# design 1

**Design 1: M1 wires**

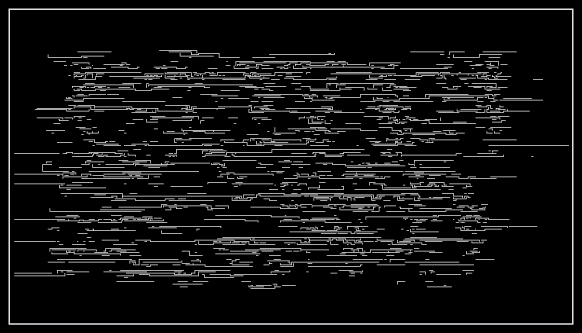
**Design 1: metal 2**

Bar = 50 um.
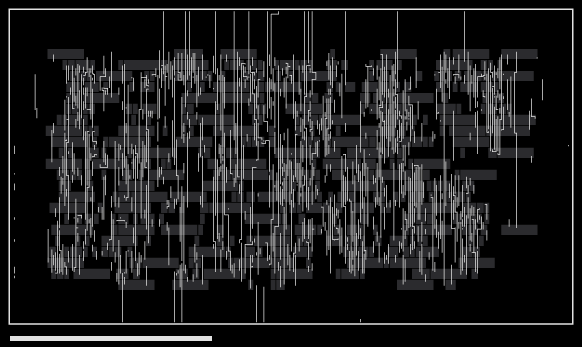
**Design 1: met3 routing**

Bar = 50 um.
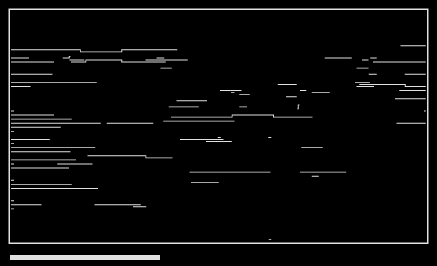
**src/rtl/reg_dump_uart.sv**
```systemverilog
// Debug scan-out: strobes the register file debug port over an index range and
// streams each captured 40-bit word as five 8N1 UART bytes, ending with a trailer.
module reg_dump_uart #(
   parameter int unsigned CLKS_PER_BIT = 434,
   parameter int unsigned FIRST_IDX    = 1,
   parameter int unsigned LAST_IDX     = 11,
   parameter logic [7:0]  TRAILER      = 8'h0A
) (
   input  logic        CLK,
   input  logic        RESET,
   input  logic        START,
   input  logic        ABORT,
   input  logic [39:0] R_IN,
   output logic [4:0]  INC_SEL,
   output logic        INC_STB,
   output logic        TX,
   output logic        BUSY,
   output logic        DONE
);

   localparam int unsigned CW = (CLKS_PER_BIT > 2) ? $clog2(CLKS_PER_BIT) : 1;
   localparam logic [CW-1:0] CNT_LAST = CW'(CLKS_PER_BIT - 1);
   localparam logic [CW-1:0] CNT_PRE  = CW'(CLKS_PER_BIT - 2);
   localparam logic [4:0]    IDX_FIRST = 5'(FIRST_IDX);
   localparam logic [4:0]    IDX_LAST  = 5'(LAST_IDX);

   localparam logic [2:0] S_IDLE   = 3'd0;
   localparam logic [2:0] S_STROBE = 3'd1;
   localparam logic [2:0] S_WAIT   = 3'd2;
   localparam logic [2:0] S_LOAD   = 3'd3;
   localparam logic [2:0] S_SEND   = 3'd4;
   localparam logic [2:0] S_NEXT   = 3'd5;
   localparam logic [2:0] S_TRAIL  = 3'd6;
   localparam logic [2:0] S_FINISH = 3'd7;

   logic [2:0]    state_q, state_d;
   logic [4:0]    idx_q, idx_d;
   logic [39:0]   shadow_q, shadow_d;
   logic [CW-1:0] clk_q, clk_d;
   logic [3:0]    bit_q, bit_d;
   logic [2:0]    byte_q, byte_d;
   logic          abort_q, abort_d;
   logic          tx_q, tx_d;
   logic          stb_q, stb_d;
   logic          busy_q, busy_d;
   logic          done_q, done_d;
   logic          abort_now;
   logic          bit_end;
   logic          stop_end;

   always_ff @(posedge CLK or posedge RESET) begin
      if (RESET) begin
         state_q  <= S_IDLE;
         idx_q    <= '0;
         shadow_q <= '0;
         clk_q    <= '0;
         bit_q    <= '0;
         byte_q   <= '0;
         abort_q  <= 1'b0;
         tx_q     <= 1'b1;
         stb_q    <= 1'b0;
         busy_q   <= 1'b0;
         done_q   <= 1'b0;
      end else begin
         state_q  <= state_d;
         idx_q    <= idx_d;
         shadow_q <= shadow_d;
         clk_q    <= clk_d;
         bit_q    <= bit_d;
         byte_q   <= byte_d;
         abort_q  <= abort_d;
         tx_q     <= tx_d;
         stb_q    <= stb_d;
         busy_q   <= busy_d;
         done_q   <= done_d;
      end
   end

   always_comb begin
      state_d   = state_q;
      idx_d     = idx_q;
      shadow_d  = shadow_q;
      clk_d     = clk_q;
      bit_d     = bit_q;
      byte_d    = byte_q;
      abort_d   = abort_q;
      abort_now = abort_q | ABORT;
      bit_end   = (clk_q == CNT_LAST);
      stop_end  = bit_end && (bit_q == 4'd9);

      // Bit timing shared by data frames and the trailer frame
      if (state_q == S_SEND || state_q == S_TRAIL) begin
         if (bit_end) begin
            clk_d = '0;
            if (bit_q == 4'd9) begin
               bit_d    = '0;
               byte_d   = byte_q + 3'd1;
               shadow_d = {8'h00, shadow_q[39:8]};
            end else begin
               bit_d = bit_q + 4'd1;
            end
         end else begin
            clk_d = clk_q + CW'(1);
         end
      end

      case (state_q)
         S_IDLE: begin
            abort_d = 1'b0;
            if (START) begin
               idx_d   = IDX_FIRST;
               state_d = S_STROBE;
            end
         end
         S_STROBE: state_d = abort_now ? S_IDLE : S_WAIT;
         S_WAIT:   state_d = abort_now ? S_IDLE : S_LOAD;
         S_LOAD: begin
            if (abort_now) begin
               state_d = S_IDLE;
            end else begin
               shadow_d = {R_IN[15:8], R_IN[23:16], R_IN[31:24], R_IN[39:32], R_IN[7:0]};
               clk_d    = '0;
               bit_d    = '0;
               byte_d   = '0;
               state_d  = S_SEND;
            end
         end
         S_SEND: begin
            abort_d = abort_now;
            // Final stop-bit cycle of the last byte is spent in NEXT
            if (stop_end && abort_now) begin
               state_d = S_IDLE;
            end else if (byte_q == 3'd4 && bit_q == 4'd9 && clk_q == CNT_PRE) begin
               state_d = S_NEXT;
            end
         end
         S_NEXT: begin
            if (abort_now) begin
               state_d = S_IDLE;
            end else if (idx_q == IDX_LAST) begin
               shadow_d = {32'h0, TRAILER};
               clk_d    = '0;
               bit_d    = '0;
               state_d  = S_TRAIL;
            end else begin
               idx_d   = idx_q + 5'd1;
               state_d = S_STROBE;
            end
         end
         S_TRAIL: begin
            abort_d = abort_now;
            if (stop_end) begin
               state_d = abort_now ? S_IDLE : S_FINISH;
            end
         end
         S_FINISH: state_d = S_IDLE;
         default:  state_d = S_IDLE;
      endcase

      stb_d  = (state_d == S_STROBE);
      busy_d = (state_d != S_IDLE);
      done_d = (state_d == S_FINISH);
      tx_d   = 1'b1;
      if (state_d == S_SEND || state_d == S_TRAIL) begin
         if (bit_d == 4'd0) begin
            tx_d = 1'b0;
         end else if (bit_d <= 4'd8) begin
            tx_d = shadow_d[3'(bit_d - 4'd1)];
         end
      end
   end

   assign INC_SEL = idx_q;
   assign INC_STB = stb_q;
   assign TX      = tx_q;
   assign BUSY    = busy_q;
   assign DONE    = done_q;

endmodule
```
**config.mk**
```make
export PLATFORM = sky130hd
export DESIGN_NAME = reg_dump_uart
export DESIGN_NICKNAME = d
export VERILOG_FILES = /design/src/rtl/reg_dump_uart.sv
export SDC_FILE = /design/constraint.sdc
export NUM_CORES = 1
export LEC_CHECK = 0
export ABC_AREA = 1
export ABC_CLOCK_PERIOD_IN_PS = 4490
export CAP_MARGIN = 15
export CORE_ASPECT_RATIO = 0.5
export CORE_MARGIN = 8
export CORE_UTILIZATION = 50
export CTS_CLUSTER_DIAMETER = 30
export DETAILED_ROUTE_END_ITERATION = 10
export DONT_BUFFER_PORTS = 1
export SYNTH_ARGS = -nofsm -noshare
export SYNTH_HDL_FRONTEND = slang
export SYNTH_SLANG_ARGS = --single-unit
```
**constraint.sdc**
```tcl
create_clock -name CLK -period 4.49 [get_ports CLK]
set_input_delay 0.449 -clock CLK [delete_from_list [all_inputs] [get_ports CLK]]
set_output_delay 0.449 -clock CLK [all_outputs]
set_load 0.005 [all_outputs]
```
==> flow_summary_export.csv <==
group,metric,value,unit
die,chip_area,0.0108,mm2
timing,rsz0062_at_grt,"false",
critical_path,crit_required,4.75,ns
timing,whs,0.171,ns
power,clockPowerShare,0.290,
timing,setup_violations,0,
synth,netlist.area_leader.share,0.449,
power,swShare,0.364,
grt,overflow,0,
power,share_comb_of_total_power,0.304,
outcome,outcome,"finished, final reports clean",
clocking,cts_htree_levels,3,
detailed_routing,drt-wirelength-per-cell,16.8,um
detailed_routing,drtIter0Drc,215,
clocking,cts_resized,0,
synth,synthFlopType,"dfrtp_1",
layout,antenna_cells,0,
critical_path,regToRegSetupSlack,1.52,ns
clocking,clkSinkCount,69,
hold_path,hp-class,"in2async",
layout,flop-count,69,
layout,seq_share,0.417,
critical_path,max_stage_delay,0.84,ns
clocking,cts_buffers,9,
detailed_routing,post_drt_via_cell_ratio,5.58,
## Picture notes: 'M1 wires' of design 1
wire length on this layer: 4510 um
share of all routed wire: 45%
main direction: horizontal
nets with wire on the layer: 504
longest straight run: 39.1 um
met1 global-route usage: 0.239
Total Wirelength: 9920 um

## Picture notes: 'metal 2' of design 1
main direction: vertical
wire length on this layer: 4470 um
longest straight run: 57.8 um
nets with wire on the layer: 444
met2 Track Usage GR: 0.300
vias: 3306

## Picture notes: 'met3 routing' of design 1
wire length on this layer: 821 um
share of all routed wire: 8.3%
longest straight run: 29.7 um
nets with wire on the layer: 61
met3 Use GR: 0.0678

[flip-flops by register name (all words and copies together), names as in the netlist]
| signal | count |
|---|---|
| BUSY | 1 |
| DONE | 1 |
| INC_SEL | 5 |
| INC_STB | 1 |
| TX | 1 |
| abort_q | 1 |
| bit_q | 4 |
| byte_q | 3 |
| clk_q | 9 |
| shadow_q | 40 |
| state_q | 3 |
[per-layer routing]
layer	vias up	track usage	wire, um
met1	1581	0.239	4510
met3	12	0.0678	821
li1	1599	-	-
met2	114	0.300	4470
met5	-	0	0
met4	0	0.0575	123
[cells by family (layout without fill, tap and decap cells)]
kind of cell | Yosys count | in the layout | share of synthesized area
XOR/XNOR | 1 | 1 | 0.00231
adder cells (fa/ha/maj) | 9 | 9 | 0.0297
AND-OR/OR-AND | 88 | 88 | 0.146
buffers and inverters | 87 | 90 | 0.0912
AND/OR/NAND/NOR | 239 | 239 | 0.274
flip-flops | 69 | 69 | 0.456
[through the flow]
stage               setup slack [ns]  instances  utilization
floorplan                       2.30        493            -
global placement                1.62        576        0.525
detailed placement              1.54        576        0.525
CTS                             1.53        592        0.566
global route                    1.23        592        0.566
finish                          1.52        592        0.566

# design 2

**Design 2: M1 wires**

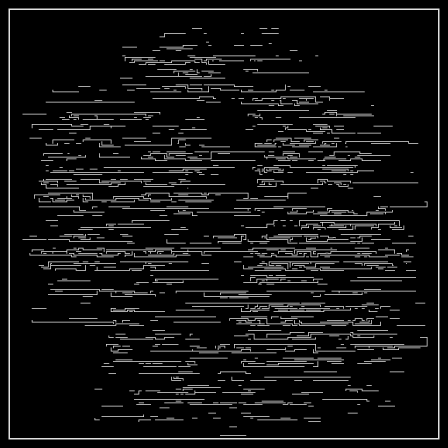
**Design 2: metal 2**

Bar = 20 um.
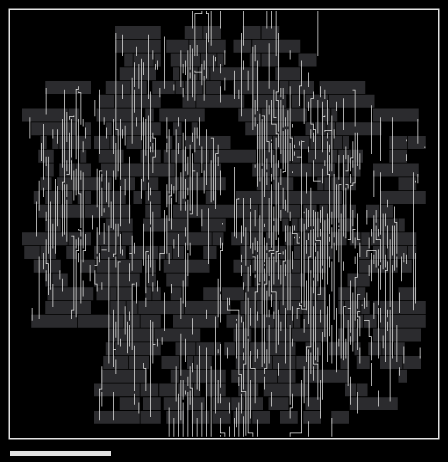
===== src/rtl/heartaware_ui_fsm.sv =====
// HeartAware UI controller: button edge detection, saturating volume, tick generator and
// the IDLE/ACQUIRE/DISPLAY/ALARM state machine driving LED, siren, BPM and countdown.
module heartaware_ui_fsm #(
  parameter int unsigned TICK_CYCLES   = 25_000_000,
  parameter int unsigned VOL_WIDTH     = 4,
  parameter int unsigned VOL_DEFAULT   = 8,
  parameter int unsigned MIN_BEATS     = 4,
  parameter int unsigned TIMEOUT_TICKS = 10,
  parameter int unsigned BPM_LOW       = 40,
  parameter int unsigned BPM_HIGH      = 180
) (
  input  logic                 clock_25mhz,
  input  logic                 reset_n,
  input  logic                 btn_start,
  input  logic                 btn_stop,
  input  logic                 btn_vol_up,
  input  logic                 btn_vol_down,
  input  logic                 beat_valid,
  input  logic [7:0]           bpm,
  output logic [1:0]           fsm_state,
  output logic                 status_indicator,
  output logic                 siren_enable,
  output logic [VOL_WIDTH-1:0] volume,
  output logic [7:0]           bpm_display,
  output logic [7:0]           seconds_left
);

  localparam int unsigned CntW = (TICK_CYCLES > 1) ? $clog2(TICK_CYCLES) : 1;
  localparam logic [CntW-1:0]      TickLast = CntW'(TICK_CYCLES - 1);
  localparam logic [7:0]           Timeout  = 8'(TIMEOUT_TICKS);
  localparam logic [3:0]           MinBeats = 4'(MIN_BEATS);
  localparam logic [7:0]           BpmLow   = 8'(BPM_LOW);
  localparam logic [7:0]           BpmHigh  = 8'(BPM_HIGH);
  localparam logic [VOL_WIDTH-1:0] VolMax   = {VOL_WIDTH{1'b1}};
  localparam logic [VOL_WIDTH-1:0] VolDef   = VOL_WIDTH'(VOL_DEFAULT);

  typedef enum logic [1:0] {
    StIdle    = 2'd0,
    StAcquire = 2'd1,
    StDisplay = 2'd2,
    StAlarm   = 2'd3
  } state_e;

  state_e              state_q;
  logic                status_q;
  logic                siren_q;
  logic [VOL_WIDTH-1:0] vol_q;
  logic [7:0]          bpm_q;
  logic [7:0]          sec_q;
  logic [3:0]          beats_q;
  logic [CntW-1:0]     tick_cnt_q;
  logic                start_prev_q, stop_prev_q, up_prev_q, down_prev_q;

  logic       start_press, stop_press, up_press, down_press;
  logic       tick, expiry, out_of_range;
  logic [3:0] beats_inc;

  assign start_press  = btn_start & ~start_prev_q;
  assign stop_press   = btn_stop & ~stop_prev_q;
  assign up_press     = btn_vol_up & ~up_prev_q;
  assign down_press   = btn_vol_down & ~down_prev_q;
  assign tick         = (tick_cnt_q == TickLast);
  assign expiry       = tick && (sec_q == 8'd1) && (state_q != StAlarm);
  assign out_of_range = (bpm < BpmLow) || (bpm > BpmHigh);
  assign beats_inc    = beats_q + 4'd1;

  assign fsm_state        = state_q;
  assign status_indicator = status_q;
  assign siren_enable     = siren_q;
  assign volume           = vol_q;
  assign bpm_display      = bpm_q;
  assign seconds_left     = sec_q;

  // Previous levels reset high so a button held through reset is not seen as a press.
  always_ff @(posedge clock_25mhz or negedge reset_n) begin
    if (!reset_n) begin
      start_prev_q <= 1'b1;
      stop_prev_q  <= 1'b1;
      up_prev_q    <= 1'b1;
      down_prev_q  <= 1'b1;
    end else begin
      start_prev_q <= btn_start;
      stop_prev_q  <= btn_stop;
      up_prev_q    <= btn_vol_up;
      down_prev_q  <= btn_vol_down;
    end
  end

  always_ff @(posedge clock_25mhz or negedge reset_n) begin
    if (!reset_n) begin
      tick_cnt_q <= '0;
    end else if (tick) begin
      tick_cnt_q <= '0;
    end else begin
      tick_cnt_q <= tick_cnt_q + CntW'(1);
    end
  end

  always_ff @(posedge clock_25mhz or negedge reset_n) begin
    if (!reset_n) begin
      vol_q <= VolDef;
    end else if (up_press && !down_press && (vol_q != VolMax)) begin
      vol_q <= vol_q + VOL_WIDTH'(1);
    end else if (down_press && !up_press && (vol_q != '0)) begin
      vol_q <= vol_q - VOL_WIDTH'(1);
    end
  end

  // Priority: stop > start > timeout expiry > beat > tick decrement.
  always_ff @(posedge clock_25mhz or negedge reset_n) begin
    if (!reset_n) begin
      state_q  <= StIdle;
      status_q <= 1'b0;
      siren_q  <= 1'b0;
      bpm_q    <= '0;
      sec_q    <= '0;
      beats_q  <= '0;
    end else begin
      case (state_q)
        StIdle: begin
          if (start_press && !stop_press) begin
            state_q  <= StAcquire;
            sec_q    <= Timeout;
            beats_q  <= '0;
            status_q <= 1'b1;
          end
        end
        default: begin
          if (stop_press) begin
            state_q  <= StIdle;
            sec_q    <= '0;
            status_q <= 1'b0;
            siren_q  <= 1'b0;
          end else if (start_press) begin
            state_q  <= StAcquire;
            sec_q    <= Timeout;
            beats_q  <= '0;
            status_q <= 1'b1;
            siren_q  <= 1'b0;
          end else if (expiry) begin
            if (state_q == StAcquire) begin
              state_q  <= StIdle;
              sec_q    <= '0;
              status_q <= 1'b0;
            end else begin
              state_q  <= StAcquire;
              sec_q    <= Timeout;
              beats_q  <= '0;
              status_q <= 1'b1;
            end
          end else if (beat_valid) begin
            case (state_q)
              StAcquire: begin
                beats_q <= beats_inc;
                sec_q   <= Timeout;
                if (beats_inc == MinBeats) begin
                  state_q  <= StDisplay;
                  bpm_q    <= bpm;
                  status_q <= 1'b1;
                end else if (tick) begin
                  status_q <= ~status_q;
                end
              end
              StDisplay: begin
                bpm_q <= bpm;
                sec_q <= Timeout;
                if (out_of_range) begin
                  state_q  <= StAlarm;
                  status_q <= 1'b1;
                  siren_q  <= 1'b1;
                end
              end
              default: begin
                bpm_q <= bpm;
                if (tick) status_q <= ~status_q;
              end
            endcase
          end else if (tick) begin
            if (state_q != StAlarm) sec_q <= sec_q - 8'd1;
            if (state_q != StDisplay) status_q <= ~status_q;
          end
        end
      endcase
    end
  end

endmodule


===== config.mk =====
export PLATFORM = sky130hd
export DESIGN_NAME = heartaware_ui_fsm
export DESIGN_NICKNAME = d
export VERILOG_FILES = /design/src/rtl/heartaware_ui_fsm.sv
export SDC_FILE = /design/constraint.sdc
export NUM_CORES = 1
export LEC_CHECK = 0
export ABC_CLOCK_PERIOD_IN_PS = 2980
export CORE_MARGIN = 2
export CORE_UTILIZATION = 50
export DETAILED_ROUTE_END_ITERATION = 8
export GPL_ROUTABILITY_DRIVEN = 0
export PLACE_DENSITY = 0.77
export REMOVE_ABC_BUFFERS = 1
export SETUP_SLACK_MARGIN = 0.05
export SYNTH_ARGS = -nofsm -noshare
export SYNTH_HDL_FRONTEND = slang
export SYNTH_SLANG_ARGS = --single-unit

===== constraint.sdc =====
create_clock -name clock_25mhz -period 2.98 [get_ports clock_25mhz]
set_input_delay 0.596 -clock clock_25mhz [delete_from_list [all_inputs] [get_ports clock_25mhz]]
set_output_delay 0.596 -clock clock_25mhz [all_outputs]
set_load 0.01 [all_outputs]

==> flow_summary_export.csv <==
group,metric,value,unit
outcome,outcome,"finished, final reports clean",
die,initial_core_util,0.516,
synth,xor_area_frac,0.0619,
critical_path,regToRegSetupSlack,0.32,ns
layout,clkbuf_count,10,
layout,largest_register_ffs,25,
synth,top_cells_by_count,"dfrtp_1, nor2_1, nand2_1",
timing,tns,0,ns
detailed_routing,routed.top_layer,"met4",
grt,grt_pass1_wl,13000,um
clocking,ctsHoldBuffers,0,
layout,seqCellArea,0.00143,mm2
layout,clock_area_frac,0.0632,
grt,grtUsageTotal,0.226,
layout,logic_gate_count,245,
synth,synth_top_cell_by_area,"dfrtp_1",
power,power_clock,925,uW
synth,synthDistinctLibCells,59,
timing,worst_pin_slew,0.565,ns
clocking,clk_latency,0.35,ns
die,chip_area,0.00717,mm2
timing,fin_worst_skew,0.00962,ns
synth,topCellsByArea,"dfrtp_1, ha_1, dfstp_2, mux2_2, nor2_1",
synth,syn_area,0.00326,mm2
critical_path,cp-start-kind,"flop",
layout,area_growth,22.7,%
timing,slew-limit-headroom,0.624,
clocking,cts.path.max_buffers,2,
synth,ys_ff,57,
grt,first_global_vias,2662,
die,fp.coreArea,0.00631,mm2
clocking,root_buffer,"clkbuf_8",
power,share_comb_of_total_power,0.379,
layout,antenna_cells,0,
timing,hold_viol,0,
place,dp_hpwl,5060,um
synth,synth-warning-count,0,
layout,fillers,498,
detailed_routing,drtIter0Drc,157,
About 'M1 wires' of design 2:
nets with wire on the layer: 364
wire length on this layer: 3330 um
vias: 2651
Total Wirelength: 7260 um
met1 global-route usage: 0.303

About 'metal 2' of design 2:
longest straight run: 39.1 um
wire length on this layer: 3570 um
main direction: vertical
nets with wire on the layer: 341
met2 Track Usage GR: 0.358

-- through the flow --
step	power (uW)	util	hold slack [ns]	instances
after floorplan	1870	-	0.300	316
after global placement	2350	0.593	0.459	438
after detailed placement	2390	0.593	0.457	438
after CTS	3320	0.633	0.232	454
after global routing	3520	0.633	0.260	454
final	3310	0.633	0.222	454
-- critical path: cells and delay by family (launching register included) --
family / cells / cell delay [ns]
and+or+nand+nor: 3 / 1.01
DFF: 1 / 0.45
AOI/OAI and AO/OA: 3 / 0.84
adders and majority gates: 1 / 0.26
-- placed cells by master (no fill, tap or decap), types with 3 or more instances in the layout --
master / instances
a21o_1: 3
a21oi_1: 13
a31oi_1: 4
and3_1: 6
and4_1: 4
buf_4: 6
bufinv_16: 3
clkbuf_8: 10
clkdlybuf4s50_1: 37
dfrtp_1: 52
dfstp_2: 5
ha_1: 12
inv_1: 14
mux2_2: 11
nand2_1: 26
nand2b_1: 6
nand3_1: 12
nand4_1: 10
nor2_1: 28
nor3_1: 8
nor4_1: 5
nor4b_2: 3
o21a_1: 3
o21ai_0: 18
o31ai_1: 3
o31ai_2: 3
or3_1: 6
xnor2_1: 11
xor2_1: 12

# design 3

**Design 3: M1 wires**

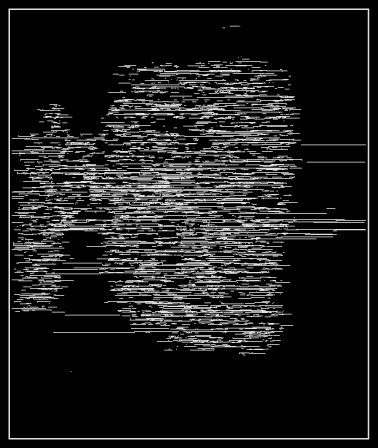
**Design 3: metal 2**

Bar = 50 um.
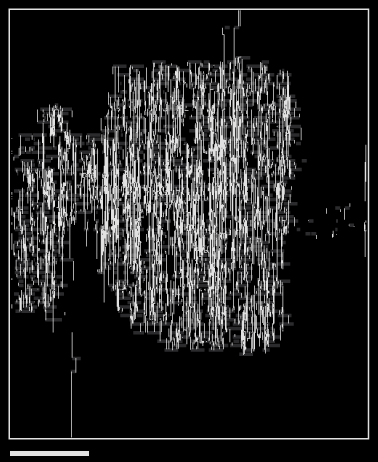
===== config.mk =====
export PLATFORM = sky130hd
export DESIGN_NAME = lcd_bus_decoder
export DESIGN_NICKNAME = d
export VERILOG_FILES = /design/src/rtl/lcd_bus_decoder.sv
export SDC_FILE = /design/constraint.sdc
export NUM_CORES = 1
export LEC_CHECK = 0
export CAP_MARGIN = 20
export CORE_ASPECT_RATIO = 1.2
export CORE_MARGIN = 2
export CORE_UTILIZATION = 25
export CTS_BUF_LIST = sky130_fd_sc_hd__clkbuf_8
export DETAILED_ROUTE_END_ITERATION = 12
export GPL_ROUTABILITY_DRIVEN = 0
export SLEW_MARGIN = 20
export SYNTH_ARGS = -nofsm -noshare
export SYNTH_HDL_FRONTEND = slang
export SYNTH_SLANG_ARGS = --single-unit

===== constraint.sdc =====
create_clock -name clock -period 19.1 [get_ports clock]
set_input_delay 2.865 -clock clock [delete_from_list [all_inputs] [get_ports clock]]
set_output_delay 2.865 -clock clock [all_outputs]
set_load 0.05 [all_outputs]

===== src/rtl/lcd_bus_decoder.sv =====
`default_nettype none
// ============================================================================
// lcd_bus_decoder: HD44780-style LCD bus receiver with a 2x16 shadow buffer.
// Optional LCD_DEC_STATS_EN adds saturating char/command counters.
// Revision: 1.0
// ============================================================================
module lcd_bus_decoder #(
    parameter int SYNC_STAGES = 2,
    parameter int MIN_EN_HIGH = 2
) (
    input  logic       clock,
    input  logic       reset,
    input  logic       lcd_en,
    input  logic       lcd_rs,
    input  logic       lcd_rw,
    input  logic [7:0] lcd_data,
    input  logic [4:0] rd_addr,
    output logic [7:0] rd_data,
    output logic       char_valid,
    output logic [7:0] char_out,
    output logic [4:0] char_index,
    output logic       cmd_valid,
    output logic [7:0] cmd_out,
    output logic [4:0] cursor,
    output logic       display_on,
    output logic       entry_inc,
    output logic       busy,
    output logic       overrun,
`ifdef LCD_DEC_STATS_EN
    output logic [15:0] char_count,
    output logic [15:0] cmd_count,
`endif
    output logic       rw_error
);

    typedef enum logic [0:0] {
        ST_IDLE  = 1'b0,
        ST_CLEAR = 1'b1
    } state_t;

    localparam logic [7:0] C_SPACE    = 8'h20;
    localparam logic [3:0] C_MIN_HIGH = 4'(MIN_EN_HIGH);

    logic [SYNC_STAGES-1:0] en_sync_q, en_sync_d;
    logic                   en_prev_q, en_prev_d;
    logic [3:0]             high_cnt_q, high_cnt_d;
    logic                   cap_rs_q, cap_rs_d;
    logic                   cap_rw_q, cap_rw_d;
    logic [7:0]             cap_data_q, cap_data_d;
    state_t                 state_q, state_d;
    logic [4:0]             clr_cnt_q, clr_cnt_d;
    logic [4:0]             cursor_q, cursor_d;
    logic                   display_on_q, display_on_d;
    logic                   entry_inc_q, entry_inc_d;
    logic                   busy_q, busy_d;
    logic                   overrun_q, overrun_d;
    logic                   rw_error_q, rw_error_d;
    logic                   char_valid_q, char_valid_d;
    logic                   cmd_valid_q, cmd_valid_d;
    logic [7:0]             char_out_q, char_out_d;
    logic [4:0]             char_index_q, char_index_d;
    logic [7:0]             cmd_out_q, cmd_out_d;
    logic [7:0]             rd_data_q, rd_data_d;
    logic [7:0]             buf_q [32];

    logic                   en_s;
    logic                   strobe;
    logic [4:0]             addr_idx;
    logic                   buf_we;
    logic [4:0]             buf_waddr;
    logic [7:0]             buf_wdata;

    always_comb begin
        en_s       = en_sync_q[SYNC_STAGES-1];
        en_sync_d  = {en_sync_q[SYNC_STAGES-2:0], lcd_en};
        en_prev_d  = en_s;
        strobe     = en_prev_q & ~en_s & (high_cnt_q >= C_MIN_HIGH);
        high_cnt_d = !en_s ? 4'd0 : ((high_cnt_q == 4'hF) ? 4'hF : high_cnt_q + 4'd1);

        cap_rs_d   = en_s ? lcd_rs   : cap_rs_q;
        cap_rw_d   = en_s ? lcd_rw   : cap_rw_q;
        cap_data_d = en_s ? lcd_data : cap_data_q;

        // DDRAM line 1 starts at 0x00, line 2 at 0x40; anything else folds.
        if (cap_data_q[6:4] == 3'b000)
            addr_idx = {1'b0, cap_data_q[3:0]};
        else if (cap_data_q[6:4] == 3'b100)
            addr_idx = {1'b1, cap_data_q[3:0]};
        else
            addr_idx = cap_data_q[4:0];

        rd_data_d    = buf_q[rd_addr];
        state_d      = state_q;
        clr_cnt_d    = clr_cnt_q;
        cursor_d     = cursor_q;
        display_on_d = display_on_q;
        entry_inc_d  = entry_inc_q;
        busy_d       = busy_q;
        overrun_d    = overrun_q;
        rw_error_d   = rw_error_q;
        char_valid_d = 1'b0;
        cmd_valid_d  = 1'b0;
        char_out_d   = char_out_q;
        char_index_d = char_index_q;
        cmd_out_d    = cmd_out_q;
        buf_we       = 1'b0;
        buf_waddr    = cursor_q;
        buf_wdata    = cap_data_q;

        case (state_q)
            ST_IDLE: begin
                if (strobe) begin
                    if (cap_rw_q) begin
                        rw_error_d = 1'b1;
                    end else if (cap_rs_q) begin
                        buf_we       = 1'b1;
                        char_valid_d = 1'b1;
                        char_out_d   = cap_data_q;
                        char_index_d = cursor_q;
                        cursor_d     = entry_inc_q ? cursor_q + 5'd1 : cursor_q - 5'd1;
                    end else begin
                        cmd_valid_d = 1'b1;
                        cmd_out_d   = cap_data_q;
                        casez (cap_data_q)
                            8'b1???????: cursor_d     = addr_idx;
                            8'b00001???: display_on_d = cap_data_q[2];
                            8'b000001??: entry_inc_d  = cap_data_q[1];
                            8'b0000001?: cursor_d     = 5'd0;
                            8'b00000001: begin
                                cursor_d  = 5'd0;
                                busy_d    = 1'b1;
                                clr_cnt_d = 5'd0;
                                state_d   = ST_CLEAR;
                            end
                            default: ;
                        endcase
                    end
                end
            end
            ST_CLEAR: begin
                buf_we    = 1'b1;
                buf_waddr = clr_cnt_q;
                buf_wdata = C_SPACE;
                clr_cnt_d = clr_cnt_q + 5'd1;
                if (strobe)
                    overrun_d = 1'b1;
                if (clr_cnt_q == 5'd31) begin
                    busy_d  = 1'b0;
                    state_d = ST_IDLE;
                end
            end
            default: state_d = ST_IDLE;
        endcase
    end

    always_ff @(posedge clock or posedge reset) begin
        if (reset) begin
            en_sync_q    <= '0;
            en_prev_q    <= 1'b0;
            high_cnt_q   <= 4'd0;
            cap_rs_q     <= 1'b0;
            cap_rw_q     <= 1'b0;
            cap_data_q   <= 8'd0;
            state_q      <= ST_IDLE;
            clr_cnt_q    <= 5'd0;
            cursor_q     <= 5'd0;
            display_on_q <= 1'b0;
            entry_inc_q  <= 1'b1;
            busy_q       <= 1'b0;
            overrun_q    <= 1'b0;
            rw_error_q   <= 1'b0;
            char_valid_q <= 1'b0;
            cmd_valid_q  <= 1'b0;
            char_out_q   <= 8'd0;
            char_index_q <= 5'd0;
            cmd_out_q    <= 8'd0;
            rd_data_q    <= 8'd0;
            for (int i = 0; i < 32; i++)
                buf_q[i] <= C_SPACE;
        end else begin
            en_sync_q    <= en_sync_d;
            en_prev_q    <= en_prev_d;
            high_cnt_q   <= high_cnt_d;
            cap_rs_q     <= cap_rs_d;
            cap_rw_q     <= cap_rw_d;
            cap_data_q   <= cap_data_d;
            state_q      <= state_d;
            clr_cnt_q    <= clr_cnt_d;
            cursor_q     <= cursor_d;
            display_on_q <= display_on_d;
            entry_inc_q  <= entry_inc_d;
            busy_q       <= busy_d;
            overrun_q    <= overrun_d;
            rw_error_q   <= rw_error_d;
            char_valid_q <= char_valid_d;
            cmd_valid_q  <= cmd_valid_d;
            char_out_q   <= char_out_d;
            char_index_q <= char_index_d;
            cmd_out_q    <= cmd_out_d;
            rd_data_q    <= rd_data_d;
            if (buf_we)
                buf_q[buf_waddr] <= buf_wdata;
        end
    end

`ifdef LCD_DEC_STATS_EN
    logic [15:0] char_count_q, char_count_d;
    logic [15:0] cmd_count_q, cmd_count_d;

    always_comb begin
        char_count_d = char_count_q;
        cmd_count_d  = cmd_count_q;
        if (char_valid_d && char_count_q != 16'hFFFF)
            char_count_d = char_count_q + 16'd1;
        if (cmd_valid_d && cmd_count_q != 16'hFFFF)
            cmd_count_d = cmd_count_q + 16'd1;
    end

    always_ff @(posedge clock or posedge reset) begin
        if (reset) begin
            char_count_q <= 16'd0;
            cmd_count_q  <= 16'd0;
        end else begin
            char_count_q <= char_count_d;
            cmd_count_q  <= cmd_count_d;
        end
    end

    assign char_count = char_count_q;
    assign cmd_count  = cmd_count_q;
`endif

    assign rd_data    = rd_data_q;
    assign char_valid = char_valid_q;
    assign char_out   = char_out_q;
    assign char_index = char_index_q;
    assign cmd_valid  = cmd_valid_q;
    assign cmd_out    = cmd_out_q;
    assign cursor     = cursor_q;
    assign display_on = display_on_q;
    assign entry_inc  = entry_inc_q;
    assign busy       = busy_q;
    assign overrun    = overrun_q;
    assign rw_error   = rw_error_q;

endmodule
`default_nettype wire

==> flow_summary_export.csv <==
group,metric,value,unit
layout,buf_share,0.0403,
layout,drive_gt1_frac,0.294,
hold_path,hp-class,"reg2reg",
timing,setup_violations,0,
detailed_routing,routed.top_layer,"met4",
synth,synthDistinctLibCells,60,
critical_path,cpLargestDelayFamily,"buffers and inverters",
synth,synth_top_cell_by_area,"dfrtp_1",
die,rows,97,
layout,largest_register_ffs,256,
outcome,outcome,"finished, final reports clean",
timing,rsz0062_at_grt,"false",
power,p_leak,0.00760,uW
detailed_routing,wl_met1,17600,um
layout,fin_nets,1257,
layout,inverters_excl_clock,14,
layout,largest_cell_class,"sequential cells",
die,die-width,226,um
timing,period_used_share,0.258,
layout,buffers,73,
grt,first_global_vias,10100,
power,max-vdd-ir-drop,0.0853,mV
detailed_routing,dr_wl_met3,2050,um
grt,antenna_found_initial,0,
synth,ys_sh_aoi,0.0746,
Notes on 'M1 wires' of design 3 above:
main direction: horizontal
share of all routed wire: 46%
vias: 9497
Total Wirelength: 38100 um
met1 global-route usage: 0.173

Notes on 'metal 2' of design 3 above:
longest straight run: 80.6 um
share of all routed wire: 47%
wire length on this layer: 17700 um
met2 Track Usage GR: 0.201

==> power by group <==
| group | internal, uW | switching, uW |
|---|---|---|
| Sequential | 762 | 59.5 |
| Combinational | 154 | 279 |
| Clock | 322 | 284 |
==> cells by family (layout without fill, tap and decap cells) <==
group / Yosys count / count (layout)
mux: 226 / 226
simple gates: 338 / 338
fa+ha+maj: 8 / 8
compound gates: 193 / 193
xor+xnor: 3 / 3
buf+inv: 106 / 187
flops: 320 / 320
==> cells in the final DEF (no fill, tap or decap), types with 33 or more instances in the layout <==
cell type	instances
dfrtp_1	287
nand2_1	199
mux2_2	158
o21ai_0	93
clkbuf_8	65
mux4_2	64
clkdlybuf4s50_1	55
inv_1	39
nand2b_1	39
nor2_1	38
dfstp_2	33
==> through the flow <==
step	total power, uW	setup WS (ns)	util	std cells	cell area (um2)
after detailed placement	1260	13.52	0.275	1967	16100
final	1860	14.16	0.294	2067	17200
after CTS	1880	14.12	0.294	2067	17200
after floorplan	1130	7.43	-	1194	14800
after global placement	1250	13.54	0.275	1967	16100
after global routing	1940	14.04	0.294	2067	17200

# design 4

**Design 4: M1 wires**

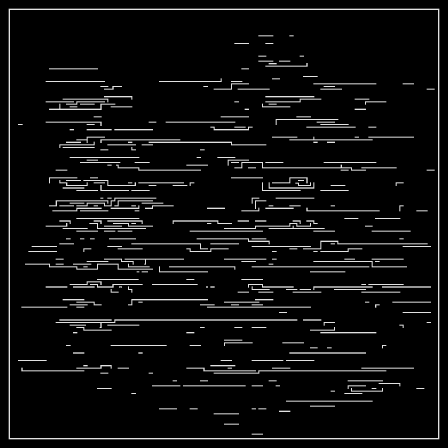
**Design 4: metal 2**

Bar = 20 um.
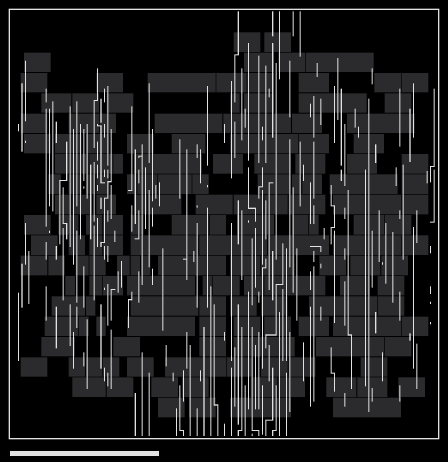
===== src/rtl/reg2_bank_pkg.sv =====
// Shared types and the round-robin pick function for the 2-bit register bank
// write scheduler.
package reg2_bank_pkg;

  localparam int REG_W   = 2;
  localparam int MAX_REQ = 16;

  typedef enum logic [0:0] {
    IDLE  = 1'b0,
    WRITE = 1'b1
  } state_t;

  typedef struct packed {
    logic       found;
    logic [3:0] idx;
  } pick_t;

  // First set bit of valid, searching upward from ptr and wrapping at n.
  function automatic pick_t rr_pick(input logic [MAX_REQ-1:0] valid,
                                    input logic [3:0]         ptr,
                                    input int unsigned        n);
    pick_t       res;
    int unsigned cand;
    res = '0;
    for (int unsigned k = 0; k < MAX_REQ; k++) begin
      cand = 32'(ptr) + k;
      if (cand >= n) cand = cand - n;
      if (k < n && !res.found && valid[cand[3:0]]) begin
        res.found = 1'b1;
        res.idx   = cand[3:0];
      end
    end
    return res;
  endfunction

endpackage


===== src/rtl/reg2_bank_write_sched_rr_arbiter.sv =====
// Combinational round-robin arbiter: returns the first valid requester at or
// after the pointer, with wrap-around.
module rr_arbiter
  import reg2_bank_pkg::*;
#(
  parameter int NUM_REQ = 4,
  parameter int ID_W    = $clog2(NUM_REQ)
) (
  input  logic [NUM_REQ-1:0] valid_i,
  input  logic [ID_W-1:0]    ptr_i,
  output logic [ID_W-1:0]    idx_o,
  output logic               found_o
);

  pick_t pick;

  always_comb begin
    pick    = rr_pick(MAX_REQ'(valid_i), 4'(ptr_i), NUM_REQ);
    found_o = pick.found;
    idx_o   = ID_W'(pick.idx);
  end

endmodule


===== src/rtl/reg2_bank_write_sched.sv =====
// Round-robin write scheduler holding a shadow copy of a bank of 2-bit
// load-every-cycle registers. Optional write counter: WRITE_COUNT_EN.
module reg2_bank_write_sched
  import reg2_bank_pkg::*;
#(
  parameter int NUM_REQ   = 4,
  parameter int GROUPSIZE = 8,
  parameter int ADDR_W    = $clog2(GROUPSIZE)
) (
  input  logic                         clk,
  input  logic                         reset,
  input  logic [NUM_REQ-1:0]           req_valid,
  input  logic [NUM_REQ*ADDR_W-1:0]    req_addr,
  input  logic [NUM_REQ*REG_W-1:0]     req_data,
  output logic [NUM_REQ-1:0]           req_ready,
  output logic [GROUPSIZE*REG_W-1:0]   bank_data_in,
  output logic [$clog2(NUM_REQ)-1:0]   grant_id,
  output logic                         busy,
  output logic                         addr_err
`ifdef WRITE_COUNT_EN
  ,
  output logic [15:0]                  wr_count
`endif
);

  localparam int          ID_W = $clog2(NUM_REQ);
  localparam logic [31:0] GS_U = GROUPSIZE;

  state_t                 state_q, state_d;
  logic [ID_W-1:0]        grant_q, grant_d;
  logic [ID_W-1:0]        rr_ptr_q;
  logic [REG_W-1:0]       shadow_q [GROUPSIZE];
  logic                   addr_err_q;

  logic [ID_W-1:0]        win_idx;
  logic                   win_found;
  logic [ADDR_W-1:0]      wr_addr;
  logic [REG_W-1:0]       wr_data;
  logic                   in_range;
  logic                   wr_fire;

  rr_arbiter #(
    .NUM_REQ (NUM_REQ),
    .ID_W    (ID_W)
  ) u_arb (
    .valid_i (req_valid),
    .ptr_i   (rr_ptr_q),
    .idx_o   (win_idx),
    .found_o (win_found)
  );

  assign wr_addr  = req_addr[grant_q*ADDR_W +: ADDR_W];
  assign wr_data  = req_data[grant_q*REG_W +: REG_W];
  assign in_range = 32'(wr_addr) < GS_U;
  assign wr_fire  = (state_q == WRITE);

  // NOTE: every combinational output gets a default first so no path leaves
  // it unassigned, which would otherwise infer a latch.
  always_comb begin
    state_d = state_q;
    grant_d = grant_q;
    unique case (state_q)
      IDLE: begin
        if (win_found) begin
          grant_d = win_idx;
          state_d = WRITE;
        end
      end
      WRITE:   state_d = IDLE;
      default: state_d = IDLE;
    endcase
  end

  // NOTE: sequential state uses non-blocking assignments so every register
  // samples pre-edge values regardless of process ordering.
  always_ff @(posedge clk or negedge reset) begin
    if (!reset) begin
      state_q    <= IDLE;
      grant_q    <= '0;
      rr_ptr_q   <= '0;
      addr_err_q <= 1'b0;
    end else begin
      state_q    <= state_d;
      grant_q    <= grant_d;
      addr_err_q <= wr_fire && !in_range;
      if (wr_fire) begin
        rr_ptr_q <= (grant_q == ID_W'(NUM_REQ - 1)) ? '0 : grant_q + 1'b1;
      end
    end
  end

  // NOTE: the shadow is reset because it drives the register bank directly;
  // the bank must see known zeros out of reset.
  always_ff @(posedge clk or negedge reset) begin
    if (!reset) begin
      for (int k = 0; k < GROUPSIZE; k++) shadow_q[k] <= '0;
    end else if (wr_fire && in_range) begin
      for (int k = 0; k < GROUPSIZE; k++) begin
        if (wr_addr == ADDR_W'(k)) shadow_q[k] <= wr_data;
      end
    end
  end

`ifdef WRITE_COUNT_EN
  logic [15:0] wr_count_q;

  always_ff @(posedge clk or negedge reset) begin
    if (!reset) begin
      wr_count_q <= '0;
    end else if (wr_fire && in_range && wr_count_q != 16'hFFFF) begin
      wr_count_q <= wr_count_q + 16'd1;
    end
  end

  assign wr_count = wr_count_q;
`endif

  always_comb begin
    bank_data_in = '0;
    for (int k = 0; k < GROUPSIZE; k++) begin
      bank_data_in[k*REG_W +: REG_W] = shadow_q[k];
    end
  end

  // Ready is decoded straight from state so it is a clean one-cycle pulse.
  assign req_ready = wr_fire ? (NUM_REQ'(1) << grant_q) : '0;
  assign grant_id  = grant_q;
  assign busy      = wr_fire;
  assign addr_err  = addr_err_q;

endmodule


===== config.mk =====
export PLATFORM = sky130hd
export DESIGN_NAME = reg2_bank_write_sched
export DESIGN_NICKNAME = d
export VERILOG_FILES = /design/src/rtl/reg2_bank_pkg.sv /design/src/rtl/reg2_bank_write_sched_rr_arbiter.sv /design/src/rtl/reg2_bank_write_sched.sv
export SDC_FILE = /design/constraint.sdc
export NUM_CORES = 1
export LEC_CHECK = 0
export CORE_UTILIZATION = 44
export CTS_BUF_LIST = sky130_fd_sc_hd__clkbuf_8 sky130_fd_sc_hd__clkbuf_16
export CTS_CLUSTER_DIAMETER = 40
export DETAILED_ROUTE_END_ITERATION = 8
export PLACE_DENSITY = 0.8
export RECOVER_POWER = 25
export SLEW_MARGIN = 20
export SYNTH_ARGS = -nofsm -noshare
export SYNTH_HDL_FRONTEND = slang
export SYNTH_SLANG_ARGS = --single-unit

===== constraint.sdc =====
create_clock -name clk -period 2.6 [get_ports clk]
set_input_delay 0.26 -clock clk [delete_from_list [all_inputs] [get_ports clk]]
set_output_delay 0.26 -clock clk [all_outputs]
set_load 0.01 [all_outputs]

==> flow_summary_export.csv <==
group,metric,value,unit
detailed_routing,drc,5,
critical_path,cp-start-kind,"flop",
place,place_area,0.00184,mm2
detailed_routing,post_drt_via_cell_ratio,5.38,
outcome,outcome,"finished, violations left",
critical_path,crit_chain,"mux4_2, nand2b_4, nor3b_2, mux2_2",
grt,grt-busiest-layer,"met2",
critical_path,crit_start,"grant_id[0]$_DFFE_PN0P_",
die,nWellTaps,31,
clocking,cts_setup_buffers,0,
synth,syn-num-nets,145,
timing,drv_slew,0,
critical_path,worstSetupEndpointType,"flop",
detailed_routing,drt-wirelength-per-cell,15.5,um
synth,synthFlopType,"dfrtp_1",
outcome,violations,"design-rule violations",
detailed_routing,route.met2.wl,1630,um
clocking,cts.path.max_buffers,2,
power,max-vdd-ir-drop,0.644,mV
About 'M1 wires' of design 4:
share of all routed wire: 41%
main direction: horizontal
Total Wirelength: 2960 um
vias: 1028
met1 global-route usage: 0.232

About 'metal 2' of design 4:
main direction: vertical
share of all routed wire: 55%
met2 Track Usage GR: 0.374

## power groups by stage
stage	Sequential (uW)	Combinational [uW]	Clock, uW
after floorplan	686	807	0
after global placement	665	1320	0
after detailed placement	674	1360	0
after CTS	667	1370	203
after global routing	697	1480	221
final	663	1350	200
## cells by family (layout without fill, tap and decap cells)
family          count (synthesis)  count (layout)  synth area share
simple gates                   29              29             0.155
compound gates                 15              15            0.0761
mux                            27              27             0.263
buf+inv                        10              59            0.0390
flops                          21              21             0.390
other cells                     1               1           0.00278
fa+ha+maj                       8               8            0.0743
## cell usage in the layout, fill, tap and decap left out, types with 2 or more instances in the layout
cell	instances
nand2_1	4
or3_1	2
clkbuf_8	3
mux2_1	2
nor3b_2	2
dfrtp_1	21
o21ai_0	4
nand2b_4	2
nor3_1	2
nor2_4	2
nor2b_1	2
inv_1	7
a21oi_1	2
clkdlybuf4s50_1	47
ha_1	8
mux2_2	15
mux4_2	5
nand3b_1	3
and2_1	6
mux2i_1	5
o31ai_1	2
## stage by stage
stage / std cells / worst slack (ns)
6_report: 191 / 0.449
5_1_grt: 191 / 0.315
4_1_cts: 191 / 0.399
3_5_place_dp: 187 / 0.415
3_3_place_gp: 187 / 0.466
2_1_floorplan: 111 / 0.497

# design 5

**Design 5: routing congestion map**

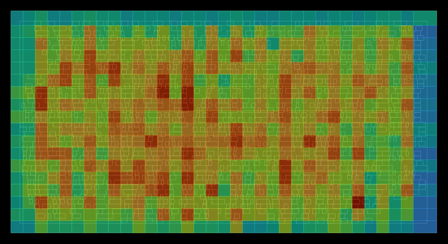
**Design 5: M1 wires**

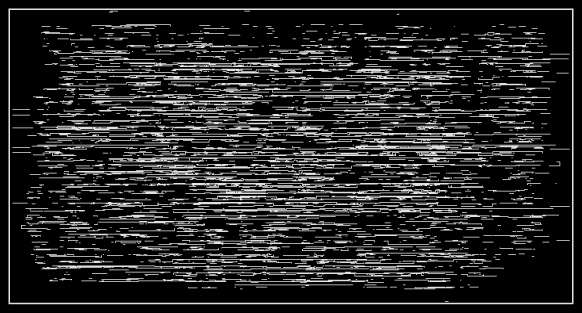
**config.mk**
```make
export PLATFORM = sky130hd
export DESIGN_NAME = sprite_blitter
export DESIGN_NICKNAME = d
export VERILOG_FILES = /design/src/rtl/blit_pkg.sv /design/src/rtl/blit_addr_gen.sv /design/src/rtl/sprite_blitter.sv
export SDC_FILE = /design/constraint.sdc
export NUM_CORES = 1
export LEC_CHECK = 0
export CELL_PAD_IN_SITES_DETAIL_PLACEMENT = 2
export CELL_PAD_IN_SITES_GLOBAL_PLACEMENT = 2
export CORE_ASPECT_RATIO = 0.5
export CORE_MARGIN = 5
export CORE_UTILIZATION = 35
export DETAILED_ROUTE_END_ITERATION = 8
export GPL_TIMING_DRIVEN = 0
export PLACE_DENSITY_LB_ADDON = 0.1
export SETUP_SLACK_MARGIN = 0.4
export SKIP_LAST_GASP = 1
export SLEW_MARGIN = 30
export SYNTH_ARGS = -nofsm -noshare
export SYNTH_HDL_FRONTEND = slang
export SYNTH_HIERARCHICAL = 1
export SYNTH_SLANG_ARGS = --single-unit
```
**constraint.sdc**
```tcl
create_clock -name Clk -period 5.7 [get_ports Clk]
set_clock_uncertainty 0.15 [all_clocks]
set_input_delay 1.14 -clock Clk [delete_from_list [all_inputs] [get_ports Clk]]
set_output_delay 1.14 -clock Clk [all_outputs]
set_load 0.005 [all_outputs]
```
**src/rtl/blit_pkg.sv**
```systemverilog
// blit_pkg: shared constants, FSM state type and a multiplier-free row-offset helper for the sprite blitter.
package blit_pkg;
    localparam int FB_WIDTH = 316;
    localparam int FB_HEIGHT = 220;
    localparam int SRC_AW = 18;
    localparam int DST_AW = 17;
    localparam int DW = 4;
    localparam logic [DW-1:0] TRANSPARENT = 4'h0;

    typedef enum logic [1:0] {IDLE, RUN, DRAIN, FIN} state_t;

    // y * FB_WIDTH as a sum of shifted copies of y, one per set bit of the width
    function automatic logic [17:0] times_fb_width(input logic [7:0] y);
        logic [17:0] acc;
        acc = '0;
        for (int i = 0; i < 10; i++)
            if (FB_WIDTH[i]) acc = acc + (18'(y) << i);
        return acc;
    endfunction
endpackage

```
**src/rtl/blit_addr_gen.sv**
```systemverilog
// blit_addr_gen: raster walk over the sprite producing source/frame-buffer addresses,
// the on-screen flag and the last-pixel flag for the pixel currently being issued.
module blit_addr_gen
    import blit_pkg::*;
(
    input  logic              Clk,
    input  logic              Reset_n,
    input  logic              load,
    input  logic              step,
    input  logic [SRC_AW-1:0] src_base,
    input  logic [9:0]        src_stride,
    input  logic [8:0]        w,
    input  logic [7:0]        h,
    input  logic [8:0]        dst_x,
    input  logic [7:0]        dst_y,
    output logic [SRC_AW-1:0] src_addr,
    output logic [DST_AW-1:0] fb_addr,
    output logic              visible,
    output logic              last
);
    logic [8:0] c, w_l, x_l;
    logic [7:0] r, h_l, y_l;
    logic [9:0] stride_l;
    logic [SRC_AW-1:0] src_row;
    logic [17:0] fb_row;
    logic row_end;

    assign row_end = c == w_l - 9'd1;
    assign last = row_end && r == h_l - 8'd1;
    assign src_addr = src_row + SRC_AW'(c);
    assign fb_addr = DST_AW'(fb_row + 18'(x_l) + 18'(c));
    // widened compares so a sprite hanging off the right/bottom edge never wraps back on screen
    assign visible = ({1'b0, x_l} + {1'b0, c} < 10'(FB_WIDTH)) && ({1'b0, y_l} + {1'b0, r} < 9'(FB_HEIGHT));

    always_ff @(posedge Clk) begin
        if (!Reset_n) begin
            c <= '0;
            r <= '0;
            w_l <= '0;
            h_l <= '0;
            x_l <= '0;
            y_l <= '0;
            stride_l <= '0;
            src_row <= '0;
            fb_row <= '0;
        end else if (load) begin
            c <= '0;
            r <= '0;
            w_l <= w;
            h_l <= h;
            x_l <= dst_x;
            y_l <= dst_y;
            stride_l <= src_stride;
            src_row <= src_base;
            fb_row <= times_fb_width(dst_y);
        end else if (step) begin
            c <= row_end ? '0 : c + 9'd1;
            if (row_end) begin
                r <= r + 8'd1;
                src_row <= src_row + SRC_AW'(stride_l);
                fb_row <= fb_row + 18'(FB_WIDTH);
            end
        end
    end
endmodule

```
**src/rtl/sprite_blitter.sv**
```systemverilog
// sprite_blitter: copies a sprite of palette indices into the frame buffer at one pixel per
// clock, skipping transparent and off-screen pixels.
module sprite_blitter
    import blit_pkg::*;
(
    input  logic              Clk,
    input  logic              Reset_n,
    input  logic              start,
    input  logic [SRC_AW-1:0] src_base,
    input  logic [9:0]        src_stride,
    input  logic [8:0]        w,
    input  logic [7:0]        h,
    input  logic [8:0]        dst_x,
    input  logic [7:0]        dst_y,
    output logic              busy,
    output logic              done,
    output logic [SRC_AW-1:0] src_addr,
    input  logic [DW-1:0]     src_data,
    output logic              fb_we,
    output logic [DST_AW-1:0] fb_addr,
    output logic [DW-1:0]     fb_data
);
    state_t state, next;
    logic load, drain_odd, p_valid, p_visible, gen_visible, gen_last, wr;
    logic [DST_AW-1:0] p_addr, gen_fb_addr;

    assign load = state == IDLE && start;
    assign busy = state == RUN || state == DRAIN;
    assign done = state == FIN;
    assign wr = p_valid && p_visible && src_data != TRANSPARENT;

    blit_addr_gen u_gen (
        .Clk       (Clk),
        .Reset_n   (Reset_n),
        .load      (load),
        .step      (state == RUN),
        .src_base  (src_base),
        .src_stride(src_stride),
        .w         (w),
        .h         (h),
        .dst_x     (dst_x),
        .dst_y     (dst_y),
        .src_addr  (src_addr),
        .fb_addr   (gen_fb_addr),
        .visible   (gen_visible),
        .last      (gen_last)
    );

    always_comb begin
        next = state;
        case (state)
            IDLE:    if (start) next = (w == '0 || h == '0) ? FIN : RUN;
            RUN:     if (gen_last) next = DRAIN;
            DRAIN:   if (drain_odd) next = FIN;
            default: next = IDLE;
        endcase
    end

    // p_* carry each pixel's tags one cycle so they meet its src_data
    always_ff @(posedge Clk) begin
        if (!Reset_n) begin
            state <= IDLE;
            drain_odd <= 1'b0;
            p_valid <= 1'b0;
            p_visible <= 1'b0;
            p_addr <= '0;
            fb_we <= 1'b0;
            fb_addr <= '0;
            fb_data <= '0;
        end else begin
            state <= next;
            drain_odd <= state == DRAIN && !drain_odd;
            p_valid <= state == RUN;
            p_visible <= gen_visible;
            p_addr <= gen_fb_addr;
            fb_we <= wr;
            if (wr) begin
                fb_addr <= p_addr;
                fb_data <= src_data;
            end
        end
    end
endmodule

```
==> flow_summary_export.csv <==
group,metric,value,unit
place,dp_hpwl,26400,um
grt,overflow,0,
timing,rsz0062_at_grt,"true",
timing,tns,0,ns
timing,setup_violations,0,
critical_path,worstSetupEndpointType,"flop",
clocking,cts_setup_buffers,5,
synth,yosysCellCount,1069,
clocking,cts_resized,45,
power,p_int,2900,uW
clocking,path_clk_slew,0.07,ns
critical_path,setup.worst_path.class,"in2reg",
power,seqPwrFrac,0.282,
critical_path,crit_path_top_delay_cell,"ha_1",
clocking,cts_buffers,17,
layout,mostFrequentLayoutCells,"dfxtp_1, clkdlybuf4s50_1, nand2_1, ha_1",
synth,simple_gate_area_frac,0.199,
clocking,clk_latency,0.44,ns
timing,layout_setup_ws,0.424,ns
die,io_pins,111,
critical_path,crit_start,"dst_y[1]",
timing,worst_pin_slew,0.919,ns
synth,ys_sh_aoi,0.160,
synth,edf_count,0,
timing,drv_slew,0,
die,fp.coreArea,0.0263,mm2
power,max-vdd-ir-drop,0.250,mV
outcome,outcome,"finished, final reports clean",
synth,top_cells_by_count,"dfxtp_1, ha_1, nand2_1",
Notes on 'routing congestion map' of design 5 above:
gr busiest metal: met2
met1 global-route usage: 0.308

Notes on 'M1 wires' of design 5 above:
longest straight run: 75.4 um
share of all routed wire: 48%
main direction: horizontal
nets with wire on the layer: 1308
wire length on this layer: 16300 um
Total Wirelength: 34100 um
vias: 8407

==> area by class of cell <==
type / instances / area (um2)
multi-input cells: 843 / 6530
diodes: 1 / 2.50
inverters: 45 / 169
plain buffers: 43 / 203
clock buffers: 19 / 453
fillers: 2835 / 14300
repair buffers: 130 / 1260
clock inverters: 13 / 180
well taps: 352 / 440
flip-flops and latches: 138 / 2760
==> layer usage <==
metal	up-vias	part of all wire	GRT usage
met5	-	0	0
met4	0	0.0083	0.0491
met3	21	0.042	0.0350
met2	126	0.47	0.360
met1	4173	0.48	0.308
li1	4087	-	-
==> worst max-delay path: cells and delay by family <==
kind / cells / cell delay (ns)
buf+inv: 4 / 0.44
xor+xnor: 4 / 0.49
compound gates: 10 / 1.96
fa+ha+maj: 5 / 1.42
==> flip-flops by register name, indices dropped and copies added, names as in the netlist <==
name and count:
p_visible 1, p_valid 1, u_gen/stride_l 10, u_gen/src_row 18, drain_odd 1, state 2, u_gen/y_l 8, u_gen/r 8
u_gen/x_l 9, p_addr 17, u_gen/h_l 8, u_gen/c 9, fb_we 1, fb_addr 17, fb_data 4, u_gen/fb_row 15
u_gen/w_l 9

# design 6

`src/rtl/axis_operand_source.sv`:
```
`default_nettype none
//------------------------------------------------------------------------------
// Module : axis_operand_source
// Dual-channel AXI4-Stream operand source with frame-aligned a/b streams.
// Build option: AXIS_SRC_THROTTLE_EN gates new tvalids with per-channel LFSRs.
// Rev    : 1.0  initial release
//------------------------------------------------------------------------------
module axis_operand_source #(
    parameter int unsigned       DATA_W     = 32,
    parameter int unsigned       FRAME_LEN  = 501,
    parameter int unsigned       NUM_FRAMES = 4,
    parameter logic [DATA_W-1:0] A_BASE     = '0,
    parameter logic [DATA_W-1:0] A_STEP     = DATA_W'(1),
    parameter logic [DATA_W-1:0] B_BASE     = DATA_W'(1),
    parameter logic [DATA_W-1:0] B_STEP     = '0
) (
    input  logic              clk_0,
    input  logic              rst_0,
    input  logic              start,
    output logic              busy,
    output logic              done,
    output logic [DATA_W-1:0] m_axis_a_tdata,
    output logic              m_axis_a_tlast,
    output logic              m_axis_a_tvalid,
    input  logic              m_axis_a_tready,
    output logic [DATA_W-1:0] m_axis_b_tdata,
    output logic              m_axis_b_tlast,
    output logic              m_axis_b_tvalid,
    input  logic              m_axis_b_tready
);

    localparam int unsigned BEAT_W  = $clog2(FRAME_LEN + 1);
    localparam int unsigned FRAME_W = $clog2(NUM_FRAMES + 1);

    localparam logic [BEAT_W-1:0]  LAST_BEAT  = BEAT_W'(FRAME_LEN - 1);
    localparam logic [FRAME_W-1:0] LAST_FRAME = FRAME_W'(NUM_FRAMES - 1);
    localparam logic               FIRST_LAST = (FRAME_LEN == 1);

    localparam logic [0:0] S_IDLE = 1'b0;
    localparam logic [0:0] S_RUN  = 1'b1;

    logic [0:0]         state_q,  state_d;
    logic [FRAME_W-1:0] frame_q,  frame_d;
    logic [BEAT_W-1:0]  a_beat_q, a_beat_d;
    logic [BEAT_W-1:0]  b_beat_q, b_beat_d;
    logic               a_fin_q,  a_fin_d;
    logic               b_fin_q,  b_fin_d;
    logic               a_valid_q, a_valid_d;
    logic               b_valid_q, b_valid_d;
    logic               a_last_q, a_last_d;
    logic               b_last_q, b_last_d;
    logic [DATA_W-1:0]  a_data_q, a_data_d;
    logic [DATA_W-1:0]  b_data_q, b_data_d;
    logic               done_q,   done_d;

    logic               a_gate;
    logic               b_gate;
    logic               a_hs;
    logic               b_hs;
    logic               a_fin_now;
    logic               b_fin_now;
    logic               advance;
    logic               final_frame;
    logic [BEAT_W-1:0]  a_beat_inc;
    logic [BEAT_W-1:0]  b_beat_inc;

`ifdef AXIS_SRC_THROTTLE_EN
    logic [15:0] lfsr_a_q;
    logic [15:0] lfsr_b_q;

    // x^16 + x^14 + x^13 + x^11 + 1, free-running only while a run is active
    always_ff @(posedge clk_0) begin
        if (rst_0) begin
            lfsr_a_q <= 16'hACE1;
            lfsr_b_q <= 16'h1D0F;
        end else if (state_q == S_RUN) begin
            lfsr_a_q <= {lfsr_a_q[14:0], lfsr_a_q[15] ^ lfsr_a_q[13] ^ lfsr_a_q[12] ^ lfsr_a_q[10]};
            lfsr_b_q <= {lfsr_b_q[14:0], lfsr_b_q[15] ^ lfsr_b_q[13] ^ lfsr_b_q[12] ^ lfsr_b_q[10]};
        end
    end

    assign a_gate = lfsr_a_q[0];
    assign b_gate = lfsr_b_q[0];
`else
    assign a_gate = 1'b1;
    assign b_gate = 1'b1;
`endif

    assign a_hs        = a_valid_q & m_axis_a_tready;
    assign b_hs        = b_valid_q & m_axis_b_tready;
    assign a_fin_now   = a_fin_q | (a_hs & a_last_q);
    assign b_fin_now   = b_fin_q | (b_hs & b_last_q);
    assign advance     = (state_q == S_RUN) & a_fin_now & b_fin_now;
    assign final_frame = advance & (frame_q == LAST_FRAME);
    assign a_beat_inc  = a_beat_q + 1'b1;
    assign b_beat_inc  = b_beat_q + 1'b1;

    always_comb begin
        state_d   = state_q;
        frame_d   = frame_q;
        a_beat_d  = a_beat_q;
        b_beat_d  = b_beat_q;
        a_fin_d   = a_fin_q;
        b_fin_d   = b_fin_q;
        a_valid_d = a_valid_q;
        b_valid_d = b_valid_q;
        a_last_d  = a_last_q;
        b_last_d  = b_last_q;
        a_data_d  = a_data_q;
        b_data_d  = b_data_q;
        done_d    = 1'b0;

        case (state_q)
            S_IDLE: begin
                if (start) begin
                    state_d   = S_RUN;
                    frame_d   = '0;
                    a_beat_d  = '0;
                    b_beat_d  = '0;
                    a_fin_d   = 1'b0;
                    b_fin_d   = 1'b0;
                    a_valid_d = a_gate;
                    b_valid_d = b_gate;
                    a_last_d  = FIRST_LAST;
                    b_last_d  = FIRST_LAST;
                    a_data_d  = A_BASE;
                    b_data_d  = B_BASE;
                end
            end

            S_RUN: begin
                if (a_hs) begin
                    if (a_last_q) begin
                        a_fin_d   = 1'b1;
                        a_valid_d = 1'b0;
                    end else begin
                        a_beat_d  = a_beat_inc;
                        a_data_d  = a_data_q + A_STEP;
                        a_last_d  = (a_beat_inc == LAST_BEAT);
                        a_valid_d = a_gate;
                    end
                end else if (!a_valid_q && !a_fin_q) begin
                    a_valid_d = a_gate;
                end

                // B keeps accumulating across frames, including on its last beat
                if (b_hs) begin
                    b_data_d = b_data_q + B_STEP;
                    if (b_last_q) begin
                        b_fin_d   = 1'b1;
                        b_valid_d = 1'b0;
                    end else begin
                        b_beat_d  = b_beat_inc;
                        b_last_d  = (b_beat_inc == LAST_BEAT);
                        b_valid_d = b_gate;
                    end
                end else if (!b_valid_q && !b_fin_q) begin
                    b_valid_d = b_gate;
                end

                if (advance) begin
                    a_fin_d  = 1'b0;
                    b_fin_d  = 1'b0;
                    a_beat_d = '0;
                    b_beat_d = '0;
                    a_last_d = FIRST_LAST;
                    b_last_d = FIRST_LAST;
                    a_data_d = A_BASE;
                    if (final_frame) begin
                        state_d   = S_IDLE;
                        done_d    = 1'b1;
                        a_valid_d = 1'b0;
                        b_valid_d = 1'b0;
                    end else begin
                        frame_d   = frame_q + 1'b1;
                        a_valid_d = a_gate;
                        b_valid_d = b_gate;
                    end
                end
            end

            default: begin
                state_d = S_IDLE;
            end
        endcase
    end

    always_ff @(posedge clk_0) begin
        if (rst_0) begin
            state_q   <= S_IDLE;
            frame_q   <= '0;
            a_beat_q  <= '0;
            b_beat_q  <= '0;
            a_fin_q   <= 1'b0;
            b_fin_q   <= 1'b0;
            a_valid_q <= 1'b0;
            b_valid_q <= 1'b0;
            a_last_q  <= 1'b0;
            b_last_q  <= 1'b0;
            a_data_q  <= '0;
            b_data_q  <= '0;
            done_q    <= 1'b0;
        end else begin
            state_q   <= state_d;
            frame_q   <= frame_d;
            a_beat_q  <= a_beat_d;
            b_beat_q  <= b_beat_d;
            a_fin_q   <= a_fin_d;
            b_fin_q   <= b_fin_d;
            a_valid_q <= a_valid_d;
            b_valid_q <= b_valid_d;
            a_last_q  <= a_last_d;
            b_last_q  <= b_last_d;
            a_data_q  <= a_data_d;
            b_data_q  <= b_data_d;
            done_q    <= done_d;
        end
    end

    assign busy            = (state_q == S_RUN);
    assign done            = done_q;
    assign m_axis_a_tdata  = a_data_q;
    assign m_axis_a_tlast  = a_last_q;
    assign m_axis_a_tvalid = a_valid_q;
    assign m_axis_b_tdata  = b_data_q;
    assign m_axis_b_tlast  = b_last_q;
    assign m_axis_b_tvalid = b_valid_q;

endmodule
`default_nettype wire

```
`config.mk`:
```
export PLATFORM = sky130hd
export DESIGN_NAME = axis_operand_source
export DESIGN_NICKNAME = d
export VERILOG_FILES = /design/src/rtl/axis_operand_source.sv
export SDC_FILE = /design/constraint.sdc
export NUM_CORES = 1
export LEC_CHECK = 0
export ABC_AREA = 1
export ABC_CLOCK_PERIOD_IN_PS = 2800
export CAP_MARGIN = 20
export CORE_MARGIN = 2
export CORE_UTILIZATION = 30
export DETAILED_ROUTE_END_ITERATION = 8
export HOLD_SLACK_MARGIN = 0.06
export SLEW_MARGIN = 25
export SYNTH_ARGS = -nofsm -noshare
export SYNTH_HDL_FRONTEND = slang
export SYNTH_SLANG_ARGS = --single-unit
```
`constraint.sdc`:
```
create_clock -name clk_0 -period 2.8 [get_ports clk_0]
set_clock_uncertainty 0.15 [all_clocks]
set_input_delay 0.56 -clock clk_0 [delete_from_list [all_inputs] [get_ports clk_0]]
set_output_delay 0.56 -clock clk_0 [all_outputs]
set_load 0.01 [all_outputs]
```
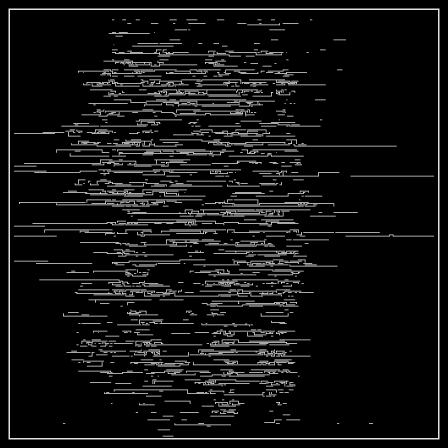
**Above:** design 6 (M1 wires).
longest straight run: 27.6 um
wire length on this layer: 4720 um
share of all routed wire: 49%
nets with wire on the layer: 588
main direction: horizontal
Total Wirelength: 9610 um
vias: 3701
met1 global-route usage: 0.197

==> flow_summary_export.csv <==
group,metric,value,unit
critical_path,crit_required,2.90,ns
critical_path,rr_endpoint,"m_axis_a_tdata[20]$_SDFFE_PP0P_",
timing,drv_slew,0,
layout,clkbuf_count,13,
layout,inverters_excl_clock,72,
die,nWellTaps,172,
grt,grt_pass1_wl,16000,um
critical_path,critPathArrivalTime,2.35,ns
grt,first_global_vias,3436,
synth,synth-warning-count,0,
outcome,outcome,"finished, final reports clean",
clocking,clk_latency,0.32,ns
place,gp_congestion,0.846,
layout,area_growth,20.7,%
synth,adder_share,0.0165,
clocking,ctsHoldBuffers,0,
clocking,cts.path.max_buffers,2,
layout,fillers,1324,
synth_stat cells (all sizes together):
cell type  instances
a21oi             24
xor2               4
nand4             13
nor3              12
and3               2
clkbuf             3
inv               71
buf               39
dfxtp             62
o211a              1
nand2            160
nor2             106
o21ai             32
conb               1
o21bai             6
nand3             44
ha                 5
clkinv             1
nand3b             1
o21a               1
or2                2
nor3b              2
xnor2              3
and2               1
per-stage QoR:
step                      std cells  worst slack (ns)  utilization  total power [uW]
after floorplan                 626             0.978            -              1120
after detailed placement        807             0.249        0.345              1140
after CTS                       821             0.561        0.367              2180
after global routing            821             0.370        0.367              2240
final                           821             0.552        0.367              2160
after global placement          807             0.296        0.345              1140
layer usage:
layer / vias up / share of wire
met1: 1678 / 0.49
met5: - / 0
li1: 1922 / -
met4: 0 / 0.016
met3: 10 / 0.044
met2: 91 / 0.45
worst max-delay path: stages:
cell and delay [ns]:
clkdlybuf4s50_1 0.52, nand3_1 0.13, nand2_2 0.14, nand3_4 0.14
o21ai_4 0.12, nand2_2 0.09, buf_4 0.19, nor2_8 0.19
inv_1 0.11, o21ai_0 0.15

# design 7

**Design 7: M1 wires**

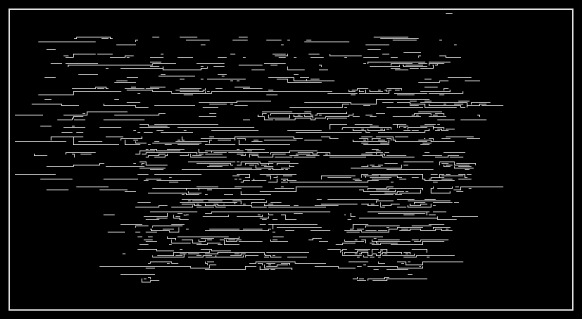
**src/rtl/hd44780_read_operation.sv**
```systemverilog
// hd44780_read_operation: read-side bus master for an HD44780/ST7066 LCD.
// Optional macro HD44780_READ_SYNC_EN adds a 2-flop synchronizer on i_d.
module hd44780_read_operation #(
    parameter int T_AS_CYC  = 4,
    parameter int T_PW_CYC  = 48,
    parameter int T_H_CYC   = 2,
    parameter int T_REC_CYC = 50,
    parameter int POLL_MAX  = 1024
) (
    input  logic       i_clk,
    input  logic       i_reset_n,
    input  logic       i_ena,
    input  logic       i_start,
    input  logic       i_rs,
    input  logic       i_poll,
    input  logic [7:0] i_d,
    output logic       o_rs,
    output logic       o_rw,
    output logic       o_e,
    output logic       o_d_oe,
    output logic [7:0] o_q,
    output logic       o_bf,
    output logic [6:0] o_ac,
    output logic       o_valid,
    output logic       o_busy,
    output logic       o_timeout
);

`ifdef HD44780_READ_SYNC_EN
    localparam int PW_LEN = T_PW_CYC + 2;
`else
    localparam int PW_LEN = T_PW_CYC;
`endif
    localparam int MAX_A = (T_AS_CYC > T_H_CYC) ? T_AS_CYC : T_H_CYC;
    localparam int MAX_B = (PW_LEN > T_REC_CYC) ? PW_LEN : T_REC_CYC;
    localparam int MAX_C = (MAX_A > MAX_B) ? MAX_A : MAX_B;
    localparam int CW    = $clog2(MAX_C + 1);

    localparam logic [CW-1:0] AS_LAST  = CW'(T_AS_CYC - 1);
    localparam logic [CW-1:0] PW_LAST  = CW'(PW_LEN - 1);
    localparam logic [CW-1:0] H_LAST   = CW'(T_H_CYC - 1);
    localparam logic [CW-1:0] REC_LAST = CW'(T_REC_CYC - 1);
    localparam logic [15:0]   POLL_LIM = 16'(POLL_MAX);

    typedef enum logic [2:0] {
        S_IDLE,
        S_SETUP,
        S_E_HIGH,
        S_HOLD,
        S_RECOVER
    } state_t;

    state_t        state_q, state_d;
    logic [CW-1:0] cnt_q, cnt_d;
    logic [15:0]   poll_cnt_q, poll_cnt_d;
    logic          pend_q, pend_d;
    logic          rs_q, rs_d;
    logic          poll_q, poll_d;
    logic [7:0]    q_q, q_d;
    logic          bf_q, bf_d;
    logic [6:0]    ac_q, ac_d;
    logic          valid_q, valid_d;
    logic          timeout_q, timeout_d;
    logic          busy_q, busy_d;
    logic          e_q, e_d;
    logic          rw_q, rw_d;
    logic          rso_q, rso_d;
    logic          oe_q, oe_d;
    logic [7:0]    d_smp;

`ifdef HD44780_READ_SYNC_EN
    logic [7:0] sync1_q, sync2_q;

    // Two-stage synchronizer for the asynchronous panel data bus
    always_ff @(posedge i_clk or negedge i_reset_n) begin
        if (!i_reset_n) begin
            sync1_q <= '0;
            sync2_q <= '0;
        end else if (i_ena) begin
            sync1_q <= i_d;
            sync2_q <= sync1_q;
        end
    end

    assign d_smp = sync2_q;
`else
    assign d_smp = i_d;
`endif

    // Sequencer: next state, phase counter, sampled data and bus outputs
    always_comb begin
        state_d    = state_q;
        cnt_d      = cnt_q;
        poll_cnt_d = poll_cnt_q;
        pend_d     = pend_q;
        rs_d       = rs_q;
        poll_d     = poll_q;
        q_d        = q_q;
        bf_d       = bf_q;
        ac_d       = ac_q;
        valid_d    = 1'b0;
        timeout_d  = timeout_q;
        unique case (state_q)
            S_IDLE: begin
                if (pend_q) begin
                    pend_d  = 1'b0;
                    cnt_d   = '0;
                    state_d = S_SETUP;
                end else if (i_start) begin
                    pend_d     = 1'b1;
                    rs_d       = i_rs;
                    poll_d     = i_poll & ~i_rs;
                    timeout_d  = 1'b0;
                    poll_cnt_d = '0;
                end
            end
            S_SETUP: begin
                if (cnt_q == AS_LAST) begin
                    cnt_d   = '0;
                    state_d = S_E_HIGH;
                end else begin
                    cnt_d = cnt_q + 1'b1;
                end
            end
            S_E_HIGH: begin
                if (cnt_q == PW_LAST) begin
                    cnt_d   = '0;
                    state_d = S_HOLD;
                    q_d     = d_smp;
                    if (!rs_q) begin
                        bf_d = d_smp[7];
                        ac_d = d_smp[6:0];
                    end else begin
                        bf_d = 1'b0;
                    end
                    if (poll_cnt_q != 16'hFFFF) begin
                        poll_cnt_d = poll_cnt_q + 16'd1;
                    end
                end else begin
                    cnt_d = cnt_q + 1'b1;
                end
            end
            S_HOLD: begin
                if (cnt_q == H_LAST) begin
                    cnt_d   = '0;
                    state_d = S_RECOVER;
                end else begin
                    cnt_d = cnt_q + 1'b1;
                end
            end
            S_RECOVER: begin
                if (cnt_q == REC_LAST) begin
                    cnt_d = '0;
                    if (poll_q && bf_q && poll_cnt_q < POLL_LIM) begin
                        state_d = S_SETUP;
                    end else begin
                        valid_d   = 1'b1;
                        timeout_d = poll_q & bf_q;
                        state_d   = S_IDLE;
                    end
                end else begin
                    cnt_d = cnt_q + 1'b1;
                end
            end
            default: begin
                state_d = S_IDLE;
                cnt_d   = '0;
            end
        endcase
        busy_d = pend_d | (state_d != S_IDLE);
        e_d    = (state_d == S_E_HIGH);
        rw_d   = (state_d == S_SETUP) | e_d | (state_d == S_HOLD);
        rso_d  = rw_d & rs_d;
        oe_d   = ~rw_d;
    end

    // State and output registers; i_ena low freezes everything
    always_ff @(posedge i_clk or negedge i_reset_n) begin
        if (!i_reset_n) begin
            state_q    <= S_IDLE;
            cnt_q      <= '0;
            poll_cnt_q <= '0;
            pend_q     <= 1'b0;
            rs_q       <= 1'b0;
            poll_q     <= 1'b0;
            q_q        <= '0;
            bf_q       <= 1'b0;
            ac_q       <= '0;
            valid_q    <= 1'b0;
            timeout_q  <= 1'b0;
            busy_q     <= 1'b0;
            e_q        <= 1'b0;
            rw_q       <= 1'b0;
            rso_q      <= 1'b0;
            oe_q       <= 1'b1;
        end else if (i_ena) begin
            state_q    <= state_d;
            cnt_q      <= cnt_d;
            poll_cnt_q <= poll_cnt_d;
            pend_q     <= pend_d;
            rs_q       <= rs_d;
            poll_q     <= poll_d;
            q_q        <= q_d;
            bf_q       <= bf_d;
            ac_q       <= ac_d;
            valid_q    <= valid_d;
            timeout_q  <= timeout_d;
            busy_q     <= busy_d;
            e_q        <= e_d;
            rw_q       <= rw_d;
            rso_q      <= rso_d;
            oe_q       <= oe_d;
        end
    end

    assign o_rs      = rso_q;
    assign o_rw      = rw_q;
    assign o_e       = e_q;
    assign o_d_oe    = oe_q;
    assign o_q       = q_q;
    assign o_bf      = bf_q;
    assign o_ac      = ac_q;
    assign o_valid   = valid_q;
    assign o_busy    = busy_q;
    assign o_timeout = timeout_q;

endmodule
```
**config.mk**
```make
export PLATFORM = sky130hd
export DESIGN_NAME = hd44780_read_operation
export DESIGN_NICKNAME = d
export VERILOG_FILES = /design/src/rtl/hd44780_read_operation.sv
export SDC_FILE = /design/constraint.sdc
export NUM_CORES = 1
export LEC_CHECK = 0
export CAP_MARGIN = 30
export CORE_ASPECT_RATIO = 0.5
export CORE_MARGIN = 4
export CORE_UTILIZATION = 40
export CTS_CLUSTER_DIAMETER = 100
export DETAILED_ROUTE_END_ITERATION = 8
export PLACE_DENSITY = 0.65
export SLEW_MARGIN = 20
export SYNTH_ARGS = -nofsm -noshare
export SYNTH_HDL_FRONTEND = slang
export SYNTH_SLANG_ARGS = --single-unit
export TNS_END_PERCENT = 100
```
**constraint.sdc**
```tcl
create_clock -name i_clk -period 2.4 [get_ports i_clk]
set_input_delay 0.6 -clock i_clk [delete_from_list [all_inputs] [get_ports i_clk]]
set_output_delay 0.6 -clock i_clk [all_outputs]
set_load 0.01 [all_outputs]
```
==> flow_summary_export.csv <==
group,metric,value,unit
detailed_routing,drtIter0Drc,145,
outcome,outcome,"finished, final reports clean",
die,io_pins,37,
synth,netlist.top_cell.by_instances,"dfrtp_1",
power,powerComb,795,uW
timing,fmax,428,MHz
layout,fin_nets,323,
detailed_routing,first_pass_iters,4,
layout,mostFrequentLayoutCells,"dfrtp_1, clkdlybuf4s50_1, nand2_1, mux2_2",
die,rows,20,
synth,netlist.area_leader.share,0.478,
power,share_comb_of_total_power,0.300,
synth,syn_area,0.00262,mm2
detailed_routing,drc,0,
timing,setup_violations,0,
grt,antenna_found_initial,0,
place,dp_hpwl,4430,um
layout,antenna_cells,0,
critical_path,timing.rr.start,"cnt_q[0]$_DFFE_PN0P_",
clocking,root_buffer,"clkbuf_16",
place,post-place-ws,-0.222,ns
power,swShare,0.340,
die,die-width,122,um
flow_run,maxCapViolations,0,
Notes on 'M1 wires' of design 7 above:
main direction: horizontal
longest straight run: 26.2 um
share of all routed wire: 48%
wire length on this layer: 2960 um
nets with wire on the layer: 300
met1 global-route usage: 0.224
vias: 2168
Total Wirelength: 6180 um

worst max-delay path by stage:
| stage | to | from | slack, ns |
|---|---|---|---|
| finish | poll_cnt_q[14]$_DFFE_PN0P_ | i_start | 0.07 |
| CTS | poll_cnt_q[15]$_DFFE_PN0P_ | i_start | 0.09 |
| global route | poll_cnt_q[14]$_DFFE_PN0P_ | i_start | 0.02 |
| detailed placement | poll_cnt_q[15]$_DFFE_PN0P_ | i_start | -0.22 |
| floorplan | poll_cnt_q[14]$_DFFE_PN0P_ | i_start | 0.29 |
| global placement | poll_cnt_q[15]$_DFFE_PN0P_ | i_start | -0.17 |
layout make-up:
cell class	instances	share of cell area
sequential	51	0.390
multi-input combinational	189	0.380
tap	88	0.0336
inverter	7	0.00801
clock inverter	3	0.00610
clock buffer	5	0.0382
timing repair buffer	52	0.144
per-stage QoR:
stage,cell area [um2],TNS (ns)
final,3280,0
after global routing,3280,0
after CTS,3260,0
after detailed placement,3120,-1.41
after global placement,3120,-1.06
after floorplan,2620,0

# design 8

**Design 8: layout detail**

Bar = 5 um. Window x 11 to 31, y 52 to 72 um. Cells in grey, sequential cells in the stronger grey; small squares are vias.
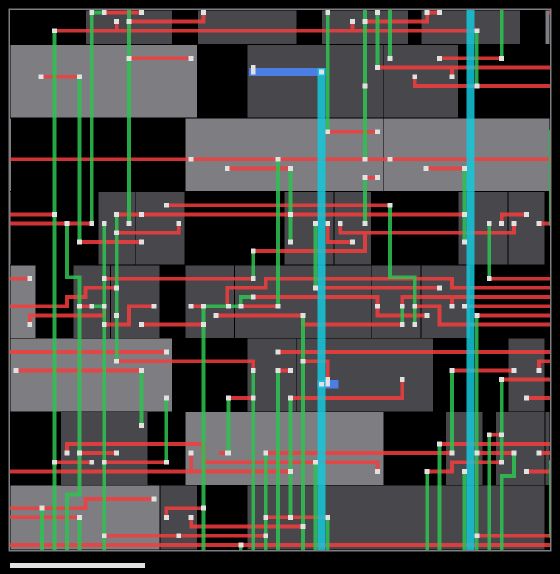
**Design 8: M1 wires**

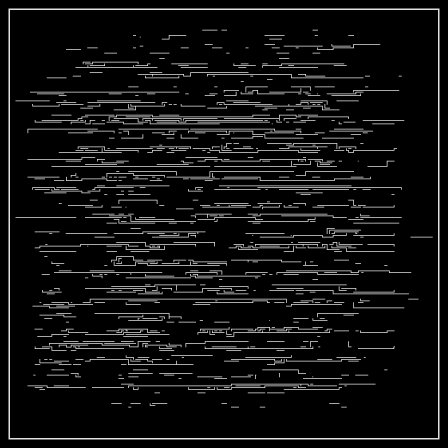
**Design 8: routing congestion map**

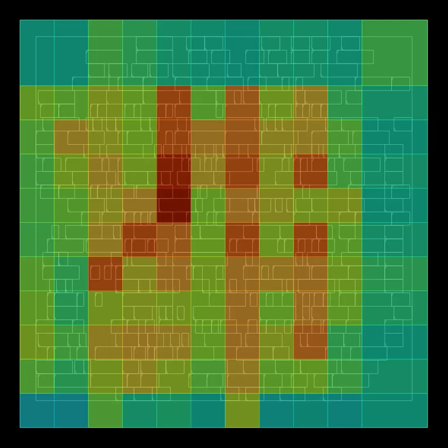
--- src/rtl/fifo_word_packer.sv ---
// Packs PACK_RATIO show-ahead FIFO entries into one wide word on a valid/ready port.
// Partial words leave on flush or after TIMEOUT idle cycles.

module fifo_word_packer_lane #(
  parameter int DATA_WIDTH = 8,
  parameter int CW         = 3,
  parameter int IDX        = 0
) (
  input  logic                  clk,
  input  logic                  rst,
  input  logic                  pop,
  input  logic                  clr,
  input  logic [CW-1:0]         cnt,
  input  logic [DATA_WIDTH-1:0] din,
  output logic                  en,
  output logic [DATA_WIDTH-1:0] q
);
  logic [DATA_WIDTH-1:0] acc;

  always_ff @(posedge clk) begin
    if (rst || clr)                     acc <= '0;
    else if (pop && cnt == CW'(IDX))    acc <= din;
  end

  // Lanes at or above the fill level never leak stale bytes
  assign en = (cnt > CW'(IDX));
  assign q  = en ? acc : '0;
endmodule

module fifo_word_packer #(
  parameter int DATA_WIDTH = 8,
  parameter int PACK_RATIO = 4,
  parameter int TIMEOUT    = 16
) (
  input  logic                             clk,
  input  logic                             rst,
  input  logic                             fifo_empty,
  input  logic [DATA_WIDTH-1:0]            fifo_rd_data,
  output logic                             fifo_rd_en,
  input  logic                             flush,
  output logic                             out_valid,
  input  logic                             out_ready,
  output logic [DATA_WIDTH*PACK_RATIO-1:0] out_data,
  output logic [PACK_RATIO-1:0]            out_keep
);
  localparam int CW = $clog2(PACK_RATIO + 1);
  localparam int IW = (TIMEOUT > 0) ? $clog2(TIMEOUT + 1) : 1;

  localparam logic [1:0] ST_EMPTY = 2'd0;
  localparam logic [1:0] ST_FILL  = 2'd1;
  localparam logic [1:0] ST_FULL  = 2'd2;

  logic [CW-1:0] cnt;
  logic          flush_pending;
  logic [IW-1:0] idle;
  logic [1:0]    state;
  logic          pop, launch, slot_free, timed_out;

  logic [PACK_RATIO-1:0][DATA_WIDTH-1:0] lane_q;
  logic [PACK_RATIO-1:0]                 lane_en;

  always_comb begin
    state = ST_FILL;
    if (cnt == '0)                    state = ST_EMPTY;
    else if (cnt == CW'(PACK_RATIO))  state = ST_FULL;
  end

  assign timed_out  = (TIMEOUT > 0) && (idle == IW'(TIMEOUT));
  assign slot_free  = !out_valid || out_ready;
  assign launch     = slot_free && ((state == ST_FULL) ||
                      ((state != ST_EMPTY) && (flush_pending || flush || timed_out)));
  assign fifo_rd_en = !rst && !fifo_empty && (state != ST_FULL) && !launch;
  assign pop        = fifo_rd_en && !fifo_empty;

  genvar i;
  generate
    for (i = 0; i < PACK_RATIO; i++) begin : g_lane
      fifo_word_packer_lane #(
        .DATA_WIDTH(DATA_WIDTH), .CW(CW), .IDX(i)
      ) u_lane (
        .clk (clk),
        .rst (rst),
        .pop (pop),
        .clr (launch),
        .cnt (cnt),
        .din (fifo_rd_data),
        .en  (lane_en[i]),
        .q   (lane_q[i])
      );
    end
  endgenerate

  always_ff @(posedge clk) begin
    if (rst) begin
      cnt           <= '0;
      flush_pending <= 1'b0;
      idle          <= '0;
    end else if (launch) begin
      cnt           <= '0;
      flush_pending <= 1'b0;
      idle          <= '0;
    end else begin
      if (pop) cnt <= cnt + CW'(1);
      if (flush && state != ST_EMPTY) flush_pending <= 1'b1;
      if (pop)
        idle <= '0;
      else if (TIMEOUT > 0 && state != ST_EMPTY && !timed_out)
        idle <= idle + IW'(1);
    end
  end

  // A launch may replace an accepted word in the same edge, keeping valid high
  always_ff @(posedge clk) begin
    if (rst) begin
      out_valid <= 1'b0;
      out_data  <= '0;
      out_keep  <= '0;
    end else if (launch) begin
      out_valid <= 1'b1;
      out_data  <= lane_q;
      out_keep  <= lane_en;
    end else if (out_ready) begin
      out_valid <= 1'b0;
    end
  end
endmodule
--- config.mk ---
export PLATFORM = sky130hd
export DESIGN_NAME = fifo_word_packer
export DESIGN_NICKNAME = d
export VERILOG_FILES = /design/src/rtl/fifo_word_packer.sv
export SDC_FILE = /design/constraint.sdc
export NUM_CORES = 1
export LEC_CHECK = 0
export CORE_MARGIN = 3
export CORE_UTILIZATION = 50
export DETAILED_ROUTE_END_ITERATION = 6
export PLACE_DENSITY_LB_ADDON = 0.1
export SETUP_SLACK_MARGIN = 0.3
export SYNTH_ARGS = -nofsm -noshare
export SYNTH_HDL_FRONTEND = slang
export SYNTH_SLANG_ARGS = --single-unit
--- constraint.sdc ---
create_clock -name clk -period 4.7 [get_ports clk]
set_clock_uncertainty 0.05 [all_clocks]
set_input_delay 0.94 -clock clk [delete_from_list [all_inputs] [get_ports clk]]
set_output_delay 0.94 -clock clk [all_outputs]
set_load 0.01 [all_outputs]
==> flow_summary_export.csv <==
group,metric,value,unit
critical_path,crit_path_top_delay_cell,"o41ai_4",
power,max-vdd-ir-drop,0.224,mV
hold_path,min_to,"out_keep[0]$_SDFFE_PP0P_",
outcome,outcome,"finished, final reports clean",
clocking,cts_setup_buffers,0,
critical_path,crit_start,"flush",
critical_path,setup.worst_path.class,"in2out",
detailed_routing,ant_nets,0,
die,die_h,82.2,um
hold_path,hold_depth,1,
power,p_total,1350,uW
place,post-place-ws,0.855,ns
synth,ys_ff,78,
grt,grt_pass1_wl,10300,um
detailed_routing,first_pass_iters,4,
critical_path,critPathArrivalTime,2.85,ns
detailed_routing,wl_met1,3090,um
synth,yosysCellCount,294,
critical_path,path_depth,5,
clocking,cts_tree,"yes",
synth,synth_area_per_cell,9.89,um2
detailed_routing,post_drt_via_cell_ratio,5.33,
layout,flop-count,78,
synth,syn_area,0.00291,mm2
power,swShare,0.257,
place,dp_hpwl,4380,um
synth,syn-num-nets,314,
layout,finalNonFillerCells,420,
critical_path,timing.rr.start,"cnt[0]$_SDFFE_PP0P_",
layout,area_growth,25.4,%
layout,antenna_cells,0,
timing,drv_slew,0,
Notes on 'layout detail' of design 8 above:
legend:
  green:
    layer: metal 2
  cyan:
    layer: metal 4
  blue:
    layer: metal 3
  red:
    layer: metal 1
most frequent: nand2_1 (7), a21oi_1 (6), dfxtp_1 (6)
sequential cells in the window: 6
netlist names of flops here include: g_lane.u_lane.acc (4), out_data (2)
cells with their middle in the window: 28

Notes on 'M1 wires' of design 8 above:
wire length on this layer: 3090 um
main direction: horizontal
met1 global-route usage: 0.279
vias: 2238
Total Wirelength: 6300 um

Notes on 'routing congestion map' of design 8 above:
met2 Track Usage GR: 0.302
gr busiest metal: met2
routed wire length per instance: 15.0 um
met3 Use GR: 0.0358
fin util: 0.654

==> worst register-to-register path: cells and delay by family (launching register included) <==
kind | cells | cell delay (ns)
fa+ha+maj | 1 | 0.35
compound gates | 2 | 0.86
flops | 1 | 0.42
simple gates | 1 | 0.54
buf+inv | 2 | 0.54
==> registers in the layout (all words and copies together), names as in the netlist <==
signal	cells
g_lane.u_lane.acc	32
out_data	32
idle	5
out_keep	4
cnt	3
flush_pending	1
out_valid	1
==> synthesized netlist by cell type (3+ instances only) <==
cell / number / share of area
a21oi_1: 30 / 0.052
a22o_1: 32 / 0.096
buf_1: 3 / 0.0039
inv_1: 5 / 0.0065
a21oi_2: 8 / 0.024
clkbuf_1: 3 / 0.0039
ha_1: 7 / 0.030
nor2b_1: 3 / 0.0065
nor2_1: 8 / 0.010
nand3_1: 9 / 0.015
buf_2: 6 / 0.010
nand2_1: 67 / 0.087
dfxtp_1: 78 / 0.54
a21o_1: 4 / 0.010
==> per-layer routing <==
| metal | GRT usage | vias up |
|---|---|---|
| li1 | - | 1131 |
| met1 | 0.279 | 1061 |
| met2 | 0.302 | 37 |
| met3 | 0.0358 | 9 |
| met4 | 0.106 | 0 |
| met5 | 0 | - |

# design 9

`src/rtl/greenhouse_pkg.sv`:
```
// Shared definitions for the greenhouse temperature path (converter + display controller).
// Latency: n/a (types and constants only).
// Backpressure: n/a.
package greenhouse_pkg;

    // Converter FSM encoding
    typedef enum logic [1:0] {
        ST_IDLE = 2'd0,
        ST_LOAD = 2'd1,
        ST_DIV  = 2'd2,
        ST_BCD  = 2'd3
    } state_t;

    // F = floor((raw*9 + 32*80) / 80) with raw in 1/16 degC
    localparam int F_OFFSET_SCALED = 2560;
    localparam int F_DIVISOR       = 80;

    // Raw sensor sample width (two's complement)
    localparam int RAW_W = 12;

    // Quotient width: largest Fahrenheit result (262) fits in 9 bits
    localparam int QUO_W = 9;

    // TEMP_F bus layout: {hundreds[1:0], tens[3:0], ones[3:0]}
    localparam int TEMP_F_W     = 10;
    localparam int BCD_ONES_LSB = 0;
    localparam int BCD_TENS_LSB = 4;
    localparam int BCD_HUND_LSB = 8;
    localparam int BCD_DIGIT_W  = 4;
    localparam int BCD_HUND_W   = 2;

endpackage

```
`src/rtl/temp_f_bcd_converter_bin9_to_bcd.sv`:
```
// Sequential double-dabble: 9-bit binary to {hundreds[1:0], tens, ones} BCD.
// Latency: 9 cycles; the start cycle performs the first step, o_done marks the 9th step.
// Backpressure: none; o_done/o_bcd are valid only in the final-step cycle and the parent must sample then.
module bin9_to_bcd
    import greenhouse_pkg::*;
(
    input  logic                CLOCK_50,
    input  logic                RESET,
    input  logic                i_start,
    input  logic [QUO_W-1:0]    i_bin,
    output logic                o_done,
    output logic [TEMP_F_W-1:0] o_bcd
);
    // Shift register layout: {bcd[TEMP_F_W-1:0], bin[QUO_W-1:0]}
    localparam int SH_W = TEMP_F_W + QUO_W;

    logic [SH_W-1:0] r_sh;
    logic [3:0]      r_cnt;
    logic            r_busy;

    logic [SH_W-1:0] w_src;
    logic [SH_W-1:0] w_adj;
    logic [SH_W-1:0] w_step;
    logic            w_unused_top;

    // One double-dabble step: adjust ones/tens digits >= 5 by +3, then shift left.
    // Hundreds never reaches 5 for results <= 399, so it is not adjusted.
    always_comb begin
        w_src = i_start ? {{TEMP_F_W{1'b0}}, i_bin} : r_sh;
        w_adj = w_src;
        for (int d = 0; d < 2; d++) begin
            if (w_src[QUO_W + BCD_DIGIT_W*d +: BCD_DIGIT_W] >= 4'd5) begin
                w_adj[QUO_W + BCD_DIGIT_W*d +: BCD_DIGIT_W] =
                    w_src[QUO_W + BCD_DIGIT_W*d +: BCD_DIGIT_W] + 4'd3;
            end
        end
        w_step = {w_adj[SH_W-2:0], 1'b0};
    end

    // The hundreds MSB shifted out is discarded: results stay below 400.
    assign w_unused_top = w_adj[SH_W-1];

    assign o_done = r_busy && (r_cnt == 4'd8);
    assign o_bcd  = w_step[SH_W-1:QUO_W];

    // Step counter and shift register; start performs step 1, eight more follow.
    always_ff @(posedge CLOCK_50) begin
        if (RESET) begin
            r_sh   <= '0;
            r_cnt  <= '0;
            r_busy <= 1'b0;
        end else if (i_start || r_busy) begin
            r_sh <= w_step;
            if (o_done) begin
                r_busy <= 1'b0;
                r_cnt  <= '0;
            end else begin
                r_busy <= 1'b1;
                r_cnt  <= r_cnt + 4'd1;
            end
        end
    end

endmodule

```
`src/rtl/temp_f_bcd_converter.sv`:
```
// Raw 1/16 degC sample -> whole degF as 3-digit BCD (scale, restoring divide by 80, double-dabble).
// Latency: fixed 25 cycles from acceptance to TEMP_VALID; one sample per 26 cycles.
// Backpressure: SAMPLE_READY only in IDLE; upstream holds SAMPLE_VALID/SAMPLE_C until accepted.
module temp_f_bcd_converter #(
    parameter int RAW_W     = 12,
    parameter int DIV_STEPS = 15
) (
    input  logic             CLOCK_50,
    input  logic             RESET,
    input  logic [RAW_W-1:0] SAMPLE_C,
    input  logic             SAMPLE_VALID,
    output logic             SAMPLE_READY,
    output logic [9:0]       TEMP_F,
    output logic             TEMP_VALID,
    output logic             CLAMPED
);
    import greenhouse_pkg::state_t;
    import greenhouse_pkg::ST_IDLE;
    import greenhouse_pkg::ST_LOAD;
    import greenhouse_pkg::ST_DIV;
    import greenhouse_pkg::ST_BCD;
    import greenhouse_pkg::F_OFFSET_SCALED;
    import greenhouse_pkg::F_DIVISOR;
    import greenhouse_pkg::QUO_W;
    import greenhouse_pkg::TEMP_F_W;

    // raw*9 needs RAW_W+4 signed bits; adding the offset needs one more
    localparam int NUM_W = RAW_W + 5;
    localparam int CNT_W = $clog2(DIV_STEPS);
    localparam int REM_W = $clog2(F_DIVISOR);

    state_t                  r_state;
    logic signed [RAW_W-1:0] r_raw;
    logic [DIV_STEPS-1:0]    r_nq;        // numerator shifts out, quotient shifts in
    logic [REM_W-1:0]        r_rem;
    logic [CNT_W-1:0]        r_step;
    logic                    r_clamp_pend;
    logic                    r_bcd_start;

    logic signed [NUM_W-1:0] w_raw_ext;
    logic signed [NUM_W-1:0] w_num;
    logic [NUM_W-2-DIV_STEPS:0] w_unused_num_hi;
    logic [REM_W:0]          w_trial;
    logic                    w_ge;
    logic [REM_W:0]          w_rem_full;
    logic                    w_unused_rem_msb;
    logic                    w_bcd_done;
    logic [TEMP_F_W-1:0]     w_bcd;

    // Scale step: raw*9 as (raw<<3)+raw, then add 32*80
    assign w_raw_ext = NUM_W'(r_raw);
    assign w_num     = (w_raw_ext <<< 3) + w_raw_ext + NUM_W'(F_OFFSET_SCALED);

    // Non-negative numerator is <= 20983, so the bits above DIV_STEPS are always zero
    assign w_unused_num_hi = w_num[NUM_W-2:DIV_STEPS];

    // Restoring division step: bring in next numerator bit, subtract divisor if it fits
    assign w_trial    = {r_rem, r_nq[DIV_STEPS-1]};
    assign w_ge       = (w_trial >= (REM_W+1)'(F_DIVISOR));
    assign w_rem_full = w_ge ? (w_trial - (REM_W+1)'(F_DIVISOR)) : w_trial;
    assign w_unused_rem_msb = w_rem_full[REM_W];

    assign SAMPLE_READY = (r_state == ST_IDLE);

    bin9_to_bcd u_bcd (
        .CLOCK_50 (CLOCK_50),
        .RESET    (RESET),
        .i_start  (r_bcd_start),
        .i_bin    (r_nq[QUO_W-1:0]),
        .o_done   (w_bcd_done),
        .o_bcd    (w_bcd)
    );

    // Conversion FSM with registered result outputs
    always_ff @(posedge CLOCK_50) begin
        if (RESET) begin
            r_state      <= ST_IDLE;
            r_raw        <= '0;
            r_nq         <= '0;
            r_rem        <= '0;
            r_step       <= '0;
            r_clamp_pend <= 1'b0;
            r_bcd_start  <= 1'b0;
            TEMP_F       <= '0;
            TEMP_VALID   <= 1'b0;
            CLAMPED      <= 1'b0;
        end else begin
            r_bcd_start <= 1'b0;
            TEMP_VALID  <= 1'b0;
            case (r_state)
                ST_IDLE: begin
                    if (SAMPLE_VALID) begin
                        r_raw   <= SAMPLE_C;
                        r_state <= ST_LOAD;
                    end
                end
                ST_LOAD: begin
                    // Below 0 degF: divide zero instead, so latency stays constant
                    if (w_num[NUM_W-1]) begin
                        r_nq         <= '0;
                        r_clamp_pend <= 1'b1;
                    end else begin
                        r_nq         <= w_num[DIV_STEPS-1:0];
                        r_clamp_pend <= 1'b0;
                    end
                    r_rem   <= '0;
                    r_step  <= '0;
                    r_state <= ST_DIV;
                end
                ST_DIV: begin
                    r_rem  <= w_rem_full[REM_W-1:0];
                    r_nq   <= {r_nq[DIV_STEPS-2:0], w_ge};
                    r_step <= r_step + CNT_W'(1);
                    if (r_step == CNT_W'(DIV_STEPS-1)) begin
                        r_bcd_start <= 1'b1;
                        r_state     <= ST_BCD;
                    end
                end
                ST_BCD: begin
                    if (w_bcd_done) begin
                        TEMP_F     <= w_bcd;
                        CLAMPED    <= r_clamp_pend;
                        TEMP_VALID <= 1'b1;
                        r_state    <= ST_IDLE;
                    end
                end
                default: r_state <= ST_IDLE;
            endcase
        end
    end

endmodule

```
`config.mk`:
```
export PLATFORM = sky130hd
export DESIGN_NAME = temp_f_bcd_converter
export DESIGN_NICKNAME = d
export VERILOG_FILES = /design/src/rtl/greenhouse_pkg.sv /design/src/rtl/temp_f_bcd_converter_bin9_to_bcd.sv /design/src/rtl/temp_f_bcd_converter.sv
export SDC_FILE = /design/constraint.sdc
export NUM_CORES = 1
export LEC_CHECK = 0
export CAP_MARGIN = 30
export CORE_ASPECT_RATIO = 2
export CORE_MARGIN = 2
export CORE_UTILIZATION = 63
export CTS_CLUSTER_DIAMETER = 40
export DETAILED_ROUTE_END_ITERATION = 6
export PLACE_DENSITY = 0.85
export SLEW_MARGIN = 30
export SYNTH_ARGS = -nofsm -noshare
export SYNTH_HDL_FRONTEND = slang
export SYNTH_SLANG_ARGS = --single-unit
```
`constraint.sdc`:
```
create_clock -name CLOCK_50 -period 4.6 [get_ports CLOCK_50]
set_input_delay 0.92 -clock CLOCK_50 [delete_from_list [all_inputs] [get_ports CLOCK_50]]
set_output_delay 0.92 -clock CLOCK_50 [all_outputs]
set_load 0.01 [all_outputs]
```
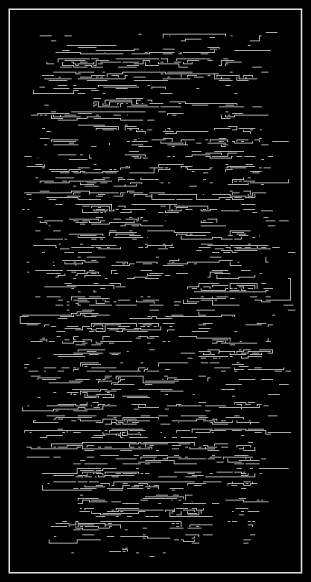
**Above:** design 9 (M1 wires).
wire length on this layer: 3130 um
longest straight run: 16.6 um
main direction: horizontal
share of all routed wire: 37%
nets with wire on the layer: 500
met1 global-route usage: 0.281
vias: 3398
Total Wirelength: 8440 um

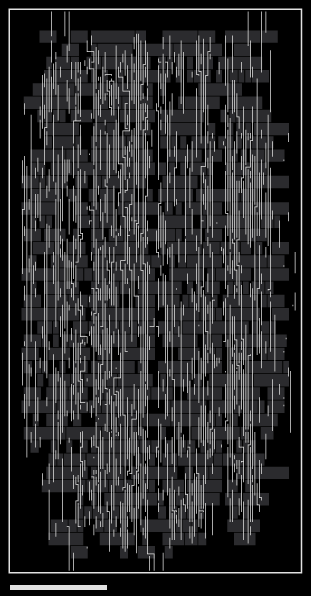
**Above:** design 9 (metal 2).
Bar = 20 um.
nets with wire on the layer: 458
longest straight run: 59.8 um
share of all routed wire: 56%
met2 Track Usage GR: 0.497

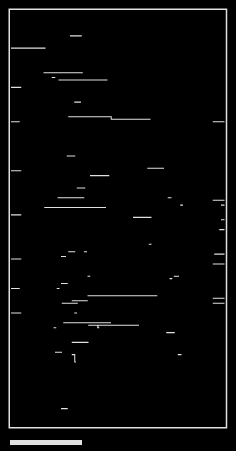
**Above:** design 9 (met3 routing).
Bar = 20 um.
share of all routed wire: 2.6%
main direction: horizontal
longest straight run: 19.1 um
met3 Use GR: 0.0402

==> flow_summary_export.csv <==
group,metric,value,unit
outcome,outcome,"finished, final reports clean",
critical_path,crit_required,4.86,ns
synth,synthFlopType,"dfxtp_1",
critical_path,worstSetupEndpointType,"flop",
detailed_routing,drtIter0Drc,213,
detailed_routing,wl_met1,3130,um
power,clockPowerShare,0.325,
die,nWellTaps,63,
clocking,cts.path.max_buffers,2,
place,gp_congestion,0.957,
die,io_pins,28,
critical_path,critPathMaxFanout,10,
clocking,path_clk_slew,0.05,ns
die,initial_core_util,0.654,
timing,tns,0,ns
critical_path,path_depth,9,
timing,worst_pin_slew,0.811,ns
layout,inverters_excl_clock,22,
critical_path,critPathArrivalTime,3.63,ns
synth,syn-num-nets,532,
critical_path,cp-start-kind,"flop",
detailed_routing,first_pass_iters,4,
detailed_routing,post_drt_via_cell_ratio,6.01,
hold_path,hold_depth,2,
grt,first_global_vias,3443,
critical_path,max_stage_delay,0.70,ns
layout,mostFrequentLayoutCells,"dfxtp_1, nand2_1, a21oi_1, nor2_1, ha_1",
timing,fmax,296,MHz
synth,syn_area,0.00393,mm2
synth,ys_ff,76,
-- metrics by stage --
stage	hold WS, ns	cells	worst slack, ns
2_1_floorplan	0.432	481	1.58
3_3_place_gp	0.439	550	1.36
3_5_place_dp	0.447	550	1.30
4_1_cts	0.454	565	1.27
5_1_grt	0.476	565	1.08
6_report	0.451	565	1.23
-- kinds of logic after synthesis --
group | after synthesis
buffers and inverters | 45
xor gates and xnor gates | 15
muxes | 12
and+or+nand+nor | 181
AOI/OAI and AO/OA | 116
adders and majority gates | 36
DFF | 76
-- synthesized netlist by cell type (all sizes together) (3+ instances only) --
master	count
a211oi	7
a21o	3
a21oi	64
a221oi	9
and2	4
and3	14
buf	3
clkbuf	20
dfxtp	76
ha	35
inv	22
mux2i	12
nand2	67
nand2b	7
nand3	8
nand4	3
nor2	61
nor3	10
o21a	3
o21ai	12
o22ai	6
xnor2	6
xor2	9
-- state kept, by name (all words and copies together), names as in the netlist --
name	count
r_nq	15
r_raw	12
u_bcd.r_busy	1
CLAMPED	1
r_state	2
r_rem	7
r_bcd_start	1
r_clamp_pend	1
TEMP_F	10
TEMP_VALID	1
r_step	4
u_bcd.r_cnt	4
u_bcd.r_sh	17

# design 10

**Design 10: M1 wires**

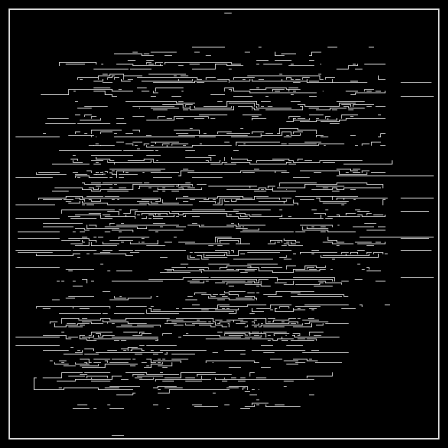
**Design 10: metal 2**

Bar = 20 um.
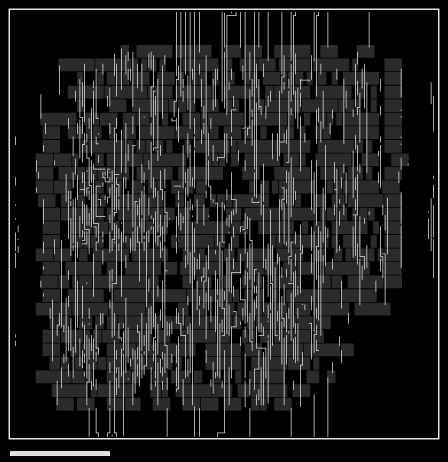
**Design 10: met3 routing**

Bar = 20 um.
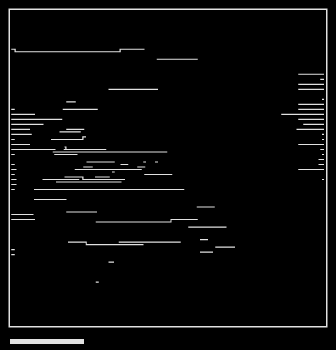
<file path="config.mk">
export PLATFORM = sky130hd
export DESIGN_NAME = imem_loader_flat
export DESIGN_NICKNAME = d
export VERILOG_FILES = /design/src/rtl/imem_loader_if.sv /design/src/rtl/imem_loader.sv /design/src/flat_wrapper.sv
export SDC_FILE = /design/constraint.sdc
export NUM_CORES = 1
export LEC_CHECK = 0
export CORE_MARGIN = 5
export CORE_UTILIZATION = 55
export CTS_BUF_LIST = sky130_fd_sc_hd__clkbuf_4
export CTS_CLUSTER_DIAMETER = 200
export DETAILED_ROUTE_END_ITERATION = 8
export PLACE_DENSITY = 0.87
export SYNTH_ARGS = -nofsm -noshare
export SYNTH_HDL_FRONTEND = slang
export SYNTH_SLANG_ARGS = --single-unit
export TNS_END_PERCENT = 5
</file>
<file path="constraint.sdc">
create_clock -name clk -period 2.7 [get_ports clk]
set_clock_uncertainty 0.1 [all_clocks]
set_input_delay 0.54 -clock clk [delete_from_list [all_inputs] [get_ports clk]]
set_output_delay 0.54 -clock clk [all_outputs]
set_load 0.01 [all_outputs]
</file>
<file path="src/rtl/imem_loader_if.sv">
// Pad-side byte stream and instruction-memory write bus of the load controller.
// The slave modport is the loader; the master modport is the pad ring / core side.
interface imem_loader_if;
  logic        load_mode;
  logic        byte_strobe;
  logic [7:0]  byte_in;
  logic [9:0]  imem_write_adr;
  logic [39:0] imem_in;
  logic        imem_write;
  logic        core_reset;
  logic [9:0]  load_count;
  logic        frame_error;

  modport slave (
    input  load_mode, byte_strobe, byte_in,
    output imem_write_adr, imem_in, imem_write, core_reset, load_count, frame_error
  );

  modport master (
    output load_mode, byte_strobe, byte_in,
    input  imem_write_adr, imem_in, imem_write, core_reset, load_count, frame_error
  );
endinterface

</file>
<file path="src/rtl/imem_loader.sv">
// Byte-serial instruction-memory loader: synchronises the pad strobe and mode level,
// assembles a 10-bit start address plus 40-bit words, and emits one-cycle writes.
module imem_loader (
  input  logic          clk,
  input  logic          reset,
  imem_loader_if.slave  bus
);

  typedef enum logic [2:0] {
    IDLE    = 3'd0,
    ADDR_HI = 3'd1,
    ADDR_LO = 3'd2,
    DATA    = 3'd3,
    WRITE   = 3'd4
  } state_t;

  logic [1:0]  lm_sync_q;
  logic [1:0]  strobe_sync_q;
  logic        strobe_edge_q;
  logic        lm_prev_q;
  logic        lm_s;
  logic        strobe_s;
  logic        byte_ev;

  state_t      state_q, state_d;
  logic [9:0]  addr_q, addr_d;
  logic [39:0] word_q, word_d;
  logic [2:0]  idx_q, idx_d;
  logic [9:0]  count_q, count_d;
  logic        ferr_q, ferr_d;
  logic        wr_q, wr_d;
  logic        core_reset_q, core_reset_d;

  assign lm_s     = lm_sync_q[1];
  assign strobe_s = strobe_sync_q[1];
  // byte_in is read straight from the pad: it is held for several cycles after the strobe.
  assign byte_ev  = strobe_s & ~strobe_edge_q;

  always_ff @(posedge clk) begin
    if (reset) begin
      lm_sync_q     <= 2'b00;
      strobe_sync_q <= 2'b00;
      strobe_edge_q <= 1'b0;
      lm_prev_q     <= 1'b0;
      state_q       <= IDLE;
      addr_q        <= '0;
      word_q        <= '0;
      idx_q         <= '0;
      count_q       <= '0;
      ferr_q        <= 1'b0;
      wr_q          <= 1'b0;
      core_reset_q  <= 1'b1;
    end else begin
      lm_sync_q     <= {lm_sync_q[0], bus.load_mode};
      strobe_sync_q <= {strobe_sync_q[0], bus.byte_strobe};
      strobe_edge_q <= strobe_s;
      lm_prev_q     <= lm_s;
      state_q       <= state_d;
      addr_q        <= addr_d;
      word_q        <= word_d;
      idx_q         <= idx_d;
      count_q       <= count_d;
      ferr_q        <= ferr_d;
      wr_q          <= wr_d;
      core_reset_q  <= core_reset_d;
    end
  end

  always_comb begin
    state_d      = state_q;
    addr_d       = addr_q;
    word_d       = word_q;
    idx_d        = idx_q;
    count_d      = count_q;
    ferr_d       = ferr_q;
    wr_d         = 1'b0;
    core_reset_d = lm_s | (state_q != IDLE);

    case (state_q)
      IDLE: begin
        if (lm_s && !lm_prev_q) begin
          state_d = ADDR_HI;
          count_d = '0;
          ferr_d  = 1'b0;
        end
      end
      ADDR_HI: begin
        if (!lm_s) begin
          state_d = IDLE;
        end else if (byte_ev) begin
          addr_d[9:8] = bus.byte_in[1:0];
          state_d     = ADDR_LO;
        end
      end
      ADDR_LO: begin
        if (!lm_s) begin
          state_d = IDLE;
          ferr_d  = 1'b1;
        end else if (byte_ev) begin
          addr_d[7:0] = bus.byte_in;
          idx_d       = 3'd0;
          state_d     = DATA;
        end
      end
      DATA: begin
        // Losing load mode on a word boundary is a clean exit; mid-word it is a frame error.
        if (!lm_s) begin
          state_d = IDLE;
          if (idx_q != 3'd0) ferr_d = 1'b1;
        end else if (byte_ev) begin
          word_d = {word_q[31:0], bus.byte_in};
          if (idx_q == 3'd4) begin
            idx_d   = 3'd0;
            state_d = WRITE;
            wr_d    = 1'b1;
          end else begin
            idx_d = idx_q + 3'd1;
          end
        end
      end
      WRITE: begin
        // The write always completes; only afterwards may a dropped mode take effect.
        addr_d  = addr_q + 10'd1;
        count_d = count_q + 10'd1;
        idx_d   = 3'd0;
        state_d = lm_s ? DATA : IDLE;
      end
      default: begin
        state_d = IDLE;
      end
    endcase
  end

  assign bus.imem_write_adr = addr_q;
  assign bus.imem_in        = word_q;
  assign bus.imem_write     = wr_q;
  assign bus.core_reset     = core_reset_q;
  assign bus.load_count     = count_q;
  assign bus.frame_error    = ferr_q;

endmodule

</file>
<file path="src/flat_wrapper.sv">
// flat-port wrapper written by rule: the top's interface ports become plain ports
module imem_loader_flat 
  (clk, reset, bus_load_mode, bus_byte_strobe, bus_byte_in, bus_imem_write_adr, bus_imem_in, bus_imem_write, bus_core_reset, bus_load_count, bus_frame_error);
  imem_loader_if bus_i ();
  input  logic clk;
  input  logic reset;
  input wire logic [$bits(bus_i.load_mode)-1:0] bus_load_mode;
  input wire logic [$bits(bus_i.byte_strobe)-1:0] bus_byte_strobe;
  input wire logic [$bits(bus_i.byte_in)-1:0] bus_byte_in;
  output wire logic [$bits(bus_i.imem_write_adr)-1:0] bus_imem_write_adr;
  output wire logic [$bits(bus_i.imem_in)-1:0] bus_imem_in;
  output wire logic [$bits(bus_i.imem_write)-1:0] bus_imem_write;
  output wire logic [$bits(bus_i.core_reset)-1:0] bus_core_reset;
  output wire logic [$bits(bus_i.load_count)-1:0] bus_load_count;
  output wire logic [$bits(bus_i.frame_error)-1:0] bus_frame_error;
  assign bus_i.load_mode = bus_load_mode;
  assign bus_i.byte_strobe = bus_byte_strobe;
  assign bus_i.byte_in = bus_byte_in;
  assign bus_imem_write_adr = bus_i.imem_write_adr;
  assign bus_imem_in = bus_i.imem_in;
  assign bus_imem_write = bus_i.imem_write;
  assign bus_core_reset = bus_i.core_reset;
  assign bus_load_count = bus_i.load_count;
  assign bus_frame_error = bus_i.frame_error;
  imem_loader u_core (.clk(clk), .reset(reset), .bus(bus_i));
endmodule
</file>
==> flow_summary_export.csv <==
group,metric,value,unit
critical_path,regToRegSetupSlack,0.43,ns
layout,logic_area,0.00152,mm2
synth,xor_area_frac,0,
detailed_routing,post_drt_via_cell_ratio,5.62,
clocking,cts.path.max_buffers,2,
clocking,cts_resized,0,
synth,edf_count,0,
detailed_routing,route.met2.wl,3480,um
synth,adder_share,0.0158,
power,share_comb_of_total_power,0.033,
synth,synthMuxAreaShare,0.0210,
outcome,outcome,"finished, final reports clean",
timing,fmax,441,MHz
place,post-place-ws,0.555,ns
hold_path,min_to,"u_core.lm_sync_q[1]$_SDFF_PP0_",
synth,topCellsByArea,"dfxtp_1, nand2_1, a21oi_1, nor2_1, o21ai_0",
clocking,clkSinkCount,75,
clocking,root_buffer,"clkbuf_4",
grt,first_global_vias,2654,
layout,finalNonFillerCells,529,
power,swShare,0.221,
synth,synth_area_per_cell,8.17,um2
layout,buffers,81,
die,io_pins,75,
power,p_int,1530,uW
critical_path,crit_path_top_delay_cell,"or3b_1",
Notes on 'M1 wires' of design 10 above:
wire length on this layer: 3510 um
longest straight run: 19.8 um
share of all routed wire: 46%
met1 global-route usage: 0.287
vias: 2975
Total Wirelength: 7660 um

Notes on 'metal 2' of design 10 above:
longest straight run: 36.5 um
nets with wire on the layer: 379
main direction: vertical
share of all routed wire: 45%
wire length on this layer: 3480 um
met2 Track Usage GR: 0.321

Notes on 'met3 routing' of design 10 above:
longest straight run: 40.5 um
main direction: horizontal
nets with wire on the layer: 65
met3 Use GR: 0.0548

[logic make-up after synthesis]
logic type	Yosys count
and+or+nand+nor	173
AOI/OAI and AO/OA	96
DFF	75
buffers and inverters	33
muxes	6
adders and majority gates	4
[power groups by stage]
stage | Sequential [uW] | Combinational (uW) | Clock [uW]
after CTS | 1120 | 63.5 | 796
after floorplan | 1140 | 35.5 | 0
after detailed placement | 1140 | 62.4 | 0
after global routing | 1120 | 69.7 | 845
final | 1120 | 63.8 | 779
after global placement | 1140 | 62.2 | 0
[cell usage in the layout, fill, tap and decap left out, types with 8 or more instances in the layout]
cell / count
nand2_1: 94
a21oi_1: 49
clkbuf_4: 10
nor2b_1: 9
nor3_1: 8
dfxtp_1: 75
clkdlybuf4s50_1: 73
nor2_1: 22
o21ai_0: 14
[synthesized netlist by cell type (4+ instances only)]
cell	number
nor3b_1	4
buf_2	6
nor2b_1	9
clkbuf_1	17
inv_1	6
mux2_2	5
a211oi_1	6
nor2_1	22
a21oi_1	49
ha_1	4
nand3_1	7
a31oi_1	4
nor3_1	9
nand2_1	94
o21ai_0	14
nand4_1	7
dfxtp_1	75

# design 11

**Design 11: M1 wires**

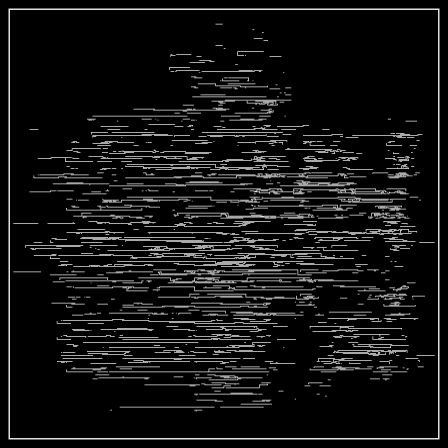
**Design 11: metal 2**

Bar = 50 um.
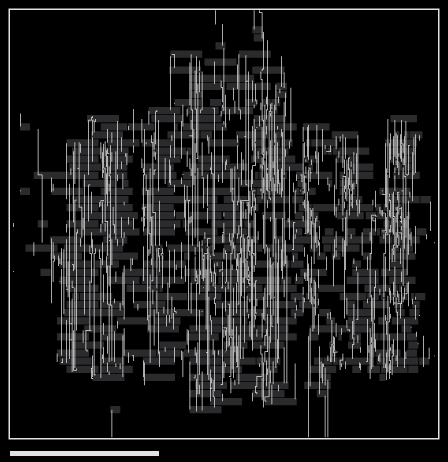
<file path="config.mk">
export PLATFORM = sky130hd
export DESIGN_NAME = sys_uart_tx
export DESIGN_NICKNAME = d
export VERILOG_FILES = /design/src/rtl/sys_uart_tx.sv
export SDC_FILE = /design/constraint.sdc
export NUM_CORES = 1
export LEC_CHECK = 0
export CORE_MARGIN = 2
export CORE_UTILIZATION = 35
export CTS_CLUSTER_DIAMETER = 80
export CTS_CLUSTER_SIZE = 8
export DETAILED_ROUTE_END_ITERATION = 6
export MAX_ROUTING_LAYER = met4
export PLACE_DENSITY = 0.61
export SLEW_MARGIN = 40
export SYNTH_ARGS = -nofsm -noshare
export SYNTH_HDL_FRONTEND = slang
export SYNTH_SLANG_ARGS = --single-unit
</file>
<file path="constraint.sdc">
create_clock -name i_clk -period 7.14 [get_ports i_clk]
set_clock_uncertainty 0.15 [all_clocks]
set_input_delay 1.071 -clock i_clk [delete_from_list [all_inputs] [get_ports i_clk]]
set_output_delay 1.071 -clock i_clk [all_outputs]
set_load 0.005 [all_outputs]
</file>
<file path="src/rtl/sys_uart_tx.sv">
// sys_uart_tx: console transmitter behind the syscall unit.
// Bytes written by the console-output syscall are queued in a small FIFO
// and serialised onto a UART TX line (idle high, start bit low, 8 data
// bits LSB first, optional even parity bit, stop bit high).
// Back-to-back frames go out with no idle gap while the FIFO holds data.
// Configuration macro: SYS_UART_TX_PARITY_EN adds an even-parity bit
// (11-bit frames). Without it, frames are plain 8N1 (10 bits).
module sys_uart_tx #(
    parameter int CLKS_PER_BIT = 16,
    parameter int FIFO_AW      = 4
) (
    input  logic       i_clk,
    input  logic       i_rst,
    input  logic       i_we,
    input  logic [7:0] i_data,
    output logic       o_full,
    output logic       o_empty,
    output logic       o_busy,
    output logic       o_tx,
    output logic [7:0] o_drops
);

    localparam int DEPTH = 2 ** FIFO_AW;
    localparam int CNT_W = (CLKS_PER_BIT > 2) ? $clog2(CLKS_PER_BIT) : 1;
    localparam logic [CNT_W-1:0] CNT_LAST = CNT_W'(CLKS_PER_BIT - 1);
    localparam logic [FIFO_AW:0] PTR_ONE = (FIFO_AW + 1)'(1);

    typedef enum logic [2:0] {
        ST_IDLE,
        ST_START,
        ST_DATA,
`ifdef SYS_UART_TX_PARITY_EN
        ST_PARITY,
`endif
        ST_STOP
    } state_t;

    logic [7:0]       mem [DEPTH];
    logic [FIFO_AW:0] wr_ptr;
    logic [FIFO_AW:0] rd_ptr;
    logic             wr_en;
    logic             pop;
    logic [7:0]       head;

    state_t           state_q, state_n;
    logic [CNT_W-1:0] baud_q, baud_n;
    logic [2:0]       bit_q, bit_n;
    logic [7:0]       shift_q, shift_n;
    logic             tx_q, tx_n;
    logic             baud_wrap;
`ifdef SYS_UART_TX_PARITY_EN
    logic             parity_q, parity_n;
`endif

    // The extra pointer bit separates a full FIFO from an empty one.
    assign o_empty = (wr_ptr == rd_ptr);
    assign o_full  = (wr_ptr[FIFO_AW] != rd_ptr[FIFO_AW]) &&
                     (wr_ptr[FIFO_AW-1:0] == rd_ptr[FIFO_AW-1:0]);
    assign wr_en   = i_we & ~o_full;
    assign head    = mem[rd_ptr[FIFO_AW-1:0]];

    assign baud_wrap = (baud_q == CNT_LAST);
    assign o_tx      = tx_q;
    assign o_busy    = (state_q != ST_IDLE) | ~o_empty;

    // FIFO storage; contents need no reset because the pointers gate them.
    always_ff @(posedge i_clk) begin
        if (wr_en) begin
            mem[wr_ptr[FIFO_AW-1:0]] <= i_data;
        end
    end

    // FIFO pointers: a write while full never lands, even if a pop happens.
    always_ff @(posedge i_clk or posedge i_rst) begin
        if (i_rst) begin
            wr_ptr <= '0;
            rd_ptr <= '0;
        end else begin
            if (wr_en) begin
                wr_ptr <= wr_ptr + PTR_ONE;
            end
            if (pop) begin
                rd_ptr <= rd_ptr + PTR_ONE;
            end
        end
    end

    // Saturating count of bytes discarded because the FIFO was full.
    always_ff @(posedge i_clk or posedge i_rst) begin
        if (i_rst) begin
            o_drops <= 8'd0;
        end else if (i_we && o_full && (o_drops != 8'hFF)) begin
            o_drops <= o_drops + 8'd1;
        end
    end

    // Transmitter state register; the line level itself is registered.
    always_ff @(posedge i_clk or posedge i_rst) begin
        if (i_rst) begin
            state_q  <= ST_IDLE;
            baud_q   <= '0;
            bit_q    <= 3'd0;
            shift_q  <= 8'd0;
            tx_q     <= 1'b1;
`ifdef SYS_UART_TX_PARITY_EN
            parity_q <= 1'b0;
`endif
        end else begin
            state_q  <= state_n;
            baud_q   <= baud_n;
            bit_q    <= bit_n;
            shift_q  <= shift_n;
            tx_q     <= tx_n;
`ifdef SYS_UART_TX_PARITY_EN
            parity_q <= parity_n;
`endif
        end
    end

    // Next-state logic: each bit lasts one full baud period and the line
    // only changes when the baud counter wraps (or on a pop from IDLE).
    always_comb begin
        state_n  = state_q;
        baud_n   = baud_wrap ? '0 : baud_q + CNT_W'(1);
        bit_n    = bit_q;
        shift_n  = shift_q;
        tx_n     = tx_q;
        pop      = 1'b0;
`ifdef SYS_UART_TX_PARITY_EN
        parity_n = parity_q;
`endif
        case (state_q)
            ST_IDLE: begin
                baud_n = '0;
                tx_n   = 1'b1;
                if (!o_empty) begin
                    pop     = 1'b1;
                    shift_n = head;
`ifdef SYS_UART_TX_PARITY_EN
                    parity_n = ^head;
`endif
                    state_n = ST_START;
                    tx_n    = 1'b0;
                end
            end
            ST_START: begin
                if (baud_wrap) begin
                    state_n = ST_DATA;
                    bit_n   = 3'd0;
                    tx_n    = shift_q[0];
                end
            end
            ST_DATA: begin
                if (baud_wrap) begin
                    if (bit_q == 3'd7) begin
`ifdef SYS_UART_TX_PARITY_EN
                        state_n = ST_PARITY;
                        tx_n    = parity_q;
`else
                        state_n = ST_STOP;
                        tx_n    = 1'b1;
`endif
                    end else begin
                        shift_n = {1'b0, shift_q[7:1]};
                        tx_n    = shift_q[1];
                        bit_n   = bit_q + 3'd1;
                    end
                end
            end
`ifdef SYS_UART_TX_PARITY_EN
            ST_PARITY: begin
                if (baud_wrap) begin
                    state_n = ST_STOP;
                    tx_n    = 1'b1;
                end
            end
`endif
            ST_STOP: begin
                if (baud_wrap) begin
                    if (!o_empty) begin
                        pop     = 1'b1;
                        shift_n = head;
`ifdef SYS_UART_TX_PARITY_EN
                        parity_n = ^head;
`endif
                        state_n = ST_START;
                        tx_n    = 1'b0;
                    end else begin
                        state_n = ST_IDLE;
                        tx_n    = 1'b1;
                    end
                end
            end
            default: begin
                state_n = ST_IDLE;
                baud_n  = '0;
                tx_n    = 1'b1;
            end
        endcase
    end

endmodule

</file>
==> flow_summary_export.csv <==
group,metric,value,unit
synth,ys_ff,164,
grt,grt_pass1_wl,21400,um
layout,buf_share,0.0306,
layout,clkbuf_count,18,
synth,ys_area,0.00686,mm2
layout,lay_top_count,"edfxtp_1",
timing,drv_slew,0,
layout,final_core_util,0.411,
grt,antenna_found_initial,0,
critical_path,crit_path_top_delay_cell,"nor4_4",
grt,overflow,0,
clocking,ctsHoldBuffers,0,
outcome,outcome,"finished, final reports clean",
power,clockPowerShare,0.289,
critical_path,crit_required,5.92,ns
detailed_routing,ant_nets,0,
power,max-vdd-ir-drop,0.176,mV
## Picture notes: 'M1 wires' of design 11
main direction: horizontal
longest straight run: 53.8 um
wire length on this layer: 6390 um
share of all routed wire: 46%
nets with wire on the layer: 434
met1 global-route usage: 0.197
Total Wirelength: 13700 um
vias: 3618

## Picture notes: 'metal 2' of design 11
nets with wire on the layer: 395
longest straight run: 58.8 um
share of all routed wire: 49%
wire length on this layer: 6700 um
met2 Track Usage GR: 0.224

==> final timing paths <==
path | startpoint | endpoint | depth (start not counted)
setup / recovery | rd_ptr[1]$_DFFE_PP0P_ | o_empty | 6
hold / removal | shift_q[3]$_DFFE_PP0P_ | shift_q[3]$_DFFE_PP0P_ | 2
setup reg to reg | rd_ptr[3]$_DFFE_PP0P_ | mem[7][2]$_DFFE_PP_ | 5
min in group asynchronous | i_rst | baud_q[2]$_DFF_PP0_ | 3
max in group asynchronous | i_rst | o_tx$_DFFE_PP1P_ | 3
hold reg to reg | shift_q[3]$_DFFE_PP0P_ | shift_q[3]$_DFFE_PP0P_ | 2
==> power by group through the flow <==
stage | combinational (uW) | sequential [uW] | clock, uW
after floorplan | 751 | 1260 | 0
after global placement | 924 | 1310 | 0
after detailed placement | 940 | 1320 | 0
after CTS | 950 | 1310 | 929
after global routing | 1040 | 1330 | 967
final | 938 | 1310 | 915
==> sequential cells by signal, indices dropped and copies added (netlist names) <==
register and cells:
bit_q 3, state_q 2, baud_q 4, wr_ptr 5
o_drops 8, rd_ptr 5, o_tx 1, mem 128
shift_q 8

# design 12

**Design 12: M1 wires**

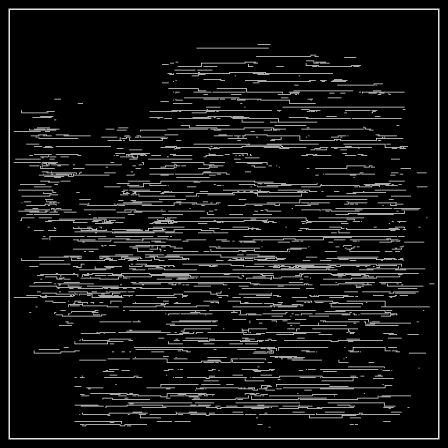
**Design 12: metal 2**

Bar = 50 um.
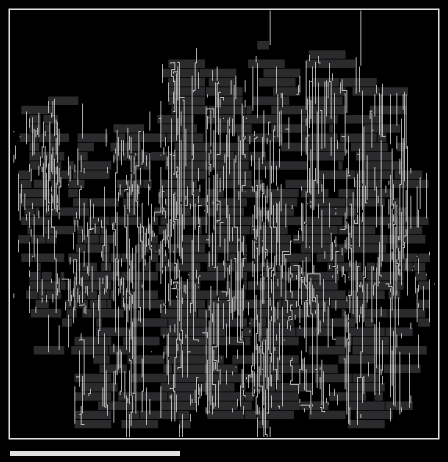
**Design 12: met3 routing**

Bar = 50 um.
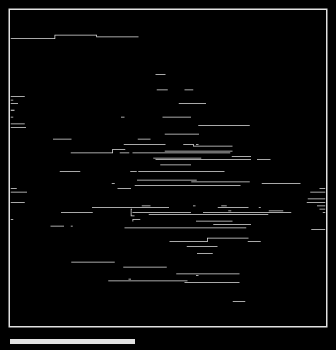
## config.mk

```make
export PLATFORM = sky130hd
export DESIGN_NAME = keyboard_event_queue_flat
export DESIGN_NICKNAME = d
export VERILOG_FILES = /design/src/rtl/keyboard_event_queue_if.sv /design/src/rtl/keyboard_event_queue.sv /design/src/flat_wrapper.sv
export SDC_FILE = /design/constraint.sdc
export NUM_CORES = 1
export LEC_CHECK = 0
export CAP_MARGIN = 10
export CORE_MARGIN = 2
export CORE_UTILIZATION = 49
export CTS_BUF_LIST = sky130_fd_sc_hd__clkbuf_8
export DETAILED_ROUTE_END_ITERATION = 10
export GPL_TIMING_DRIVEN = 0
export HOLD_SLACK_MARGIN = 0.08
export PLACE_DENSITY = 0.73
export SLEW_MARGIN = 10
export SYNTH_ARGS = -nofsm -noshare
export SYNTH_HDL_FRONTEND = slang
export SYNTH_SLANG_ARGS = --single-unit
```

## constraint.sdc

```tcl
create_clock -name sys_clk -period 4.7 [get_ports sys_clk]
set_clock_uncertainty 0.05 [all_clocks]
set_input_delay 0.705 -clock sys_clk [delete_from_list [all_inputs] [get_ports sys_clk]]
set_output_delay 0.705 -clock sys_clk [all_outputs]
set_load 0.1 [all_outputs]
```

## src/rtl/keyboard_event_queue_if.sv

```systemverilog
// Bus between the keyboard byte producer / CPU side and keyboard_event_queue.
// Master: drives raw bytes, pops and clears overflow. Slave: presents queued key events.
interface keyboard_event_queue_if #(
    parameter int unsigned AW = 4
);
    logic [7:0]  kb_data;
    logic        kb_valid;
    logic [9:0]  evt_data;
    logic        evt_valid;
    logic        evt_pop;
    logic [AW:0] evt_count;
    logic        overflow;
    logic        ovf_clr;

    modport master (
        output kb_data, kb_valid, evt_pop, ovf_clr,
        input  evt_data, evt_valid, evt_count, overflow
    );

    modport slave (
        input  kb_data, kb_valid, evt_pop, ovf_clr,
        output evt_data, evt_valid, evt_count, overflow
    );
endinterface

```

## src/rtl/keyboard_event_queue.sv

```systemverilog
// Synchronises PS/2 set-2 bytes into sys_clk, folds E0/F0 prefixes into key events
// and queues them in a show-ahead FIFO. Optional macro: KBD_EVENT_REPEAT_FILTER_EN.
module keyboard_event_queue #(
    parameter int unsigned DEPTH = 16,
    parameter int unsigned AW    = $clog2(DEPTH)
) (
    input  logic                    sys_clk,
    input  logic                    rst_n,
    keyboard_event_queue_if.slave   bus
);
    localparam int unsigned EW = 10;

    typedef enum logic [1:0] {
        IDLE    = 2'd0,
        EXT     = 2'd1,
        BRK     = 2'd2,
        EXT_BRK = 2'd3
    } state_e;

    // kb_valid is asynchronous: three-flop chain, rising-edge detect on the last pair
    logic s1_q, s2_q, s3_q;
    logic strobe_c;

    always_ff @(posedge sys_clk or negedge rst_n) begin
        if (!rst_n) begin
            s1_q <= 1'b0;
            s2_q <= 1'b0;
            s3_q <= 1'b0;
        end else begin
            s1_q <= bus.kb_valid;
            s2_q <= s1_q;
            s3_q <= s2_q;
        end
    end

    assign strobe_c = s2_q & ~s3_q;

    state_e      state_q, state_d;
    logic        emit_c;
    logic        emit_ext_c;
    logic        emit_rel_c;
    logic [7:0]  byte_c;
    logic        is_status_c;

    assign byte_c      = bus.kb_data;
    assign is_status_c = (byte_c == 8'hAA) || (byte_c == 8'hFA) || (byte_c == 8'hEE)
                      || (byte_c == 8'hFC) || (byte_c == 8'hFE);

    always_comb begin
        state_d    = state_q;
        emit_c     = 1'b0;
        emit_ext_c = 1'b0;
        emit_rel_c = 1'b0;
        if (strobe_c) begin
            case (state_q)
                IDLE: begin
                    if (byte_c == 8'hE0)      state_d = EXT;
                    else if (byte_c == 8'hF0) state_d = BRK;
                    else if (!is_status_c)    emit_c  = 1'b1;
                end
                EXT: begin
                    if (byte_c == 8'hF0)      state_d = EXT_BRK;
                    else if (byte_c != 8'hE0) begin
                        emit_c     = 1'b1;
                        emit_ext_c = 1'b1;
                        state_d    = IDLE;
                    end
                end
                BRK: begin
                    if (byte_c == 8'hE0)      state_d = EXT_BRK;
                    else if (byte_c != 8'hF0) begin
                        emit_c     = 1'b1;
                        emit_rel_c = 1'b1;
                        state_d    = IDLE;
                    end
                end
                default: begin
                    if ((byte_c != 8'hE0) && (byte_c != 8'hF0)) begin
                        emit_c     = 1'b1;
                        emit_ext_c = 1'b1;
                        emit_rel_c = 1'b1;
                        state_d    = IDLE;
                    end
                end
            endcase
        end
    end

    always_ff @(posedge sys_clk or negedge rst_n) begin
        if (!rst_n) state_q <= IDLE;
        else        state_q <= state_d;
    end

    logic [EW-1:0] event_c;
    logic          filt_c;
    logic          push_c;

    assign event_c = {emit_ext_c, emit_rel_c, byte_c};

`ifdef KBD_EVENT_REPEAT_FILTER_EN
    // Most recent make; a repeat of it is typematic and is suppressed
    logic       lm_valid_q;
    logic [8:0] lm_key_q;
    logic       lm_hit_c;

    assign lm_hit_c = lm_valid_q && (lm_key_q == {emit_ext_c, byte_c});
    assign filt_c   = emit_c && !emit_rel_c && lm_hit_c;

    always_ff @(posedge sys_clk or negedge rst_n) begin
        if (!rst_n) begin
            lm_valid_q <= 1'b0;
            lm_key_q   <= 9'd0;
        end else if (emit_c) begin
            if (emit_rel_c) begin
                if (lm_hit_c) lm_valid_q <= 1'b0;
            end else if (!lm_hit_c) begin
                lm_valid_q <= 1'b1;
                lm_key_q   <= {emit_ext_c, byte_c};
            end
        end
    end
`else
    assign filt_c = 1'b0;
`endif

    assign push_c = emit_c & ~filt_c;

    logic [EW-1:0] mem_q [DEPTH];
    logic [AW:0]   wr_ptr_q, rd_ptr_q;
    logic [AW:0]   count_q;
    logic          ovf_q;
    logic          empty_c, full_c, pop_c, wr_en_c;

    assign empty_c = (wr_ptr_q == rd_ptr_q);
    assign full_c  = (wr_ptr_q[AW] != rd_ptr_q[AW])
                  && (wr_ptr_q[AW-1:0] == rd_ptr_q[AW-1:0]);
    assign pop_c   = bus.evt_pop & ~empty_c;
    // A full FIFO still takes a push when the head leaves on the same edge
    assign wr_en_c = push_c & (~full_c | pop_c);

    always_ff @(posedge sys_clk) begin
        if (wr_en_c) mem_q[wr_ptr_q[AW-1:0]] <= event_c;
    end

    always_ff @(posedge sys_clk or negedge rst_n) begin
        if (!rst_n) begin
            wr_ptr_q <= '0;
            rd_ptr_q <= '0;
            count_q  <= '0;
            ovf_q    <= 1'b0;
        end else begin
            if (wr_en_c) wr_ptr_q <= wr_ptr_q + (AW+1)'(1);
            if (pop_c)   rd_ptr_q <= rd_ptr_q + (AW+1)'(1);
            if (wr_en_c && !pop_c)      count_q <= count_q + (AW+1)'(1);
            else if (!wr_en_c && pop_c) count_q <= count_q - (AW+1)'(1);
            if (push_c && !wr_en_c) ovf_q <= 1'b1;
            else if (bus.ovf_clr)   ovf_q <= 1'b0;
        end
    end

    assign bus.evt_data  = empty_c ? '0 : mem_q[rd_ptr_q[AW-1:0]];
    assign bus.evt_valid = ~empty_c;
    assign bus.evt_count = count_q;
    assign bus.overflow  = ovf_q;

endmodule

```

## src/flat_wrapper.sv

```systemverilog
// flat-port wrapper written by rule: the top's interface ports become plain ports
module keyboard_event_queue_flat 
#(
    parameter int unsigned DEPTH = 16,
    parameter int unsigned AW    = $clog2(DEPTH)
)
  (sys_clk, rst_n, bus_kb_data, bus_kb_valid, bus_evt_pop, bus_ovf_clr, bus_evt_data, bus_evt_valid, bus_evt_count, bus_overflow);
  keyboard_event_queue_if #(.AW(AW)) bus_i ();
  input  logic sys_clk;
  input  logic rst_n;
  input wire logic [$bits(bus_i.kb_data)-1:0] bus_kb_data;
  input wire logic [$bits(bus_i.kb_valid)-1:0] bus_kb_valid;
  input wire logic [$bits(bus_i.evt_pop)-1:0] bus_evt_pop;
  input wire logic [$bits(bus_i.ovf_clr)-1:0] bus_ovf_clr;
  output wire logic [$bits(bus_i.evt_data)-1:0] bus_evt_data;
  output wire logic [$bits(bus_i.evt_valid)-1:0] bus_evt_valid;
  output wire logic [$bits(bus_i.evt_count)-1:0] bus_evt_count;
  output wire logic [$bits(bus_i.overflow)-1:0] bus_overflow;
  assign bus_i.kb_data = bus_kb_data;
  assign bus_i.kb_valid = bus_kb_valid;
  assign bus_i.evt_pop = bus_evt_pop;
  assign bus_i.ovf_clr = bus_ovf_clr;
  assign bus_evt_data = bus_i.evt_data;
  assign bus_evt_valid = bus_i.evt_valid;
  assign bus_evt_count = bus_i.evt_count;
  assign bus_overflow = bus_i.overflow;
  keyboard_event_queue #(.DEPTH(DEPTH), .AW(AW)) u_core (.sys_clk(sys_clk), .rst_n(rst_n), .bus(bus_i));
endmodule
```

==> flow_summary_export.csv <==
group,metric,value,unit
outcome,outcome,"finished, final reports clean",
layout,mostFrequentLayoutCells,"edfxtp_1, mux4_2, clkdlybuf4s50_1, dfrtp_1, a22oi_1",
critical_path,crit_required,3.94,ns
clocking,cts_setup_buffers,0,
layout,fillers,1120,
critical_path,crit_chain,"clkbuf_1, clkbuf_1, mux4_2, a22oi_1, a21oi_1, clkdlybuf4s50_1",
timing,worst_pin_slew,0.979,ns
critical_path,cp-start-kind,"flop",
layout,area_growth,12.6,%
clocking,clkSinkCount,181,
synth,synth_area_per_cell,19.1,um2
synth,top_cells_by_count,"edfxtp_1, mux4_2, dfrtp_1",
critical_path,cp_common_cell,"clkbuf_1",
critical_path,cpLargestDelayFamily,"buffers and inverters",
hold_path,hp-class,"reg2reg",
timing,slew-limit-headroom,0.345,
hold_path,hp-start,"u_core.s1_q$_DFF_PN0_",
detailed_routing,dr_wl_met3,999,um
critical_path,setup.worst_path.class,"reg2out",
critical_path,path_depth,6,
layout,seqCellArea,0.00533,mm2
About 'M1 wires' of design 12:
share of all routed wire: 44%
nets with wire on the layer: 420
main direction: horizontal
wire length on this layer: 6400 um
vias: 3697
met1 global-route usage: 0.271
Total Wirelength: 14500 um

About 'metal 2' of design 12:
wire length on this layer: 6890 um
nets with wire on the layer: 415
share of all routed wire: 47%
main direction: vertical
longest straight run: 61.0 um
met2 Track Usage GR: 0.295

About 'met3 routing' of design 12:
share of all routed wire: 6.9%
wire length on this layer: 999 um
met3 Use GR: 0.0480

cell families after synthesis:
kind of cell / count (synthesis) / share of synthesized area
xor+xnor: 17 / 0.0204
flops: 181 / 0.731
mux: 41 / 0.125
compound gates: 43 / 0.0395
simple gates: 62 / 0.0489
buf+inv: 26 / 0.0153
fa+ha+maj: 11 / 0.0199
power by group:
group | total, uW | internal (uW) | switching (uW)
clock | 1050 | 520 | 525
sequential | 1980 | 1890 | 91.7
combinational | 2550 | 801 | 1750
cell type report:
| type | instances | share of cell area |
|---|---|---|
| buffer | 17 | 0.00945 |
| clock buffer | 17 | 0.0285 |
| clock inverter | 15 | 0.0197 |
| inverter | 9 | 0.00412 |
| multi-input combinational | 174 | 0.225 |
| sequential | 181 | 0.649 |
| tap | 184 | 0.0280 |
| timing repair buffer | 29 | 0.0354 |
per-stage QoR:
| stage | cell area [um2] | power (uW) | utilization |
|---|---|---|---|
| 6_report | 8210 | 5580 | 0.565 |
| 5_1_grt | 8210 | 5800 | 0.565 |
| 4_1_cts | 8210 | 5610 | 0.565 |
| 3_5_place_dp | 7810 | 4570 | 0.538 |
| 3_3_place_gp | 7810 | 4530 | 0.538 |
| 2_1_floorplan | 7290 | 3930 | - |

# design 13

===== config.mk =====
export PLATFORM = sky130hd
export DESIGN_NAME = zcycle_sync
export DESIGN_NICKNAME = d
export VERILOG_FILES = /design/src/rtl/zcycle_sync.sv
export SDC_FILE = /design/constraint.sdc
export NUM_CORES = 1
export LEC_CHECK = 0
export ABC_AREA = 1
export CELL_PAD_IN_SITES_DETAIL_PLACEMENT = 0
export CELL_PAD_IN_SITES_GLOBAL_PLACEMENT = 1
export CORE_MARGIN = 3
export CORE_UTILIZATION = 31
export CTS_CLUSTER_SIZE = 28
export DETAILED_ROUTE_END_ITERATION = 10
export PLACE_DENSITY = 0.84
export SLEW_MARGIN = 20
export SYNTH_ARGS = -nofsm -noshare
export SYNTH_HDL_FRONTEND = slang
export SYNTH_SLANG_ARGS = --single-unit
export TNS_END_PERCENT = 1

===== constraint.sdc =====
create_clock -name fclk -period 1.35 [get_ports fclk]
set_clock_uncertainty 0.1 [all_clocks]
set_input_delay 0.27 -clock fclk [delete_from_list [all_inputs] [get_ports fclk]]
set_output_delay 0.27 -clock fclk [all_outputs]
set_load 0.02 [all_outputs]

===== src/rtl/zcycle_sync.sv =====
// zcycle_sync: 4-fclk memory-cycle phase strobes, Z80 half-rate marker, turbo handshake.
// Optional `ZCYCLE_STALL_EN freezes the cycle at phase 3 while stall is high.
module zcycle_sync (
   input  logic       fclk,
   input  logic       rst,
   input  logic [1:0] turbo_req,
   input  logic       turbo_stb,
   input  logic       stall,
   output logic       cbeg,
   output logic       post_cbeg,
   output logic       pre_cend,
   output logic       cend,
   output logic       zpos,
   output logic       zcycle_end,
   output logic [1:0] turbo_out,
   output logic       turbo_ack,
   output logic       turbo_busy
);

   logic [1:0] r_ph;
   logic       r_zpos;
   logic       r_live;
   logic       r_cbeg;
   logic       r_post;
   logic       r_pre;
   logic       r_cend;
   logic       r_zce;
   logic [1:0] r_pend;
   logic [1:0] r_tout;
   logic       r_ack;
   logic       r_busy;
   logic       w_adv;
   logic       w_emit;

`ifdef ZCYCLE_STALL_EN
   assign w_adv = !((r_ph == 2'd3) && stall);
`else
   logic w_unused_stall;
   assign w_unused_stall = stall;
   assign w_adv = 1'b1;
`endif

   // no strobe for the phase held during reset
   assign w_emit = r_live & w_adv;

   always_ff @(posedge fclk) begin
      if (rst) begin
         r_ph   <= 2'd3;
         r_zpos <= 1'b1;
         r_live <= 1'b0;
         r_cbeg <= 1'b0;
         r_post <= 1'b0;
         r_pre  <= 1'b0;
         r_cend <= 1'b0;
         r_zce  <= 1'b0;
      end else begin
         r_live <= 1'b1;
         if (w_adv) begin
            r_ph <= r_ph + 2'd1;
            if (r_ph == 2'd3)
               r_zpos <= ~r_zpos;
         end
         r_cbeg <= w_emit & (r_ph == 2'd0);
         r_post <= w_emit & (r_ph == 2'd1);
         r_pre  <= w_emit & (r_ph == 2'd2);
         r_cend <= w_emit & (r_ph == 2'd3);
         r_zce  <= w_emit & (r_ph == 2'd3) & r_zpos;
      end
   end

   // apply only while zcycle_end is shown; a coincident strobe wins over pend
   always_ff @(posedge fclk) begin
      if (rst) begin
         r_pend <= 2'b00;
         r_tout <= 2'b00;
         r_ack  <= 1'b0;
         r_busy <= 1'b0;
      end else if (r_zce) begin
         if (turbo_stb) begin
            r_tout <= turbo_req;
            r_pend <= turbo_req;
            r_ack  <= 1'b1;
            r_busy <= 1'b0;
         end else if (r_busy) begin
            r_tout <= r_pend;
            r_ack  <= 1'b1;
            r_busy <= 1'b0;
         end else begin
            r_ack  <= 1'b0;
         end
      end else begin
         r_ack <= 1'b0;
         if (turbo_stb) begin
            r_pend <= turbo_req;
            r_busy <= 1'b1;
         end
      end
   end

   assign cbeg       = r_cbeg;
   assign post_cbeg  = r_post;
   assign pre_cend   = r_pre;
   assign cend       = r_cend;
   assign zpos       = r_zpos;
   assign zcycle_end = r_zce;
   assign turbo_out  = r_tout;
   assign turbo_ack  = r_ack;
   assign turbo_busy = r_busy;

endmodule


==> flow_summary_export.csv <==
group,metric,value,unit
critical_path,rr_endpoint,"r_ph[1]$_SDFF_PP1_",
layout,fillers,163,
detailed_routing,routed.top_layer,"met4",
clocking,cts.path.max_buffers,2,
synth,adder_share,0.0911,
layout,largest_cell_class,"sequential cells",
layout,finalNonFillerCells,109,
layout,clock_area_frac,0.0368,
die,die-width,48.1,um
critical_path,crit_path_top_delay_cell,"dfxtp_1",
synth,ys_sh_aoi,0.0182,
synth,syn-num-nets,74,
power,clockPowerShare,0.290,
critical_path,r2r_cells,3,
power,powerComb,130,uW
die,die_h,48.1,um
synth,synthMuxAreaShare,0,
outcome,outcome,"finished, final reports clean",
detailed_routing,drt-wirelength-per-cell,7.87,um
synth,synth_area_per_cell,8.58,um2
-- what timing repair did --
item / 4_1_cts / 5_1_grt
endpoints found under the hold margin: 0 / 0
gates resized: 11 / 5
hold buffers: 0 / 0
setup buffers: 0 / 0
setup endpoints to repair: 10 / 3
-- cell usage after synthesis --
master   instances
nor3_1           3
nor4_2           1
dfxtp_1         15
nand2_1         14
buf_6            1
ha_1             4
o21ai_0          1
nor2_2           2
nor2_1           9
a21oi_1          1
inv_1           12
or2_2            1
-- worst min path at each step --
| stage | endpoint | slack, ns | depth (start not counted) |
|---|---|---|---|
| after global routing | turbo_busy$_SDFFE_PP0P_ | 0.35 | 1 |
| after floorplan | r_live$_DFF_P_ | 0.27 | 1 |
| final | r_ph[0]$_SDFF_PP1_ | 0.34 | 1 |
| after global placement | r_ph[0]$_SDFF_PP1_ | 0.32 | 1 |
| after detailed placement | r_ph[0]$_SDFF_PP1_ | 0.32 | 1 |
| after CTS | r_ph[0]$_SDFF_PP1_ | 0.34 | 1 |
-- cells by family after synthesis --
| logic type | after synthesis |
|---|---|
| and+or+nand+nor | 30 |
| DFF | 15 |
| buffers and inverters | 13 |
| adders and majority gates | 4 |
| AOI/OAI and AO/OA | 2 |
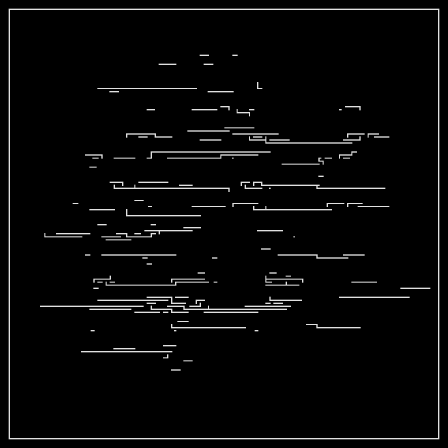
**Above:** design 13 (M1 wires).
longest straight run: 13.3 um
main direction: horizontal
wire length on this layer: 394 um
nets with wire on the layer: 75
met1 global-route usage: 0.0874
Total Wirelength: 858 um
vias: 430

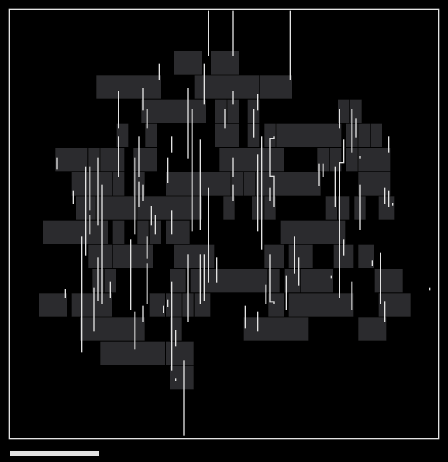
**Above:** design 13 (metal 2).
Bar = 10 um.
nets with wire on the layer: 71
main direction: vertical
met2 Track Usage GR: 0.135


# design 14

==> src/rtl/mul_wb.sv <==
// Sequential shift-add multiplier with a single register-file write-back beat.
// Optional build macro MUL_WB_SIGNED_EN selects two's complement operands.
module mul_wb #(
    parameter int DATA_WIDTH = 8,
    parameter int ADDR_WIDTH = 2
) (
    input  logic                  clk,
    input  logic                  reset_n,
    input  logic                  start,
    input  logic [DATA_WIDTH-1:0] a,
    input  logic [DATA_WIDTH-1:0] b,
    input  logic [ADDR_WIDTH-1:0] dest,
    input  logic                  sel_hi,
    output logic                  busy,
    output logic                  done,
    output logic                  w,
    output logic [ADDR_WIDTH-1:0] waddr,
    output logic [DATA_WIDTH-1:0] wdata
);

    localparam int CNT_W = $clog2(DATA_WIDTH + 1);

    typedef enum logic [1:0] {
        IDLE,
        RUN,
        WB
    } state_t;

    state_t                  state_q, state_d;
    logic [2*DATA_WIDTH-1:0] acc_q, acc_d;
    logic [DATA_WIDTH-1:0]   mcand_q, mcand_d;
    logic [CNT_W-1:0]        count_q, count_d;
    logic [ADDR_WIDTH-1:0]   dest_q, dest_d;
    logic                    sel_hi_q, sel_hi_d;
    logic                    busy_q, busy_d;
    logic                    done_q, done_d;
    logic                    w_q, w_d;
    logic [ADDR_WIDTH-1:0]   waddr_q, waddr_d;
    logic [DATA_WIDTH-1:0]   wdata_q, wdata_d;

    logic                    last_iter;
    logic [DATA_WIDTH:0]     hi_ext;
    logic [DATA_WIDTH:0]     addend;
    logic [DATA_WIDTH:0]     sum;
    logic [2*DATA_WIDTH-1:0] acc_step;

    // The multiplier lives in the lower accumulator half, so acc_q[0] is the
    // current multiplier bit and product bits shift in from the top.
    always_comb begin
        last_iter = (count_q == CNT_W'(1));
`ifdef MUL_WB_SIGNED_EN
        hi_ext    = {acc_q[2*DATA_WIDTH-1], acc_q[2*DATA_WIDTH-1:DATA_WIDTH]};
        addend    = acc_q[0] ? {mcand_q[DATA_WIDTH-1], mcand_q} : '0;
        sum       = last_iter ? (hi_ext - addend) : (hi_ext + addend);
`else
        hi_ext    = {1'b0, acc_q[2*DATA_WIDTH-1:DATA_WIDTH]};
        addend    = acc_q[0] ? {1'b0, mcand_q} : '0;
        sum       = hi_ext + addend;
`endif
        acc_step  = {sum, acc_q[DATA_WIDTH-1:1]};
    end

    always_comb begin
        state_d  = state_q;
        acc_d    = acc_q;
        mcand_d  = mcand_q;
        count_d  = count_q;
        dest_d   = dest_q;
        sel_hi_d = sel_hi_q;
        busy_d   = busy_q;
        done_d   = 1'b0;
        w_d      = 1'b0;
        waddr_d  = waddr_q;
        wdata_d  = wdata_q;

        case (state_q)
            IDLE: begin
                if (start) begin
                    mcand_d  = a;
                    acc_d    = {{DATA_WIDTH{1'b0}}, b};
                    count_d  = CNT_W'(DATA_WIDTH);
                    dest_d   = dest;
                    sel_hi_d = sel_hi;
                    busy_d   = 1'b1;
                    state_d  = RUN;
                end
            end
            RUN: begin
                acc_d   = acc_step;
                count_d = count_q - CNT_W'(1);
                if (last_iter) begin
                    w_d     = 1'b1;
                    done_d  = 1'b1;
                    waddr_d = dest_q;
                    wdata_d = sel_hi_q ? acc_step[2*DATA_WIDTH-1:DATA_WIDTH]
                                       : acc_step[DATA_WIDTH-1:0];
                    state_d = WB;
                end
            end
            WB: begin
                busy_d  = 1'b0;
                state_d = IDLE;
            end
            default: begin
                busy_d  = 1'b0;
                state_d = IDLE;
            end
        endcase
    end

    always_ff @(posedge clk or negedge reset_n) begin
        if (!reset_n) begin
            state_q  <= IDLE;
            acc_q    <= '0;
            mcand_q  <= '0;
            count_q  <= '0;
            dest_q   <= '0;
            sel_hi_q <= 1'b0;
            busy_q   <= 1'b0;
            done_q   <= 1'b0;
            w_q      <= 1'b0;
            waddr_q  <= '0;
            wdata_q  <= '0;
        end else begin
            state_q  <= state_d;
            acc_q    <= acc_d;
            mcand_q  <= mcand_d;
            count_q  <= count_d;
            dest_q   <= dest_d;
            sel_hi_q <= sel_hi_d;
            busy_q   <= busy_d;
            done_q   <= done_d;
            w_q      <= w_d;
            waddr_q  <= waddr_d;
            wdata_q  <= wdata_d;
        end
    end

    assign busy  = busy_q;
    assign done  = done_q;
    assign w     = w_q;
    assign waddr = waddr_q;
    assign wdata = wdata_q;

endmodule

==> config.mk <==
export PLATFORM = sky130hd
export DESIGN_NAME = mul_wb
export DESIGN_NICKNAME = d
export VERILOG_FILES = /design/src/rtl/mul_wb.sv
export SDC_FILE = /design/constraint.sdc
export NUM_CORES = 1
export LEC_CHECK = 0
export CORE_MARGIN = 2
export CORE_UTILIZATION = 25
export DETAILED_ROUTE_END_ITERATION = 7
export GPL_TIMING_DRIVEN = 1
export SYNTH_ARGS = -nofsm -noshare
export SYNTH_HDL_FRONTEND = slang
export SYNTH_SLANG_ARGS = --single-unit
==> constraint.sdc <==
create_clock -name clk -period 2.3 [get_ports clk]
set_clock_uncertainty 0.2 [all_clocks]
set_input_delay 0.23 -clock clk [delete_from_list [all_inputs] [get_ports clk]]
set_output_delay 0.23 -clock clk [all_outputs]
set_load 0.05 [all_outputs]
==> flow_summary_export.csv <==
group,metric,value,unit
place,dp.cells,348,
critical_path,path_depth,8,
critical_path,critPathMaxFanout,3,
synth,syn-num-nets,240,
layout,area_growth,30.6,%
power,seqPwrFrac,0.366,
critical_path,critPathArrivalTime,2.27,ns
synth,adder_share,0.0660,
layout,seqCellArea,0.00113,mm2
critical_path,crit_path_top_delay_cell,"dfrtp_1",
power,p_int,2340,uW
power,swShare,0.407,
outcome,outcome,"finished, final reports clean",
layout,buf_share,0.144,
timing,fin_crit,2.28,ns
grt,grtUsageTotal,0.108,
detailed_routing,wl_met1,2320,um
layout,fillers,894,
die,chip_area,0.00956,mm2
critical_path,max_stage_delay,0.38,ns
timing,period_used_share,0.993,
grt,grt-busiest-layer,"met2",
detailed_routing,drtIter0Drc,85,
place,dp_hpwl,3580,um
synth,synthCells,207,
hold_path,hp-class,"reg2reg",
grt,first_global_vias,1695,
detailed_routing,dr_wl_met3,235,um
power,p_total,3940,uW
detailed_routing,drc,0,
synth,synth_top_cell_by_area,"dfrtp_1",
layout,seq_share,0.392,
clocking,path_clk_slew,0.09,ns
layout,drive_gt1_frac,0.160,
critical_path,regToRegSetupSlack,0.02,ns
layout,inverters_excl_clock,5,
critical_path,rr_endpoint,"wdata[5]$_DFFE_PN0P_",
how the worst max path moves through the flow:
| stage | end | start |
|---|---|---|
| detailed placement | wdata[5]$_DFFE_PN0P_ | mcand_q[0]$_DFFE_PN0P_ |
| global placement | wdata[5]$_DFFE_PN0P_ | mcand_q[0]$_DFFE_PN0P_ |
| global route | wdata[5]$_DFFE_PN0P_ | acc_q[0]$_DFFE_PN0P_ |
| floorplan | wdata[5]$_DFFE_PN0P_ | acc_q[0]$_DFFE_PN0P_ |
| finish | wdata[5]$_DFFE_PN0P_ | mcand_q[0]$_DFFE_PN0P_ |
| CTS | wdata[5]$_DFFE_PN0P_ | acc_q[0]$_DFFE_PN0P_ |
sequential cells by signal (all words and copies together), names as in the netlist:
name,cells
w,1
count_q,4
acc_q,16
waddr,2
wdata,8
state_q,2
busy,1
dest_q,2
sel_hi_q,1
mcand_q,8
repair_timing:
action | 4_1_cts | 5_1_grt
hold buffers | 1 | 0
setup endpoints to repair | 1 | 10
pin swaps | 0 | 8
gates cloned | 0 | 0
gates resized | 1 | 9
buffers inserted | 0 | 1
hold endpoints to repair | 45 | 0
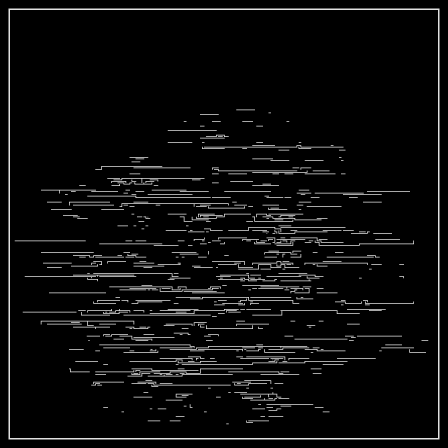
**Above:** design 14 (M1 wires).
share of all routed wire: 46%
longest straight run: 24.4 um
wire length on this layer: 2320 um
nets with wire on the layer: 254
main direction: horizontal
Total Wirelength: 5030 um
vias: 1637
met1 global-route usage: 0.143

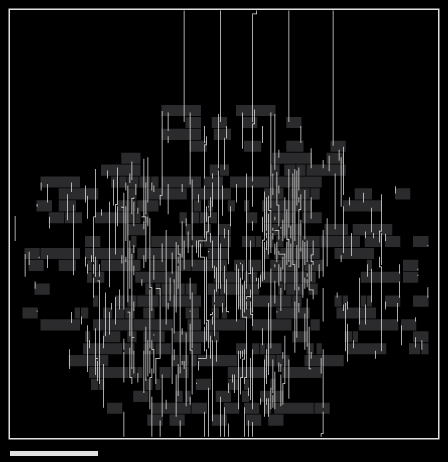
**Above:** design 14 (metal 2).
Bar = 20 um.
main direction: vertical
share of all routed wire: 47%
nets with wire on the layer: 227
longest straight run: 30.8 um
met2 Track Usage GR: 0.176


# design 15

--- config.mk ---
export PLATFORM = sky130hd
export DESIGN_NAME = axis_deadlock_watchdog
export DESIGN_NICKNAME = d
export VERILOG_FILES = /design/src/rtl/axis_deadlock_watchdog.sv
export SDC_FILE = /design/constraint.sdc
export NUM_CORES = 1
export LEC_CHECK = 0
export ABC_AREA = 0
export CORE_MARGIN = 5
export CORE_UTILIZATION = 40
export DETAILED_ROUTE_END_ITERATION = 6
export PLACE_DENSITY = 0.6
export SYNTH_ARGS = -nofsm -noshare
export SYNTH_HDL_FRONTEND = slang
export SYNTH_SLANG_ARGS = --single-unit
--- constraint.sdc ---
create_clock -name kernel_monitor_clock -period 4.4 [get_ports kernel_monitor_clock]
set_input_delay 1.32 -clock kernel_monitor_clock [delete_from_list [all_inputs] [get_ports kernel_monitor_clock]]
set_output_delay 1.32 -clock kernel_monitor_clock [all_outputs]
set_load 0.02 [all_outputs]
--- src/rtl/axis_deadlock_watchdog.sv ---
// Kernel deadlock watchdog: declares a block once the stall condition has held for
// THRESHOLD consecutive cycles, and records a snapshot, the episode length and an event count.
//
// state   | meaning
// IDLE    | condition not present, qualification count at zero
// WATCH   | condition present, counting consecutive cycles toward THRESHOLD
// BLOCKED | kernel declared blocked, episode length accumulating
module axis_deadlock_watchdog #(
  parameter int NUM_AXIS  = 4,
  parameter int NUM_INST  = 1,
  parameter int THRESHOLD = 16,
  parameter int CNT_W     = 16,
  parameter int EVT_W     = 8
) (
  input  logic                kernel_monitor_clock,
  input  logic                kernel_monitor_reset,
  input  logic [NUM_AXIS-1:0] axis_block_sigs,
  input  logic [NUM_AXIS-1:0] inst_idle_sigs,
  input  logic [NUM_INST-1:0] inst_block_sigs,
  input  logic                clear,
  output logic                block,
  output logic                block_pulse,
  output logic [NUM_AXIS-1:0] stall_snapshot,
  output logic [CNT_W-1:0]    stall_cycles,
  output logic [EVT_W-1:0]    block_events
);

  typedef enum logic [1:0] {IDLE, WATCH, BLOCKED} state_t;

  state_t              state_q, state_d;
  logic [CNT_W-1:0]    cnt_q, cnt_d;
  logic                block_d, pulse_d;
  logic [NUM_AXIS-1:0] snap_d;
  logic [CNT_W-1:0]    cycles_d;
  logic [EVT_W-1:0]    events_d;

  logic [NUM_AXIS-1:0] stalled;
  logic                all_stuck;
  logic                cond;
  logic                enter;

  // A channel waiting on an idle instance is not a stall; all-idle means finished.
  assign stalled   = axis_block_sigs & ~inst_idle_sigs;
  assign all_stuck = (|stalled) & (&(stalled | inst_idle_sigs));
  assign cond      = (|inst_block_sigs) | all_stuck;

  always_ff @(posedge kernel_monitor_clock or negedge kernel_monitor_reset) begin
    if (!kernel_monitor_reset) begin
      state_q        <= IDLE;
      cnt_q          <= '0;
      block          <= 1'b0;
      block_pulse    <= 1'b0;
      stall_snapshot <= '0;
      stall_cycles   <= '0;
      block_events   <= '0;
    end else begin
      state_q        <= state_d;
      cnt_q          <= cnt_d;
      block          <= block_d;
      block_pulse    <= pulse_d;
      stall_snapshot <= snap_d;
      stall_cycles   <= cycles_d;
      block_events   <= events_d;
    end
  end

  always_comb begin
    state_d  = state_q;
    cnt_d    = cnt_q;
    block_d  = block;
    pulse_d  = 1'b0;
    snap_d   = stall_snapshot;
    cycles_d = stall_cycles;
    events_d = block_events;
    enter    = 1'b0;

    case (state_q)
      IDLE: begin
        cnt_d   = '0;
        block_d = 1'b0;
        if (cond) begin
          if (THRESHOLD == 1) begin
            enter = 1'b1;
          end else begin
            state_d = WATCH;
            cnt_d   = CNT_W'(1);
          end
        end
      end
      WATCH: begin
        if (!cond) begin
          state_d = IDLE;
          cnt_d   = '0;
        end else if (cnt_q == CNT_W'(THRESHOLD - 1)) begin
          enter = 1'b1;
        end else begin
          cnt_d = cnt_q + CNT_W'(1);
        end
      end
      BLOCKED: begin
        if (cond) begin
          if (stall_cycles != {CNT_W{1'b1}}) cycles_d = stall_cycles + CNT_W'(1);
        end else begin
          state_d = IDLE;
          cnt_d   = '0;
          block_d = 1'b0;
        end
      end
      default: begin
        state_d = IDLE;
        cnt_d   = '0;
        block_d = 1'b0;
      end
    endcase

    if (enter) begin
      state_d  = BLOCKED;
      cnt_d    = '0;
      block_d  = 1'b1;
      pulse_d  = 1'b1;
      snap_d   = stalled;
      cycles_d = CNT_W'(1);
      if (block_events != {EVT_W{1'b1}}) events_d = block_events + EVT_W'(1);
    end

    // Clear wins over any transition, so an entry on the same edge leaves no trace.
    if (clear) begin
      state_d  = IDLE;
      cnt_d    = '0;
      block_d  = 1'b0;
      pulse_d  = 1'b0;
      snap_d   = '0;
      cycles_d = '0;
      events_d = '0;
    end
  end

endmodule

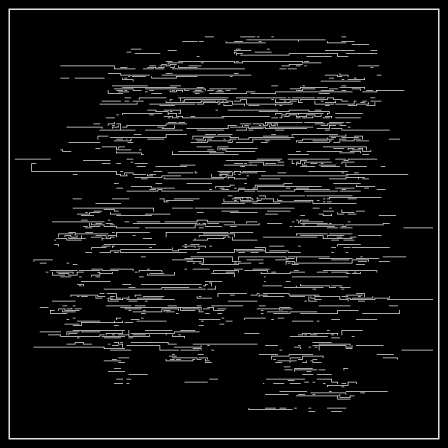
**Above:** design 15 (M1 wires).
longest straight run: 22.1 um
wire length on this layer: 3510 um
Total Wirelength: 7110 um
vias: 2624
met1 global-route usage: 0.231

==> flow_summary_export.csv <==
group,metric,value,unit
critical_path,cp-endpoint,"block_events[6]$_DFFE_PN0P_",
detailed_routing,drt-wirelength-per-cell,15.4,um
power,p_sw,196,uW
clocking,cts_tree,"yes",
outcome,outcome,"finished, final reports clean",
place,gp_congestion,0.799,
die,io_pins,42,
synth,top_cells_by_count,"dfrtp_1, a21oi_1, nand2_1",
timing,drv_slew,0,
synth,synthFlopType,"dfrtp_1",
layout,seqCellArea,0.00120,mm2
place,post-place-ws,0.520,ns
layout,comb-cell-share,0.454,
clocking,clk_latency,0.30,ns
synth,ys_area,0.00291,mm2
clocking,ctsHoldBuffers,0,
place,dp.cells,453,
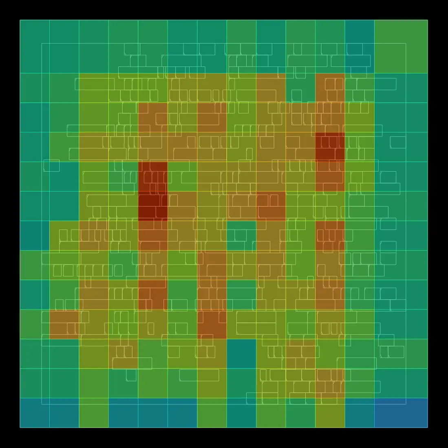
**Above:** design 15 (routing congestion map).
met3 Use GR: 0.0284
gr busiest metal: met2
met2 Track Usage GR: 0.264
fin util: 0.487

==> layer usage <==
layer,global-route usage,routed length [um],vias to the layer above
li1,-,-,1313
met1,0.231,3500,1276
met2,0.264,3350,33
met3,0.0284,228,2
met4,0.0361,31,0
met5,0,0,-
==> cells in the final DEF, fill, tap and decap left out, types with 2 or more instances in the layout <==
cell type and count:
a21o_1 2, a21oi_1 37, a311oi_1 2, a31oi_1 6, a32oi_1 3, and2_1 5
and3_1 4, and4_1 4, and4_2 2, buf_4 6, clkbuf_8 6, clkdlybuf4s50_1 40
clkinv_2 2, dfrtp_1 48, ha_1 6, inv_1 11, nand2_1 33, nand2b_1 3
nand3_1 24, nand4_1 8, nor2_1 5, nor2b_1 2, nor3_1 7, nor4_1 2
o211ai_1 5, o21a_1 2, o21ai_0 17, o21bai_1 2, o311ai_0 2, o31a_1 2
o31ai_1 5, or3_1 20, or3b_2 4, or4_1 13
==> flip-flops by register name, indices dropped and copies added, names as in the netlist <==
signal	count
stall_cycles	16
block	1
block_events	8
stall_snapshot	4
block_pulse	1
state_q	2
cnt_q	16

# design 16

**Design 16: M1 wires**

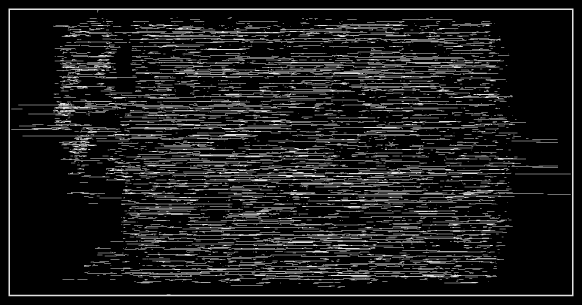
File: config.mk
export PLATFORM = sky130hd
export DESIGN_NAME = bus_capture
export DESIGN_NICKNAME = d
export VERILOG_FILES = /design/src/rtl/bus_capture.sv
export SDC_FILE = /design/constraint.sdc
export NUM_CORES = 1
export LEC_CHECK = 0
export CELL_PAD_IN_SITES_DETAIL_PLACEMENT = 1
export CELL_PAD_IN_SITES_GLOBAL_PLACEMENT = 1
export CORE_ASPECT_RATIO = 0.5
export CORE_MARGIN = 3
export CORE_UTILIZATION = 30
export CTS_CLUSTER_DIAMETER = 40
export CTS_CLUSTER_SIZE = 28
export DETAILED_ROUTE_END_ITERATION = 10
export PLACE_DENSITY = 0.46
export SYNTH_ARGS = -nofsm -noshare
export SYNTH_HDL_FRONTEND = slang
export SYNTH_SLANG_ARGS = --single-unit
File: constraint.sdc
create_clock -name clk -period 11.34 [get_ports clk]
set_clock_uncertainty 0.2 [all_clocks]
set_input_delay 2.268 -clock clk [delete_from_list [all_inputs] [get_ports clk]]
set_output_delay 2.268 -clock clk [all_outputs]
set_load 0.01 [all_outputs]
File: src/rtl/bus_capture.sv
// Cartridge-bus capture: samples bus lines on each phi2 falling edge and buffers records in a 16-entry FIFO.
// Optional macro BUS_CAPTURE_TRIGGER_EN: session starts only on an event whose addr matches trig_addr.
module bus_capture (
  input  logic        clk,
  input  logic        rst_n,
  input  logic        phi2,
  input  logic [15:0] addr,
  input  logic [7:0]  data,
  input  logic        rw_n,
  input  logic        s4_n,
  input  logic        s5_n,
  input  logic        cctl_n,
  input  logic        D1xx_n,
  input  logic        extsel_n,
  input  logic        mpd_n,
  input  logic        ref_n,
  input  logic        irq_n,
  input  logic        halt_n,
  input  logic        rd4,
  input  logic        rd5,
  input  logic        arm,
  input  logic        abort,
  input  logic [7:0]  cap_len,
  input  logic [15:0] trig_addr,
  output logic [39:0] out_data,
  output logic        out_valid,
  input  logic        out_ready,
  output logic [1:0]  state,
  output logic        overflow
);

  typedef enum logic [1:0] {
    S_IDLE    = 2'd0,
    S_ARMED   = 2'd1,
    S_CAPTURE = 2'd2,
    S_DONE    = 2'd3
  } state_t;

  state_t      cur_state, next_state;

  logic        phi2_s1, phi2_s2, phi2_s3;
  logic        fall;
  logic        ev_q;
  logic [35:0] bus_q;
  logic [35:0] ev_rec;

  logic [8:0]  sess_len;
  logic [8:0]  rec_cnt;
  logic [3:0]  seq;
  logic        qualify;
  logic        take;
  logic        last;
  logic        start;

  logic [39:0] mem [16];
  logic [3:0]  wr_ptr, rd_ptr;
  logic [4:0]  fifo_cnt;
  logic        full;
  logic        push, pop, drop;

  // phi2 synchronizer; s3 is the previous synchronized value used for edge detect
  assign fall = phi2_s3 & ~phi2_s2;

  always_ff @(posedge clk or negedge rst_n) begin
    if (!rst_n) begin
      phi2_s1 <= 1'b1;
      phi2_s2 <= 1'b1;
      phi2_s3 <= 1'b1;
      ev_q    <= 1'b0;
      bus_q   <= '0;
      ev_rec  <= '0;
    end else begin
      phi2_s1 <= phi2;
      phi2_s2 <= phi2_s1;
      phi2_s3 <= phi2_s2;
      bus_q   <= {rd5, rd4, halt_n, irq_n, ref_n, mpd_n, extsel_n, D1xx_n,
                  cctl_n, s5_n, s4_n, rw_n, data, addr};
      ev_q    <= fall;
      if (fall) ev_rec <= bus_q;
    end
  end

`ifdef BUS_CAPTURE_TRIGGER_EN
  logic [15:0] trig_q;

  always_ff @(posedge clk or negedge rst_n) begin
    if (!rst_n)     trig_q <= '0;
    else if (start) trig_q <= trig_addr;
  end

  assign qualify = (ev_rec[15:0] == trig_q);
`else
  logic unused_trig;
  assign unused_trig = ^trig_addr;
  assign qualify     = 1'b1;
`endif

  assign start = arm & ~abort & (cur_state == S_IDLE);
  assign take  = ev_q & ~abort &
                 (((cur_state == S_ARMED) & qualify) | (cur_state == S_CAPTURE));
  assign last  = take & ((rec_cnt + 9'd1) == sess_len);

  always_comb begin
    next_state = cur_state;
    case (cur_state)
      S_IDLE:    if (arm) next_state = S_ARMED;
      S_ARMED:   if (take) next_state = last ? S_DONE : S_CAPTURE;
      S_CAPTURE: if (last) next_state = S_DONE;
      S_DONE:    if (fifo_cnt == 5'd0) next_state = S_IDLE;
      default:   next_state = S_IDLE;
    endcase
    if (abort) next_state = S_IDLE;
  end

  always_ff @(posedge clk or negedge rst_n) begin
    if (!rst_n) cur_state <= S_IDLE;
    else        cur_state <= next_state;
  end

  // Session bookkeeping: dropped records still consume a sequence number and length slot
  always_ff @(posedge clk or negedge rst_n) begin
    if (!rst_n) begin
      sess_len <= 9'd0;
      rec_cnt  <= 9'd0;
      seq      <= 4'd0;
      overflow <= 1'b0;
    end else if (start) begin
      sess_len <= (cap_len == 8'd0) ? 9'd256 : {1'b0, cap_len};
      rec_cnt  <= 9'd0;
      seq      <= 4'd0;
      overflow <= 1'b0;
    end else if (take) begin
      rec_cnt <= rec_cnt + 9'd1;
      seq     <= seq + 4'd1;
      if (drop) overflow <= 1'b1;
    end
  end

  assign full      = (fifo_cnt == 5'd16);
  assign out_valid = (fifo_cnt != 5'd0);
  assign pop       = out_valid & out_ready;
  assign push      = take & (~full | pop);
  assign drop      = take & full & ~pop;

  always_ff @(posedge clk or negedge rst_n) begin
    if (!rst_n) begin
      wr_ptr   <= 4'd0;
      rd_ptr   <= 4'd0;
      fifo_cnt <= 5'd0;
    end else if (abort) begin
      wr_ptr   <= 4'd0;
      rd_ptr   <= 4'd0;
      fifo_cnt <= 5'd0;
    end else begin
      if (push) wr_ptr <= wr_ptr + 4'd1;
      if (pop)  rd_ptr <= rd_ptr + 4'd1;
      case ({push, pop})
        2'b10:   fifo_cnt <= fifo_cnt + 5'd1;
        2'b01:   fifo_cnt <= fifo_cnt - 5'd1;
        default: fifo_cnt <= fifo_cnt;
      endcase
    end
  end

  always_ff @(posedge clk) begin
    if (push) mem[wr_ptr] <= {seq, ev_rec};
  end

  // Storage is not reset, so the output is gated to read zero while empty
  assign out_data = out_valid ? mem[rd_ptr] : 40'd0;
  assign state    = cur_state;

endmodule

==> flow_summary_export.csv <==
group,metric,value,unit
synth,edf_count,640,
clocking,clk_latency,0.66,ns
layout,antenna_cells,0,
timing,period_used_share,0.596,
detailed_routing,first_pass_iters,5,
critical_path,crit_buf_inv,2,
die,chip_area,0.101,mm2
die,rows,79,
clocking,root_buffer,"clkbuf_16",
critical_path,rr_endpoint,"mem[11][17]$_DFFE_PP_",
critical_path,cp-start-kind,"flop",
power,seqPwrFrac,0.435,
clocking,cts_buffers,86,
outcome,outcome,"finished, final reports clean",
critical_path,cp-endpoint,"out_data[10]",
critical_path,r2r_cells,8,
layout,logic_gate_count,495,
About 'M1 wires' of design 16:
wire length on this layer: 33.2 mm
share of all routed wire: 46%
nets with wire on the layer: 1474
longest straight run: 83.3 um
met1 global-route usage: 0.203
Total Wirelength: 73000 um
vias: 13600

==> worst min path at each step <==
stage,start,to,slack [ns],cells after the start
after detailed placement,phi2_s1$_DFF_PN1_,phi2_s2$_DFF_PN1_,0.15,0
final,phi2_s1$_DFF_PN1_,phi2_s2$_DFF_PN1_,0.16,0
after global routing,phi2_s1$_DFF_PN1_,phi2_s2$_DFF_PN1_,0.16,0
after global placement,phi2_s1$_DFF_PN1_,phi2_s2$_DFF_PN1_,0.15,0
after floorplan,phi2_s1$_DFF_PN1_,phi2_s2$_DFF_PN1_,0.15,0
after CTS,phi2_s1$_DFF_PN1_,phi2_s2$_DFF_PN1_,0.16,0
==> registers in the layout, summed over array words and instances (netlist names) <==
| register | count |
|---|---|
| phi2_s2 | 1 |
| seq | 4 |
| fifo_cnt | 5 |
| ev_rec | 36 |
| phi2_s3 | 1 |
| wr_ptr | 4 |
| rec_cnt | 9 |
| sess_len | 9 |
| state | 2 |
| overflow | 1 |
| mem | 640 |
| phi2_s1 | 1 |
| rd_ptr | 4 |
| ev_q | 1 |
| bus_q | 36 |

# design 17

**src/rtl/vert_transform.sv**
```systemverilog
// Rotating-model vertex stage: free-running Y-axis angle plus a per-pass
// fetch / rotate / emit pipeline feeding screen coordinates to a valid/ready stream.
`timescale 1ns/1ps
module vert_transform #(
   parameter int NUM_VERTS   = 3,
   parameter int COORD_W     = 8,
   parameter int TRIG_W      = 11,
   parameter int FRAME_TICKS = 333334,
   parameter int ANGLE_MAX   = 359,
   parameter int CENTER_X    = 320,
   parameter int CENTER_Y    = 120,
   parameter int IDX_W       = (NUM_VERTS > 1) ? $clog2(NUM_VERTS) : 1
) (
   input  logic                      clk_pix,
   input  logic                      resetn,
   input  logic                      pause,
   input  logic                      dir,
   input  logic                      start,
   output logic                      busy,
   output logic                      done,
   output logic [8:0]                angle,
   output logic [8:0]                trig_angle,
   input  logic signed [TRIG_W-1:0]  sin,
   input  logic signed [TRIG_W-1:0]  cos,
   output logic [IDX_W-1:0]          vtx_addr,
   input  logic signed [COORD_W-1:0] vtx_x,
   input  logic signed [COORD_W-1:0] vtx_y,
   input  logic signed [COORD_W-1:0] vtx_z,
   output logic                      out_valid,
   input  logic                      out_ready,
   output logic [IDX_W-1:0]          out_idx,
   output logic [9:0]                out_x,
   output logic [8:0]                out_y,
   output logic signed [COORD_W:0]   out_z
);
   localparam int FRAC   = TRIG_W - 1;
   localparam int PW     = COORD_W + TRIG_W + 1;
   localparam int TICK_W = $clog2(FRAME_TICKS);
   localparam logic [TICK_W-1:0] TICK_LAST = TICK_W'(FRAME_TICKS - 1);
   localparam logic [8:0]        ANG_LAST  = 9'(ANGLE_MAX);
   localparam logic [IDX_W-1:0]  IDX_LAST  = IDX_W'(NUM_VERTS - 1);

   typedef enum logic [1:0] {S_IDLE, S_FETCH, S_MUL, S_EMIT} state_t;
   state_t state_q, state_d;

   logic [TICK_W-1:0]  tick;
   logic               last_vtx;
   logic signed [PW-1:0] xe, ze, se, ce, xp, zp;

   // angle stepper: tick and angle both freeze while paused
   always_ff @(posedge clk_pix or negedge resetn) begin
      if (!resetn) begin
         tick  <= '0;
         angle <= '0;
      end else if (!pause) begin
         if (tick == TICK_LAST) begin
            tick <= '0;
            if (dir) angle <= (angle == 9'd0) ? ANG_LAST : angle - 9'd1;
            else     angle <= (angle == ANG_LAST) ? 9'd0 : angle + 9'd1;
         end else begin
            tick <= tick + TICK_W'(1);
         end
      end
   end

   assign last_vtx = (vtx_addr == IDX_LAST);

   always_ff @(posedge clk_pix or negedge resetn) begin
      if (!resetn) state_q <= S_IDLE;
      else         state_q <= state_d;
   end

   always_comb begin
      state_d   = state_q;
      busy      = 1'b1;
      out_valid = 1'b0;
      done      = 1'b0;
      case (state_q)
         S_IDLE: begin
            busy = 1'b0;
            if (start) state_d = S_FETCH;
         end
         S_FETCH: state_d = S_MUL;
         S_MUL:   state_d = S_EMIT;
         S_EMIT: begin
            out_valid = 1'b1;
            if (out_ready) begin
               done    = last_vtx;
               state_d = last_vtx ? S_IDLE : S_FETCH;
            end
         end
         default: state_d = S_IDLE;
      endcase
   end

   // widened operands keep the sum of two products exact
   assign xe = PW'(vtx_x);
   assign ze = PW'(vtx_z);
   assign se = PW'(sin);
   assign ce = PW'(cos);
   assign xp = xe * ce + ze * se;
   assign zp = ze * ce - xe * se;

   always_ff @(posedge clk_pix or negedge resetn) begin
      if (!resetn) begin
         trig_angle <= '0;
         vtx_addr   <= '0;
         out_idx    <= '0;
         out_x      <= '0;
         out_y      <= '0;
         out_z      <= '0;
      end else begin
         if (state_q == S_IDLE && start) begin
            trig_angle <= angle;
            vtx_addr   <= '0;
         end
         if (state_q == S_MUL) begin
            out_idx <= vtx_addr;
            out_x   <= 10'(xp >>> FRAC) + 10'(CENTER_X);
            out_y   <= 9'(vtx_y) + 9'(CENTER_Y);
            out_z   <= (COORD_W+1)'(zp >>> FRAC);
         end
         if (state_q == S_EMIT && out_ready && !last_vtx)
            vtx_addr <= vtx_addr + IDX_W'(1);
      end
   end
endmodule

```
**config.mk**
```make
export PLATFORM = sky130hd
export DESIGN_NAME = vert_transform
export DESIGN_NICKNAME = d
export VERILOG_FILES = /design/src/rtl/vert_transform.sv
export SDC_FILE = /design/constraint.sdc
export NUM_CORES = 1
export LEC_CHECK = 0
export CAP_MARGIN = 10
export CORE_MARGIN = 2
export CORE_UTILIZATION = 50
export CTS_CLUSTER_DIAMETER = 60
export CTS_CLUSTER_SIZE = 24
export DETAILED_ROUTE_END_ITERATION = 10
export HOLD_SLACK_MARGIN = 0.12
export PLACE_DENSITY_LB_ADDON = 0.12
export REMOVE_ABC_BUFFERS = 1
export SYNTH_ARGS = -nofsm -noshare
export SYNTH_HDL_FRONTEND = slang
export SYNTH_SLANG_ARGS = --single-unit
```
**constraint.sdc**
```tcl
create_clock -name clk_pix -period 4.7 [get_ports clk_pix]
set_input_delay 0.94 -clock clk_pix [delete_from_list [all_inputs] [get_ports clk_pix]]
set_output_delay 0.94 -clock clk_pix [all_outputs]
set_load 0.1 [all_outputs]
```
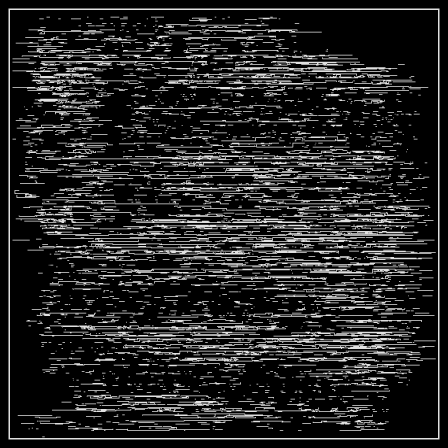
**Above:** design 17 (M1 wires).
longest straight run: 65.8 um
share of all routed wire: 42%
wire length on this layer: 16700 um
nets with wire on the layer: 2255
main direction: horizontal
Total Wirelength: 40100 um
met1 global-route usage: 0.340
vias: 12300

==> flow_summary_export.csv <==
group,metric,value,unit
timing,worst_pin_slew,0.990,ns
outcome,outcome,"finished, violations left",
outcome,violations,"negative setup slack",
hold_path,hp-start,"tick[15]$_DFFE_PN0N_",
timing,setup_violations,19,
synth,top_cells_by_count,"inv_1, fa_1, and2_1",
layout,lay_top_count,"inv_1",
grt,grt_max_degree,72,
die,chip_area,0.0342,mm2
grt,use_met2,0.430,
grt,grt_pass1_wl,67900,um
detailed_routing,routed.top_layer,"met5",
place,gp_congestion,0.907,
detailed_routing,drtIter0Drc,579,
die,initial_core_util,0.505,
critical_path,cp-start-kind,"input port",
place,dp_hpwl,32100,um
synth,synth_top_cell_by_area,"fa_1",
critical_path,crit_path_top_delay_cell,"fa_1",
clocking,cts_tree,"yes",
timing,whs,0.491,ns
timing,layout_setup_ws,-1.57,ns
critical_path,setup.worst_path.class,"in2reg",
## final cells by class
| cell class | instances | area [um2] |
|---|---|---|
| multi-input combinational | 1189 | 13500 |
| fill | 2730 | 11800 |
| timing repair buffer | 329 | 3070 |
| sequential | 71 | 1780 |
| inverter | 377 | 1420 |
| tap | 442 | 553 |
| clock buffer | 10 | 229 |
| clock inverter | 6 | 45.0 |
| antenna | 1 | 2.50 |
## flip-flops by register name (all words and copies together) (netlist names)
register / cells
angle: 9
out_idx: 2
out_x: 10
out_y: 9
out_z: 9
state_q: 2
tick: 19
trig_angle: 9
vtx_addr: 2
## cells by family after synthesis
family / Yosys count / share of synthesized area
compound gates: 109 / 0.0443
flops: 71 / 0.109
mux: 36 / 0.0246
fa+ha+maj: 482 / 0.531
simple gates: 498 / 0.155
buf+inv: 444 / 0.102
xor+xnor: 64 / 0.0343

# design 18

**Design 18: M1 wires**

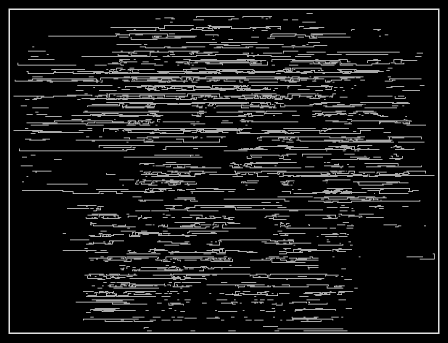
## src/rtl/keypad_entry_if.sv

```systemverilog
// Scanner result and committed-amount handshake between the keypad entry block and its neighbours.
// The slave view belongs to keypad_entry. The master view belongs to the scanner/consumer side.
interface keypad_entry_if #(
  parameter int VALUE_W = 20
);
  logic               key_valid;
  logic [31:0]        key_row;
  logic [31:0]        key_col;
  logic               scan_start;
  logic [VALUE_W-1:0] amount;
  logic               amount_valid;
  logic               amount_ready;

  modport slave (
    input  key_valid, key_row, key_col, amount_ready,
    output scan_start, amount, amount_valid
  );

  modport master (
    output key_valid, key_row, key_col, amount_ready,
    input  scan_start, amount, amount_valid
  );
endinterface

```

## src/rtl/keypad_entry.sv

```systemverilog
// Debounces 4x3 keypad scanner results into key strobes and accumulates a decimal amount.
// '*' clears the entry. '#' commits the entry over a valid/ready handshake.
module keypad_entry #(
  parameter int DEBOUNCE_CYCLES = 16,
  parameter int RELEASE_CYCLES  = 16,
  parameter int MAX_DIGITS      = 6,
  parameter int VALUE_W         = 20
) (
  input  logic               clock,
  input  logic               resetn,
  keypad_entry_if.slave      bus,
  output logic               key_pulse,
  output logic [3:0]         key_code,
  output logic [VALUE_W-1:0] entry_value,
  output logic [3:0]         digit_count,
  output logic               overflow_err
);

  localparam int CNT_W = $clog2(DEBOUNCE_CYCLES + 1);
  localparam int REL_W = $clog2(RELEASE_CYCLES + 1);
  localparam logic [3:0] KEY_STAR = 4'd10;
  localparam logic [3:0] KEY_HASH = 4'd11;

  typedef enum logic [1:0] {S_IDLE, S_STABLE, S_RELEASE} db_state_t;
  typedef enum logic       {S_ENTER, S_COMMIT}           en_state_t;

  // Row-major keypad layout; the bottom row carries '*', '0', '#'.
  function automatic logic [3:0] key_map(input logic [1:0] row, input logic [1:0] col);
    logic [3:0] code;
    if (row == 2'd3) begin
      case (col)
        2'd0:    code = KEY_STAR;
        2'd1:    code = 4'd0;
        default: code = KEY_HASH;
      endcase
    end else begin
      code = 4'(row) * 4'd3 + 4'(col) + 4'd1;
    end
    return code;
  endfunction

  // Out-of-range coordinates are indistinguishable from no key at all.
  logic key_ok;
  assign key_ok = bus.key_valid && (bus.key_row < 32'd4) && (bus.key_col < 32'd3);

  db_state_t        db_state, db_next;
  logic [1:0]       row_q, row_next, col_q, col_next;
  logic [CNT_W-1:0] cnt_q, cnt_next, cnt_inc;
  logic [REL_W-1:0] rel_q, rel_next;
  logic             pulse_next, scan_req;
  logic [3:0]       code_next;

  // NOTE: every variable written below gets a default first, so no path can infer a latch.
  always_comb begin
    db_next    = db_state;
    row_next   = row_q;
    col_next   = col_q;
    cnt_next   = cnt_q;
    rel_next   = rel_q;
    pulse_next = 1'b0;
    code_next  = key_code;
    scan_req   = 1'b1;
    cnt_inc    = cnt_q + CNT_W'(1);
    case (db_state)
      S_IDLE: begin
        if (key_ok) begin
          row_next = bus.key_row[1:0];
          col_next = bus.key_col[1:0];
          cnt_next = CNT_W'(1);
          if (DEBOUNCE_CYCLES <= 1) begin
            pulse_next = 1'b1;
            code_next  = key_map(bus.key_row[1:0], bus.key_col[1:0]);
            rel_next   = '0;
            db_next    = S_RELEASE;
          end else begin
            db_next = S_STABLE;
          end
        end
      end
      S_STABLE: begin
        if (key_ok && bus.key_row[1:0] == row_q && bus.key_col[1:0] == col_q) begin
          cnt_next = cnt_inc;
          if (cnt_inc == CNT_W'(DEBOUNCE_CYCLES)) begin
            pulse_next = 1'b1;
            code_next  = key_map(row_q, col_q);
            rel_next   = '0;
            db_next    = S_RELEASE;
          end
        end else begin
          db_next = S_IDLE;
        end
      end
      S_RELEASE: begin
        scan_req = 1'b0;
        // Any activity restarts the quiet-run count, so a held key is accepted only once.
        if (key_ok) begin
          rel_next = '0;
        end else if (rel_q == REL_W'(RELEASE_CYCLES - 1)) begin
          rel_next = '0;
          db_next  = S_IDLE;
        end else begin
          rel_next = rel_q + REL_W'(1);
        end
      end
      default: db_next = S_IDLE;
    endcase
  end

  // NOTE: sequential state uses non-blocking assignments so every register samples pre-edge values.
  always_ff @(posedge clock or negedge resetn) begin
    if (!resetn) begin
      db_state  <= S_IDLE;
      row_q     <= '0;
      col_q     <= '0;
      cnt_q     <= '0;
      rel_q     <= '0;
      key_pulse <= 1'b0;
      key_code  <= '0;
    end else begin
      db_state  <= db_next;
      row_q     <= row_next;
      col_q     <= col_next;
      cnt_q     <= cnt_next;
      rel_q     <= rel_next;
      key_pulse <= pulse_next;
      key_code  <= code_next;
    end
  end

  assign bus.scan_start = scan_req;

  en_state_t          en_state, en_next;
  logic [VALUE_W-1:0] value_next, amount_q, amount_next;
  logic [3:0]         count_next;
  logic               valid_q, valid_next, ovf_next;

  always_comb begin
    en_next     = en_state;
    value_next  = entry_value;
    count_next  = digit_count;
    amount_next = amount_q;
    valid_next  = valid_q;
    ovf_next    = 1'b0;
    case (en_state)
      S_ENTER: begin
        if (key_pulse) begin
          if (key_code <= 4'd9) begin
            if (digit_count < 4'(MAX_DIGITS)) begin
              value_next = (entry_value << 3) + (entry_value << 1) + VALUE_W'(key_code);
              count_next = digit_count + 4'd1;
            end else begin
              ovf_next = 1'b1;
            end
          end else if (key_code == KEY_STAR) begin
            value_next = '0;
            count_next = '0;
          end else if (digit_count != 4'd0) begin
            amount_next = entry_value;
            valid_next  = 1'b1;
            en_next     = S_COMMIT;
          end
        end
      end
      S_COMMIT: begin
        // Keys are still debounced here but the entry is frozen until the amount is taken.
        if (bus.amount_ready) begin
          valid_next = 1'b0;
          value_next = '0;
          count_next = '0;
          en_next    = S_ENTER;
        end
      end
      default: en_next = S_ENTER;
    endcase
  end

  always_ff @(posedge clock or negedge resetn) begin
    if (!resetn) begin
      en_state     <= S_ENTER;
      entry_value  <= '0;
      digit_count  <= '0;
      amount_q     <= '0;
      valid_q      <= 1'b0;
      overflow_err <= 1'b0;
    end else begin
      en_state     <= en_next;
      entry_value  <= value_next;
      digit_count  <= count_next;
      amount_q     <= amount_next;
      valid_q      <= valid_next;
      overflow_err <= ovf_next;
    end
  end

  assign bus.amount       = amount_q;
  assign bus.amount_valid = valid_q;

endmodule

```

## src/flat_wrapper.sv

```systemverilog
// flat-port wrapper written by rule: the top's interface ports become plain ports
module keypad_entry_flat 
#(
  parameter int DEBOUNCE_CYCLES = 16,
  parameter int RELEASE_CYCLES  = 16,
  parameter int MAX_DIGITS      = 6,
  parameter int VALUE_W         = 20
)
  (clock, resetn, key_pulse, key_code, entry_value, digit_count, overflow_err, bus_key_valid, bus_key_row, bus_key_col, bus_amount_ready, bus_scan_start, bus_amount, bus_amount_valid);
  keypad_entry_if #(.VALUE_W(VALUE_W)) bus_i ();
  input  logic clock;
  input  logic resetn;
  output logic key_pulse;
  output logic [3:0] key_code;
  output logic [VALUE_W-1:0] entry_value;
  output logic [3:0] digit_count;
  output logic overflow_err;
  input wire logic [$bits(bus_i.key_valid)-1:0] bus_key_valid;
  input wire logic [$bits(bus_i.key_row)-1:0] bus_key_row;
  input wire logic [$bits(bus_i.key_col)-1:0] bus_key_col;
  input wire logic [$bits(bus_i.amount_ready)-1:0] bus_amount_ready;
  output wire logic [$bits(bus_i.scan_start)-1:0] bus_scan_start;
  output wire logic [$bits(bus_i.amount)-1:0] bus_amount;
  output wire logic [$bits(bus_i.amount_valid)-1:0] bus_amount_valid;
  assign bus_i.key_valid = bus_key_valid;
  assign bus_i.key_row = bus_key_row;
  assign bus_i.key_col = bus_key_col;
  assign bus_i.amount_ready = bus_amount_ready;
  assign bus_scan_start = bus_i.scan_start;
  assign bus_amount = bus_i.amount;
  assign bus_amount_valid = bus_i.amount_valid;
  keypad_entry #(.DEBOUNCE_CYCLES(DEBOUNCE_CYCLES), .RELEASE_CYCLES(RELEASE_CYCLES), .MAX_DIGITS(MAX_DIGITS), .VALUE_W(VALUE_W)) u_core (.clock(clock), .resetn(resetn), .bus(bus_i), .key_pulse(key_pulse), .key_code(key_code), .entry_value(entry_value), .digit_count(digit_count), .overflow_err(overflow_err));
endmodule
```

## config.mk

```make
export PLATFORM = sky130hd
export DESIGN_NAME = keypad_entry_flat
export DESIGN_NICKNAME = d
export VERILOG_FILES = /design/src/rtl/keypad_entry_if.sv /design/src/rtl/keypad_entry.sv /design/src/flat_wrapper.sv
export SDC_FILE = /design/constraint.sdc
export NUM_CORES = 1
export LEC_CHECK = 0
export ABC_AREA = 1
export CORE_ASPECT_RATIO = 0.75
export CORE_UTILIZATION = 35
export CTS_CLUSTER_SIZE = 40
export DETAILED_ROUTE_END_ITERATION = 8
export MAX_ROUTING_LAYER = met4
export PLACE_DENSITY_LB_ADDON = 0.25
export SYNTH_ARGS = -nofsm -noshare
export SYNTH_HDL_FRONTEND = slang
export SYNTH_SLANG_ARGS = --single-unit
```

## constraint.sdc

```tcl
create_clock -name clock -period 2.9 [get_ports clock]
set_input_delay 0.29 -clock clock [delete_from_list [all_inputs] [get_ports clock]]
set_output_delay 0.29 -clock clock [all_outputs]
set_load 0.1 [all_outputs]
```

==> flow_summary_export.csv <==
group,metric,value,unit
timing,hold_viol,0,
grt,grtUsageTotal,0.198,
die,chip_area,0.0139,mm2
critical_path,crit_chain,"inv_1, fa_1, inv_1, fa_1, nand2_1, a21oi_1, nand3_1, nand2_1, nand2_1, nand3_1, nand2_1, nand2_1, o21ai_0",
synth,edf_count,0,
synth,netlist.area_leader.share,0.363,
flow_run,maxCapViolations,0,
place,dp_hpwl,10300,um
grt,grt_pass1_wl,20700,um
outcome,outcome,"finished, final reports clean",
hold_path,min_to,"u_core.rel_q[4]$_DFFE_PN0P_",
synth,xor_area_frac,0.0261,
timing,fin_crit,2.45,ns
grt,first_global_vias,4257,
layout,logic_area,0.00270,mm2
layout,drive_gt1_frac,0.124,
detailed_routing,first_pass_iters,4,
synth,top_cells_by_count,"nand2_1, nor2_1, dfrtp_1",
detailed_routing,post_drt_via_cell_ratio,4.84,
clocking,clk_latency,0.33,ns
critical_path,crit_start,"u_core.key_code[3]$_DFFE_PN0P_",
critical_path,cp-endpoint,"u_core.entry_value[14]$_DFFE_PN0P_",
synth,netlist.top_cell.by_instances,"nand2_1",
clocking,cts_tree,"yes",
clocking,cts_resized,0,
About 'M1 wires' of design 18:
share of all routed wire: 51%
main direction: horizontal
wire length on this layer: 6430 um
longest straight run: 42.3 um
nets with wire on the layer: 797
vias: 4500
Total Wirelength: 12700 um
met1 global-route usage: 0.273

[layout by cell type, fill, tap and decap left out, types with 9 or more instances in the layout]
cell type | Yosys | layout
a21oi_1 | 18 | 18
buf_4 | 2 | 54
clkbuf_16 | 0 | 9
clkdlybuf4s50_1 | 0 | 66
dfrtp_1 | 68 | 66
ha_1 | 45 | 45
inv_1 | 66 | 66
nand2_1 | 166 | 166
nand3_1 | 34 | 34
nand4_1 | 12 | 12
nor2_1 | 107 | 107
o21ai_0 | 32 | 32
o22ai_1 | 9 | 9
[area by class of cell]
type	count	area share
sequential	68	0.271
tap	171	0.0341
timing repair buffer	123	0.175
multi-input combinational	486	0.429
inverter	67	0.0400
clock inverter	6	0.0141
clock buffer	9	0.0359
[through the flow]
stage                     utilization  instances
after floorplan                     -        628
after detailed placement        0.458        914
after global routing            0.483        930
final                           0.483        930
after CTS                       0.483        930
after global placement          0.458        914
[routing by layer]
layer | wire, um | GRT usage | vias to the layer above | part of all wire
li1 | - | - | 2293 | -
met1 | 6430 | 0.273 | 2102 | 0.51
met2 | 5550 | 0.298 | 93 | 0.44
met3 | 544 | 0.0357 | 12 | 0.043
met4 | 157 | 0.0493 | 0 | 0.012
met5 | 0 | - | - | 0

# design 19

==> src/rtl/sm3_pkg.sv <==
// Shared SM3 definitions: core input word width, byte-lane count and the
// word record carried between the byte packer and the core input stage.
package sm3_pkg;

`ifdef SM3_INPT_DW_64
    localparam int SM3_INPT_DW = 64;
`else
    localparam int SM3_INPT_DW = 32;
`endif

    localparam int SM3_INPT_BW = SM3_INPT_DW / 8;
    localparam int SM3_CNT_W   = $clog2(SM3_INPT_BW);

    // One core input word: big-endian data, lane-valid mask (MSB lane first)
    // and the end-of-message marker.
    typedef struct packed {
        logic [SM3_INPT_DW-1:0] data;
        logic [SM3_INPT_BW-1:0] mask;
        logic                   lst;
    } sm3_word_t;

endpackage

==> src/rtl/sm3_byte_packer_if.sv <==
// Byte-stream input and core word-output handshakes of the SM3 byte packer.
// The master modport is the packer's view (it masters the core word bus);
// the slave modport is the surrounding environment's view.
interface sm3_byte_packer_if;
    import sm3_pkg::*;

    logic [7:0]             s_byte;
    logic                   s_vld;
    logic                   s_lst;
    logic                   s_rdy;

    logic [SM3_INPT_DW-1:0] msg_inpt_d;
    logic [SM3_INPT_BW-1:0] msg_inpt_vld_byte;
    logic                   msg_inpt_vld;
    logic                   msg_inpt_lst;
    logic                   msg_inpt_rdy;

    modport master (
        input  s_byte, s_vld, s_lst, msg_inpt_rdy,
        output s_rdy, msg_inpt_d, msg_inpt_vld_byte, msg_inpt_vld, msg_inpt_lst
    );

    modport slave (
        output s_byte, s_vld, s_lst, msg_inpt_rdy,
        input  s_rdy, msg_inpt_d, msg_inpt_vld_byte, msg_inpt_vld, msg_inpt_lst
    );
endinterface

==> src/rtl/sm3_word_reg.sv <==
// Valid/ready holding register for one sm3_word_t. Accepts a word whenever
// it is empty or its content is leaving this cycle, and holds the word
// stable while the consumer stalls.
module sm3_word_reg
    import sm3_pkg::*;
(
    input  logic      clk,
    input  logic      rst,
    input  logic      i_vld,
    input  sm3_word_t i_word,
    output logic      o_rdy,
    output logic      o_vld,
    output sm3_word_t o_word,
    input  logic      i_rdy
);

    logic      r_vld;
    sm3_word_t r_word;
    logic      w_load;

    assign o_rdy  = !r_vld || i_rdy;
    assign w_load = i_vld && o_rdy;
    assign o_vld  = r_vld;
    assign o_word = r_word;

    // Load on accept, drop valid after a transfer that is not refilled.
    always_ff @(posedge clk) begin
        if (rst) begin
            r_vld  <= 1'b0;
            r_word <= '0;
        end else if (w_load) begin
            r_vld  <= 1'b1;
            r_word <= i_word;
        end else if (i_rdy) begin
            r_vld  <= 1'b0;
        end
    end

endmodule

==> src/rtl/sm3_byte_packer.sv <==
// Byte-serial to word packer feeding the SM3 core input. Bytes are packed
// big-endian into an accumulator; completed words move into an output
// holding register, so one byte per cycle is sustained while the core
// applies backpressure to a single pending word.
module sm3_byte_packer
    import sm3_pkg::*;
(
    input  logic              clk,
    input  logic              rst,
    sm3_byte_packer_if.master pk,
    output logic              busy
);

    localparam int DW = SM3_INPT_DW;
    localparam int BW = SM3_INPT_BW;
    localparam int CW = SM3_CNT_W;

    logic [CW-1:0]         r_cnt;
    sm3_word_t             r_acc;
    logic                  r_acc_done;

    logic                  w_out_rdy;
    logic                  w_out_vld;
    sm3_word_t             w_out_word;
    logic                  w_out_load;
    logic                  w_s_rdy;
    logic                  w_accept;
    logic                  w_complete;
    logic [CW-1:0]         w_lane;
    logic [$clog2(DW)-1:0] w_bit_lo;
    sm3_word_t             w_acc_nxt;

    // A finished accumulator word may only move when the output register frees.
    assign w_out_load = r_acc_done && w_out_rdy;
    // Input is open while the accumulator is filling or is being emptied now.
    assign w_s_rdy    = !r_acc_done || w_out_load;
    assign w_accept   = pk.s_vld && w_s_rdy;
    assign w_complete = w_accept && ((r_cnt == CW'(BW - 1)) || pk.s_lst);
    // First byte of each word goes to the most significant lane.
    assign w_lane     = CW'(BW - 1) - r_cnt;
    assign w_bit_lo   = {w_lane, 3'b000};

    // Next accumulator content: clear after a move, then merge the new byte.
    always_comb begin
        w_acc_nxt = r_acc;
        if (w_out_load) begin
            w_acc_nxt = '0;
        end
        if (w_accept) begin
            w_acc_nxt.data[w_bit_lo +: 8] = pk.s_byte;
            w_acc_nxt.mask[w_lane]        = 1'b1;
            w_acc_nxt.lst                 = pk.s_lst;
        end
    end

    // Accumulator, lane counter and word-complete flag.
    always_ff @(posedge clk) begin
        if (rst) begin
            r_cnt      <= '0;
            r_acc      <= '0;
            r_acc_done <= 1'b0;
        end else begin
            r_acc <= w_acc_nxt;
            if (w_complete) begin
                r_acc_done <= 1'b1;
                r_cnt      <= '0;
            end else begin
                if (w_out_load) begin
                    r_acc_done <= 1'b0;
                end
                if (w_accept) begin
                    r_cnt <= r_cnt + CW'(1);
                end
            end
        end
    end

    sm3_word_reg u_out_reg (
        .clk    (clk),
        .rst    (rst),
        .i_vld  (r_acc_done),
        .i_word (r_acc),
        .o_rdy  (w_out_rdy),
        .o_vld  (w_out_vld),
        .o_word (w_out_word),
        .i_rdy  (pk.msg_inpt_rdy)
    );

    assign pk.s_rdy             = w_s_rdy;
    assign pk.msg_inpt_d        = w_out_word.data;
    assign pk.msg_inpt_vld_byte = w_out_word.mask;
    assign pk.msg_inpt_lst      = w_out_word.lst;
    assign pk.msg_inpt_vld      = w_out_vld;

    assign busy = (r_cnt != '0) || r_acc_done || w_out_vld;

endmodule

==> src/flat_wrapper.sv <==
// flat-port wrapper written by rule: the top's interface ports become plain ports
module sm3_byte_packer_flat import sm3_pkg::*;
  (clk, rst, busy, pk_s_byte, pk_s_vld, pk_s_lst, pk_msg_inpt_rdy, pk_s_rdy, pk_msg_inpt_d, pk_msg_inpt_vld_byte, pk_msg_inpt_vld, pk_msg_inpt_lst);
  sm3_byte_packer_if pk_i ();
  input  logic clk;
  input  logic rst;
  output logic busy;
  input wire logic [$bits(pk_i.s_byte)-1:0] pk_s_byte;
  input wire logic [$bits(pk_i.s_vld)-1:0] pk_s_vld;
  input wire logic [$bits(pk_i.s_lst)-1:0] pk_s_lst;
  input wire logic [$bits(pk_i.msg_inpt_rdy)-1:0] pk_msg_inpt_rdy;
  output wire logic [$bits(pk_i.s_rdy)-1:0] pk_s_rdy;
  output wire logic [$bits(pk_i.msg_inpt_d)-1:0] pk_msg_inpt_d;
  output wire logic [$bits(pk_i.msg_inpt_vld_byte)-1:0] pk_msg_inpt_vld_byte;
  output wire logic [$bits(pk_i.msg_inpt_vld)-1:0] pk_msg_inpt_vld;
  output wire logic [$bits(pk_i.msg_inpt_lst)-1:0] pk_msg_inpt_lst;
  assign pk_i.s_byte = pk_s_byte;
  assign pk_i.s_vld = pk_s_vld;
  assign pk_i.s_lst = pk_s_lst;
  assign pk_i.msg_inpt_rdy = pk_msg_inpt_rdy;
  assign pk_s_rdy = pk_i.s_rdy;
  assign pk_msg_inpt_d = pk_i.msg_inpt_d;
  assign pk_msg_inpt_vld_byte = pk_i.msg_inpt_vld_byte;
  assign pk_msg_inpt_vld = pk_i.msg_inpt_vld;
  assign pk_msg_inpt_lst = pk_i.msg_inpt_lst;
  sm3_byte_packer u_core (.clk(clk), .rst(rst), .pk(pk_i), .busy(busy));
endmodule
==> config.mk <==
export PLATFORM = sky130hd
export DESIGN_NAME = sm3_byte_packer_flat
export DESIGN_NICKNAME = d
export VERILOG_FILES = /design/src/rtl/sm3_pkg.sv /design/src/rtl/sm3_byte_packer_if.sv /design/src/rtl/sm3_word_reg.sv /design/src/rtl/sm3_byte_packer.sv /design/src/flat_wrapper.sv
export SDC_FILE = /design/constraint.sdc
export NUM_CORES = 1
export LEC_CHECK = 0
export CAP_MARGIN = 20
export CORE_ASPECT_RATIO = 0.6
export CORE_MARGIN = 3
export CORE_UTILIZATION = 45
export DETAILED_ROUTE_END_ITERATION = 8
export GPL_ROUTABILITY_DRIVEN = 0
export PLACE_DENSITY_LB_ADDON = 0.15
export SKIP_CTS_REPAIR_TIMING = 1
export SLEW_MARGIN = 40
export SYNTH_ARGS = -nofsm -noshare
export SYNTH_HDL_FRONTEND = slang
export SYNTH_SLANG_ARGS = --single-unit
==> constraint.sdc <==
create_clock -name clk -period 1.9 [get_ports clk]
set_clock_uncertainty 0.05 [all_clocks]
set_input_delay 0.475 -clock clk [delete_from_list [all_inputs] [get_ports clk]]
set_output_delay 0.475 -clock clk [all_outputs]
set_load 0.01 [all_outputs]
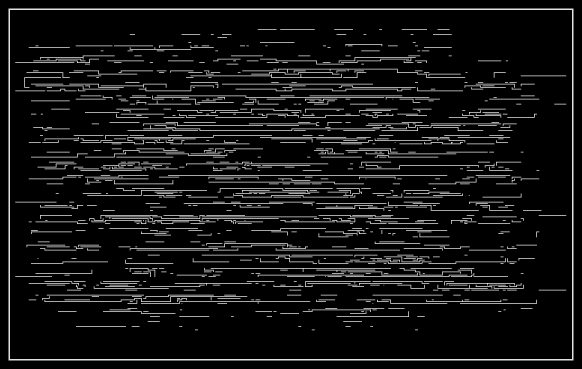
**Above:** design 19 (M1 wires).
share of all routed wire: 50%
longest straight run: 57.0 um
main direction: horizontal
nets with wire on the layer: 391
wire length on this layer: 4300 um
met1 global-route usage: 0.329
vias: 2968
Total Wirelength: 8680 um

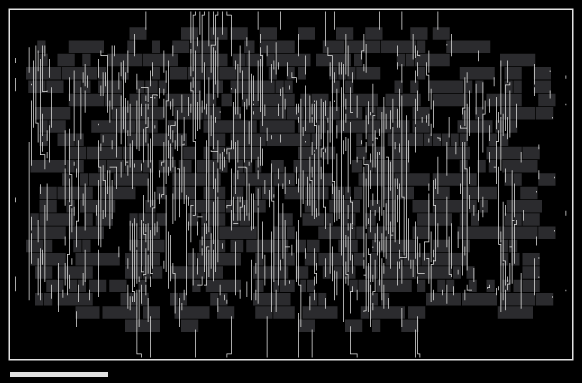
**Above:** design 19 (metal 2).
Bar = 20 um.
share of all routed wire: 43%
longest straight run: 34.3 um
wire length on this layer: 3710 um
nets with wire on the layer: 353
met2 Track Usage GR: 0.315

placed cells by master, fill, tap and decap left out, types with 2 or more instances in the layout:
| master | instances |
|---|---|
| dlymetal6s2s_1 | 2 |
| nor4_1 | 28 |
| a21oi_1 | 46 |
| clkbuf_8 | 4 |
| ha_1 | 6 |
| clkinv_2 | 3 |
| clkbuf_16 | 9 |
| o21ai_0 | 16 |
| inv_1 | 3 |
| dfxtp_1 | 75 |
| buf_12 | 2 |
| o21ai_1 | 27 |
| nand3_2 | 2 |
| nand3_1 | 41 |
| buf_4 | 23 |
| a41o_1 | 32 |
| a21o_1 | 2 |
| nand4_1 | 2 |
| nand2b_1 | 9 |
| nor2_1 | 3 |
| dfxtp_2 | 3 |
| clkdlybuf4s50_1 | 50 |
| nor4_2 | 4 |
| nand2_1 | 6 |
layer usage:
layer | vias up | track usage | wire, um
met5 | - | 0 | 0
met1 | 1411 | 0.329 | 4300
met2 | 91 | 0.315 | 3710
li1 | 1450 | - | -
met4 | 0 | 0.0703 | 142
met3 | 16 | 0.0684 | 529
worst register-to-register path: stages (launching register included):
cell     delay, ns
dfxtp_2       0.32
buf_4         0.16
ha_1          0.24
or4b_4        0.59
nor4_1        0.26
a41o_1        0.13
==> flow_summary_export.csv <==
group,metric,value,unit
layout,drive_gt1_frac,0.144,
power,p_leak,0.00172,uW
power,max-vdd-ir-drop,0.795,mV
synth,ys_sh_aoi,0.243,
synth,logic_family,"AND-OR/OR-AND gates",
timing,hold_viol,0,
layout,comb-cell-share,0.353,
critical_path,crit_chain,"dlymetal6s2s_1, and3b_1, clkinv_2, clkdlybuf4s50_1",
synth,yosysCellCount,354,
layout,clock_area_frac,0.0750,
power,top_power_group,"clock",
detailed_routing,drt-wirelength-per-cell,17.5,um
synth,xor_area_frac,0,
power,swShare,0.224,
detailed_routing,post_drt_via_cell_ratio,5.98,
detailed_routing,first_pass_iters,6,
outcome,outcome,"finished, violations left",
synth,topCellsByArea,"dfxtp_1, a41o_1, a21oi_1, nand3_1, nor4_1",
layout,fillers,574,
power,p_int,2920,uW
grt,antenna_found_initial,0,
detailed_routing,drc,0,
synth,yosysSeqAreaShare,0.486,
timing,setup_violations,1,
grt,grt_pass1_wl,14500,um
synth,synthFlopType,"dfxtp_1",
critical_path,timing.rr.start,"u_core.r_cnt[0]$_SDFFE_PP0P_",
clocking,clk_latency,0.34,ns
outcome,violations,"negative setup slack",
critical_path,cpLargestDelayFamily,"buffers and inverters",
grt,grt_max_degree,43,
synth,adder_share,0.0273,
critical_path,rr_endpoint,"u_core.r_acc[20]$_SDFF_PP0_",
power,pg_seq,1670,uW
layout,logic_area,0.00151,mm2
timing,layout_setup_ws,-0.0924,ns
layout,seq_share,0.366,
timing,fmax,502,MHz
layout,buf_share,0.175,

# design 20

File: src/rtl/mix_pkg.sv
// Shared definitions for the MIX card reader: word geometry, character codes,
// controller states and the ASCII to MIX character translation.
package mix_pkg;

  localparam int CHARS_PER_WORD = 5;
  localparam int MIX_ADDR_W     = 12;
  localparam int MIX_WORD_W     = 30;
  localparam int MIX_CHAR_W     = 6;

  localparam logic [MIX_CHAR_W-1:0] MIX_SPACE  = 6'd0;
  localparam logic [MIX_CHAR_W-1:0] MIX_A      = 6'd1;
  localparam logic [MIX_CHAR_W-1:0] MIX_J      = 6'd11;
  localparam logic [MIX_CHAR_W-1:0] MIX_S      = 6'd22;
  localparam logic [MIX_CHAR_W-1:0] MIX_DIGIT0 = 6'd30;
  localparam logic [MIX_CHAR_W-1:0] MIX_PERIOD = 6'd40;

  typedef enum logic [1:0] {
    IDLE,
    COLLECT,
    PAD,
    WRITE
  } state_t;

  typedef struct packed {
    logic                  is_cr;
    logic                  is_lf;
    logic [MIX_CHAR_W-1:0] code;
  } mix_char_t;

  // Lower case folds onto upper case; CR and LF are flagged rather than coded.
  function automatic mix_char_t ascii2mix(input logic [7:0] c);
    mix_char_t  r;
    logic [7:0] u;
    r = '0;
    u = (c >= "a" && c <= "z") ? c - 8'h20 : c;
    if (c == 8'h0D) begin
      r.is_cr = 1'b1;
    end else if (c == 8'h0A) begin
      r.is_lf = 1'b1;
    end else if (u >= "A" && u <= "I") begin
      r.code = MIX_A + 6'(u - "A");
    end else if (u >= "J" && u <= "R") begin
      r.code = MIX_J + 6'(u - "J");
    end else if (u >= "S" && u <= "Z") begin
      r.code = MIX_S + 6'(u - "S");
    end else if (u >= "0" && u <= "9") begin
      r.code = MIX_DIGIT0 + 6'(u - "0");
    end else begin
      case (u)
        ".":     r.code = MIX_PERIOD;
        ",":     r.code = MIX_PERIOD + 6'd1;
        "(":     r.code = MIX_PERIOD + 6'd2;
        ")":     r.code = MIX_PERIOD + 6'd3;
        "+":     r.code = MIX_PERIOD + 6'd4;
        "-":     r.code = MIX_PERIOD + 6'd5;
        "*":     r.code = MIX_PERIOD + 6'd6;
        "/":     r.code = MIX_PERIOD + 6'd7;
        "=":     r.code = MIX_PERIOD + 6'd8;
        "$":     r.code = MIX_PERIOD + 6'd9;
        "<":     r.code = MIX_PERIOD + 6'd10;
        ">":     r.code = MIX_PERIOD + 6'd11;
        "@":     r.code = MIX_PERIOD + 6'd12;
        ";":     r.code = MIX_PERIOD + 6'd13;
        ":":     r.code = MIX_PERIOD + 6'd14;
        "'":     r.code = MIX_PERIOD + 6'd15;
        default: r.code = MIX_SPACE;
      endcase
    end
    return r;
  endfunction

endpackage

File: src/rtl/uart_rx_byte.sv
// 8N1 UART byte receiver working on an already synchronized rx line.
// Emits one-cycle valid with the byte, or frame_err when the stop bit is low.
module uart_rx_byte #(
  parameter int CLKS_PER_BIT = 217
) (
  input  logic       clk,
  input  logic       reset_n,
  input  logic       rx,
  output logic [7:0] data,
  output logic       valid,
  output logic       frame_err
);

  localparam int CW = $clog2(CLKS_PER_BIT + 1);
  localparam logic [CW-1:0] FULL = CW'(CLKS_PER_BIT - 1);
  localparam logic [CW-1:0] HALF = CW'(CLKS_PER_BIT / 2 - 1);

  typedef enum logic [2:0] {
    RX_IDLE,
    RX_START,
    RX_DATA,
    RX_STOP,
    RX_WAIT_HIGH
  } rx_state_t;

  rx_state_t     state;
  logic [CW-1:0] cnt;
  logic [2:0]    bit_idx;
  logic [7:0]    shreg;

  assign data = shreg;

  // After a framing error the line may still be low; wait for idle before re-arming.
  always_ff @(posedge clk or negedge reset_n) begin
    if (!reset_n) begin
      state     <= RX_IDLE;
      cnt       <= '0;
      bit_idx   <= '0;
      shreg     <= '0;
      valid     <= 1'b0;
      frame_err <= 1'b0;
    end else begin
      valid     <= 1'b0;
      frame_err <= 1'b0;
      case (state)
        RX_IDLE: begin
          if (!rx) begin
            cnt   <= '0;
            state <= RX_START;
          end
        end
        RX_START: begin
          if (cnt == HALF) begin
            cnt     <= '0;
            bit_idx <= '0;
            state   <= rx ? RX_IDLE : RX_DATA;
          end else begin
            cnt <= cnt + CW'(1);
          end
        end
        RX_DATA: begin
          if (cnt == FULL) begin
            cnt   <= '0;
            shreg <= {rx, shreg[7:1]};
            if (bit_idx == 3'd7) begin
              state <= RX_STOP;
            end else begin
              bit_idx <= bit_idx + 3'd1;
            end
          end else begin
            cnt <= cnt + CW'(1);
          end
        end
        RX_STOP: begin
          if (cnt == FULL) begin
            cnt <= '0;
            if (rx) begin
              valid <= 1'b1;
              state <= RX_IDLE;
            end else begin
              frame_err <= 1'b1;
              state     <= RX_WAIT_HIGH;
            end
          end else begin
            cnt <= cnt + CW'(1);
          end
        end
        RX_WAIT_HIGH: begin
          if (rx) state <= RX_IDLE;
        end
        default: state <= RX_IDLE;
      endcase
    end
  end

endmodule

File: src/rtl/mix_card_reader.sv
// MIX card reader: receives ASCII over UART, packs five MIX characters per word
// and writes a block of WORDS words to memory through a request/store handshake.
module mix_card_reader
  import mix_pkg::*;
#(
  parameter int CLKS_PER_BIT = 217,
  parameter int WORDS        = 16
) (
  input  logic                  clk,
  input  logic                  reset_n,
  input  logic                  rx,
  input  logic                  start,
  input  logic [MIX_ADDR_W-1:0] addressin,
  output logic                  stop,
  output logic                  busy,
  output logic                  request,
  input  logic                  store,
  output logic [MIX_ADDR_W-1:0] addressout,
  output logic [MIX_WORD_W-1:0] out,
  output logic                  err
);

  localparam int WCW = $clog2(WORDS + 1);
  localparam logic [WCW-1:0] LAST_WORD = WCW'(WORDS - 1);
  localparam logic [2:0]     LAST_CHAR = 3'(CHARS_PER_WORD - 1);

  logic            rx_meta;
  logic            rx_sync;
  logic [7:0]      rx_data;
  logic            rx_valid;
  logic            rx_ferr;

  state_t          state;
  logic [WCW-1:0]  word_cnt;
  logic [2:0]      char_cnt;
  logic            padding;
  logic            hold_full;
  logic [7:0]      hold_byte;
  mix_char_t       hold_char;
  logic            consume;

  always_ff @(posedge clk or negedge reset_n) begin
    if (!reset_n) begin
      rx_meta <= 1'b1;
      rx_sync <= 1'b1;
    end else begin
      rx_meta <= rx;
      rx_sync <= rx_meta;
    end
  end

  uart_rx_byte #(
    .CLKS_PER_BIT(CLKS_PER_BIT)
  ) u_rx (
    .clk      (clk),
    .reset_n  (reset_n),
    .rx       (rx_sync),
    .data     (rx_data),
    .valid    (rx_valid),
    .frame_err(rx_ferr)
  );

  assign hold_char = ascii2mix(hold_byte);
  assign consume   = (state == COLLECT) && hold_full;

  // The accumulator doubles as the out port: five 6-bit shifts flush a whole word,
  // so it never needs clearing between words.
  always_ff @(posedge clk or negedge reset_n) begin
    if (!reset_n) begin
      state      <= IDLE;
      busy       <= 1'b0;
      request    <= 1'b0;
      stop       <= 1'b0;
      err        <= 1'b0;
      addressout <= '0;
      out        <= '0;
      word_cnt   <= '0;
      char_cnt   <= '0;
      padding    <= 1'b0;
      hold_full  <= 1'b0;
      hold_byte  <= '0;
    end else begin
      stop <= start;

      if (state == IDLE || padding) begin
        hold_full <= 1'b0;
      end else if (rx_valid) begin
        if (hold_full && !consume) begin
          err <= 1'b1;
        end else begin
          hold_byte <= rx_data;
          hold_full <= 1'b1;
        end
      end else if (consume) begin
        hold_full <= 1'b0;
      end

      if (rx_ferr && state != IDLE) err <= 1'b1;

      case (state)
        IDLE: begin
          if (start) begin
            addressout <= addressin;
            err        <= 1'b0;
            busy       <= 1'b1;
            word_cnt   <= '0;
            char_cnt   <= '0;
            padding    <= 1'b0;
            out        <= '0;
            state      <= COLLECT;
          end
        end
        COLLECT: begin
          if (hold_full) begin
            if (hold_char.is_lf) begin
              padding <= 1'b1;
              state   <= PAD;
            end else if (!hold_char.is_cr) begin
              out <= {out[MIX_WORD_W-MIX_CHAR_W-1:0], hold_char.code};
              if (char_cnt == LAST_CHAR) begin
                char_cnt <= '0;
                request  <= 1'b1;
                state    <= WRITE;
              end else begin
                char_cnt <= char_cnt + 3'd1;
              end
            end
          end
        end
        PAD: begin
          out <= {out[MIX_WORD_W-MIX_CHAR_W-1:0], MIX_SPACE};
          if (char_cnt == LAST_CHAR) begin
            char_cnt <= '0;
            request  <= 1'b1;
            state    <= WRITE;
          end else begin
            char_cnt <= char_cnt + 3'd1;
          end
        end
        WRITE: begin
          if (store) begin
            request    <= 1'b0;
            addressout <= addressout + MIX_ADDR_W'(1);
            word_cnt   <= word_cnt + WCW'(1);
            if (word_cnt == LAST_WORD) begin
              busy  <= 1'b0;
              state <= IDLE;
            end else begin
              state <= padding ? PAD : COLLECT;
            end
          end
        end
        default: state <= IDLE;
      endcase
    end
  end

endmodule
File: config.mk
export PLATFORM = sky130hd
export DESIGN_NAME = mix_card_reader
export DESIGN_NICKNAME = d
export VERILOG_FILES = /design/src/rtl/mix_pkg.sv /design/src/rtl/uart_rx_byte.sv /design/src/rtl/mix_card_reader.sv
export SDC_FILE = /design/constraint.sdc
export NUM_CORES = 1
export LEC_CHECK = 0
export CELL_PAD_IN_SITES_DETAIL_PLACEMENT = 0
export CELL_PAD_IN_SITES_GLOBAL_PLACEMENT = 1
export CORE_MARGIN = 5
export CORE_UTILIZATION = 47
export CTS_CLUSTER_SIZE = 14
export DETAILED_ROUTE_END_ITERATION = 8
export PLACE_DENSITY_LB_ADDON = 0.1
export SYNTH_ARGS = -nofsm -noshare
export SYNTH_HDL_FRONTEND = slang
export SYNTH_HIERARCHICAL = 1
export SYNTH_SLANG_ARGS = --single-unit
File: constraint.sdc
create_clock -name clk -period 6.6 [get_ports clk]
set_input_delay 1.98 -clock clk [delete_from_list [all_inputs] [get_ports clk]]
set_output_delay 1.98 -clock clk [all_outputs]
set_load 0.03 [all_outputs]
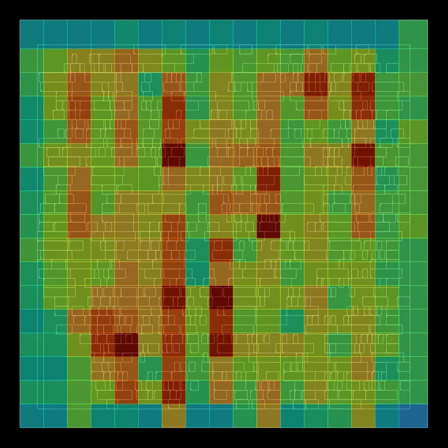
**Above:** design 20 (routing congestion map).
fin util: 0.568
met2 Track Usage GR: 0.297

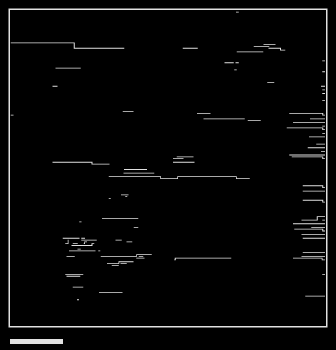
**Above:** design 20 (met3 routing).
Bar = 20 um.
nets with wire on the layer: 71
main direction: horizontal
wire length on this layer: 595 um
longest straight run: 23.7 um
Total Wirelength: 12900 um
vias: 4762
met3 Use GR: 0.0444

==> flow_summary_export.csv <==
group,metric,value,unit
outcome,outcome,"finished, final reports clean",
clocking,cts_buffers,9,
detailed_routing,route.met2.wl,6040,um
detailed_routing,post_drt_via_cell_ratio,5.85,
critical_path,worstSetupEndpointType,"flop",
grt,grtUsageTotal,0.188,
timing,hold_viol,0,
clocking,clk_latency,0.35,ns
synth,ys_sh_aoi,0.196,
critical_path,timing.rr.start,"hold_byte[1]$_DFFE_PN0P_",
power,p_per_area,258,mW/mm2
critical_path,crit_path_top_delay_cell,"clkdlybuf4s50_1",
clocking,cts.path.max_buffers,2,
layout,finalNonFillerCells,814,
grt,use_met1,0.248,
critical_path,crit_chain,"clkdlybuf4s50_1, nand2b_1, nand3_1, nand2_1, nand3_1, o21ai_0, a32oi_1",
flow_run,warning_count,38,
clocking,ctsHoldBuffers,0,
synth,yosysCellCount,622,
synth,top_cells_by_count,"nand2_1, dfrtp_1, o21ai_0",
timing,worst_pin_slew,0.986,ns
die,fp.coreArea,0.0115,mm2
critical_path,crit_start,"start",
timing,rsz0062_at_grt,"false",
layout,antenna_cells,0,
grt,grt-busiest-layer,"met2",
metrics by stage:
stage	utilization	setup slack [ns]
2_1_floorplan	-	3.49
3_3_place_gp	0.542	2.32
3_5_place_dp	0.542	2.28
4_1_cts	0.568	2.65
5_1_grt	0.568	2.36
6_report	0.568	2.56
registers in the layout, summed over array words and instances (netlist names):
register / cells
u_rx/data: 8
state: 2
padding: 1
stop: 1
u_rx/state: 3
rx_meta: 1
u_rx/frame_err: 1
addressout: 12
word_cnt: 5
char_cnt: 3
hold_full: 1
u_rx/bit_idx: 3
u_rx/valid: 1
out: 30
rx_sync: 1
busy: 1
u_rx/cnt: 8
request: 1
err: 1
hold_byte: 8
area by class of cell:
cell class,count,area share
multi-input combinational,471,0.461
sequential,92,0.352
timing repair buffer,65,0.0980
clock buffer,14,0.0434
tap,143,0.0274
inverter,27,0.0155
clock inverter,2,0.00210
cells by family after synthesis:
group | Yosys count
DFF | 92
AOI/OAI and AO/OA | 158
buffers and inverters | 59
adders and majority gates | 23
xor gates and xnor gates | 3
muxes | 23
and+or+nand+nor | 264
worst max-delay path: cells and delay by family:
family	cells	cell delay, ns
AOI/OAI and AO/OA	2	0.16
buffers and inverters	1	0.61
and+or+nand+nor	4	1.46

# design 21

[src/rtl/ram_access_scheduler_pkg.sv]
// Shared memory-subsystem definitions: word/address/counter widths used by the
// scheduler and the dual-port RAM it drives.
package ram_access_scheduler_pkg;

  localparam int MEM_DATA_WIDTH = 8;
  localparam int MEM_ADDR_WIDTH = 8;
  localparam int CNT_WIDTH      = 16;

  typedef enum logic {
    PRIO_A = 1'b0,
    PRIO_B = 1'b1
  } prio_e;

  // Increment that sticks at all-ones instead of wrapping.
  function automatic logic [CNT_WIDTH-1:0] sat_inc(input logic [CNT_WIDTH-1:0] v);
    return (&v) ? v : v + 1'b1;
  endfunction

endpackage

[src/rtl/ram_access_scheduler_if.sv]
// Two-master request/grant/read-return bus between the masters and the scheduler.
interface ram_access_scheduler_if #(
  parameter int DATA_WIDTH = 8,
  parameter int ADDR_WIDTH = 8
);

  logic                  req_a,    req_b;
  logic                  we_a,     we_b;
  logic [ADDR_WIDTH-1:0] addr_a,   addr_b;
  logic [DATA_WIDTH-1:0] wdata_a,  wdata_b;
  logic                  gnt_a,    gnt_b;
  logic                  rvalid_a, rvalid_b;
  logic [DATA_WIDTH-1:0] rdata_a,  rdata_b;

  modport master (
    output req_a, req_b, we_a, we_b, addr_a, addr_b, wdata_a, wdata_b,
    input  gnt_a, gnt_b, rvalid_a, rvalid_b, rdata_a, rdata_b
  );

  modport slave (
    input  req_a, req_b, we_a, we_b, addr_a, addr_b, wdata_a, wdata_b,
    output gnt_a, gnt_b, rvalid_a, rvalid_b, rdata_a, rdata_b
  );

endinterface

[src/rtl/ram_access_scheduler_conflict_arbiter.sv]
// Detects same-address accesses involving a write and grants one master,
// alternating the winner on every conflict through the priority flop.
module conflict_arbiter
  import ram_access_scheduler_pkg::*;
#(
  parameter int ADDR_WIDTH = MEM_ADDR_WIDTH
) (
  input  logic                  clk,
  input  logic                  rst,
  input  logic                  req_a,
  input  logic                  req_b,
  input  logic                  we_a,
  input  logic                  we_b,
  input  logic [ADDR_WIDTH-1:0] addr_a,
  input  logic [ADDR_WIDTH-1:0] addr_b,
  output logic                  gnt_a,
  output logic                  gnt_b,
  output logic                  conflict,
  output logic                  prio_b
);

  prio_e prio_q, prio_nxt;

  // NOTE: every always_comb output gets a default first so no path leaves a
  // signal unassigned, which would otherwise infer a latch.
  always_comb begin
    gnt_a    = 1'b0;
    gnt_b    = 1'b0;
    prio_nxt = prio_q;
    conflict = req_a & req_b & (addr_a == addr_b) & (we_a | we_b);
    // Grants are forced low during reset so no write can reach the RAM.
    if (!rst) begin
      if (conflict) begin
        gnt_a    = (prio_q == PRIO_A);
        gnt_b    = (prio_q == PRIO_B);
        prio_nxt = (prio_q == PRIO_A) ? PRIO_B : PRIO_A;
      end else begin
        gnt_a = req_a;
        gnt_b = req_b;
      end
    end
  end

  // NOTE: state flops use non-blocking assignments so every register samples
  // pre-edge values regardless of process evaluation order.
  always_ff @(posedge clk or posedge rst) begin
    if (rst) prio_q <= PRIO_A;
    else     prio_q <= prio_nxt;
  end

  assign prio_b = (prio_q == PRIO_B);

endmodule

[src/rtl/ram_access_scheduler.sv]
// Maps masters A/B onto RAM ports A/B, arbitrating same-address conflicts so
// the dual-port RAM never sees a collision; tracks read-valid and conflicts.
module ram_access_scheduler
  import ram_access_scheduler_pkg::*;
#(
  parameter int DATA_WIDTH = MEM_DATA_WIDTH,
  parameter int ADDR_WIDTH = MEM_ADDR_WIDTH
) (
  input  logic                  clk,
  input  logic                  rst,
  ram_access_scheduler_if.slave bus,
  output logic                  ram_we_a,
  output logic                  ram_we_b,
  output logic [ADDR_WIDTH-1:0] ram_addr_a,
  output logic [ADDR_WIDTH-1:0] ram_addr_b,
  output logic [DATA_WIDTH-1:0] ram_din_a,
  output logic [DATA_WIDTH-1:0] ram_din_b,
  input  logic [DATA_WIDTH-1:0] ram_dout_a,
  input  logic [DATA_WIDTH-1:0] ram_dout_b,
  output logic [CNT_WIDTH-1:0]  conflict_cnt,
  output logic                  prio_b
);

  logic gnt_a, gnt_b, conflict;
  logic rvalid_a_q, rvalid_b_q;
  logic [CNT_WIDTH-1:0] cnt_q;

  conflict_arbiter #(
    .ADDR_WIDTH (ADDR_WIDTH)
  ) u_arb (
    .clk      (clk),
    .rst      (rst),
    .req_a    (bus.req_a),
    .req_b    (bus.req_b),
    .we_a     (bus.we_a),
    .we_b     (bus.we_b),
    .addr_a   (bus.addr_a),
    .addr_b   (bus.addr_b),
    .gnt_a    (gnt_a),
    .gnt_b    (gnt_b),
    .conflict (conflict),
    .prio_b   (prio_b)
  );

  // Address and data pass straight through; only the write enable is gated.
  assign ram_we_a   = gnt_a & bus.we_a;
  assign ram_we_b   = gnt_b & bus.we_b;
  assign ram_addr_a = bus.addr_a;
  assign ram_addr_b = bus.addr_b;
  assign ram_din_a  = bus.wdata_a;
  assign ram_din_b  = bus.wdata_b;

  always_ff @(posedge clk or posedge rst) begin
    if (rst) begin
      rvalid_a_q <= 1'b0;
      rvalid_b_q <= 1'b0;
      cnt_q      <= '0;
    end else begin
      rvalid_a_q <= gnt_a & ~bus.we_a;
      rvalid_b_q <= gnt_b & ~bus.we_b;
      if (conflict) cnt_q <= sat_inc(cnt_q);
    end
  end

  assign bus.gnt_a    = gnt_a;
  assign bus.gnt_b    = gnt_b;
  assign bus.rvalid_a = rvalid_a_q;
  assign bus.rvalid_b = rvalid_b_q;
  assign bus.rdata_a  = ram_dout_a;
  assign bus.rdata_b  = ram_dout_b;
  assign conflict_cnt = cnt_q;

endmodule
[src/flat_wrapper.sv]
// flat-port wrapper written by rule: the top's interface ports become plain ports
module ram_access_scheduler_flat import ram_access_scheduler_pkg::*;
#(
  parameter int DATA_WIDTH = MEM_DATA_WIDTH,
  parameter int ADDR_WIDTH = MEM_ADDR_WIDTH
)
  (clk, rst, ram_we_a, ram_we_b, ram_addr_a, ram_addr_b, ram_din_a, ram_din_b, ram_dout_a, ram_dout_b, conflict_cnt, prio_b, bus_req_a, bus_req_b, bus_we_a, bus_we_b, bus_addr_a, bus_addr_b, bus_wdata_a, bus_wdata_b, bus_gnt_a, bus_gnt_b, bus_rvalid_a, bus_rvalid_b, bus_rdata_a, bus_rdata_b);
  ram_access_scheduler_if #(.DATA_WIDTH(DATA_WIDTH), .ADDR_WIDTH(ADDR_WIDTH)) bus_i ();
  input  logic clk;
  input  logic rst;
  output logic ram_we_a;
  output logic ram_we_b;
  output logic [ADDR_WIDTH-1:0] ram_addr_a;
  output logic [ADDR_WIDTH-1:0] ram_addr_b;
  output logic [DATA_WIDTH-1:0] ram_din_a;
  output logic [DATA_WIDTH-1:0] ram_din_b;
  input  logic [DATA_WIDTH-1:0] ram_dout_a;
  input  logic [DATA_WIDTH-1:0] ram_dout_b;
  output logic [CNT_WIDTH-1:0] conflict_cnt;
  output logic prio_b;
  input wire logic [$bits(bus_i.req_a)-1:0] bus_req_a;
  input wire logic [$bits(bus_i.req_b)-1:0] bus_req_b;
  input wire logic [$bits(bus_i.we_a)-1:0] bus_we_a;
  input wire logic [$bits(bus_i.we_b)-1:0] bus_we_b;
  input wire logic [$bits(bus_i.addr_a)-1:0] bus_addr_a;
  input wire logic [$bits(bus_i.addr_b)-1:0] bus_addr_b;
  input wire logic [$bits(bus_i.wdata_a)-1:0] bus_wdata_a;
  input wire logic [$bits(bus_i.wdata_b)-1:0] bus_wdata_b;
  output wire logic [$bits(bus_i.gnt_a)-1:0] bus_gnt_a;
  output wire logic [$bits(bus_i.gnt_b)-1:0] bus_gnt_b;
  output wire logic [$bits(bus_i.rvalid_a)-1:0] bus_rvalid_a;
  output wire logic [$bits(bus_i.rvalid_b)-1:0] bus_rvalid_b;
  output wire logic [$bits(bus_i.rdata_a)-1:0] bus_rdata_a;
  output wire logic [$bits(bus_i.rdata_b)-1:0] bus_rdata_b;
  assign bus_i.req_a = bus_req_a;
  assign bus_i.req_b = bus_req_b;
  assign bus_i.we_a = bus_we_a;
  assign bus_i.we_b = bus_we_b;
  assign bus_i.addr_a = bus_addr_a;
  assign bus_i.addr_b = bus_addr_b;
  assign bus_i.wdata_a = bus_wdata_a;
  assign bus_i.wdata_b = bus_wdata_b;
  assign bus_gnt_a = bus_i.gnt_a;
  assign bus_gnt_b = bus_i.gnt_b;
  assign bus_rvalid_a = bus_i.rvalid_a;
  assign bus_rvalid_b = bus_i.rvalid_b;
  assign bus_rdata_a = bus_i.rdata_a;
  assign bus_rdata_b = bus_i.rdata_b;
  ram_access_scheduler #(.DATA_WIDTH(DATA_WIDTH), .ADDR_WIDTH(ADDR_WIDTH)) u_core (.clk(clk), .rst(rst), .bus(bus_i), .ram_we_a(ram_we_a), .ram_we_b(ram_we_b), .ram_addr_a(ram_addr_a), .ram_addr_b(ram_addr_b), .ram_din_a(ram_din_a), .ram_din_b(ram_din_b), .ram_dout_a(ram_dout_a), .ram_dout_b(ram_dout_b), .conflict_cnt(conflict_cnt), .prio_b(prio_b));
endmodule
[config.mk]
export PLATFORM = sky130hd
export DESIGN_NAME = ram_access_scheduler_flat
export DESIGN_NICKNAME = d
export VERILOG_FILES = /design/src/rtl/ram_access_scheduler_pkg.sv /design/src/rtl/ram_access_scheduler_if.sv /design/src/rtl/ram_access_scheduler_conflict_arbiter.sv /design/src/rtl/ram_access_scheduler.sv /design/src/flat_wrapper.sv
export SDC_FILE = /design/constraint.sdc
export NUM_CORES = 1
export LEC_CHECK = 0
export CORE_ASPECT_RATIO = 1.1
export CORE_UTILIZATION = 31
export DETAILED_ROUTE_END_ITERATION = 10
export MAX_ROUTING_LAYER = met4
export PLACE_DENSITY = 0.82
export SLEW_MARGIN = 5
export SYNTH_ARGS = -nofsm -noshare
export SYNTH_HDL_FRONTEND = slang
export SYNTH_SLANG_ARGS = --single-unit
[constraint.sdc]
create_clock -name clk -period 2.47 [get_ports clk]
set_clock_uncertainty 0.1 [all_clocks]
set_input_delay 0.494 -clock clk [delete_from_list [all_inputs] [get_ports clk]]
set_output_delay 0.494 -clock clk [all_outputs]
set_load 0.01 [all_outputs]
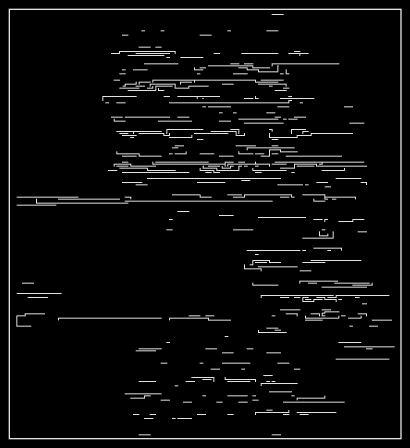
**Above:** design 21 (M1 wires).
wire length on this layer: 1040 um
nets with wire on the layer: 165
Total Wirelength: 2610 um
vias: 996
met1 global-route usage: 0.128

==> flow_summary_export.csv <==
group,metric,value,unit
place,place_area,0.00173,mm2
critical_path,critPathMaxFanout,3,
synth,synthCells,142,
synth,topCellsByArea,"dfrtp_1, buf_4, xnor2_1, xor2_1, nand2_1",
synth,synthDistinctLibCells,26,
detailed_routing,routed.top_layer,"met4",
synth,ys_ff,19,
flow_run,warning_count,26,
detailed_routing,wl_met1,1040,um
layout,fin_nets,228,
layout,largest_cell_class,"buffers",
detailed_routing,post_drt_via_cell_ratio,4.45,
clocking,clkSinkCount,19,
layout,buf_share,0.353,
place,post-place-ws,-0.632,ns
layout,buffers,74,
layout,inverters_excl_clock,3,
critical_path,setup.worst_path.class,"in2out",
layout,antenna_cells,0,
power,share_comb_of_total_power,0.178,
die,chip_area,0.00459,mm2
hold_path,hold_depth,1,
die,rows,24,
layout,finalNonFillerCells,224,
layout,seqCellArea,475,um2
hold_path,hp-class,"reg2reg",
layout,clkbuf_count,3,
layout,fillers,412,
critical_path,crit_required,1.88,ns
synth,netlist.area_leader.share,0.355,
clocking,root_buffer,"clkbuf_8",
hold_path,hp-start,"u_core.conflict_cnt[5]$_DFFE_PP0P_",
layout,final_core_util,0.425,
power,p_per_area,369,mW/mm2
timing,fmax,428,MHz
grt,grt_max_degree,21,
clocking,path_clk_slew,0.07,ns
timing,whs,0.388,ns
detailed_routing,dr_wl_met3,169,um
hold_path,min_to,"u_core.conflict_cnt[5]$_DFFE_PP0P_",
outcome,outcome,"finished, final reports clean",
power,max-vdd-ir-drop,0.137,mV
power,p_total,635,uW
critical_path,cp-endpoint,"bus_gnt_b",
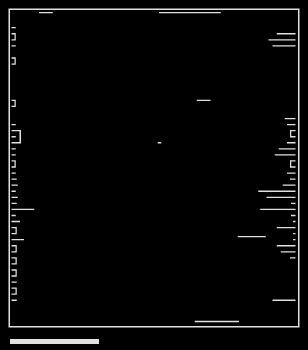
**Above:** design 21 (met3 routing).
Bar = 20 um.
nets with wire on the layer: 51
main direction: horizontal
longest straight run: 13.6 um
met3 Use GR: 0.0210

cell usage after synthesis:
master / instances
nand4_1: 6
ha_1: 1
o211ai_1: 1
a31oi_1: 1
and3_2: 1
xor2_1: 7
o21ai_2: 1
nand3_1: 7
mux2_2: 1
nor4_1: 3
a21oi_1: 1
nor2b_1: 1
o21a_1: 1
nor2_1: 3
nand2b_1: 1
or2b_1: 1
nand2_1: 11
buf_4: 48
and3_1: 3
and4_1: 1
and2_1: 1
dfrtp_1: 19
xnor2_1: 15
inv_1: 3
nor3_1: 3
nor4_4: 1
cells by family (layout without fill, tap and decap cells):
group / after synthesis / in the layout / share of synthesized area
AND/OR/NAND/NOR: 43 / 43 / 0.180
buffers and inverters: 51 / 81 / 0.277
flip-flops: 19 / 19 / 0.355
adder cells (fa/ha/maj): 1 / 1 / 0.00934
AND-OR/OR-AND: 5 / 5 / 0.0261
XOR/XNOR: 22 / 22 / 0.144
multiplexers: 1 / 1 / 0.00840
registers in the layout, summed over array words and instances, names as in the netlist:
| register | flops |
|---|---|
| u_core.conflict_cnt | 16 |
| u_core.u_arb.prio_b | 1 |
| u_core.bus.rvalid_a | 1 |
| u_core.bus.rvalid_b | 1 |

# design 22

**Design 22: M1 wires**

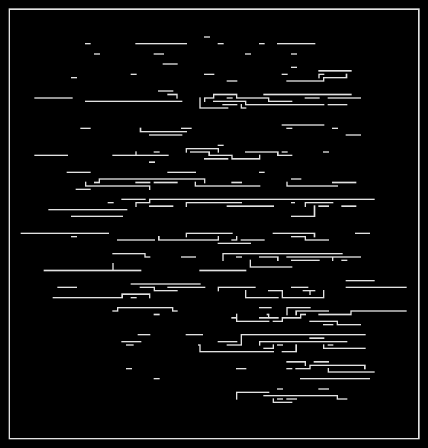
<file path="src/rtl/mux_rr_arbiter.sv">
// Four-way round-robin arbiter feeding a registered 4:1 data mux with a valid/ready output stage.
// Optional packet locking (grant held until a last beat) is enabled by MUX_RR_ARBITER_PKT_LOCK_EN.
module mux_rr_arbiter #(
  parameter int DATA_W = 2
) (
  input  logic              clk_i,
  input  logic              rst_ni,
  input  logic [DATA_W-1:0] data0_i,
  input  logic [DATA_W-1:0] data1_i,
  input  logic [DATA_W-1:0] data2_i,
  input  logic [DATA_W-1:0] data3_i,
  input  logic [3:0]        valid_i,
  output logic [3:0]        ready_o,
  output logic [DATA_W-1:0] data_o,
  output logic [1:0]        sel_o,
  output logic              valid_o,
  input  logic              ready_i
`ifdef MUX_RR_ARBITER_PKT_LOCK_EN
  ,
  input  logic [3:0]        last_i,
  output logic              last_o
`endif
);

  // Returns {found, index} of the first requester after ptr, wrapping back to ptr itself last.
  function automatic logic [2:0] rr_pick(input logic [3:0] req, input logic [1:0] ptr);
    logic [2:0] pick;
    logic [1:0] idx;
    pick = 3'b000;
    for (int i = 4; i >= 1; i--) begin
      idx = ptr + i[1:0];
      if (req[idx]) begin
        pick = {1'b1, idx};
      end else begin
        pick = pick;
      end
    end
    return pick;
  endfunction

  logic              valid_q, valid_d;
  logic [DATA_W-1:0] data_q, data_d;
  logic [1:0]        sel_q, sel_d;
  logic [1:0]        ptr_q, ptr_d;
  logic [3:0]        req_s;
  logic [2:0]        pick_s;
  logic              can_load_s;
  logic              xfer_s;
  logic [DATA_W-1:0] data_mux_s;
`ifdef MUX_RR_ARBITER_PKT_LOCK_EN
  logic              lock_q, lock_d;
  logic              last_q, last_d;
`endif

  // Grant selection, ready generation and next-state computation.
  always_comb begin
`ifdef MUX_RR_ARBITER_PKT_LOCK_EN
    // While locked only the owner of the open packet (held in sel_q) may be granted.
    if (lock_q) begin
      req_s = valid_i & (4'b0001 << sel_q);
    end else begin
      req_s = valid_i;
    end
`else
    req_s = valid_i;
`endif
    pick_s     = rr_pick(req_s, ptr_q);
    can_load_s = !valid_q || ready_i;
    xfer_s     = pick_s[2] && can_load_s && rst_ni;
    if (xfer_s) begin
      ready_o = 4'b0001 << pick_s[1:0];
    end else begin
      ready_o = 4'b0000;
    end

    case (pick_s[1:0])
      2'd0:    data_mux_s = data0_i;
      2'd1:    data_mux_s = data1_i;
      2'd2:    data_mux_s = data2_i;
      2'd3:    data_mux_s = data3_i;
      default: data_mux_s = data0_i;
    endcase

    valid_d = valid_q;
    data_d  = data_q;
    sel_d   = sel_q;
    ptr_d   = ptr_q;
`ifdef MUX_RR_ARBITER_PKT_LOCK_EN
    lock_d  = lock_q;
    last_d  = last_q;
`endif
    if (xfer_s) begin
      valid_d = 1'b1;
      data_d  = data_mux_s;
      sel_d   = pick_s[1:0];
`ifdef MUX_RR_ARBITER_PKT_LOCK_EN
      last_d  = last_i[pick_s[1:0]];
      lock_d  = !last_i[pick_s[1:0]];
      if (last_i[pick_s[1:0]]) begin
        ptr_d = pick_s[1:0];
      end else begin
        ptr_d = ptr_q;
      end
`else
      ptr_d   = pick_s[1:0];
`endif
    end else if (valid_q && ready_i) begin
      valid_d = 1'b0;
    end else begin
      valid_d = valid_q;
    end
  end

  // State and output registers; ptr resets to 3 so requester 0 wins first.
  always_ff @(posedge clk_i or negedge rst_ni) begin
    if (!rst_ni) begin
      valid_q <= 1'b0;
      data_q  <= '0;
      sel_q   <= 2'd0;
      ptr_q   <= 2'd3;
`ifdef MUX_RR_ARBITER_PKT_LOCK_EN
      lock_q  <= 1'b0;
      last_q  <= 1'b0;
`endif
    end else begin
      valid_q <= valid_d;
      data_q  <= data_d;
      sel_q   <= sel_d;
      ptr_q   <= ptr_d;
`ifdef MUX_RR_ARBITER_PKT_LOCK_EN
      lock_q  <= lock_d;
      last_q  <= last_d;
`endif
    end
  end

  assign valid_o = valid_q;
  assign data_o  = data_q;
  assign sel_o   = sel_q;
`ifdef MUX_RR_ARBITER_PKT_LOCK_EN
  assign last_o  = last_q;
`endif

endmodule

</file>
<file path="config.mk">
export PLATFORM = sky130hd
export DESIGN_NAME = mux_rr_arbiter
export DESIGN_NICKNAME = d
export VERILOG_FILES = /design/src/rtl/mux_rr_arbiter.sv
export SDC_FILE = /design/constraint.sdc
export NUM_CORES = 1
export LEC_CHECK = 0
export CAP_MARGIN = 10
export CORE_AREA = 2 2 39 41
export CTS_BUF_LIST = sky130_fd_sc_hd__clkbuf_8
export DETAILED_ROUTE_END_ITERATION = 16
export DIE_AREA = 0 0 41 43
export PLACE_DENSITY = 0.71
export SETUP_SLACK_MARGIN = 0.5
export SLEW_MARGIN = 20
export SYNTH_ARGS = -nofsm -noshare
export SYNTH_HDL_FRONTEND = slang
export SYNTH_SLANG_ARGS = --single-unit
</file>
<file path="constraint.sdc">
create_clock -name clk_i -period 1.86 [get_ports clk_i]
set_input_delay 0.372 -clock clk_i [delete_from_list [all_inputs] [get_ports clk_i]]
set_output_delay 0.372 -clock clk_i [all_outputs]
set_load 0.03 [all_outputs]
</file>
==> flow_summary_export.csv <==
group,metric,value,unit
power,p_sw,361,uW
synth,synthCells,48,
outcome,outcome,"finished, violations left",
grt,use_met2,0.353,
critical_path,crit_path_top_delay_cell,"dfstp_2",
outcome,violations,"negative setup slack",
critical_path,rr_endpoint,"data_o[0]$_DFFE_PN0P_",
timing,fin_worst_skew,0.00143,ns
grt,overflow,0,
timing,setup_violations,4,
detailed_routing,drt-wirelength-per-cell,13.2,um
timing,whs,0.265,ns
synth,synth-warning-count,0,
power,p_leak,0.000469,uW
layout,fin_nets,107,
critical_path,cp-start-kind,"flop",
die,chip_area,0.00176,mm2
timing,layout_setup_ws,-0.178,ns
synth,logic_family,"AND-OR/OR-AND gates",
clocking,cts_htree_levels,1,
synth,simple_gate_area_frac,0.204,
critical_path,critPathMaxFanout,5,
critical_path,max_stage_delay,0.58,ns
layout,drive_gt1_frac,0.604,
About 'M1 wires' of design 22:
nets with wire on the layer: 91
longest straight run: 22.5 um
main direction: horizontal
met1 global-route usage: 0.200
Total Wirelength: 1410 um

-- state kept, by name (all words and copies together), names as in the netlist --
register,count
valid_o,1
data_o,2
sel_o,2
ptr_q,2
-- repair_timing --
action	4_1_cts	5_1_grt
resized	33	14
setup endpoints to repair	16	13
setup buffers	5	1
pin swaps	6	5
hold endpoints to repair	0	0
-- per-stage QoR --
| stage | worst slack, ns | cells |
|---|---|---|
| floorplan | 0.0953 | 48 |
| global placement | -0.354 | 97 |
| detailed placement | -0.364 | 97 |
| CTS | -0.205 | 106 |
| global route | -0.267 | 107 |
| finish | -0.178 | 107 |
-- cell type report --
class	count	area (um2)	area share
Clock buffer	3	41.3	0.0415
Sequential cell	7	179	0.180
Tap cell	16	20.0	0.0201
Multi-Input combinational cell	35	372	0.373
Timing Repair Buffer	41	365	0.367
Inverter	4	15.0	0.0151
Clock inverter	1	3.75	0.00377
-- power by group through the flow --
stage / clock network [uW] / registers (uW) / logic [uW]
after floorplan: 0 / 294 / 188
after global placement: 0 / 238 / 402
after detailed placement: 0 / 239 / 406
after CTS: 209 / 236 / 490
after global routing: 215 / 246 / 576
final: 203 / 239 / 540

# design 23

$ cat config.mk
export PLATFORM = sky130hd
export DESIGN_NAME = pet_need_sequencer
export DESIGN_NICKNAME = d
export VERILOG_FILES = /design/src/rtl/pet_pkg.sv /design/src/rtl/need_arbiter.sv /design/src/rtl/pet_need_sequencer.sv
export SDC_FILE = /design/constraint.sdc
export NUM_CORES = 1
export LEC_CHECK = 0
export ABC_AREA = 1
export CAP_MARGIN = 20
export CORE_MARGIN = 2
export CORE_UTILIZATION = 55
export DETAILED_ROUTE_END_ITERATION = 8
export PLACE_DENSITY = 0.78
export SETUP_SLACK_MARGIN = 0.4
export SKIP_CTS_REPAIR_TIMING = 1
export SLEW_MARGIN = 20
export SYNTH_ARGS = -nofsm -noshare
export SYNTH_HDL_FRONTEND = slang
export SYNTH_HIERARCHICAL = 1
export SYNTH_SLANG_ARGS = --single-unit
$ cat constraint.sdc
create_clock -name clk -period 4.2 [get_ports clk]
set_clock_uncertainty 0.1 [all_clocks]
set_input_delay 0.84 -clock clk [delete_from_list [all_inputs] [get_ports clk]]
set_output_delay 0.84 -clock clk [all_outputs]
set_load 0.02 [all_outputs]
$ cat src/rtl/pet_pkg.sv
// Shared types and draw object codes for the virtual-pet sequencer.
// Imported by the arbiter and the top-level FSM.
package pet_pkg;

  typedef enum logic [3:0] {
    S_IDLE,
    S_BG,
    S_PET,
    S_AGE,
    S_READY,
    S_ZS_DRAW,
    S_ZS_MOVE,
    S_ARB,
    S_BUBBLE_DRAW,
    S_BUBBLE_WAIT,
    S_ITEM_DRAW,
    S_ITEM_MOVE,
    S_DEAD_DRAW,
    S_OVER_DRAW,
    S_OVER_WAIT
  } state_e;

  localparam int SEL_BG          = 0;
  localparam int SEL_PET         = 1;
  localparam int SEL_AGE         = 2;
  localparam int SEL_ZS          = 3;
  localparam int SEL_OVER        = 4;
  localparam int SEL_DEAD        = 5;
  localparam int SEL_BUBBLE_BASE = 8;

  // Item codes follow the bubble codes, so they move with the channel count.
  function automatic int sel_item_base(input int n);
    return SEL_BUBBLE_BASE + n;
  endfunction

  function automatic logic is_draw(input state_e s);
    return (s == S_BG) || (s == S_PET) || (s == S_AGE) ||
           (s == S_ZS_DRAW) || (s == S_BUBBLE_DRAW) ||
           (s == S_ITEM_DRAW) || (s == S_DEAD_DRAW) ||
           (s == S_OVER_DRAW);
  endfunction

  function automatic logic is_move(input state_e s);
    return (s == S_ZS_MOVE) || (s == S_ITEM_MOVE);
  endfunction

endpackage

$ cat src/rtl/need_arbiter.sv
// Need-channel arbiter: fixed priority (bit 0 first) or round-robin.
// Grant is combinational; rr pointer advances only when a grant is taken.
module need_arbiter
  import pet_pkg::*;
#(
  parameter int NUM_NEEDS = 5,
  parameter int ARB_MODE  = 0,
  parameter int AW        = 3
) (
  input  logic                 clk,
  input  logic                 reset,
  input  logic [NUM_NEEDS-1:0] req,
  input  logic                 adv,
  output logic [AW-1:0]        grant
);

  logic [AW-1:0] rr_ptr_q, rr_ptr_d;
  logic [AW:0]   sum;
  logic [AW-1:0] idx;
  logic          found;

  always_comb begin
    grant = '0;
    found = 1'b0;
    sum   = '0;
    idx   = '0;
    for (int k = 0; k < NUM_NEEDS; k++) begin
      if (ARB_MODE == 0) begin
        sum = (AW+1)'(k);
      end else begin
        sum = {1'b0, rr_ptr_q} + (AW+1)'(k);
        if (sum >= (AW+1)'(NUM_NEEDS))
          sum = sum - (AW+1)'(NUM_NEEDS);
      end
      idx = sum[AW-1:0];
      if (!found && req[idx]) begin
        found = 1'b1;
        grant = idx;
      end
    end
  end

  always_comb begin
    rr_ptr_d = rr_ptr_q;
    if (adv)
      rr_ptr_d = (grant == AW'(NUM_NEEDS - 1)) ? '0
                                               : grant + AW'(1);
  end

  always_ff @(posedge clk) begin
    if (reset) rr_ptr_q <= '0;
    else       rr_ptr_q <= rr_ptr_d;
  end

endmodule

$ cat src/rtl/pet_need_sequencer.sv
// Virtual-pet need sequencer: arbitrates need channels and drives
// the VGA draw/animate datapath with registered Moore outputs.
module pet_need_sequencer
  import pet_pkg::*;
#(
  parameter int                 NUM_NEEDS    = 5,
  parameter int                 ARB_MODE     = 0,
  parameter int                 TIMEOUT_W    = 24,
  parameter logic [TIMEOUT_W-1:0] BUBBLE_TICKS = 24'd5000000,
  parameter int                 DEATH_LIMIT  = 4,
  parameter int                 SEL_W        = 5,
  localparam int AW = (NUM_NEEDS > 1) ? $clog2(NUM_NEEDS) : 1,
  localparam int NW = $clog2(DEATH_LIMIT + 1)
) (
  input  logic                 clk,
  input  logic                 reset,
  input  logic                 go,
  input  logic                 sleep,
  input  logic [NUM_NEEDS-1:0] need_req,
  input  logic [NUM_NEEDS-1:0] item_given,
  input  logic                 deceased,
  input  logic                 draw_done,
  input  logic                 move_done,
  output logic                 draw_en,
  output logic                 move_en,
  output logic [SEL_W-1:0]     draw_sel,
  output logic [AW-1:0]        active_need,
  output logic                 need_served,
  output logic [NW-1:0]        neglect_cnt,
  output logic                 game_over
);

  localparam logic [NW-1:0] LIM = NW'(DEATH_LIMIT);

  state_e                 state_q, state_d;
  logic [TIMEOUT_W-1:0]   timer_q, timer_d;
  logic [NW-1:0]          neglect_q, neglect_d;
  logic [AW-1:0]          active_q, active_d;
  logic                   draw_en_q, draw_en_d;
  logic                   move_en_q, move_en_d;
  logic [SEL_W-1:0]       sel_q, sel_d;
  logic                   served_q, served_d;
  logic                   over_q, over_d;
  logic                   arb_adv;
  logic [AW-1:0]          arb_grant;
  logic                   draw_fire, move_fire;

  need_arbiter #(
    .NUM_NEEDS (NUM_NEEDS),
    .ARB_MODE  (ARB_MODE),
    .AW        (AW)
  ) u_arb (
    .clk   (clk),
    .reset (reset),
    .req   (need_req),
    .adv   (arb_adv),
    .grant (arb_grant)
  );

  assign draw_fire = draw_en_q & draw_done;
  assign move_fire = move_en_q & move_done;

  always_comb begin
    state_d   = state_q;
    timer_d   = timer_q;
    neglect_d = neglect_q;
    active_d  = active_q;
    served_d  = 1'b0;
    arb_adv   = 1'b0;
    unique case (state_q)
      S_IDLE: if (go) state_d = S_BG;
      S_BG: if (draw_fire)
        state_d = (deceased || neglect_q == LIM) ? S_OVER_DRAW : S_PET;
      S_PET: if (draw_fire) state_d = S_AGE;
      S_AGE: if (draw_fire) state_d = S_READY;
      S_READY: begin
        if (deceased)   state_d = S_DEAD_DRAW;
        else if (sleep) state_d = S_ZS_DRAW;
        else            state_d = S_ARB;
      end
      S_ZS_DRAW: if (draw_fire) state_d = S_ZS_MOVE;
      S_ZS_MOVE: if (move_fire) state_d = S_BG;
      S_ARB: begin
        if (|need_req) begin
          arb_adv  = 1'b1;
          active_d = arb_grant;
          timer_d  = '0;
          state_d  = S_BUBBLE_DRAW;
        end else begin
          state_d = S_READY;
        end
      end
      S_BUBBLE_DRAW: if (draw_fire) state_d = S_BUBBLE_WAIT;
      S_BUBBLE_WAIT: begin
        timer_d = timer_q + TIMEOUT_W'(1);
        // Item beats a same-cycle timeout, leaving neglect untouched.
        if (deceased) begin
          state_d = S_DEAD_DRAW;
        end else if (item_given[active_q]) begin
          state_d = S_ITEM_DRAW;
        end else if (timer_q == BUBBLE_TICKS - TIMEOUT_W'(1)) begin
          if (neglect_q != LIM) neglect_d = neglect_q + NW'(1);
          state_d = S_BG;
        end else if (!need_req[active_q]) begin
          state_d = S_BG;
        end
      end
      S_ITEM_DRAW: if (draw_fire) state_d = S_ITEM_MOVE;
      S_ITEM_MOVE: if (move_fire) begin
        served_d  = 1'b1;
        neglect_d = '0;
        state_d   = S_BG;
      end
      S_DEAD_DRAW: if (draw_fire) state_d = S_OVER_DRAW;
      S_OVER_DRAW: if (draw_fire) state_d = S_OVER_WAIT;
      S_OVER_WAIT: if (go) begin
        neglect_d = '0;
        state_d   = S_BG;
      end
      default: state_d = S_IDLE;
    endcase
  end

  // Enables drop for one cycle after a done so back-to-back
  // plots always present a fresh request edge.
  always_comb begin
    draw_en_d = is_draw(state_d) && !(draw_fire || move_fire);
    move_en_d = is_move(state_d) && !(draw_fire || move_fire);
    over_d    = (state_d == S_OVER_DRAW) || (state_d == S_OVER_WAIT);
    sel_d     = SEL_W'(SEL_BG);
    unique case (state_d)
      S_PET:                  sel_d = SEL_W'(SEL_PET);
      S_AGE:                  sel_d = SEL_W'(SEL_AGE);
      S_ZS_DRAW, S_ZS_MOVE:   sel_d = SEL_W'(SEL_ZS);
      S_BUBBLE_DRAW,
      S_BUBBLE_WAIT:
        sel_d = SEL_W'(SEL_BUBBLE_BASE) + SEL_W'(active_d);
      S_ITEM_DRAW,
      S_ITEM_MOVE:
        sel_d = SEL_W'(sel_item_base(NUM_NEEDS)) + SEL_W'(active_d);
      S_DEAD_DRAW:            sel_d = SEL_W'(SEL_DEAD);
      S_OVER_DRAW,
      S_OVER_WAIT:            sel_d = SEL_W'(SEL_OVER);
      default:                sel_d = SEL_W'(SEL_BG);
    endcase
  end

  always_ff @(posedge clk) begin
    if (reset) begin
      state_q   <= S_IDLE;
      timer_q   <= '0;
      neglect_q <= '0;
      active_q  <= '0;
      draw_en_q <= 1'b0;
      move_en_q <= 1'b0;
      sel_q     <= '0;
      served_q  <= 1'b0;
      over_q    <= 1'b0;
    end else begin
      state_q   <= state_d;
      timer_q   <= timer_d;
      neglect_q <= neglect_d;
      active_q  <= active_d;
      draw_en_q <= draw_en_d;
      move_en_q <= move_en_d;
      sel_q     <= sel_d;
      served_q  <= served_d;
      over_q    <= over_d;
    end
  end

  assign draw_en     = draw_en_q;
  assign move_en     = move_en_q;
  assign draw_sel    = sel_q;
  assign active_need = active_q;
  assign need_served = served_q;
  assign neglect_cnt = neglect_q;
  assign game_over   = over_q;

endmodule

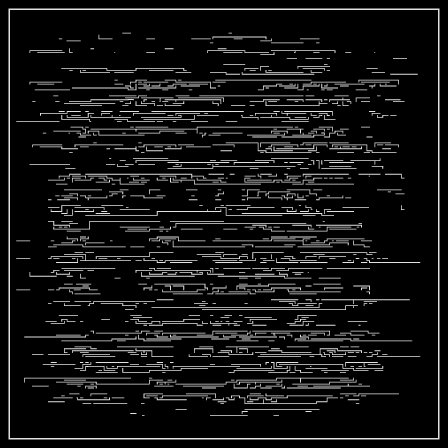
**Above:** design 23 (M1 wires).
share of all routed wire: 46%
main direction: horizontal
nets with wire on the layer: 452
wire length on this layer: 3150 um
longest straight run: 29.0 um
vias: 2979
Total Wirelength: 6860 um
met1 global-route usage: 0.370

==> flow_summary_export.csv <==
group,metric,value,unit
outcome,outcome,"finished, final reports clean",
place,port-buffer-count,31,
timing,whs,0.388,ns
timing,setup_violations,0,
critical_path,timing.rr.start,"state_q[0]$_SDFF_PP0_",
layout,lay_top_count,"nand2_1",
place,dp_hpwl,5050,um
grt,grt_use_met3,0.0339,
layout,fillers,447,
critical_path,crit_required,4.35,ns
detailed_routing,drtIter0Drc,507,
critical_path,crit_chain,"clkdlybuf4s50_1, nor2_1, nand2_1, nand2_4, o21ai_0, inv_1, ha_1, inv_1, ha_1, inv_1, nand2_1, nand3b_1, nand2_1, inv_1",
layout,seqCellArea,861,um2
critical_path,crit_start,"need_req[0]",
layout,fin_nets,491,
synth,synth_area_per_cell,6.16,um2
timing,rsz0062_at_grt,"false",
layout,buf_share,0.100,
layout,mostFrequentLayoutCells,"nand2_1, nor2_1, inv_1, dfxtp_1, nand3_1",
grt,overflow,0,
synth,syn-num-nets,462,
hold_path,min_to,"timer_q[23]$_SDFFE_PP0P_",
critical_path,worstSetupEndpointType,"flop",
timing,slew-limit-headroom,0.654,
grt,antenna_found_initial,0,
layout,flop-count,43,
layout,design_area,0.00317,mm2
detailed_routing,wl_met1,3150,um
hold_path,hold_depth,2,
clocking,clkSinkCount,43,
critical_path,cpLargestDelayFamily,"buffers and inverters",
die,chip_area,0.00551,mm2
critical_path,regToRegSetupSlack,1.60,ns
detailed_routing,drc,0,
layout,logic_gate_count,326,
synth,topCellsByArea,"dfxtp_1, nand2_1, nor2_1, nand3_1, inv_1",
synth,synthCells,440,
layout,logic_area,0.00158,mm2
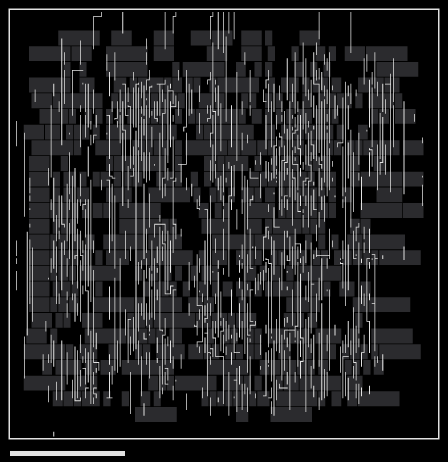
**Above:** design 23 (metal 2).
Bar = 20 um.
share of all routed wire: 44%
wire length on this layer: 3000 um
longest straight run: 37.7 um
nets with wire on the layer: 388
met2 Track Usage GR: 0.428

## Yosys cell counts, types with 5 or more instances
| cell type | number |
|---|---|
| nor2_1 | 66 |
| nand3_1 | 40 |
| dfxtp_1 | 43 |
| inv_1 | 48 |
| nor3_1 | 10 |
| ha_1 | 5 |
| nand2_1 | 112 |
| o21ai_1 | 5 |
| clkbuf_1 | 5 |
| o21ai_0 | 16 |
| nand4_1 | 9 |
| inv_2 | 13 |
| a21oi_1 | 18 |
| a211oi_1 | 9 |
## cell families after synthesis
family | after synthesis | share of synthesized area
AND-OR/OR-AND | 67 | 0.152
adder cells (fa/ha/maj) | 5 | 0.0231
buffers and inverters | 71 | 0.100
flip-flops | 43 | 0.317
AND/OR/NAND/NOR | 254 | 0.407
## sequential cells by signal, summed over array words and instances, names as in the netlist
name,cells
draw_en,1
neglect_cnt,3
move_en,1
active_need,3
timer_q,24
state_q,4
game_over,1
need_served,1
draw_sel,5
## power by group through the flow
stage | registers, uW | logic, uW | clock network (uW)
3_5_place_dp | 456 | 256 | 0
3_3_place_gp | 456 | 255 | 0
2_1_floorplan | 453 | 186 | 0
4_1_cts | 446 | 258 | 303
5_1_grt | 450 | 294 | 317
6_report | 447 | 262 | 300

# design 24

**Design 24: met3 routing**

Bar = 20 um.
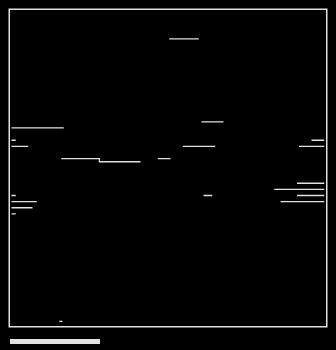
**Design 24: metal 2**

Bar = 20 um.
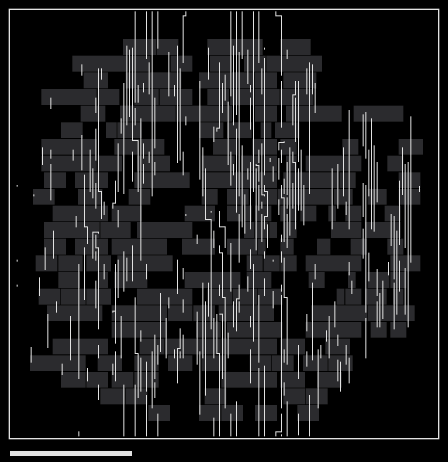
**Design 24: routing congestion map**

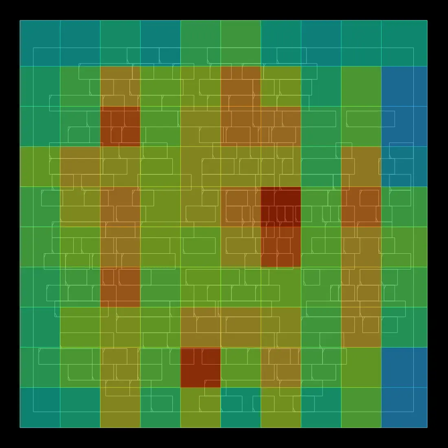
`src/rtl/fifo_stream_reader_pkg.sv`:
```
// Shared types and constants for the FIFO stream reader and its skid buffer.
package fifo_stream_reader_pkg;

    // Number of words the skid buffer can hold.
    localparam int unsigned BUF_ENTRIES = 2;

    // Occupancy of the skid buffer; the encoding equals the word count.
    typedef enum logic [1:0] {
        EMPTY = 2'd0,
        ONE   = 2'd1,
        TWO   = 2'd2
    } occ_e;

endpackage

```
`src/rtl/fifo_stream_reader_skid_buf2.sv`:
```
// Two-entry skid buffer: push to tail, pop from head, head data and occupancy out.
// A clear empties the buffer and wins over a simultaneous push or pop.
module skid_buf2
    import fifo_stream_reader_pkg::*;
#(
    parameter int unsigned Width = 16
) (
    input  logic             clk,
    input  logic             reset,
    input  logic             clear_i,
    input  logic             push_i,
    input  logic [Width-1:0] push_data_i,
    input  logic             pop_i,
    output logic [Width-1:0] head_data_o,
    output logic [1:0]       occ_o
);

    occ_e             occ_q;
    logic [Width-1:0] head_q;
    logic [Width-1:0] tail_q;

    // Occupancy FSM and storage: push fills the tail, pop advances the head.
    always_ff @(posedge clk or posedge reset) begin
        if (reset) begin
            occ_q  <= EMPTY;
            head_q <= '0;
            tail_q <= '0;
        end else if (clear_i) begin
            occ_q <= EMPTY;
        end else begin
            case (occ_q)
                EMPTY: begin
                    // No bypass: a word pushed into an empty buffer is visible next cycle.
                    if (push_i) begin
                        head_q <= push_data_i;
                        occ_q  <= ONE;
                    end
                end
                ONE: begin
                    if (push_i && pop_i) begin
                        head_q <= push_data_i;
                    end else if (push_i) begin
                        tail_q <= push_data_i;
                        occ_q  <= TWO;
                    end else if (pop_i) begin
                        occ_q <= EMPTY;
                    end
                end
                TWO: begin
                    if (pop_i) begin
                        head_q <= tail_q;
                        if (push_i) begin
                            tail_q <= push_data_i;
                        end else begin
                            occ_q <= ONE;
                        end
                    end
                end
                default: occ_q <= EMPTY;
            endcase
        end
    end

    assign head_data_o = head_q;
    assign occ_o       = occ_q;

endmodule

```
`src/rtl/fifo_stream_reader.sv`:
```
// Drains a synchronous FIFO (registered read data) into a valid/ready stream
// through a 2-entry skid buffer, sustaining one word per cycle.
// Optional feature: define FIFO_RD_STATS_EN to add the rd_count transfer counter.
module fifo_stream_reader
    import fifo_stream_reader_pkg::*;
#(
    parameter int unsigned Width = 16
) (
    input  logic             clk,
    input  logic             reset,
    input  logic             flush,
    input  logic             fifo_empty,
    input  logic [Width-1:0] fifo_dout,
    output logic             fifo_r_enb,
    output logic             m_valid,
    output logic [Width-1:0] m_data,
    input  logic             m_ready
`ifdef FIFO_RD_STATS_EN
    ,
    output logic [15:0]      rd_count
`endif
);

    logic       infl_q;
    logic [1:0] occ;
    logic       xfer;
    logic       push;
    logic [2:0] pending;

    // Read only when the buffered, in-flight and leaving words leave room for one more.
    always_comb begin
        xfer       = m_valid && m_ready;
        pending    = {1'b0, occ} + {2'b00, infl_q} - {2'b00, xfer};
        fifo_r_enb = !reset && !fifo_empty && !flush && (pending < 3'(BUF_ENTRIES));
        push       = infl_q && !flush;
    end

    // In-flight flag: the FIFO presents the word read last cycle on fifo_dout.
    always_ff @(posedge clk or posedge reset) begin
        if (reset) begin
            infl_q <= 1'b0;
        end else begin
            infl_q <= fifo_r_enb;
        end
    end

    skid_buf2 #(
        .Width (Width)
    ) u_buf (
        .clk         (clk),
        .reset       (reset),
        .clear_i     (flush),
        .push_i      (push),
        .push_data_i (fifo_dout),
        .pop_i       (xfer),
        .head_data_o (m_data),
        .occ_o       (occ)
    );

    assign m_valid = (occ != EMPTY);

`ifdef FIFO_RD_STATS_EN
    logic [15:0] rd_count_q;

    // Transfer counter since reset or flush; wraps naturally at 16 bits.
    always_ff @(posedge clk or posedge reset) begin
        if (reset) begin
            rd_count_q <= '0;
        end else if (flush) begin
            rd_count_q <= '0;
        end else if (xfer) begin
            rd_count_q <= rd_count_q + 16'd1;
        end
    end

    assign rd_count = rd_count_q;
`endif

endmodule

```
`config.mk`:
```
export PLATFORM = sky130hd
export DESIGN_NAME = fifo_stream_reader
export DESIGN_NICKNAME = d
export VERILOG_FILES = /design/src/rtl/fifo_stream_reader_pkg.sv /design/src/rtl/fifo_stream_reader_skid_buf2.sv /design/src/rtl/fifo_stream_reader.sv
export SDC_FILE = /design/constraint.sdc
export NUM_CORES = 1
export LEC_CHECK = 0
export CORE_MARGIN = 2
export CORE_UTILIZATION = 39
export CTS_CLUSTER_DIAMETER = 50
export DETAILED_ROUTE_END_ITERATION = 16
export PLACE_DENSITY = 0.71
export SLEW_MARGIN = 5
export SYNTH_ARGS = -nofsm -noshare
export SYNTH_HDL_FRONTEND = slang
export SYNTH_HIERARCHICAL = 1
export SYNTH_SLANG_ARGS = --single-unit
```
`constraint.sdc`:
```
create_clock -name clk -period 3.2 [get_ports clk]
set_input_delay 0.96 -clock clk [delete_from_list [all_inputs] [get_ports clk]]
set_output_delay 0.96 -clock clk [all_outputs]
set_load 0.005 [all_outputs]
```
==> flow_summary_export.csv <==
group,metric,value,unit
outcome,outcome,"finished, violations left",
outcome,violations,"negative setup slack",
hold_path,hold_depth,1,
clocking,clkSinkCount,35,
place,port-buffer-count,38,
detailed_routing,first_pass_iters,4,
timing,rsz0062_at_grt,"true",
detailed_routing,routed.top_layer,"met4",
critical_path,cp-endpoint,"fifo_r_enb",
grt,antenna_found_initial,0,
synth,top_cells_by_count,"dfrtp_1, mux2_2, mux2_1",
timing,worst_pin_slew,0.422,ns
layout,antenna_cells,0,
place,post-place-ws,-1.12,ns
timing,fin_crit,3.40,ns
die,initial_core_util,0.415,
timing,layout_setup_ws,-0.203,ns
flow_run,maxCapViolations,0,
die,die_h,70.0,um
timing,slew-limit-headroom,0.719,
layout,design_area,0.00237,mm2
synth,netlist.area_leader.share,0.516,
place,gp_congestion,0.812,
layout,fillers,344,
timing,hold_viol,0,
die,io_pins,39,
critical_path,cp-start-kind,"input port",
power,clockPowerShare,0.282,
hold_path,hp-class,"reg2reg",
power,p_leak,0.00111,uW
critical_path,critPathArrivalTime,2.44,ns
power,share_comb_of_total_power,0.227,
detailed_routing,drtIter0Drc,20,
critical_path,rr_endpoint,"infl_q$_DFF_PP0_",
detailed_routing,wl_met1,1470,um
synth,topCellsByArea,"dfrtp_1, mux2_2, mux2_1, mux2_4, buf_6",
timing,setup_violations,1,
layout,finalNonFillerCells,226,
die,fp.coreArea,0.00409,mm2
critical_path,worstSetupEndpointType,"output pin",
Notes on 'met3 routing' of design 24 above:
wire length on this layer: 106 um
main direction: horizontal
share of all routed wire: 3.1%
longest straight run: 11.3 um
nets with wire on the layer: 17
Total Wirelength: 3450 um
met3 Use GR: 0.0361

Notes on 'metal 2' of design 24 above:
wire length on this layer: 1800 um
nets with wire on the layer: 186
share of all routed wire: 52%
longest straight run: 30.1 um
vias: 1118
met2 Track Usage GR: 0.267

Notes on 'routing congestion map' of design 24 above:
routed wire length per instance: 15.2 um
gr busiest metal: met2
GRT Total Usage: 0.154
met1 global-route usage: 0.179

[critical path, cell delays in order]
cell	delay, ns
buf_6	0.09
and2_4	0.14
ha_4	0.20
nand2b_4	0.14
fa_2	0.56
nand2b_4	0.06
nor4_4	0.14
buf_2	0.16
[logic make-up after synthesis]
logic type | count (synthesis) | share of synthesized area
muxes | 49 | 0.347
and+or+nand+nor | 15 | 0.0538
DFF | 35 | 0.516
AOI/OAI and AO/OA | 5 | 0.0228
adders and majority gates | 2 | 0.0192
xor gates and xnor gates | 1 | 0.00516
buffers and inverters | 10 | 0.0361
[flip-flops by register name, indices dropped and copies added, names as in the netlist]
| signal | count |
|---|---|
| u_buf/head_data_o | 16 |
| u_buf/occ_o | 2 |
| u_buf/tail_q | 16 |
| infl_q | 1 |
[what timing repair did]
item	in CTS	in global routing
cloned	0	0
resized	8	4
pin swaps	3	3
buffers inserted	6	0
endpoints found under the setup margin	1	1
[final cells by class]
| type | count | share of cell area |
|---|---|---|
| clock buffer | 5 | 0.0291 |
| clock inverter | 3 | 0.00635 |
| inverter | 5 | 0.00793 |
| multi-input combinational | 72 | 0.344 |
| sequential | 35 | 0.370 |
| tap | 50 | 0.0264 |
| timing repair buffer | 56 | 0.216 |


==> gallery <==
Layout detail.
image #1
Bar = 5 um. Window x 6 to 26, y 43 to 63 um. Cells in grey, sequential cells in the stronger grey; small squares are vias.
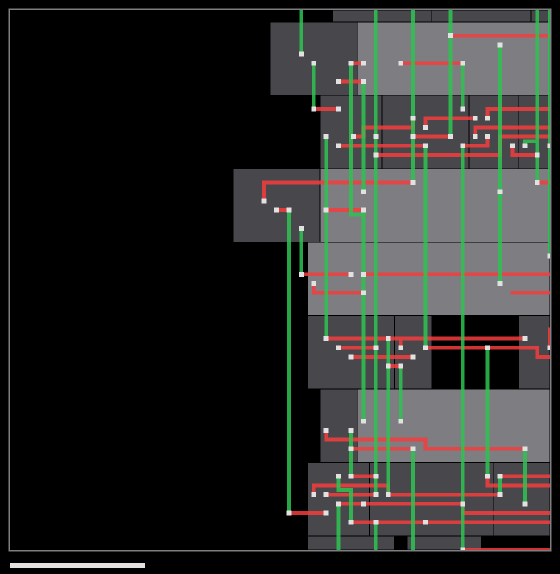
image #2
Bar = 5 um. Window x 25 to 45, y 48 to 68 um. Cells in grey, sequential cells in the stronger grey; small squares are vias.
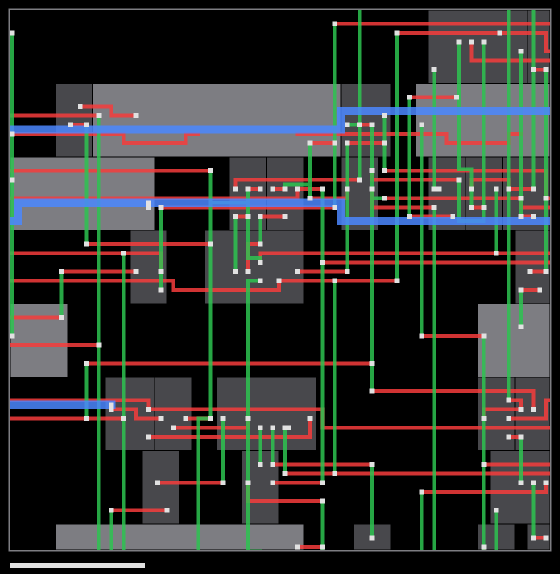
image #3
Bar = 5 um. Window x 24 to 44, y 67 to 87 um. Cells in grey, sequential cells in the stronger grey; small squares are vias.
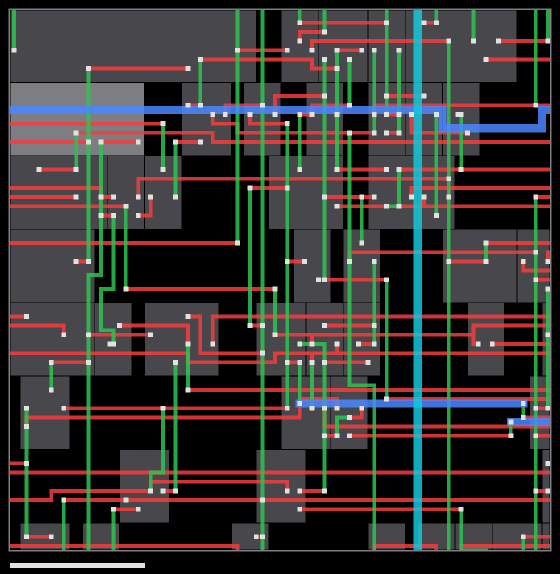
image #4
Bar = 5 um. Window x 4 to 24, y 33 to 53 um. Cells in grey, sequential cells in the stronger grey; small squares are vias.
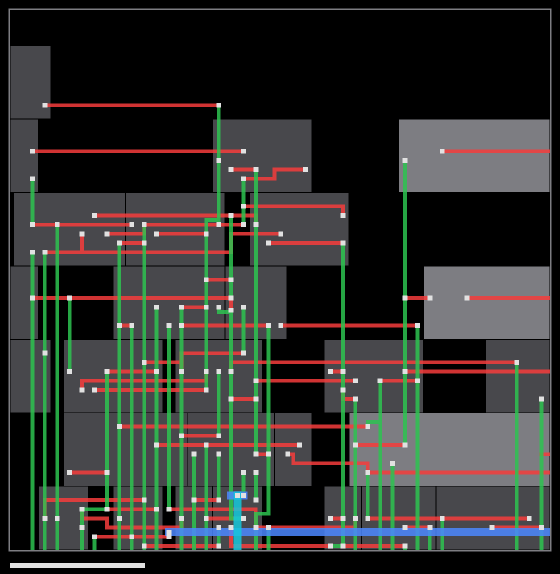
image #5
Bar = 5 um. Window x 0 to 20, y 22 to 42 um. Cells in grey, sequential cells in the stronger grey; small squares are vias.
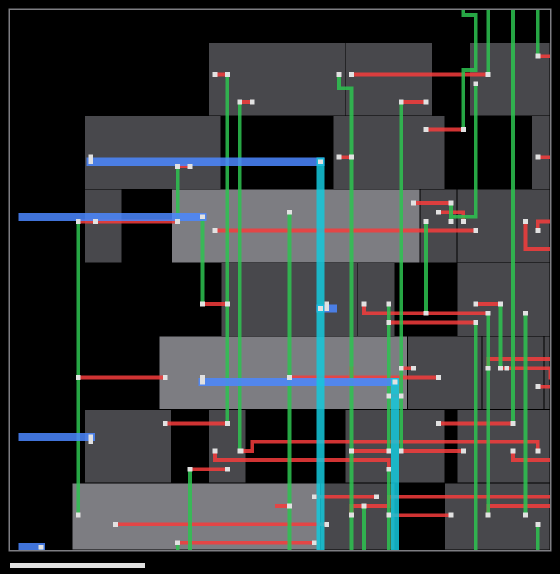
image #6
Bar = 5 um. Window x 7 to 27, y 42 to 62 um. Cells in grey, sequential cells in the stronger grey; small squares are vias.
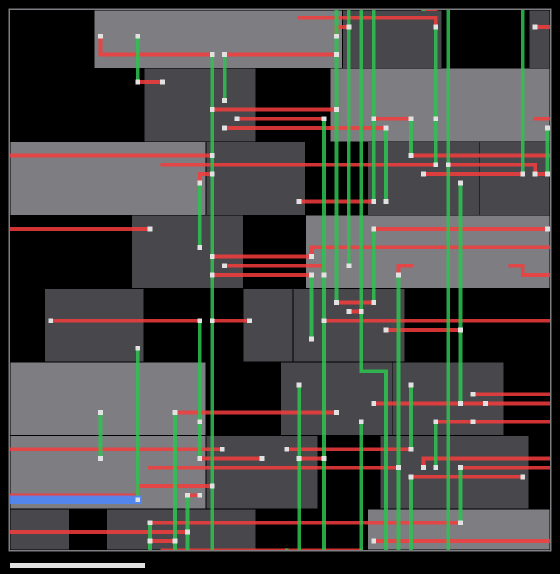
| from | picture |
|---|---|
| design 18 | image #3 |
| design 21 | image #1 |
| design 22 | image #5 |
| design 4 | image #4 |
| design 1 | image #2 |
| design 24 | image #6 |

Key to image #6:
legend:
  red:
    layer: metal 1
  blue:
    layer: metal 3
  green:
    layer: metal 2
cells with their middle in the window: 21
netlist names of flops here include: u_buf/head_data_o (4), u_buf/tail_q (3)
sequential cells in the window: 7
most frequent: mux2_2 (7), dfrtp_1 (7), clkdlybuf4s50_1 (4)

Power and IR drop assume default switching activity.
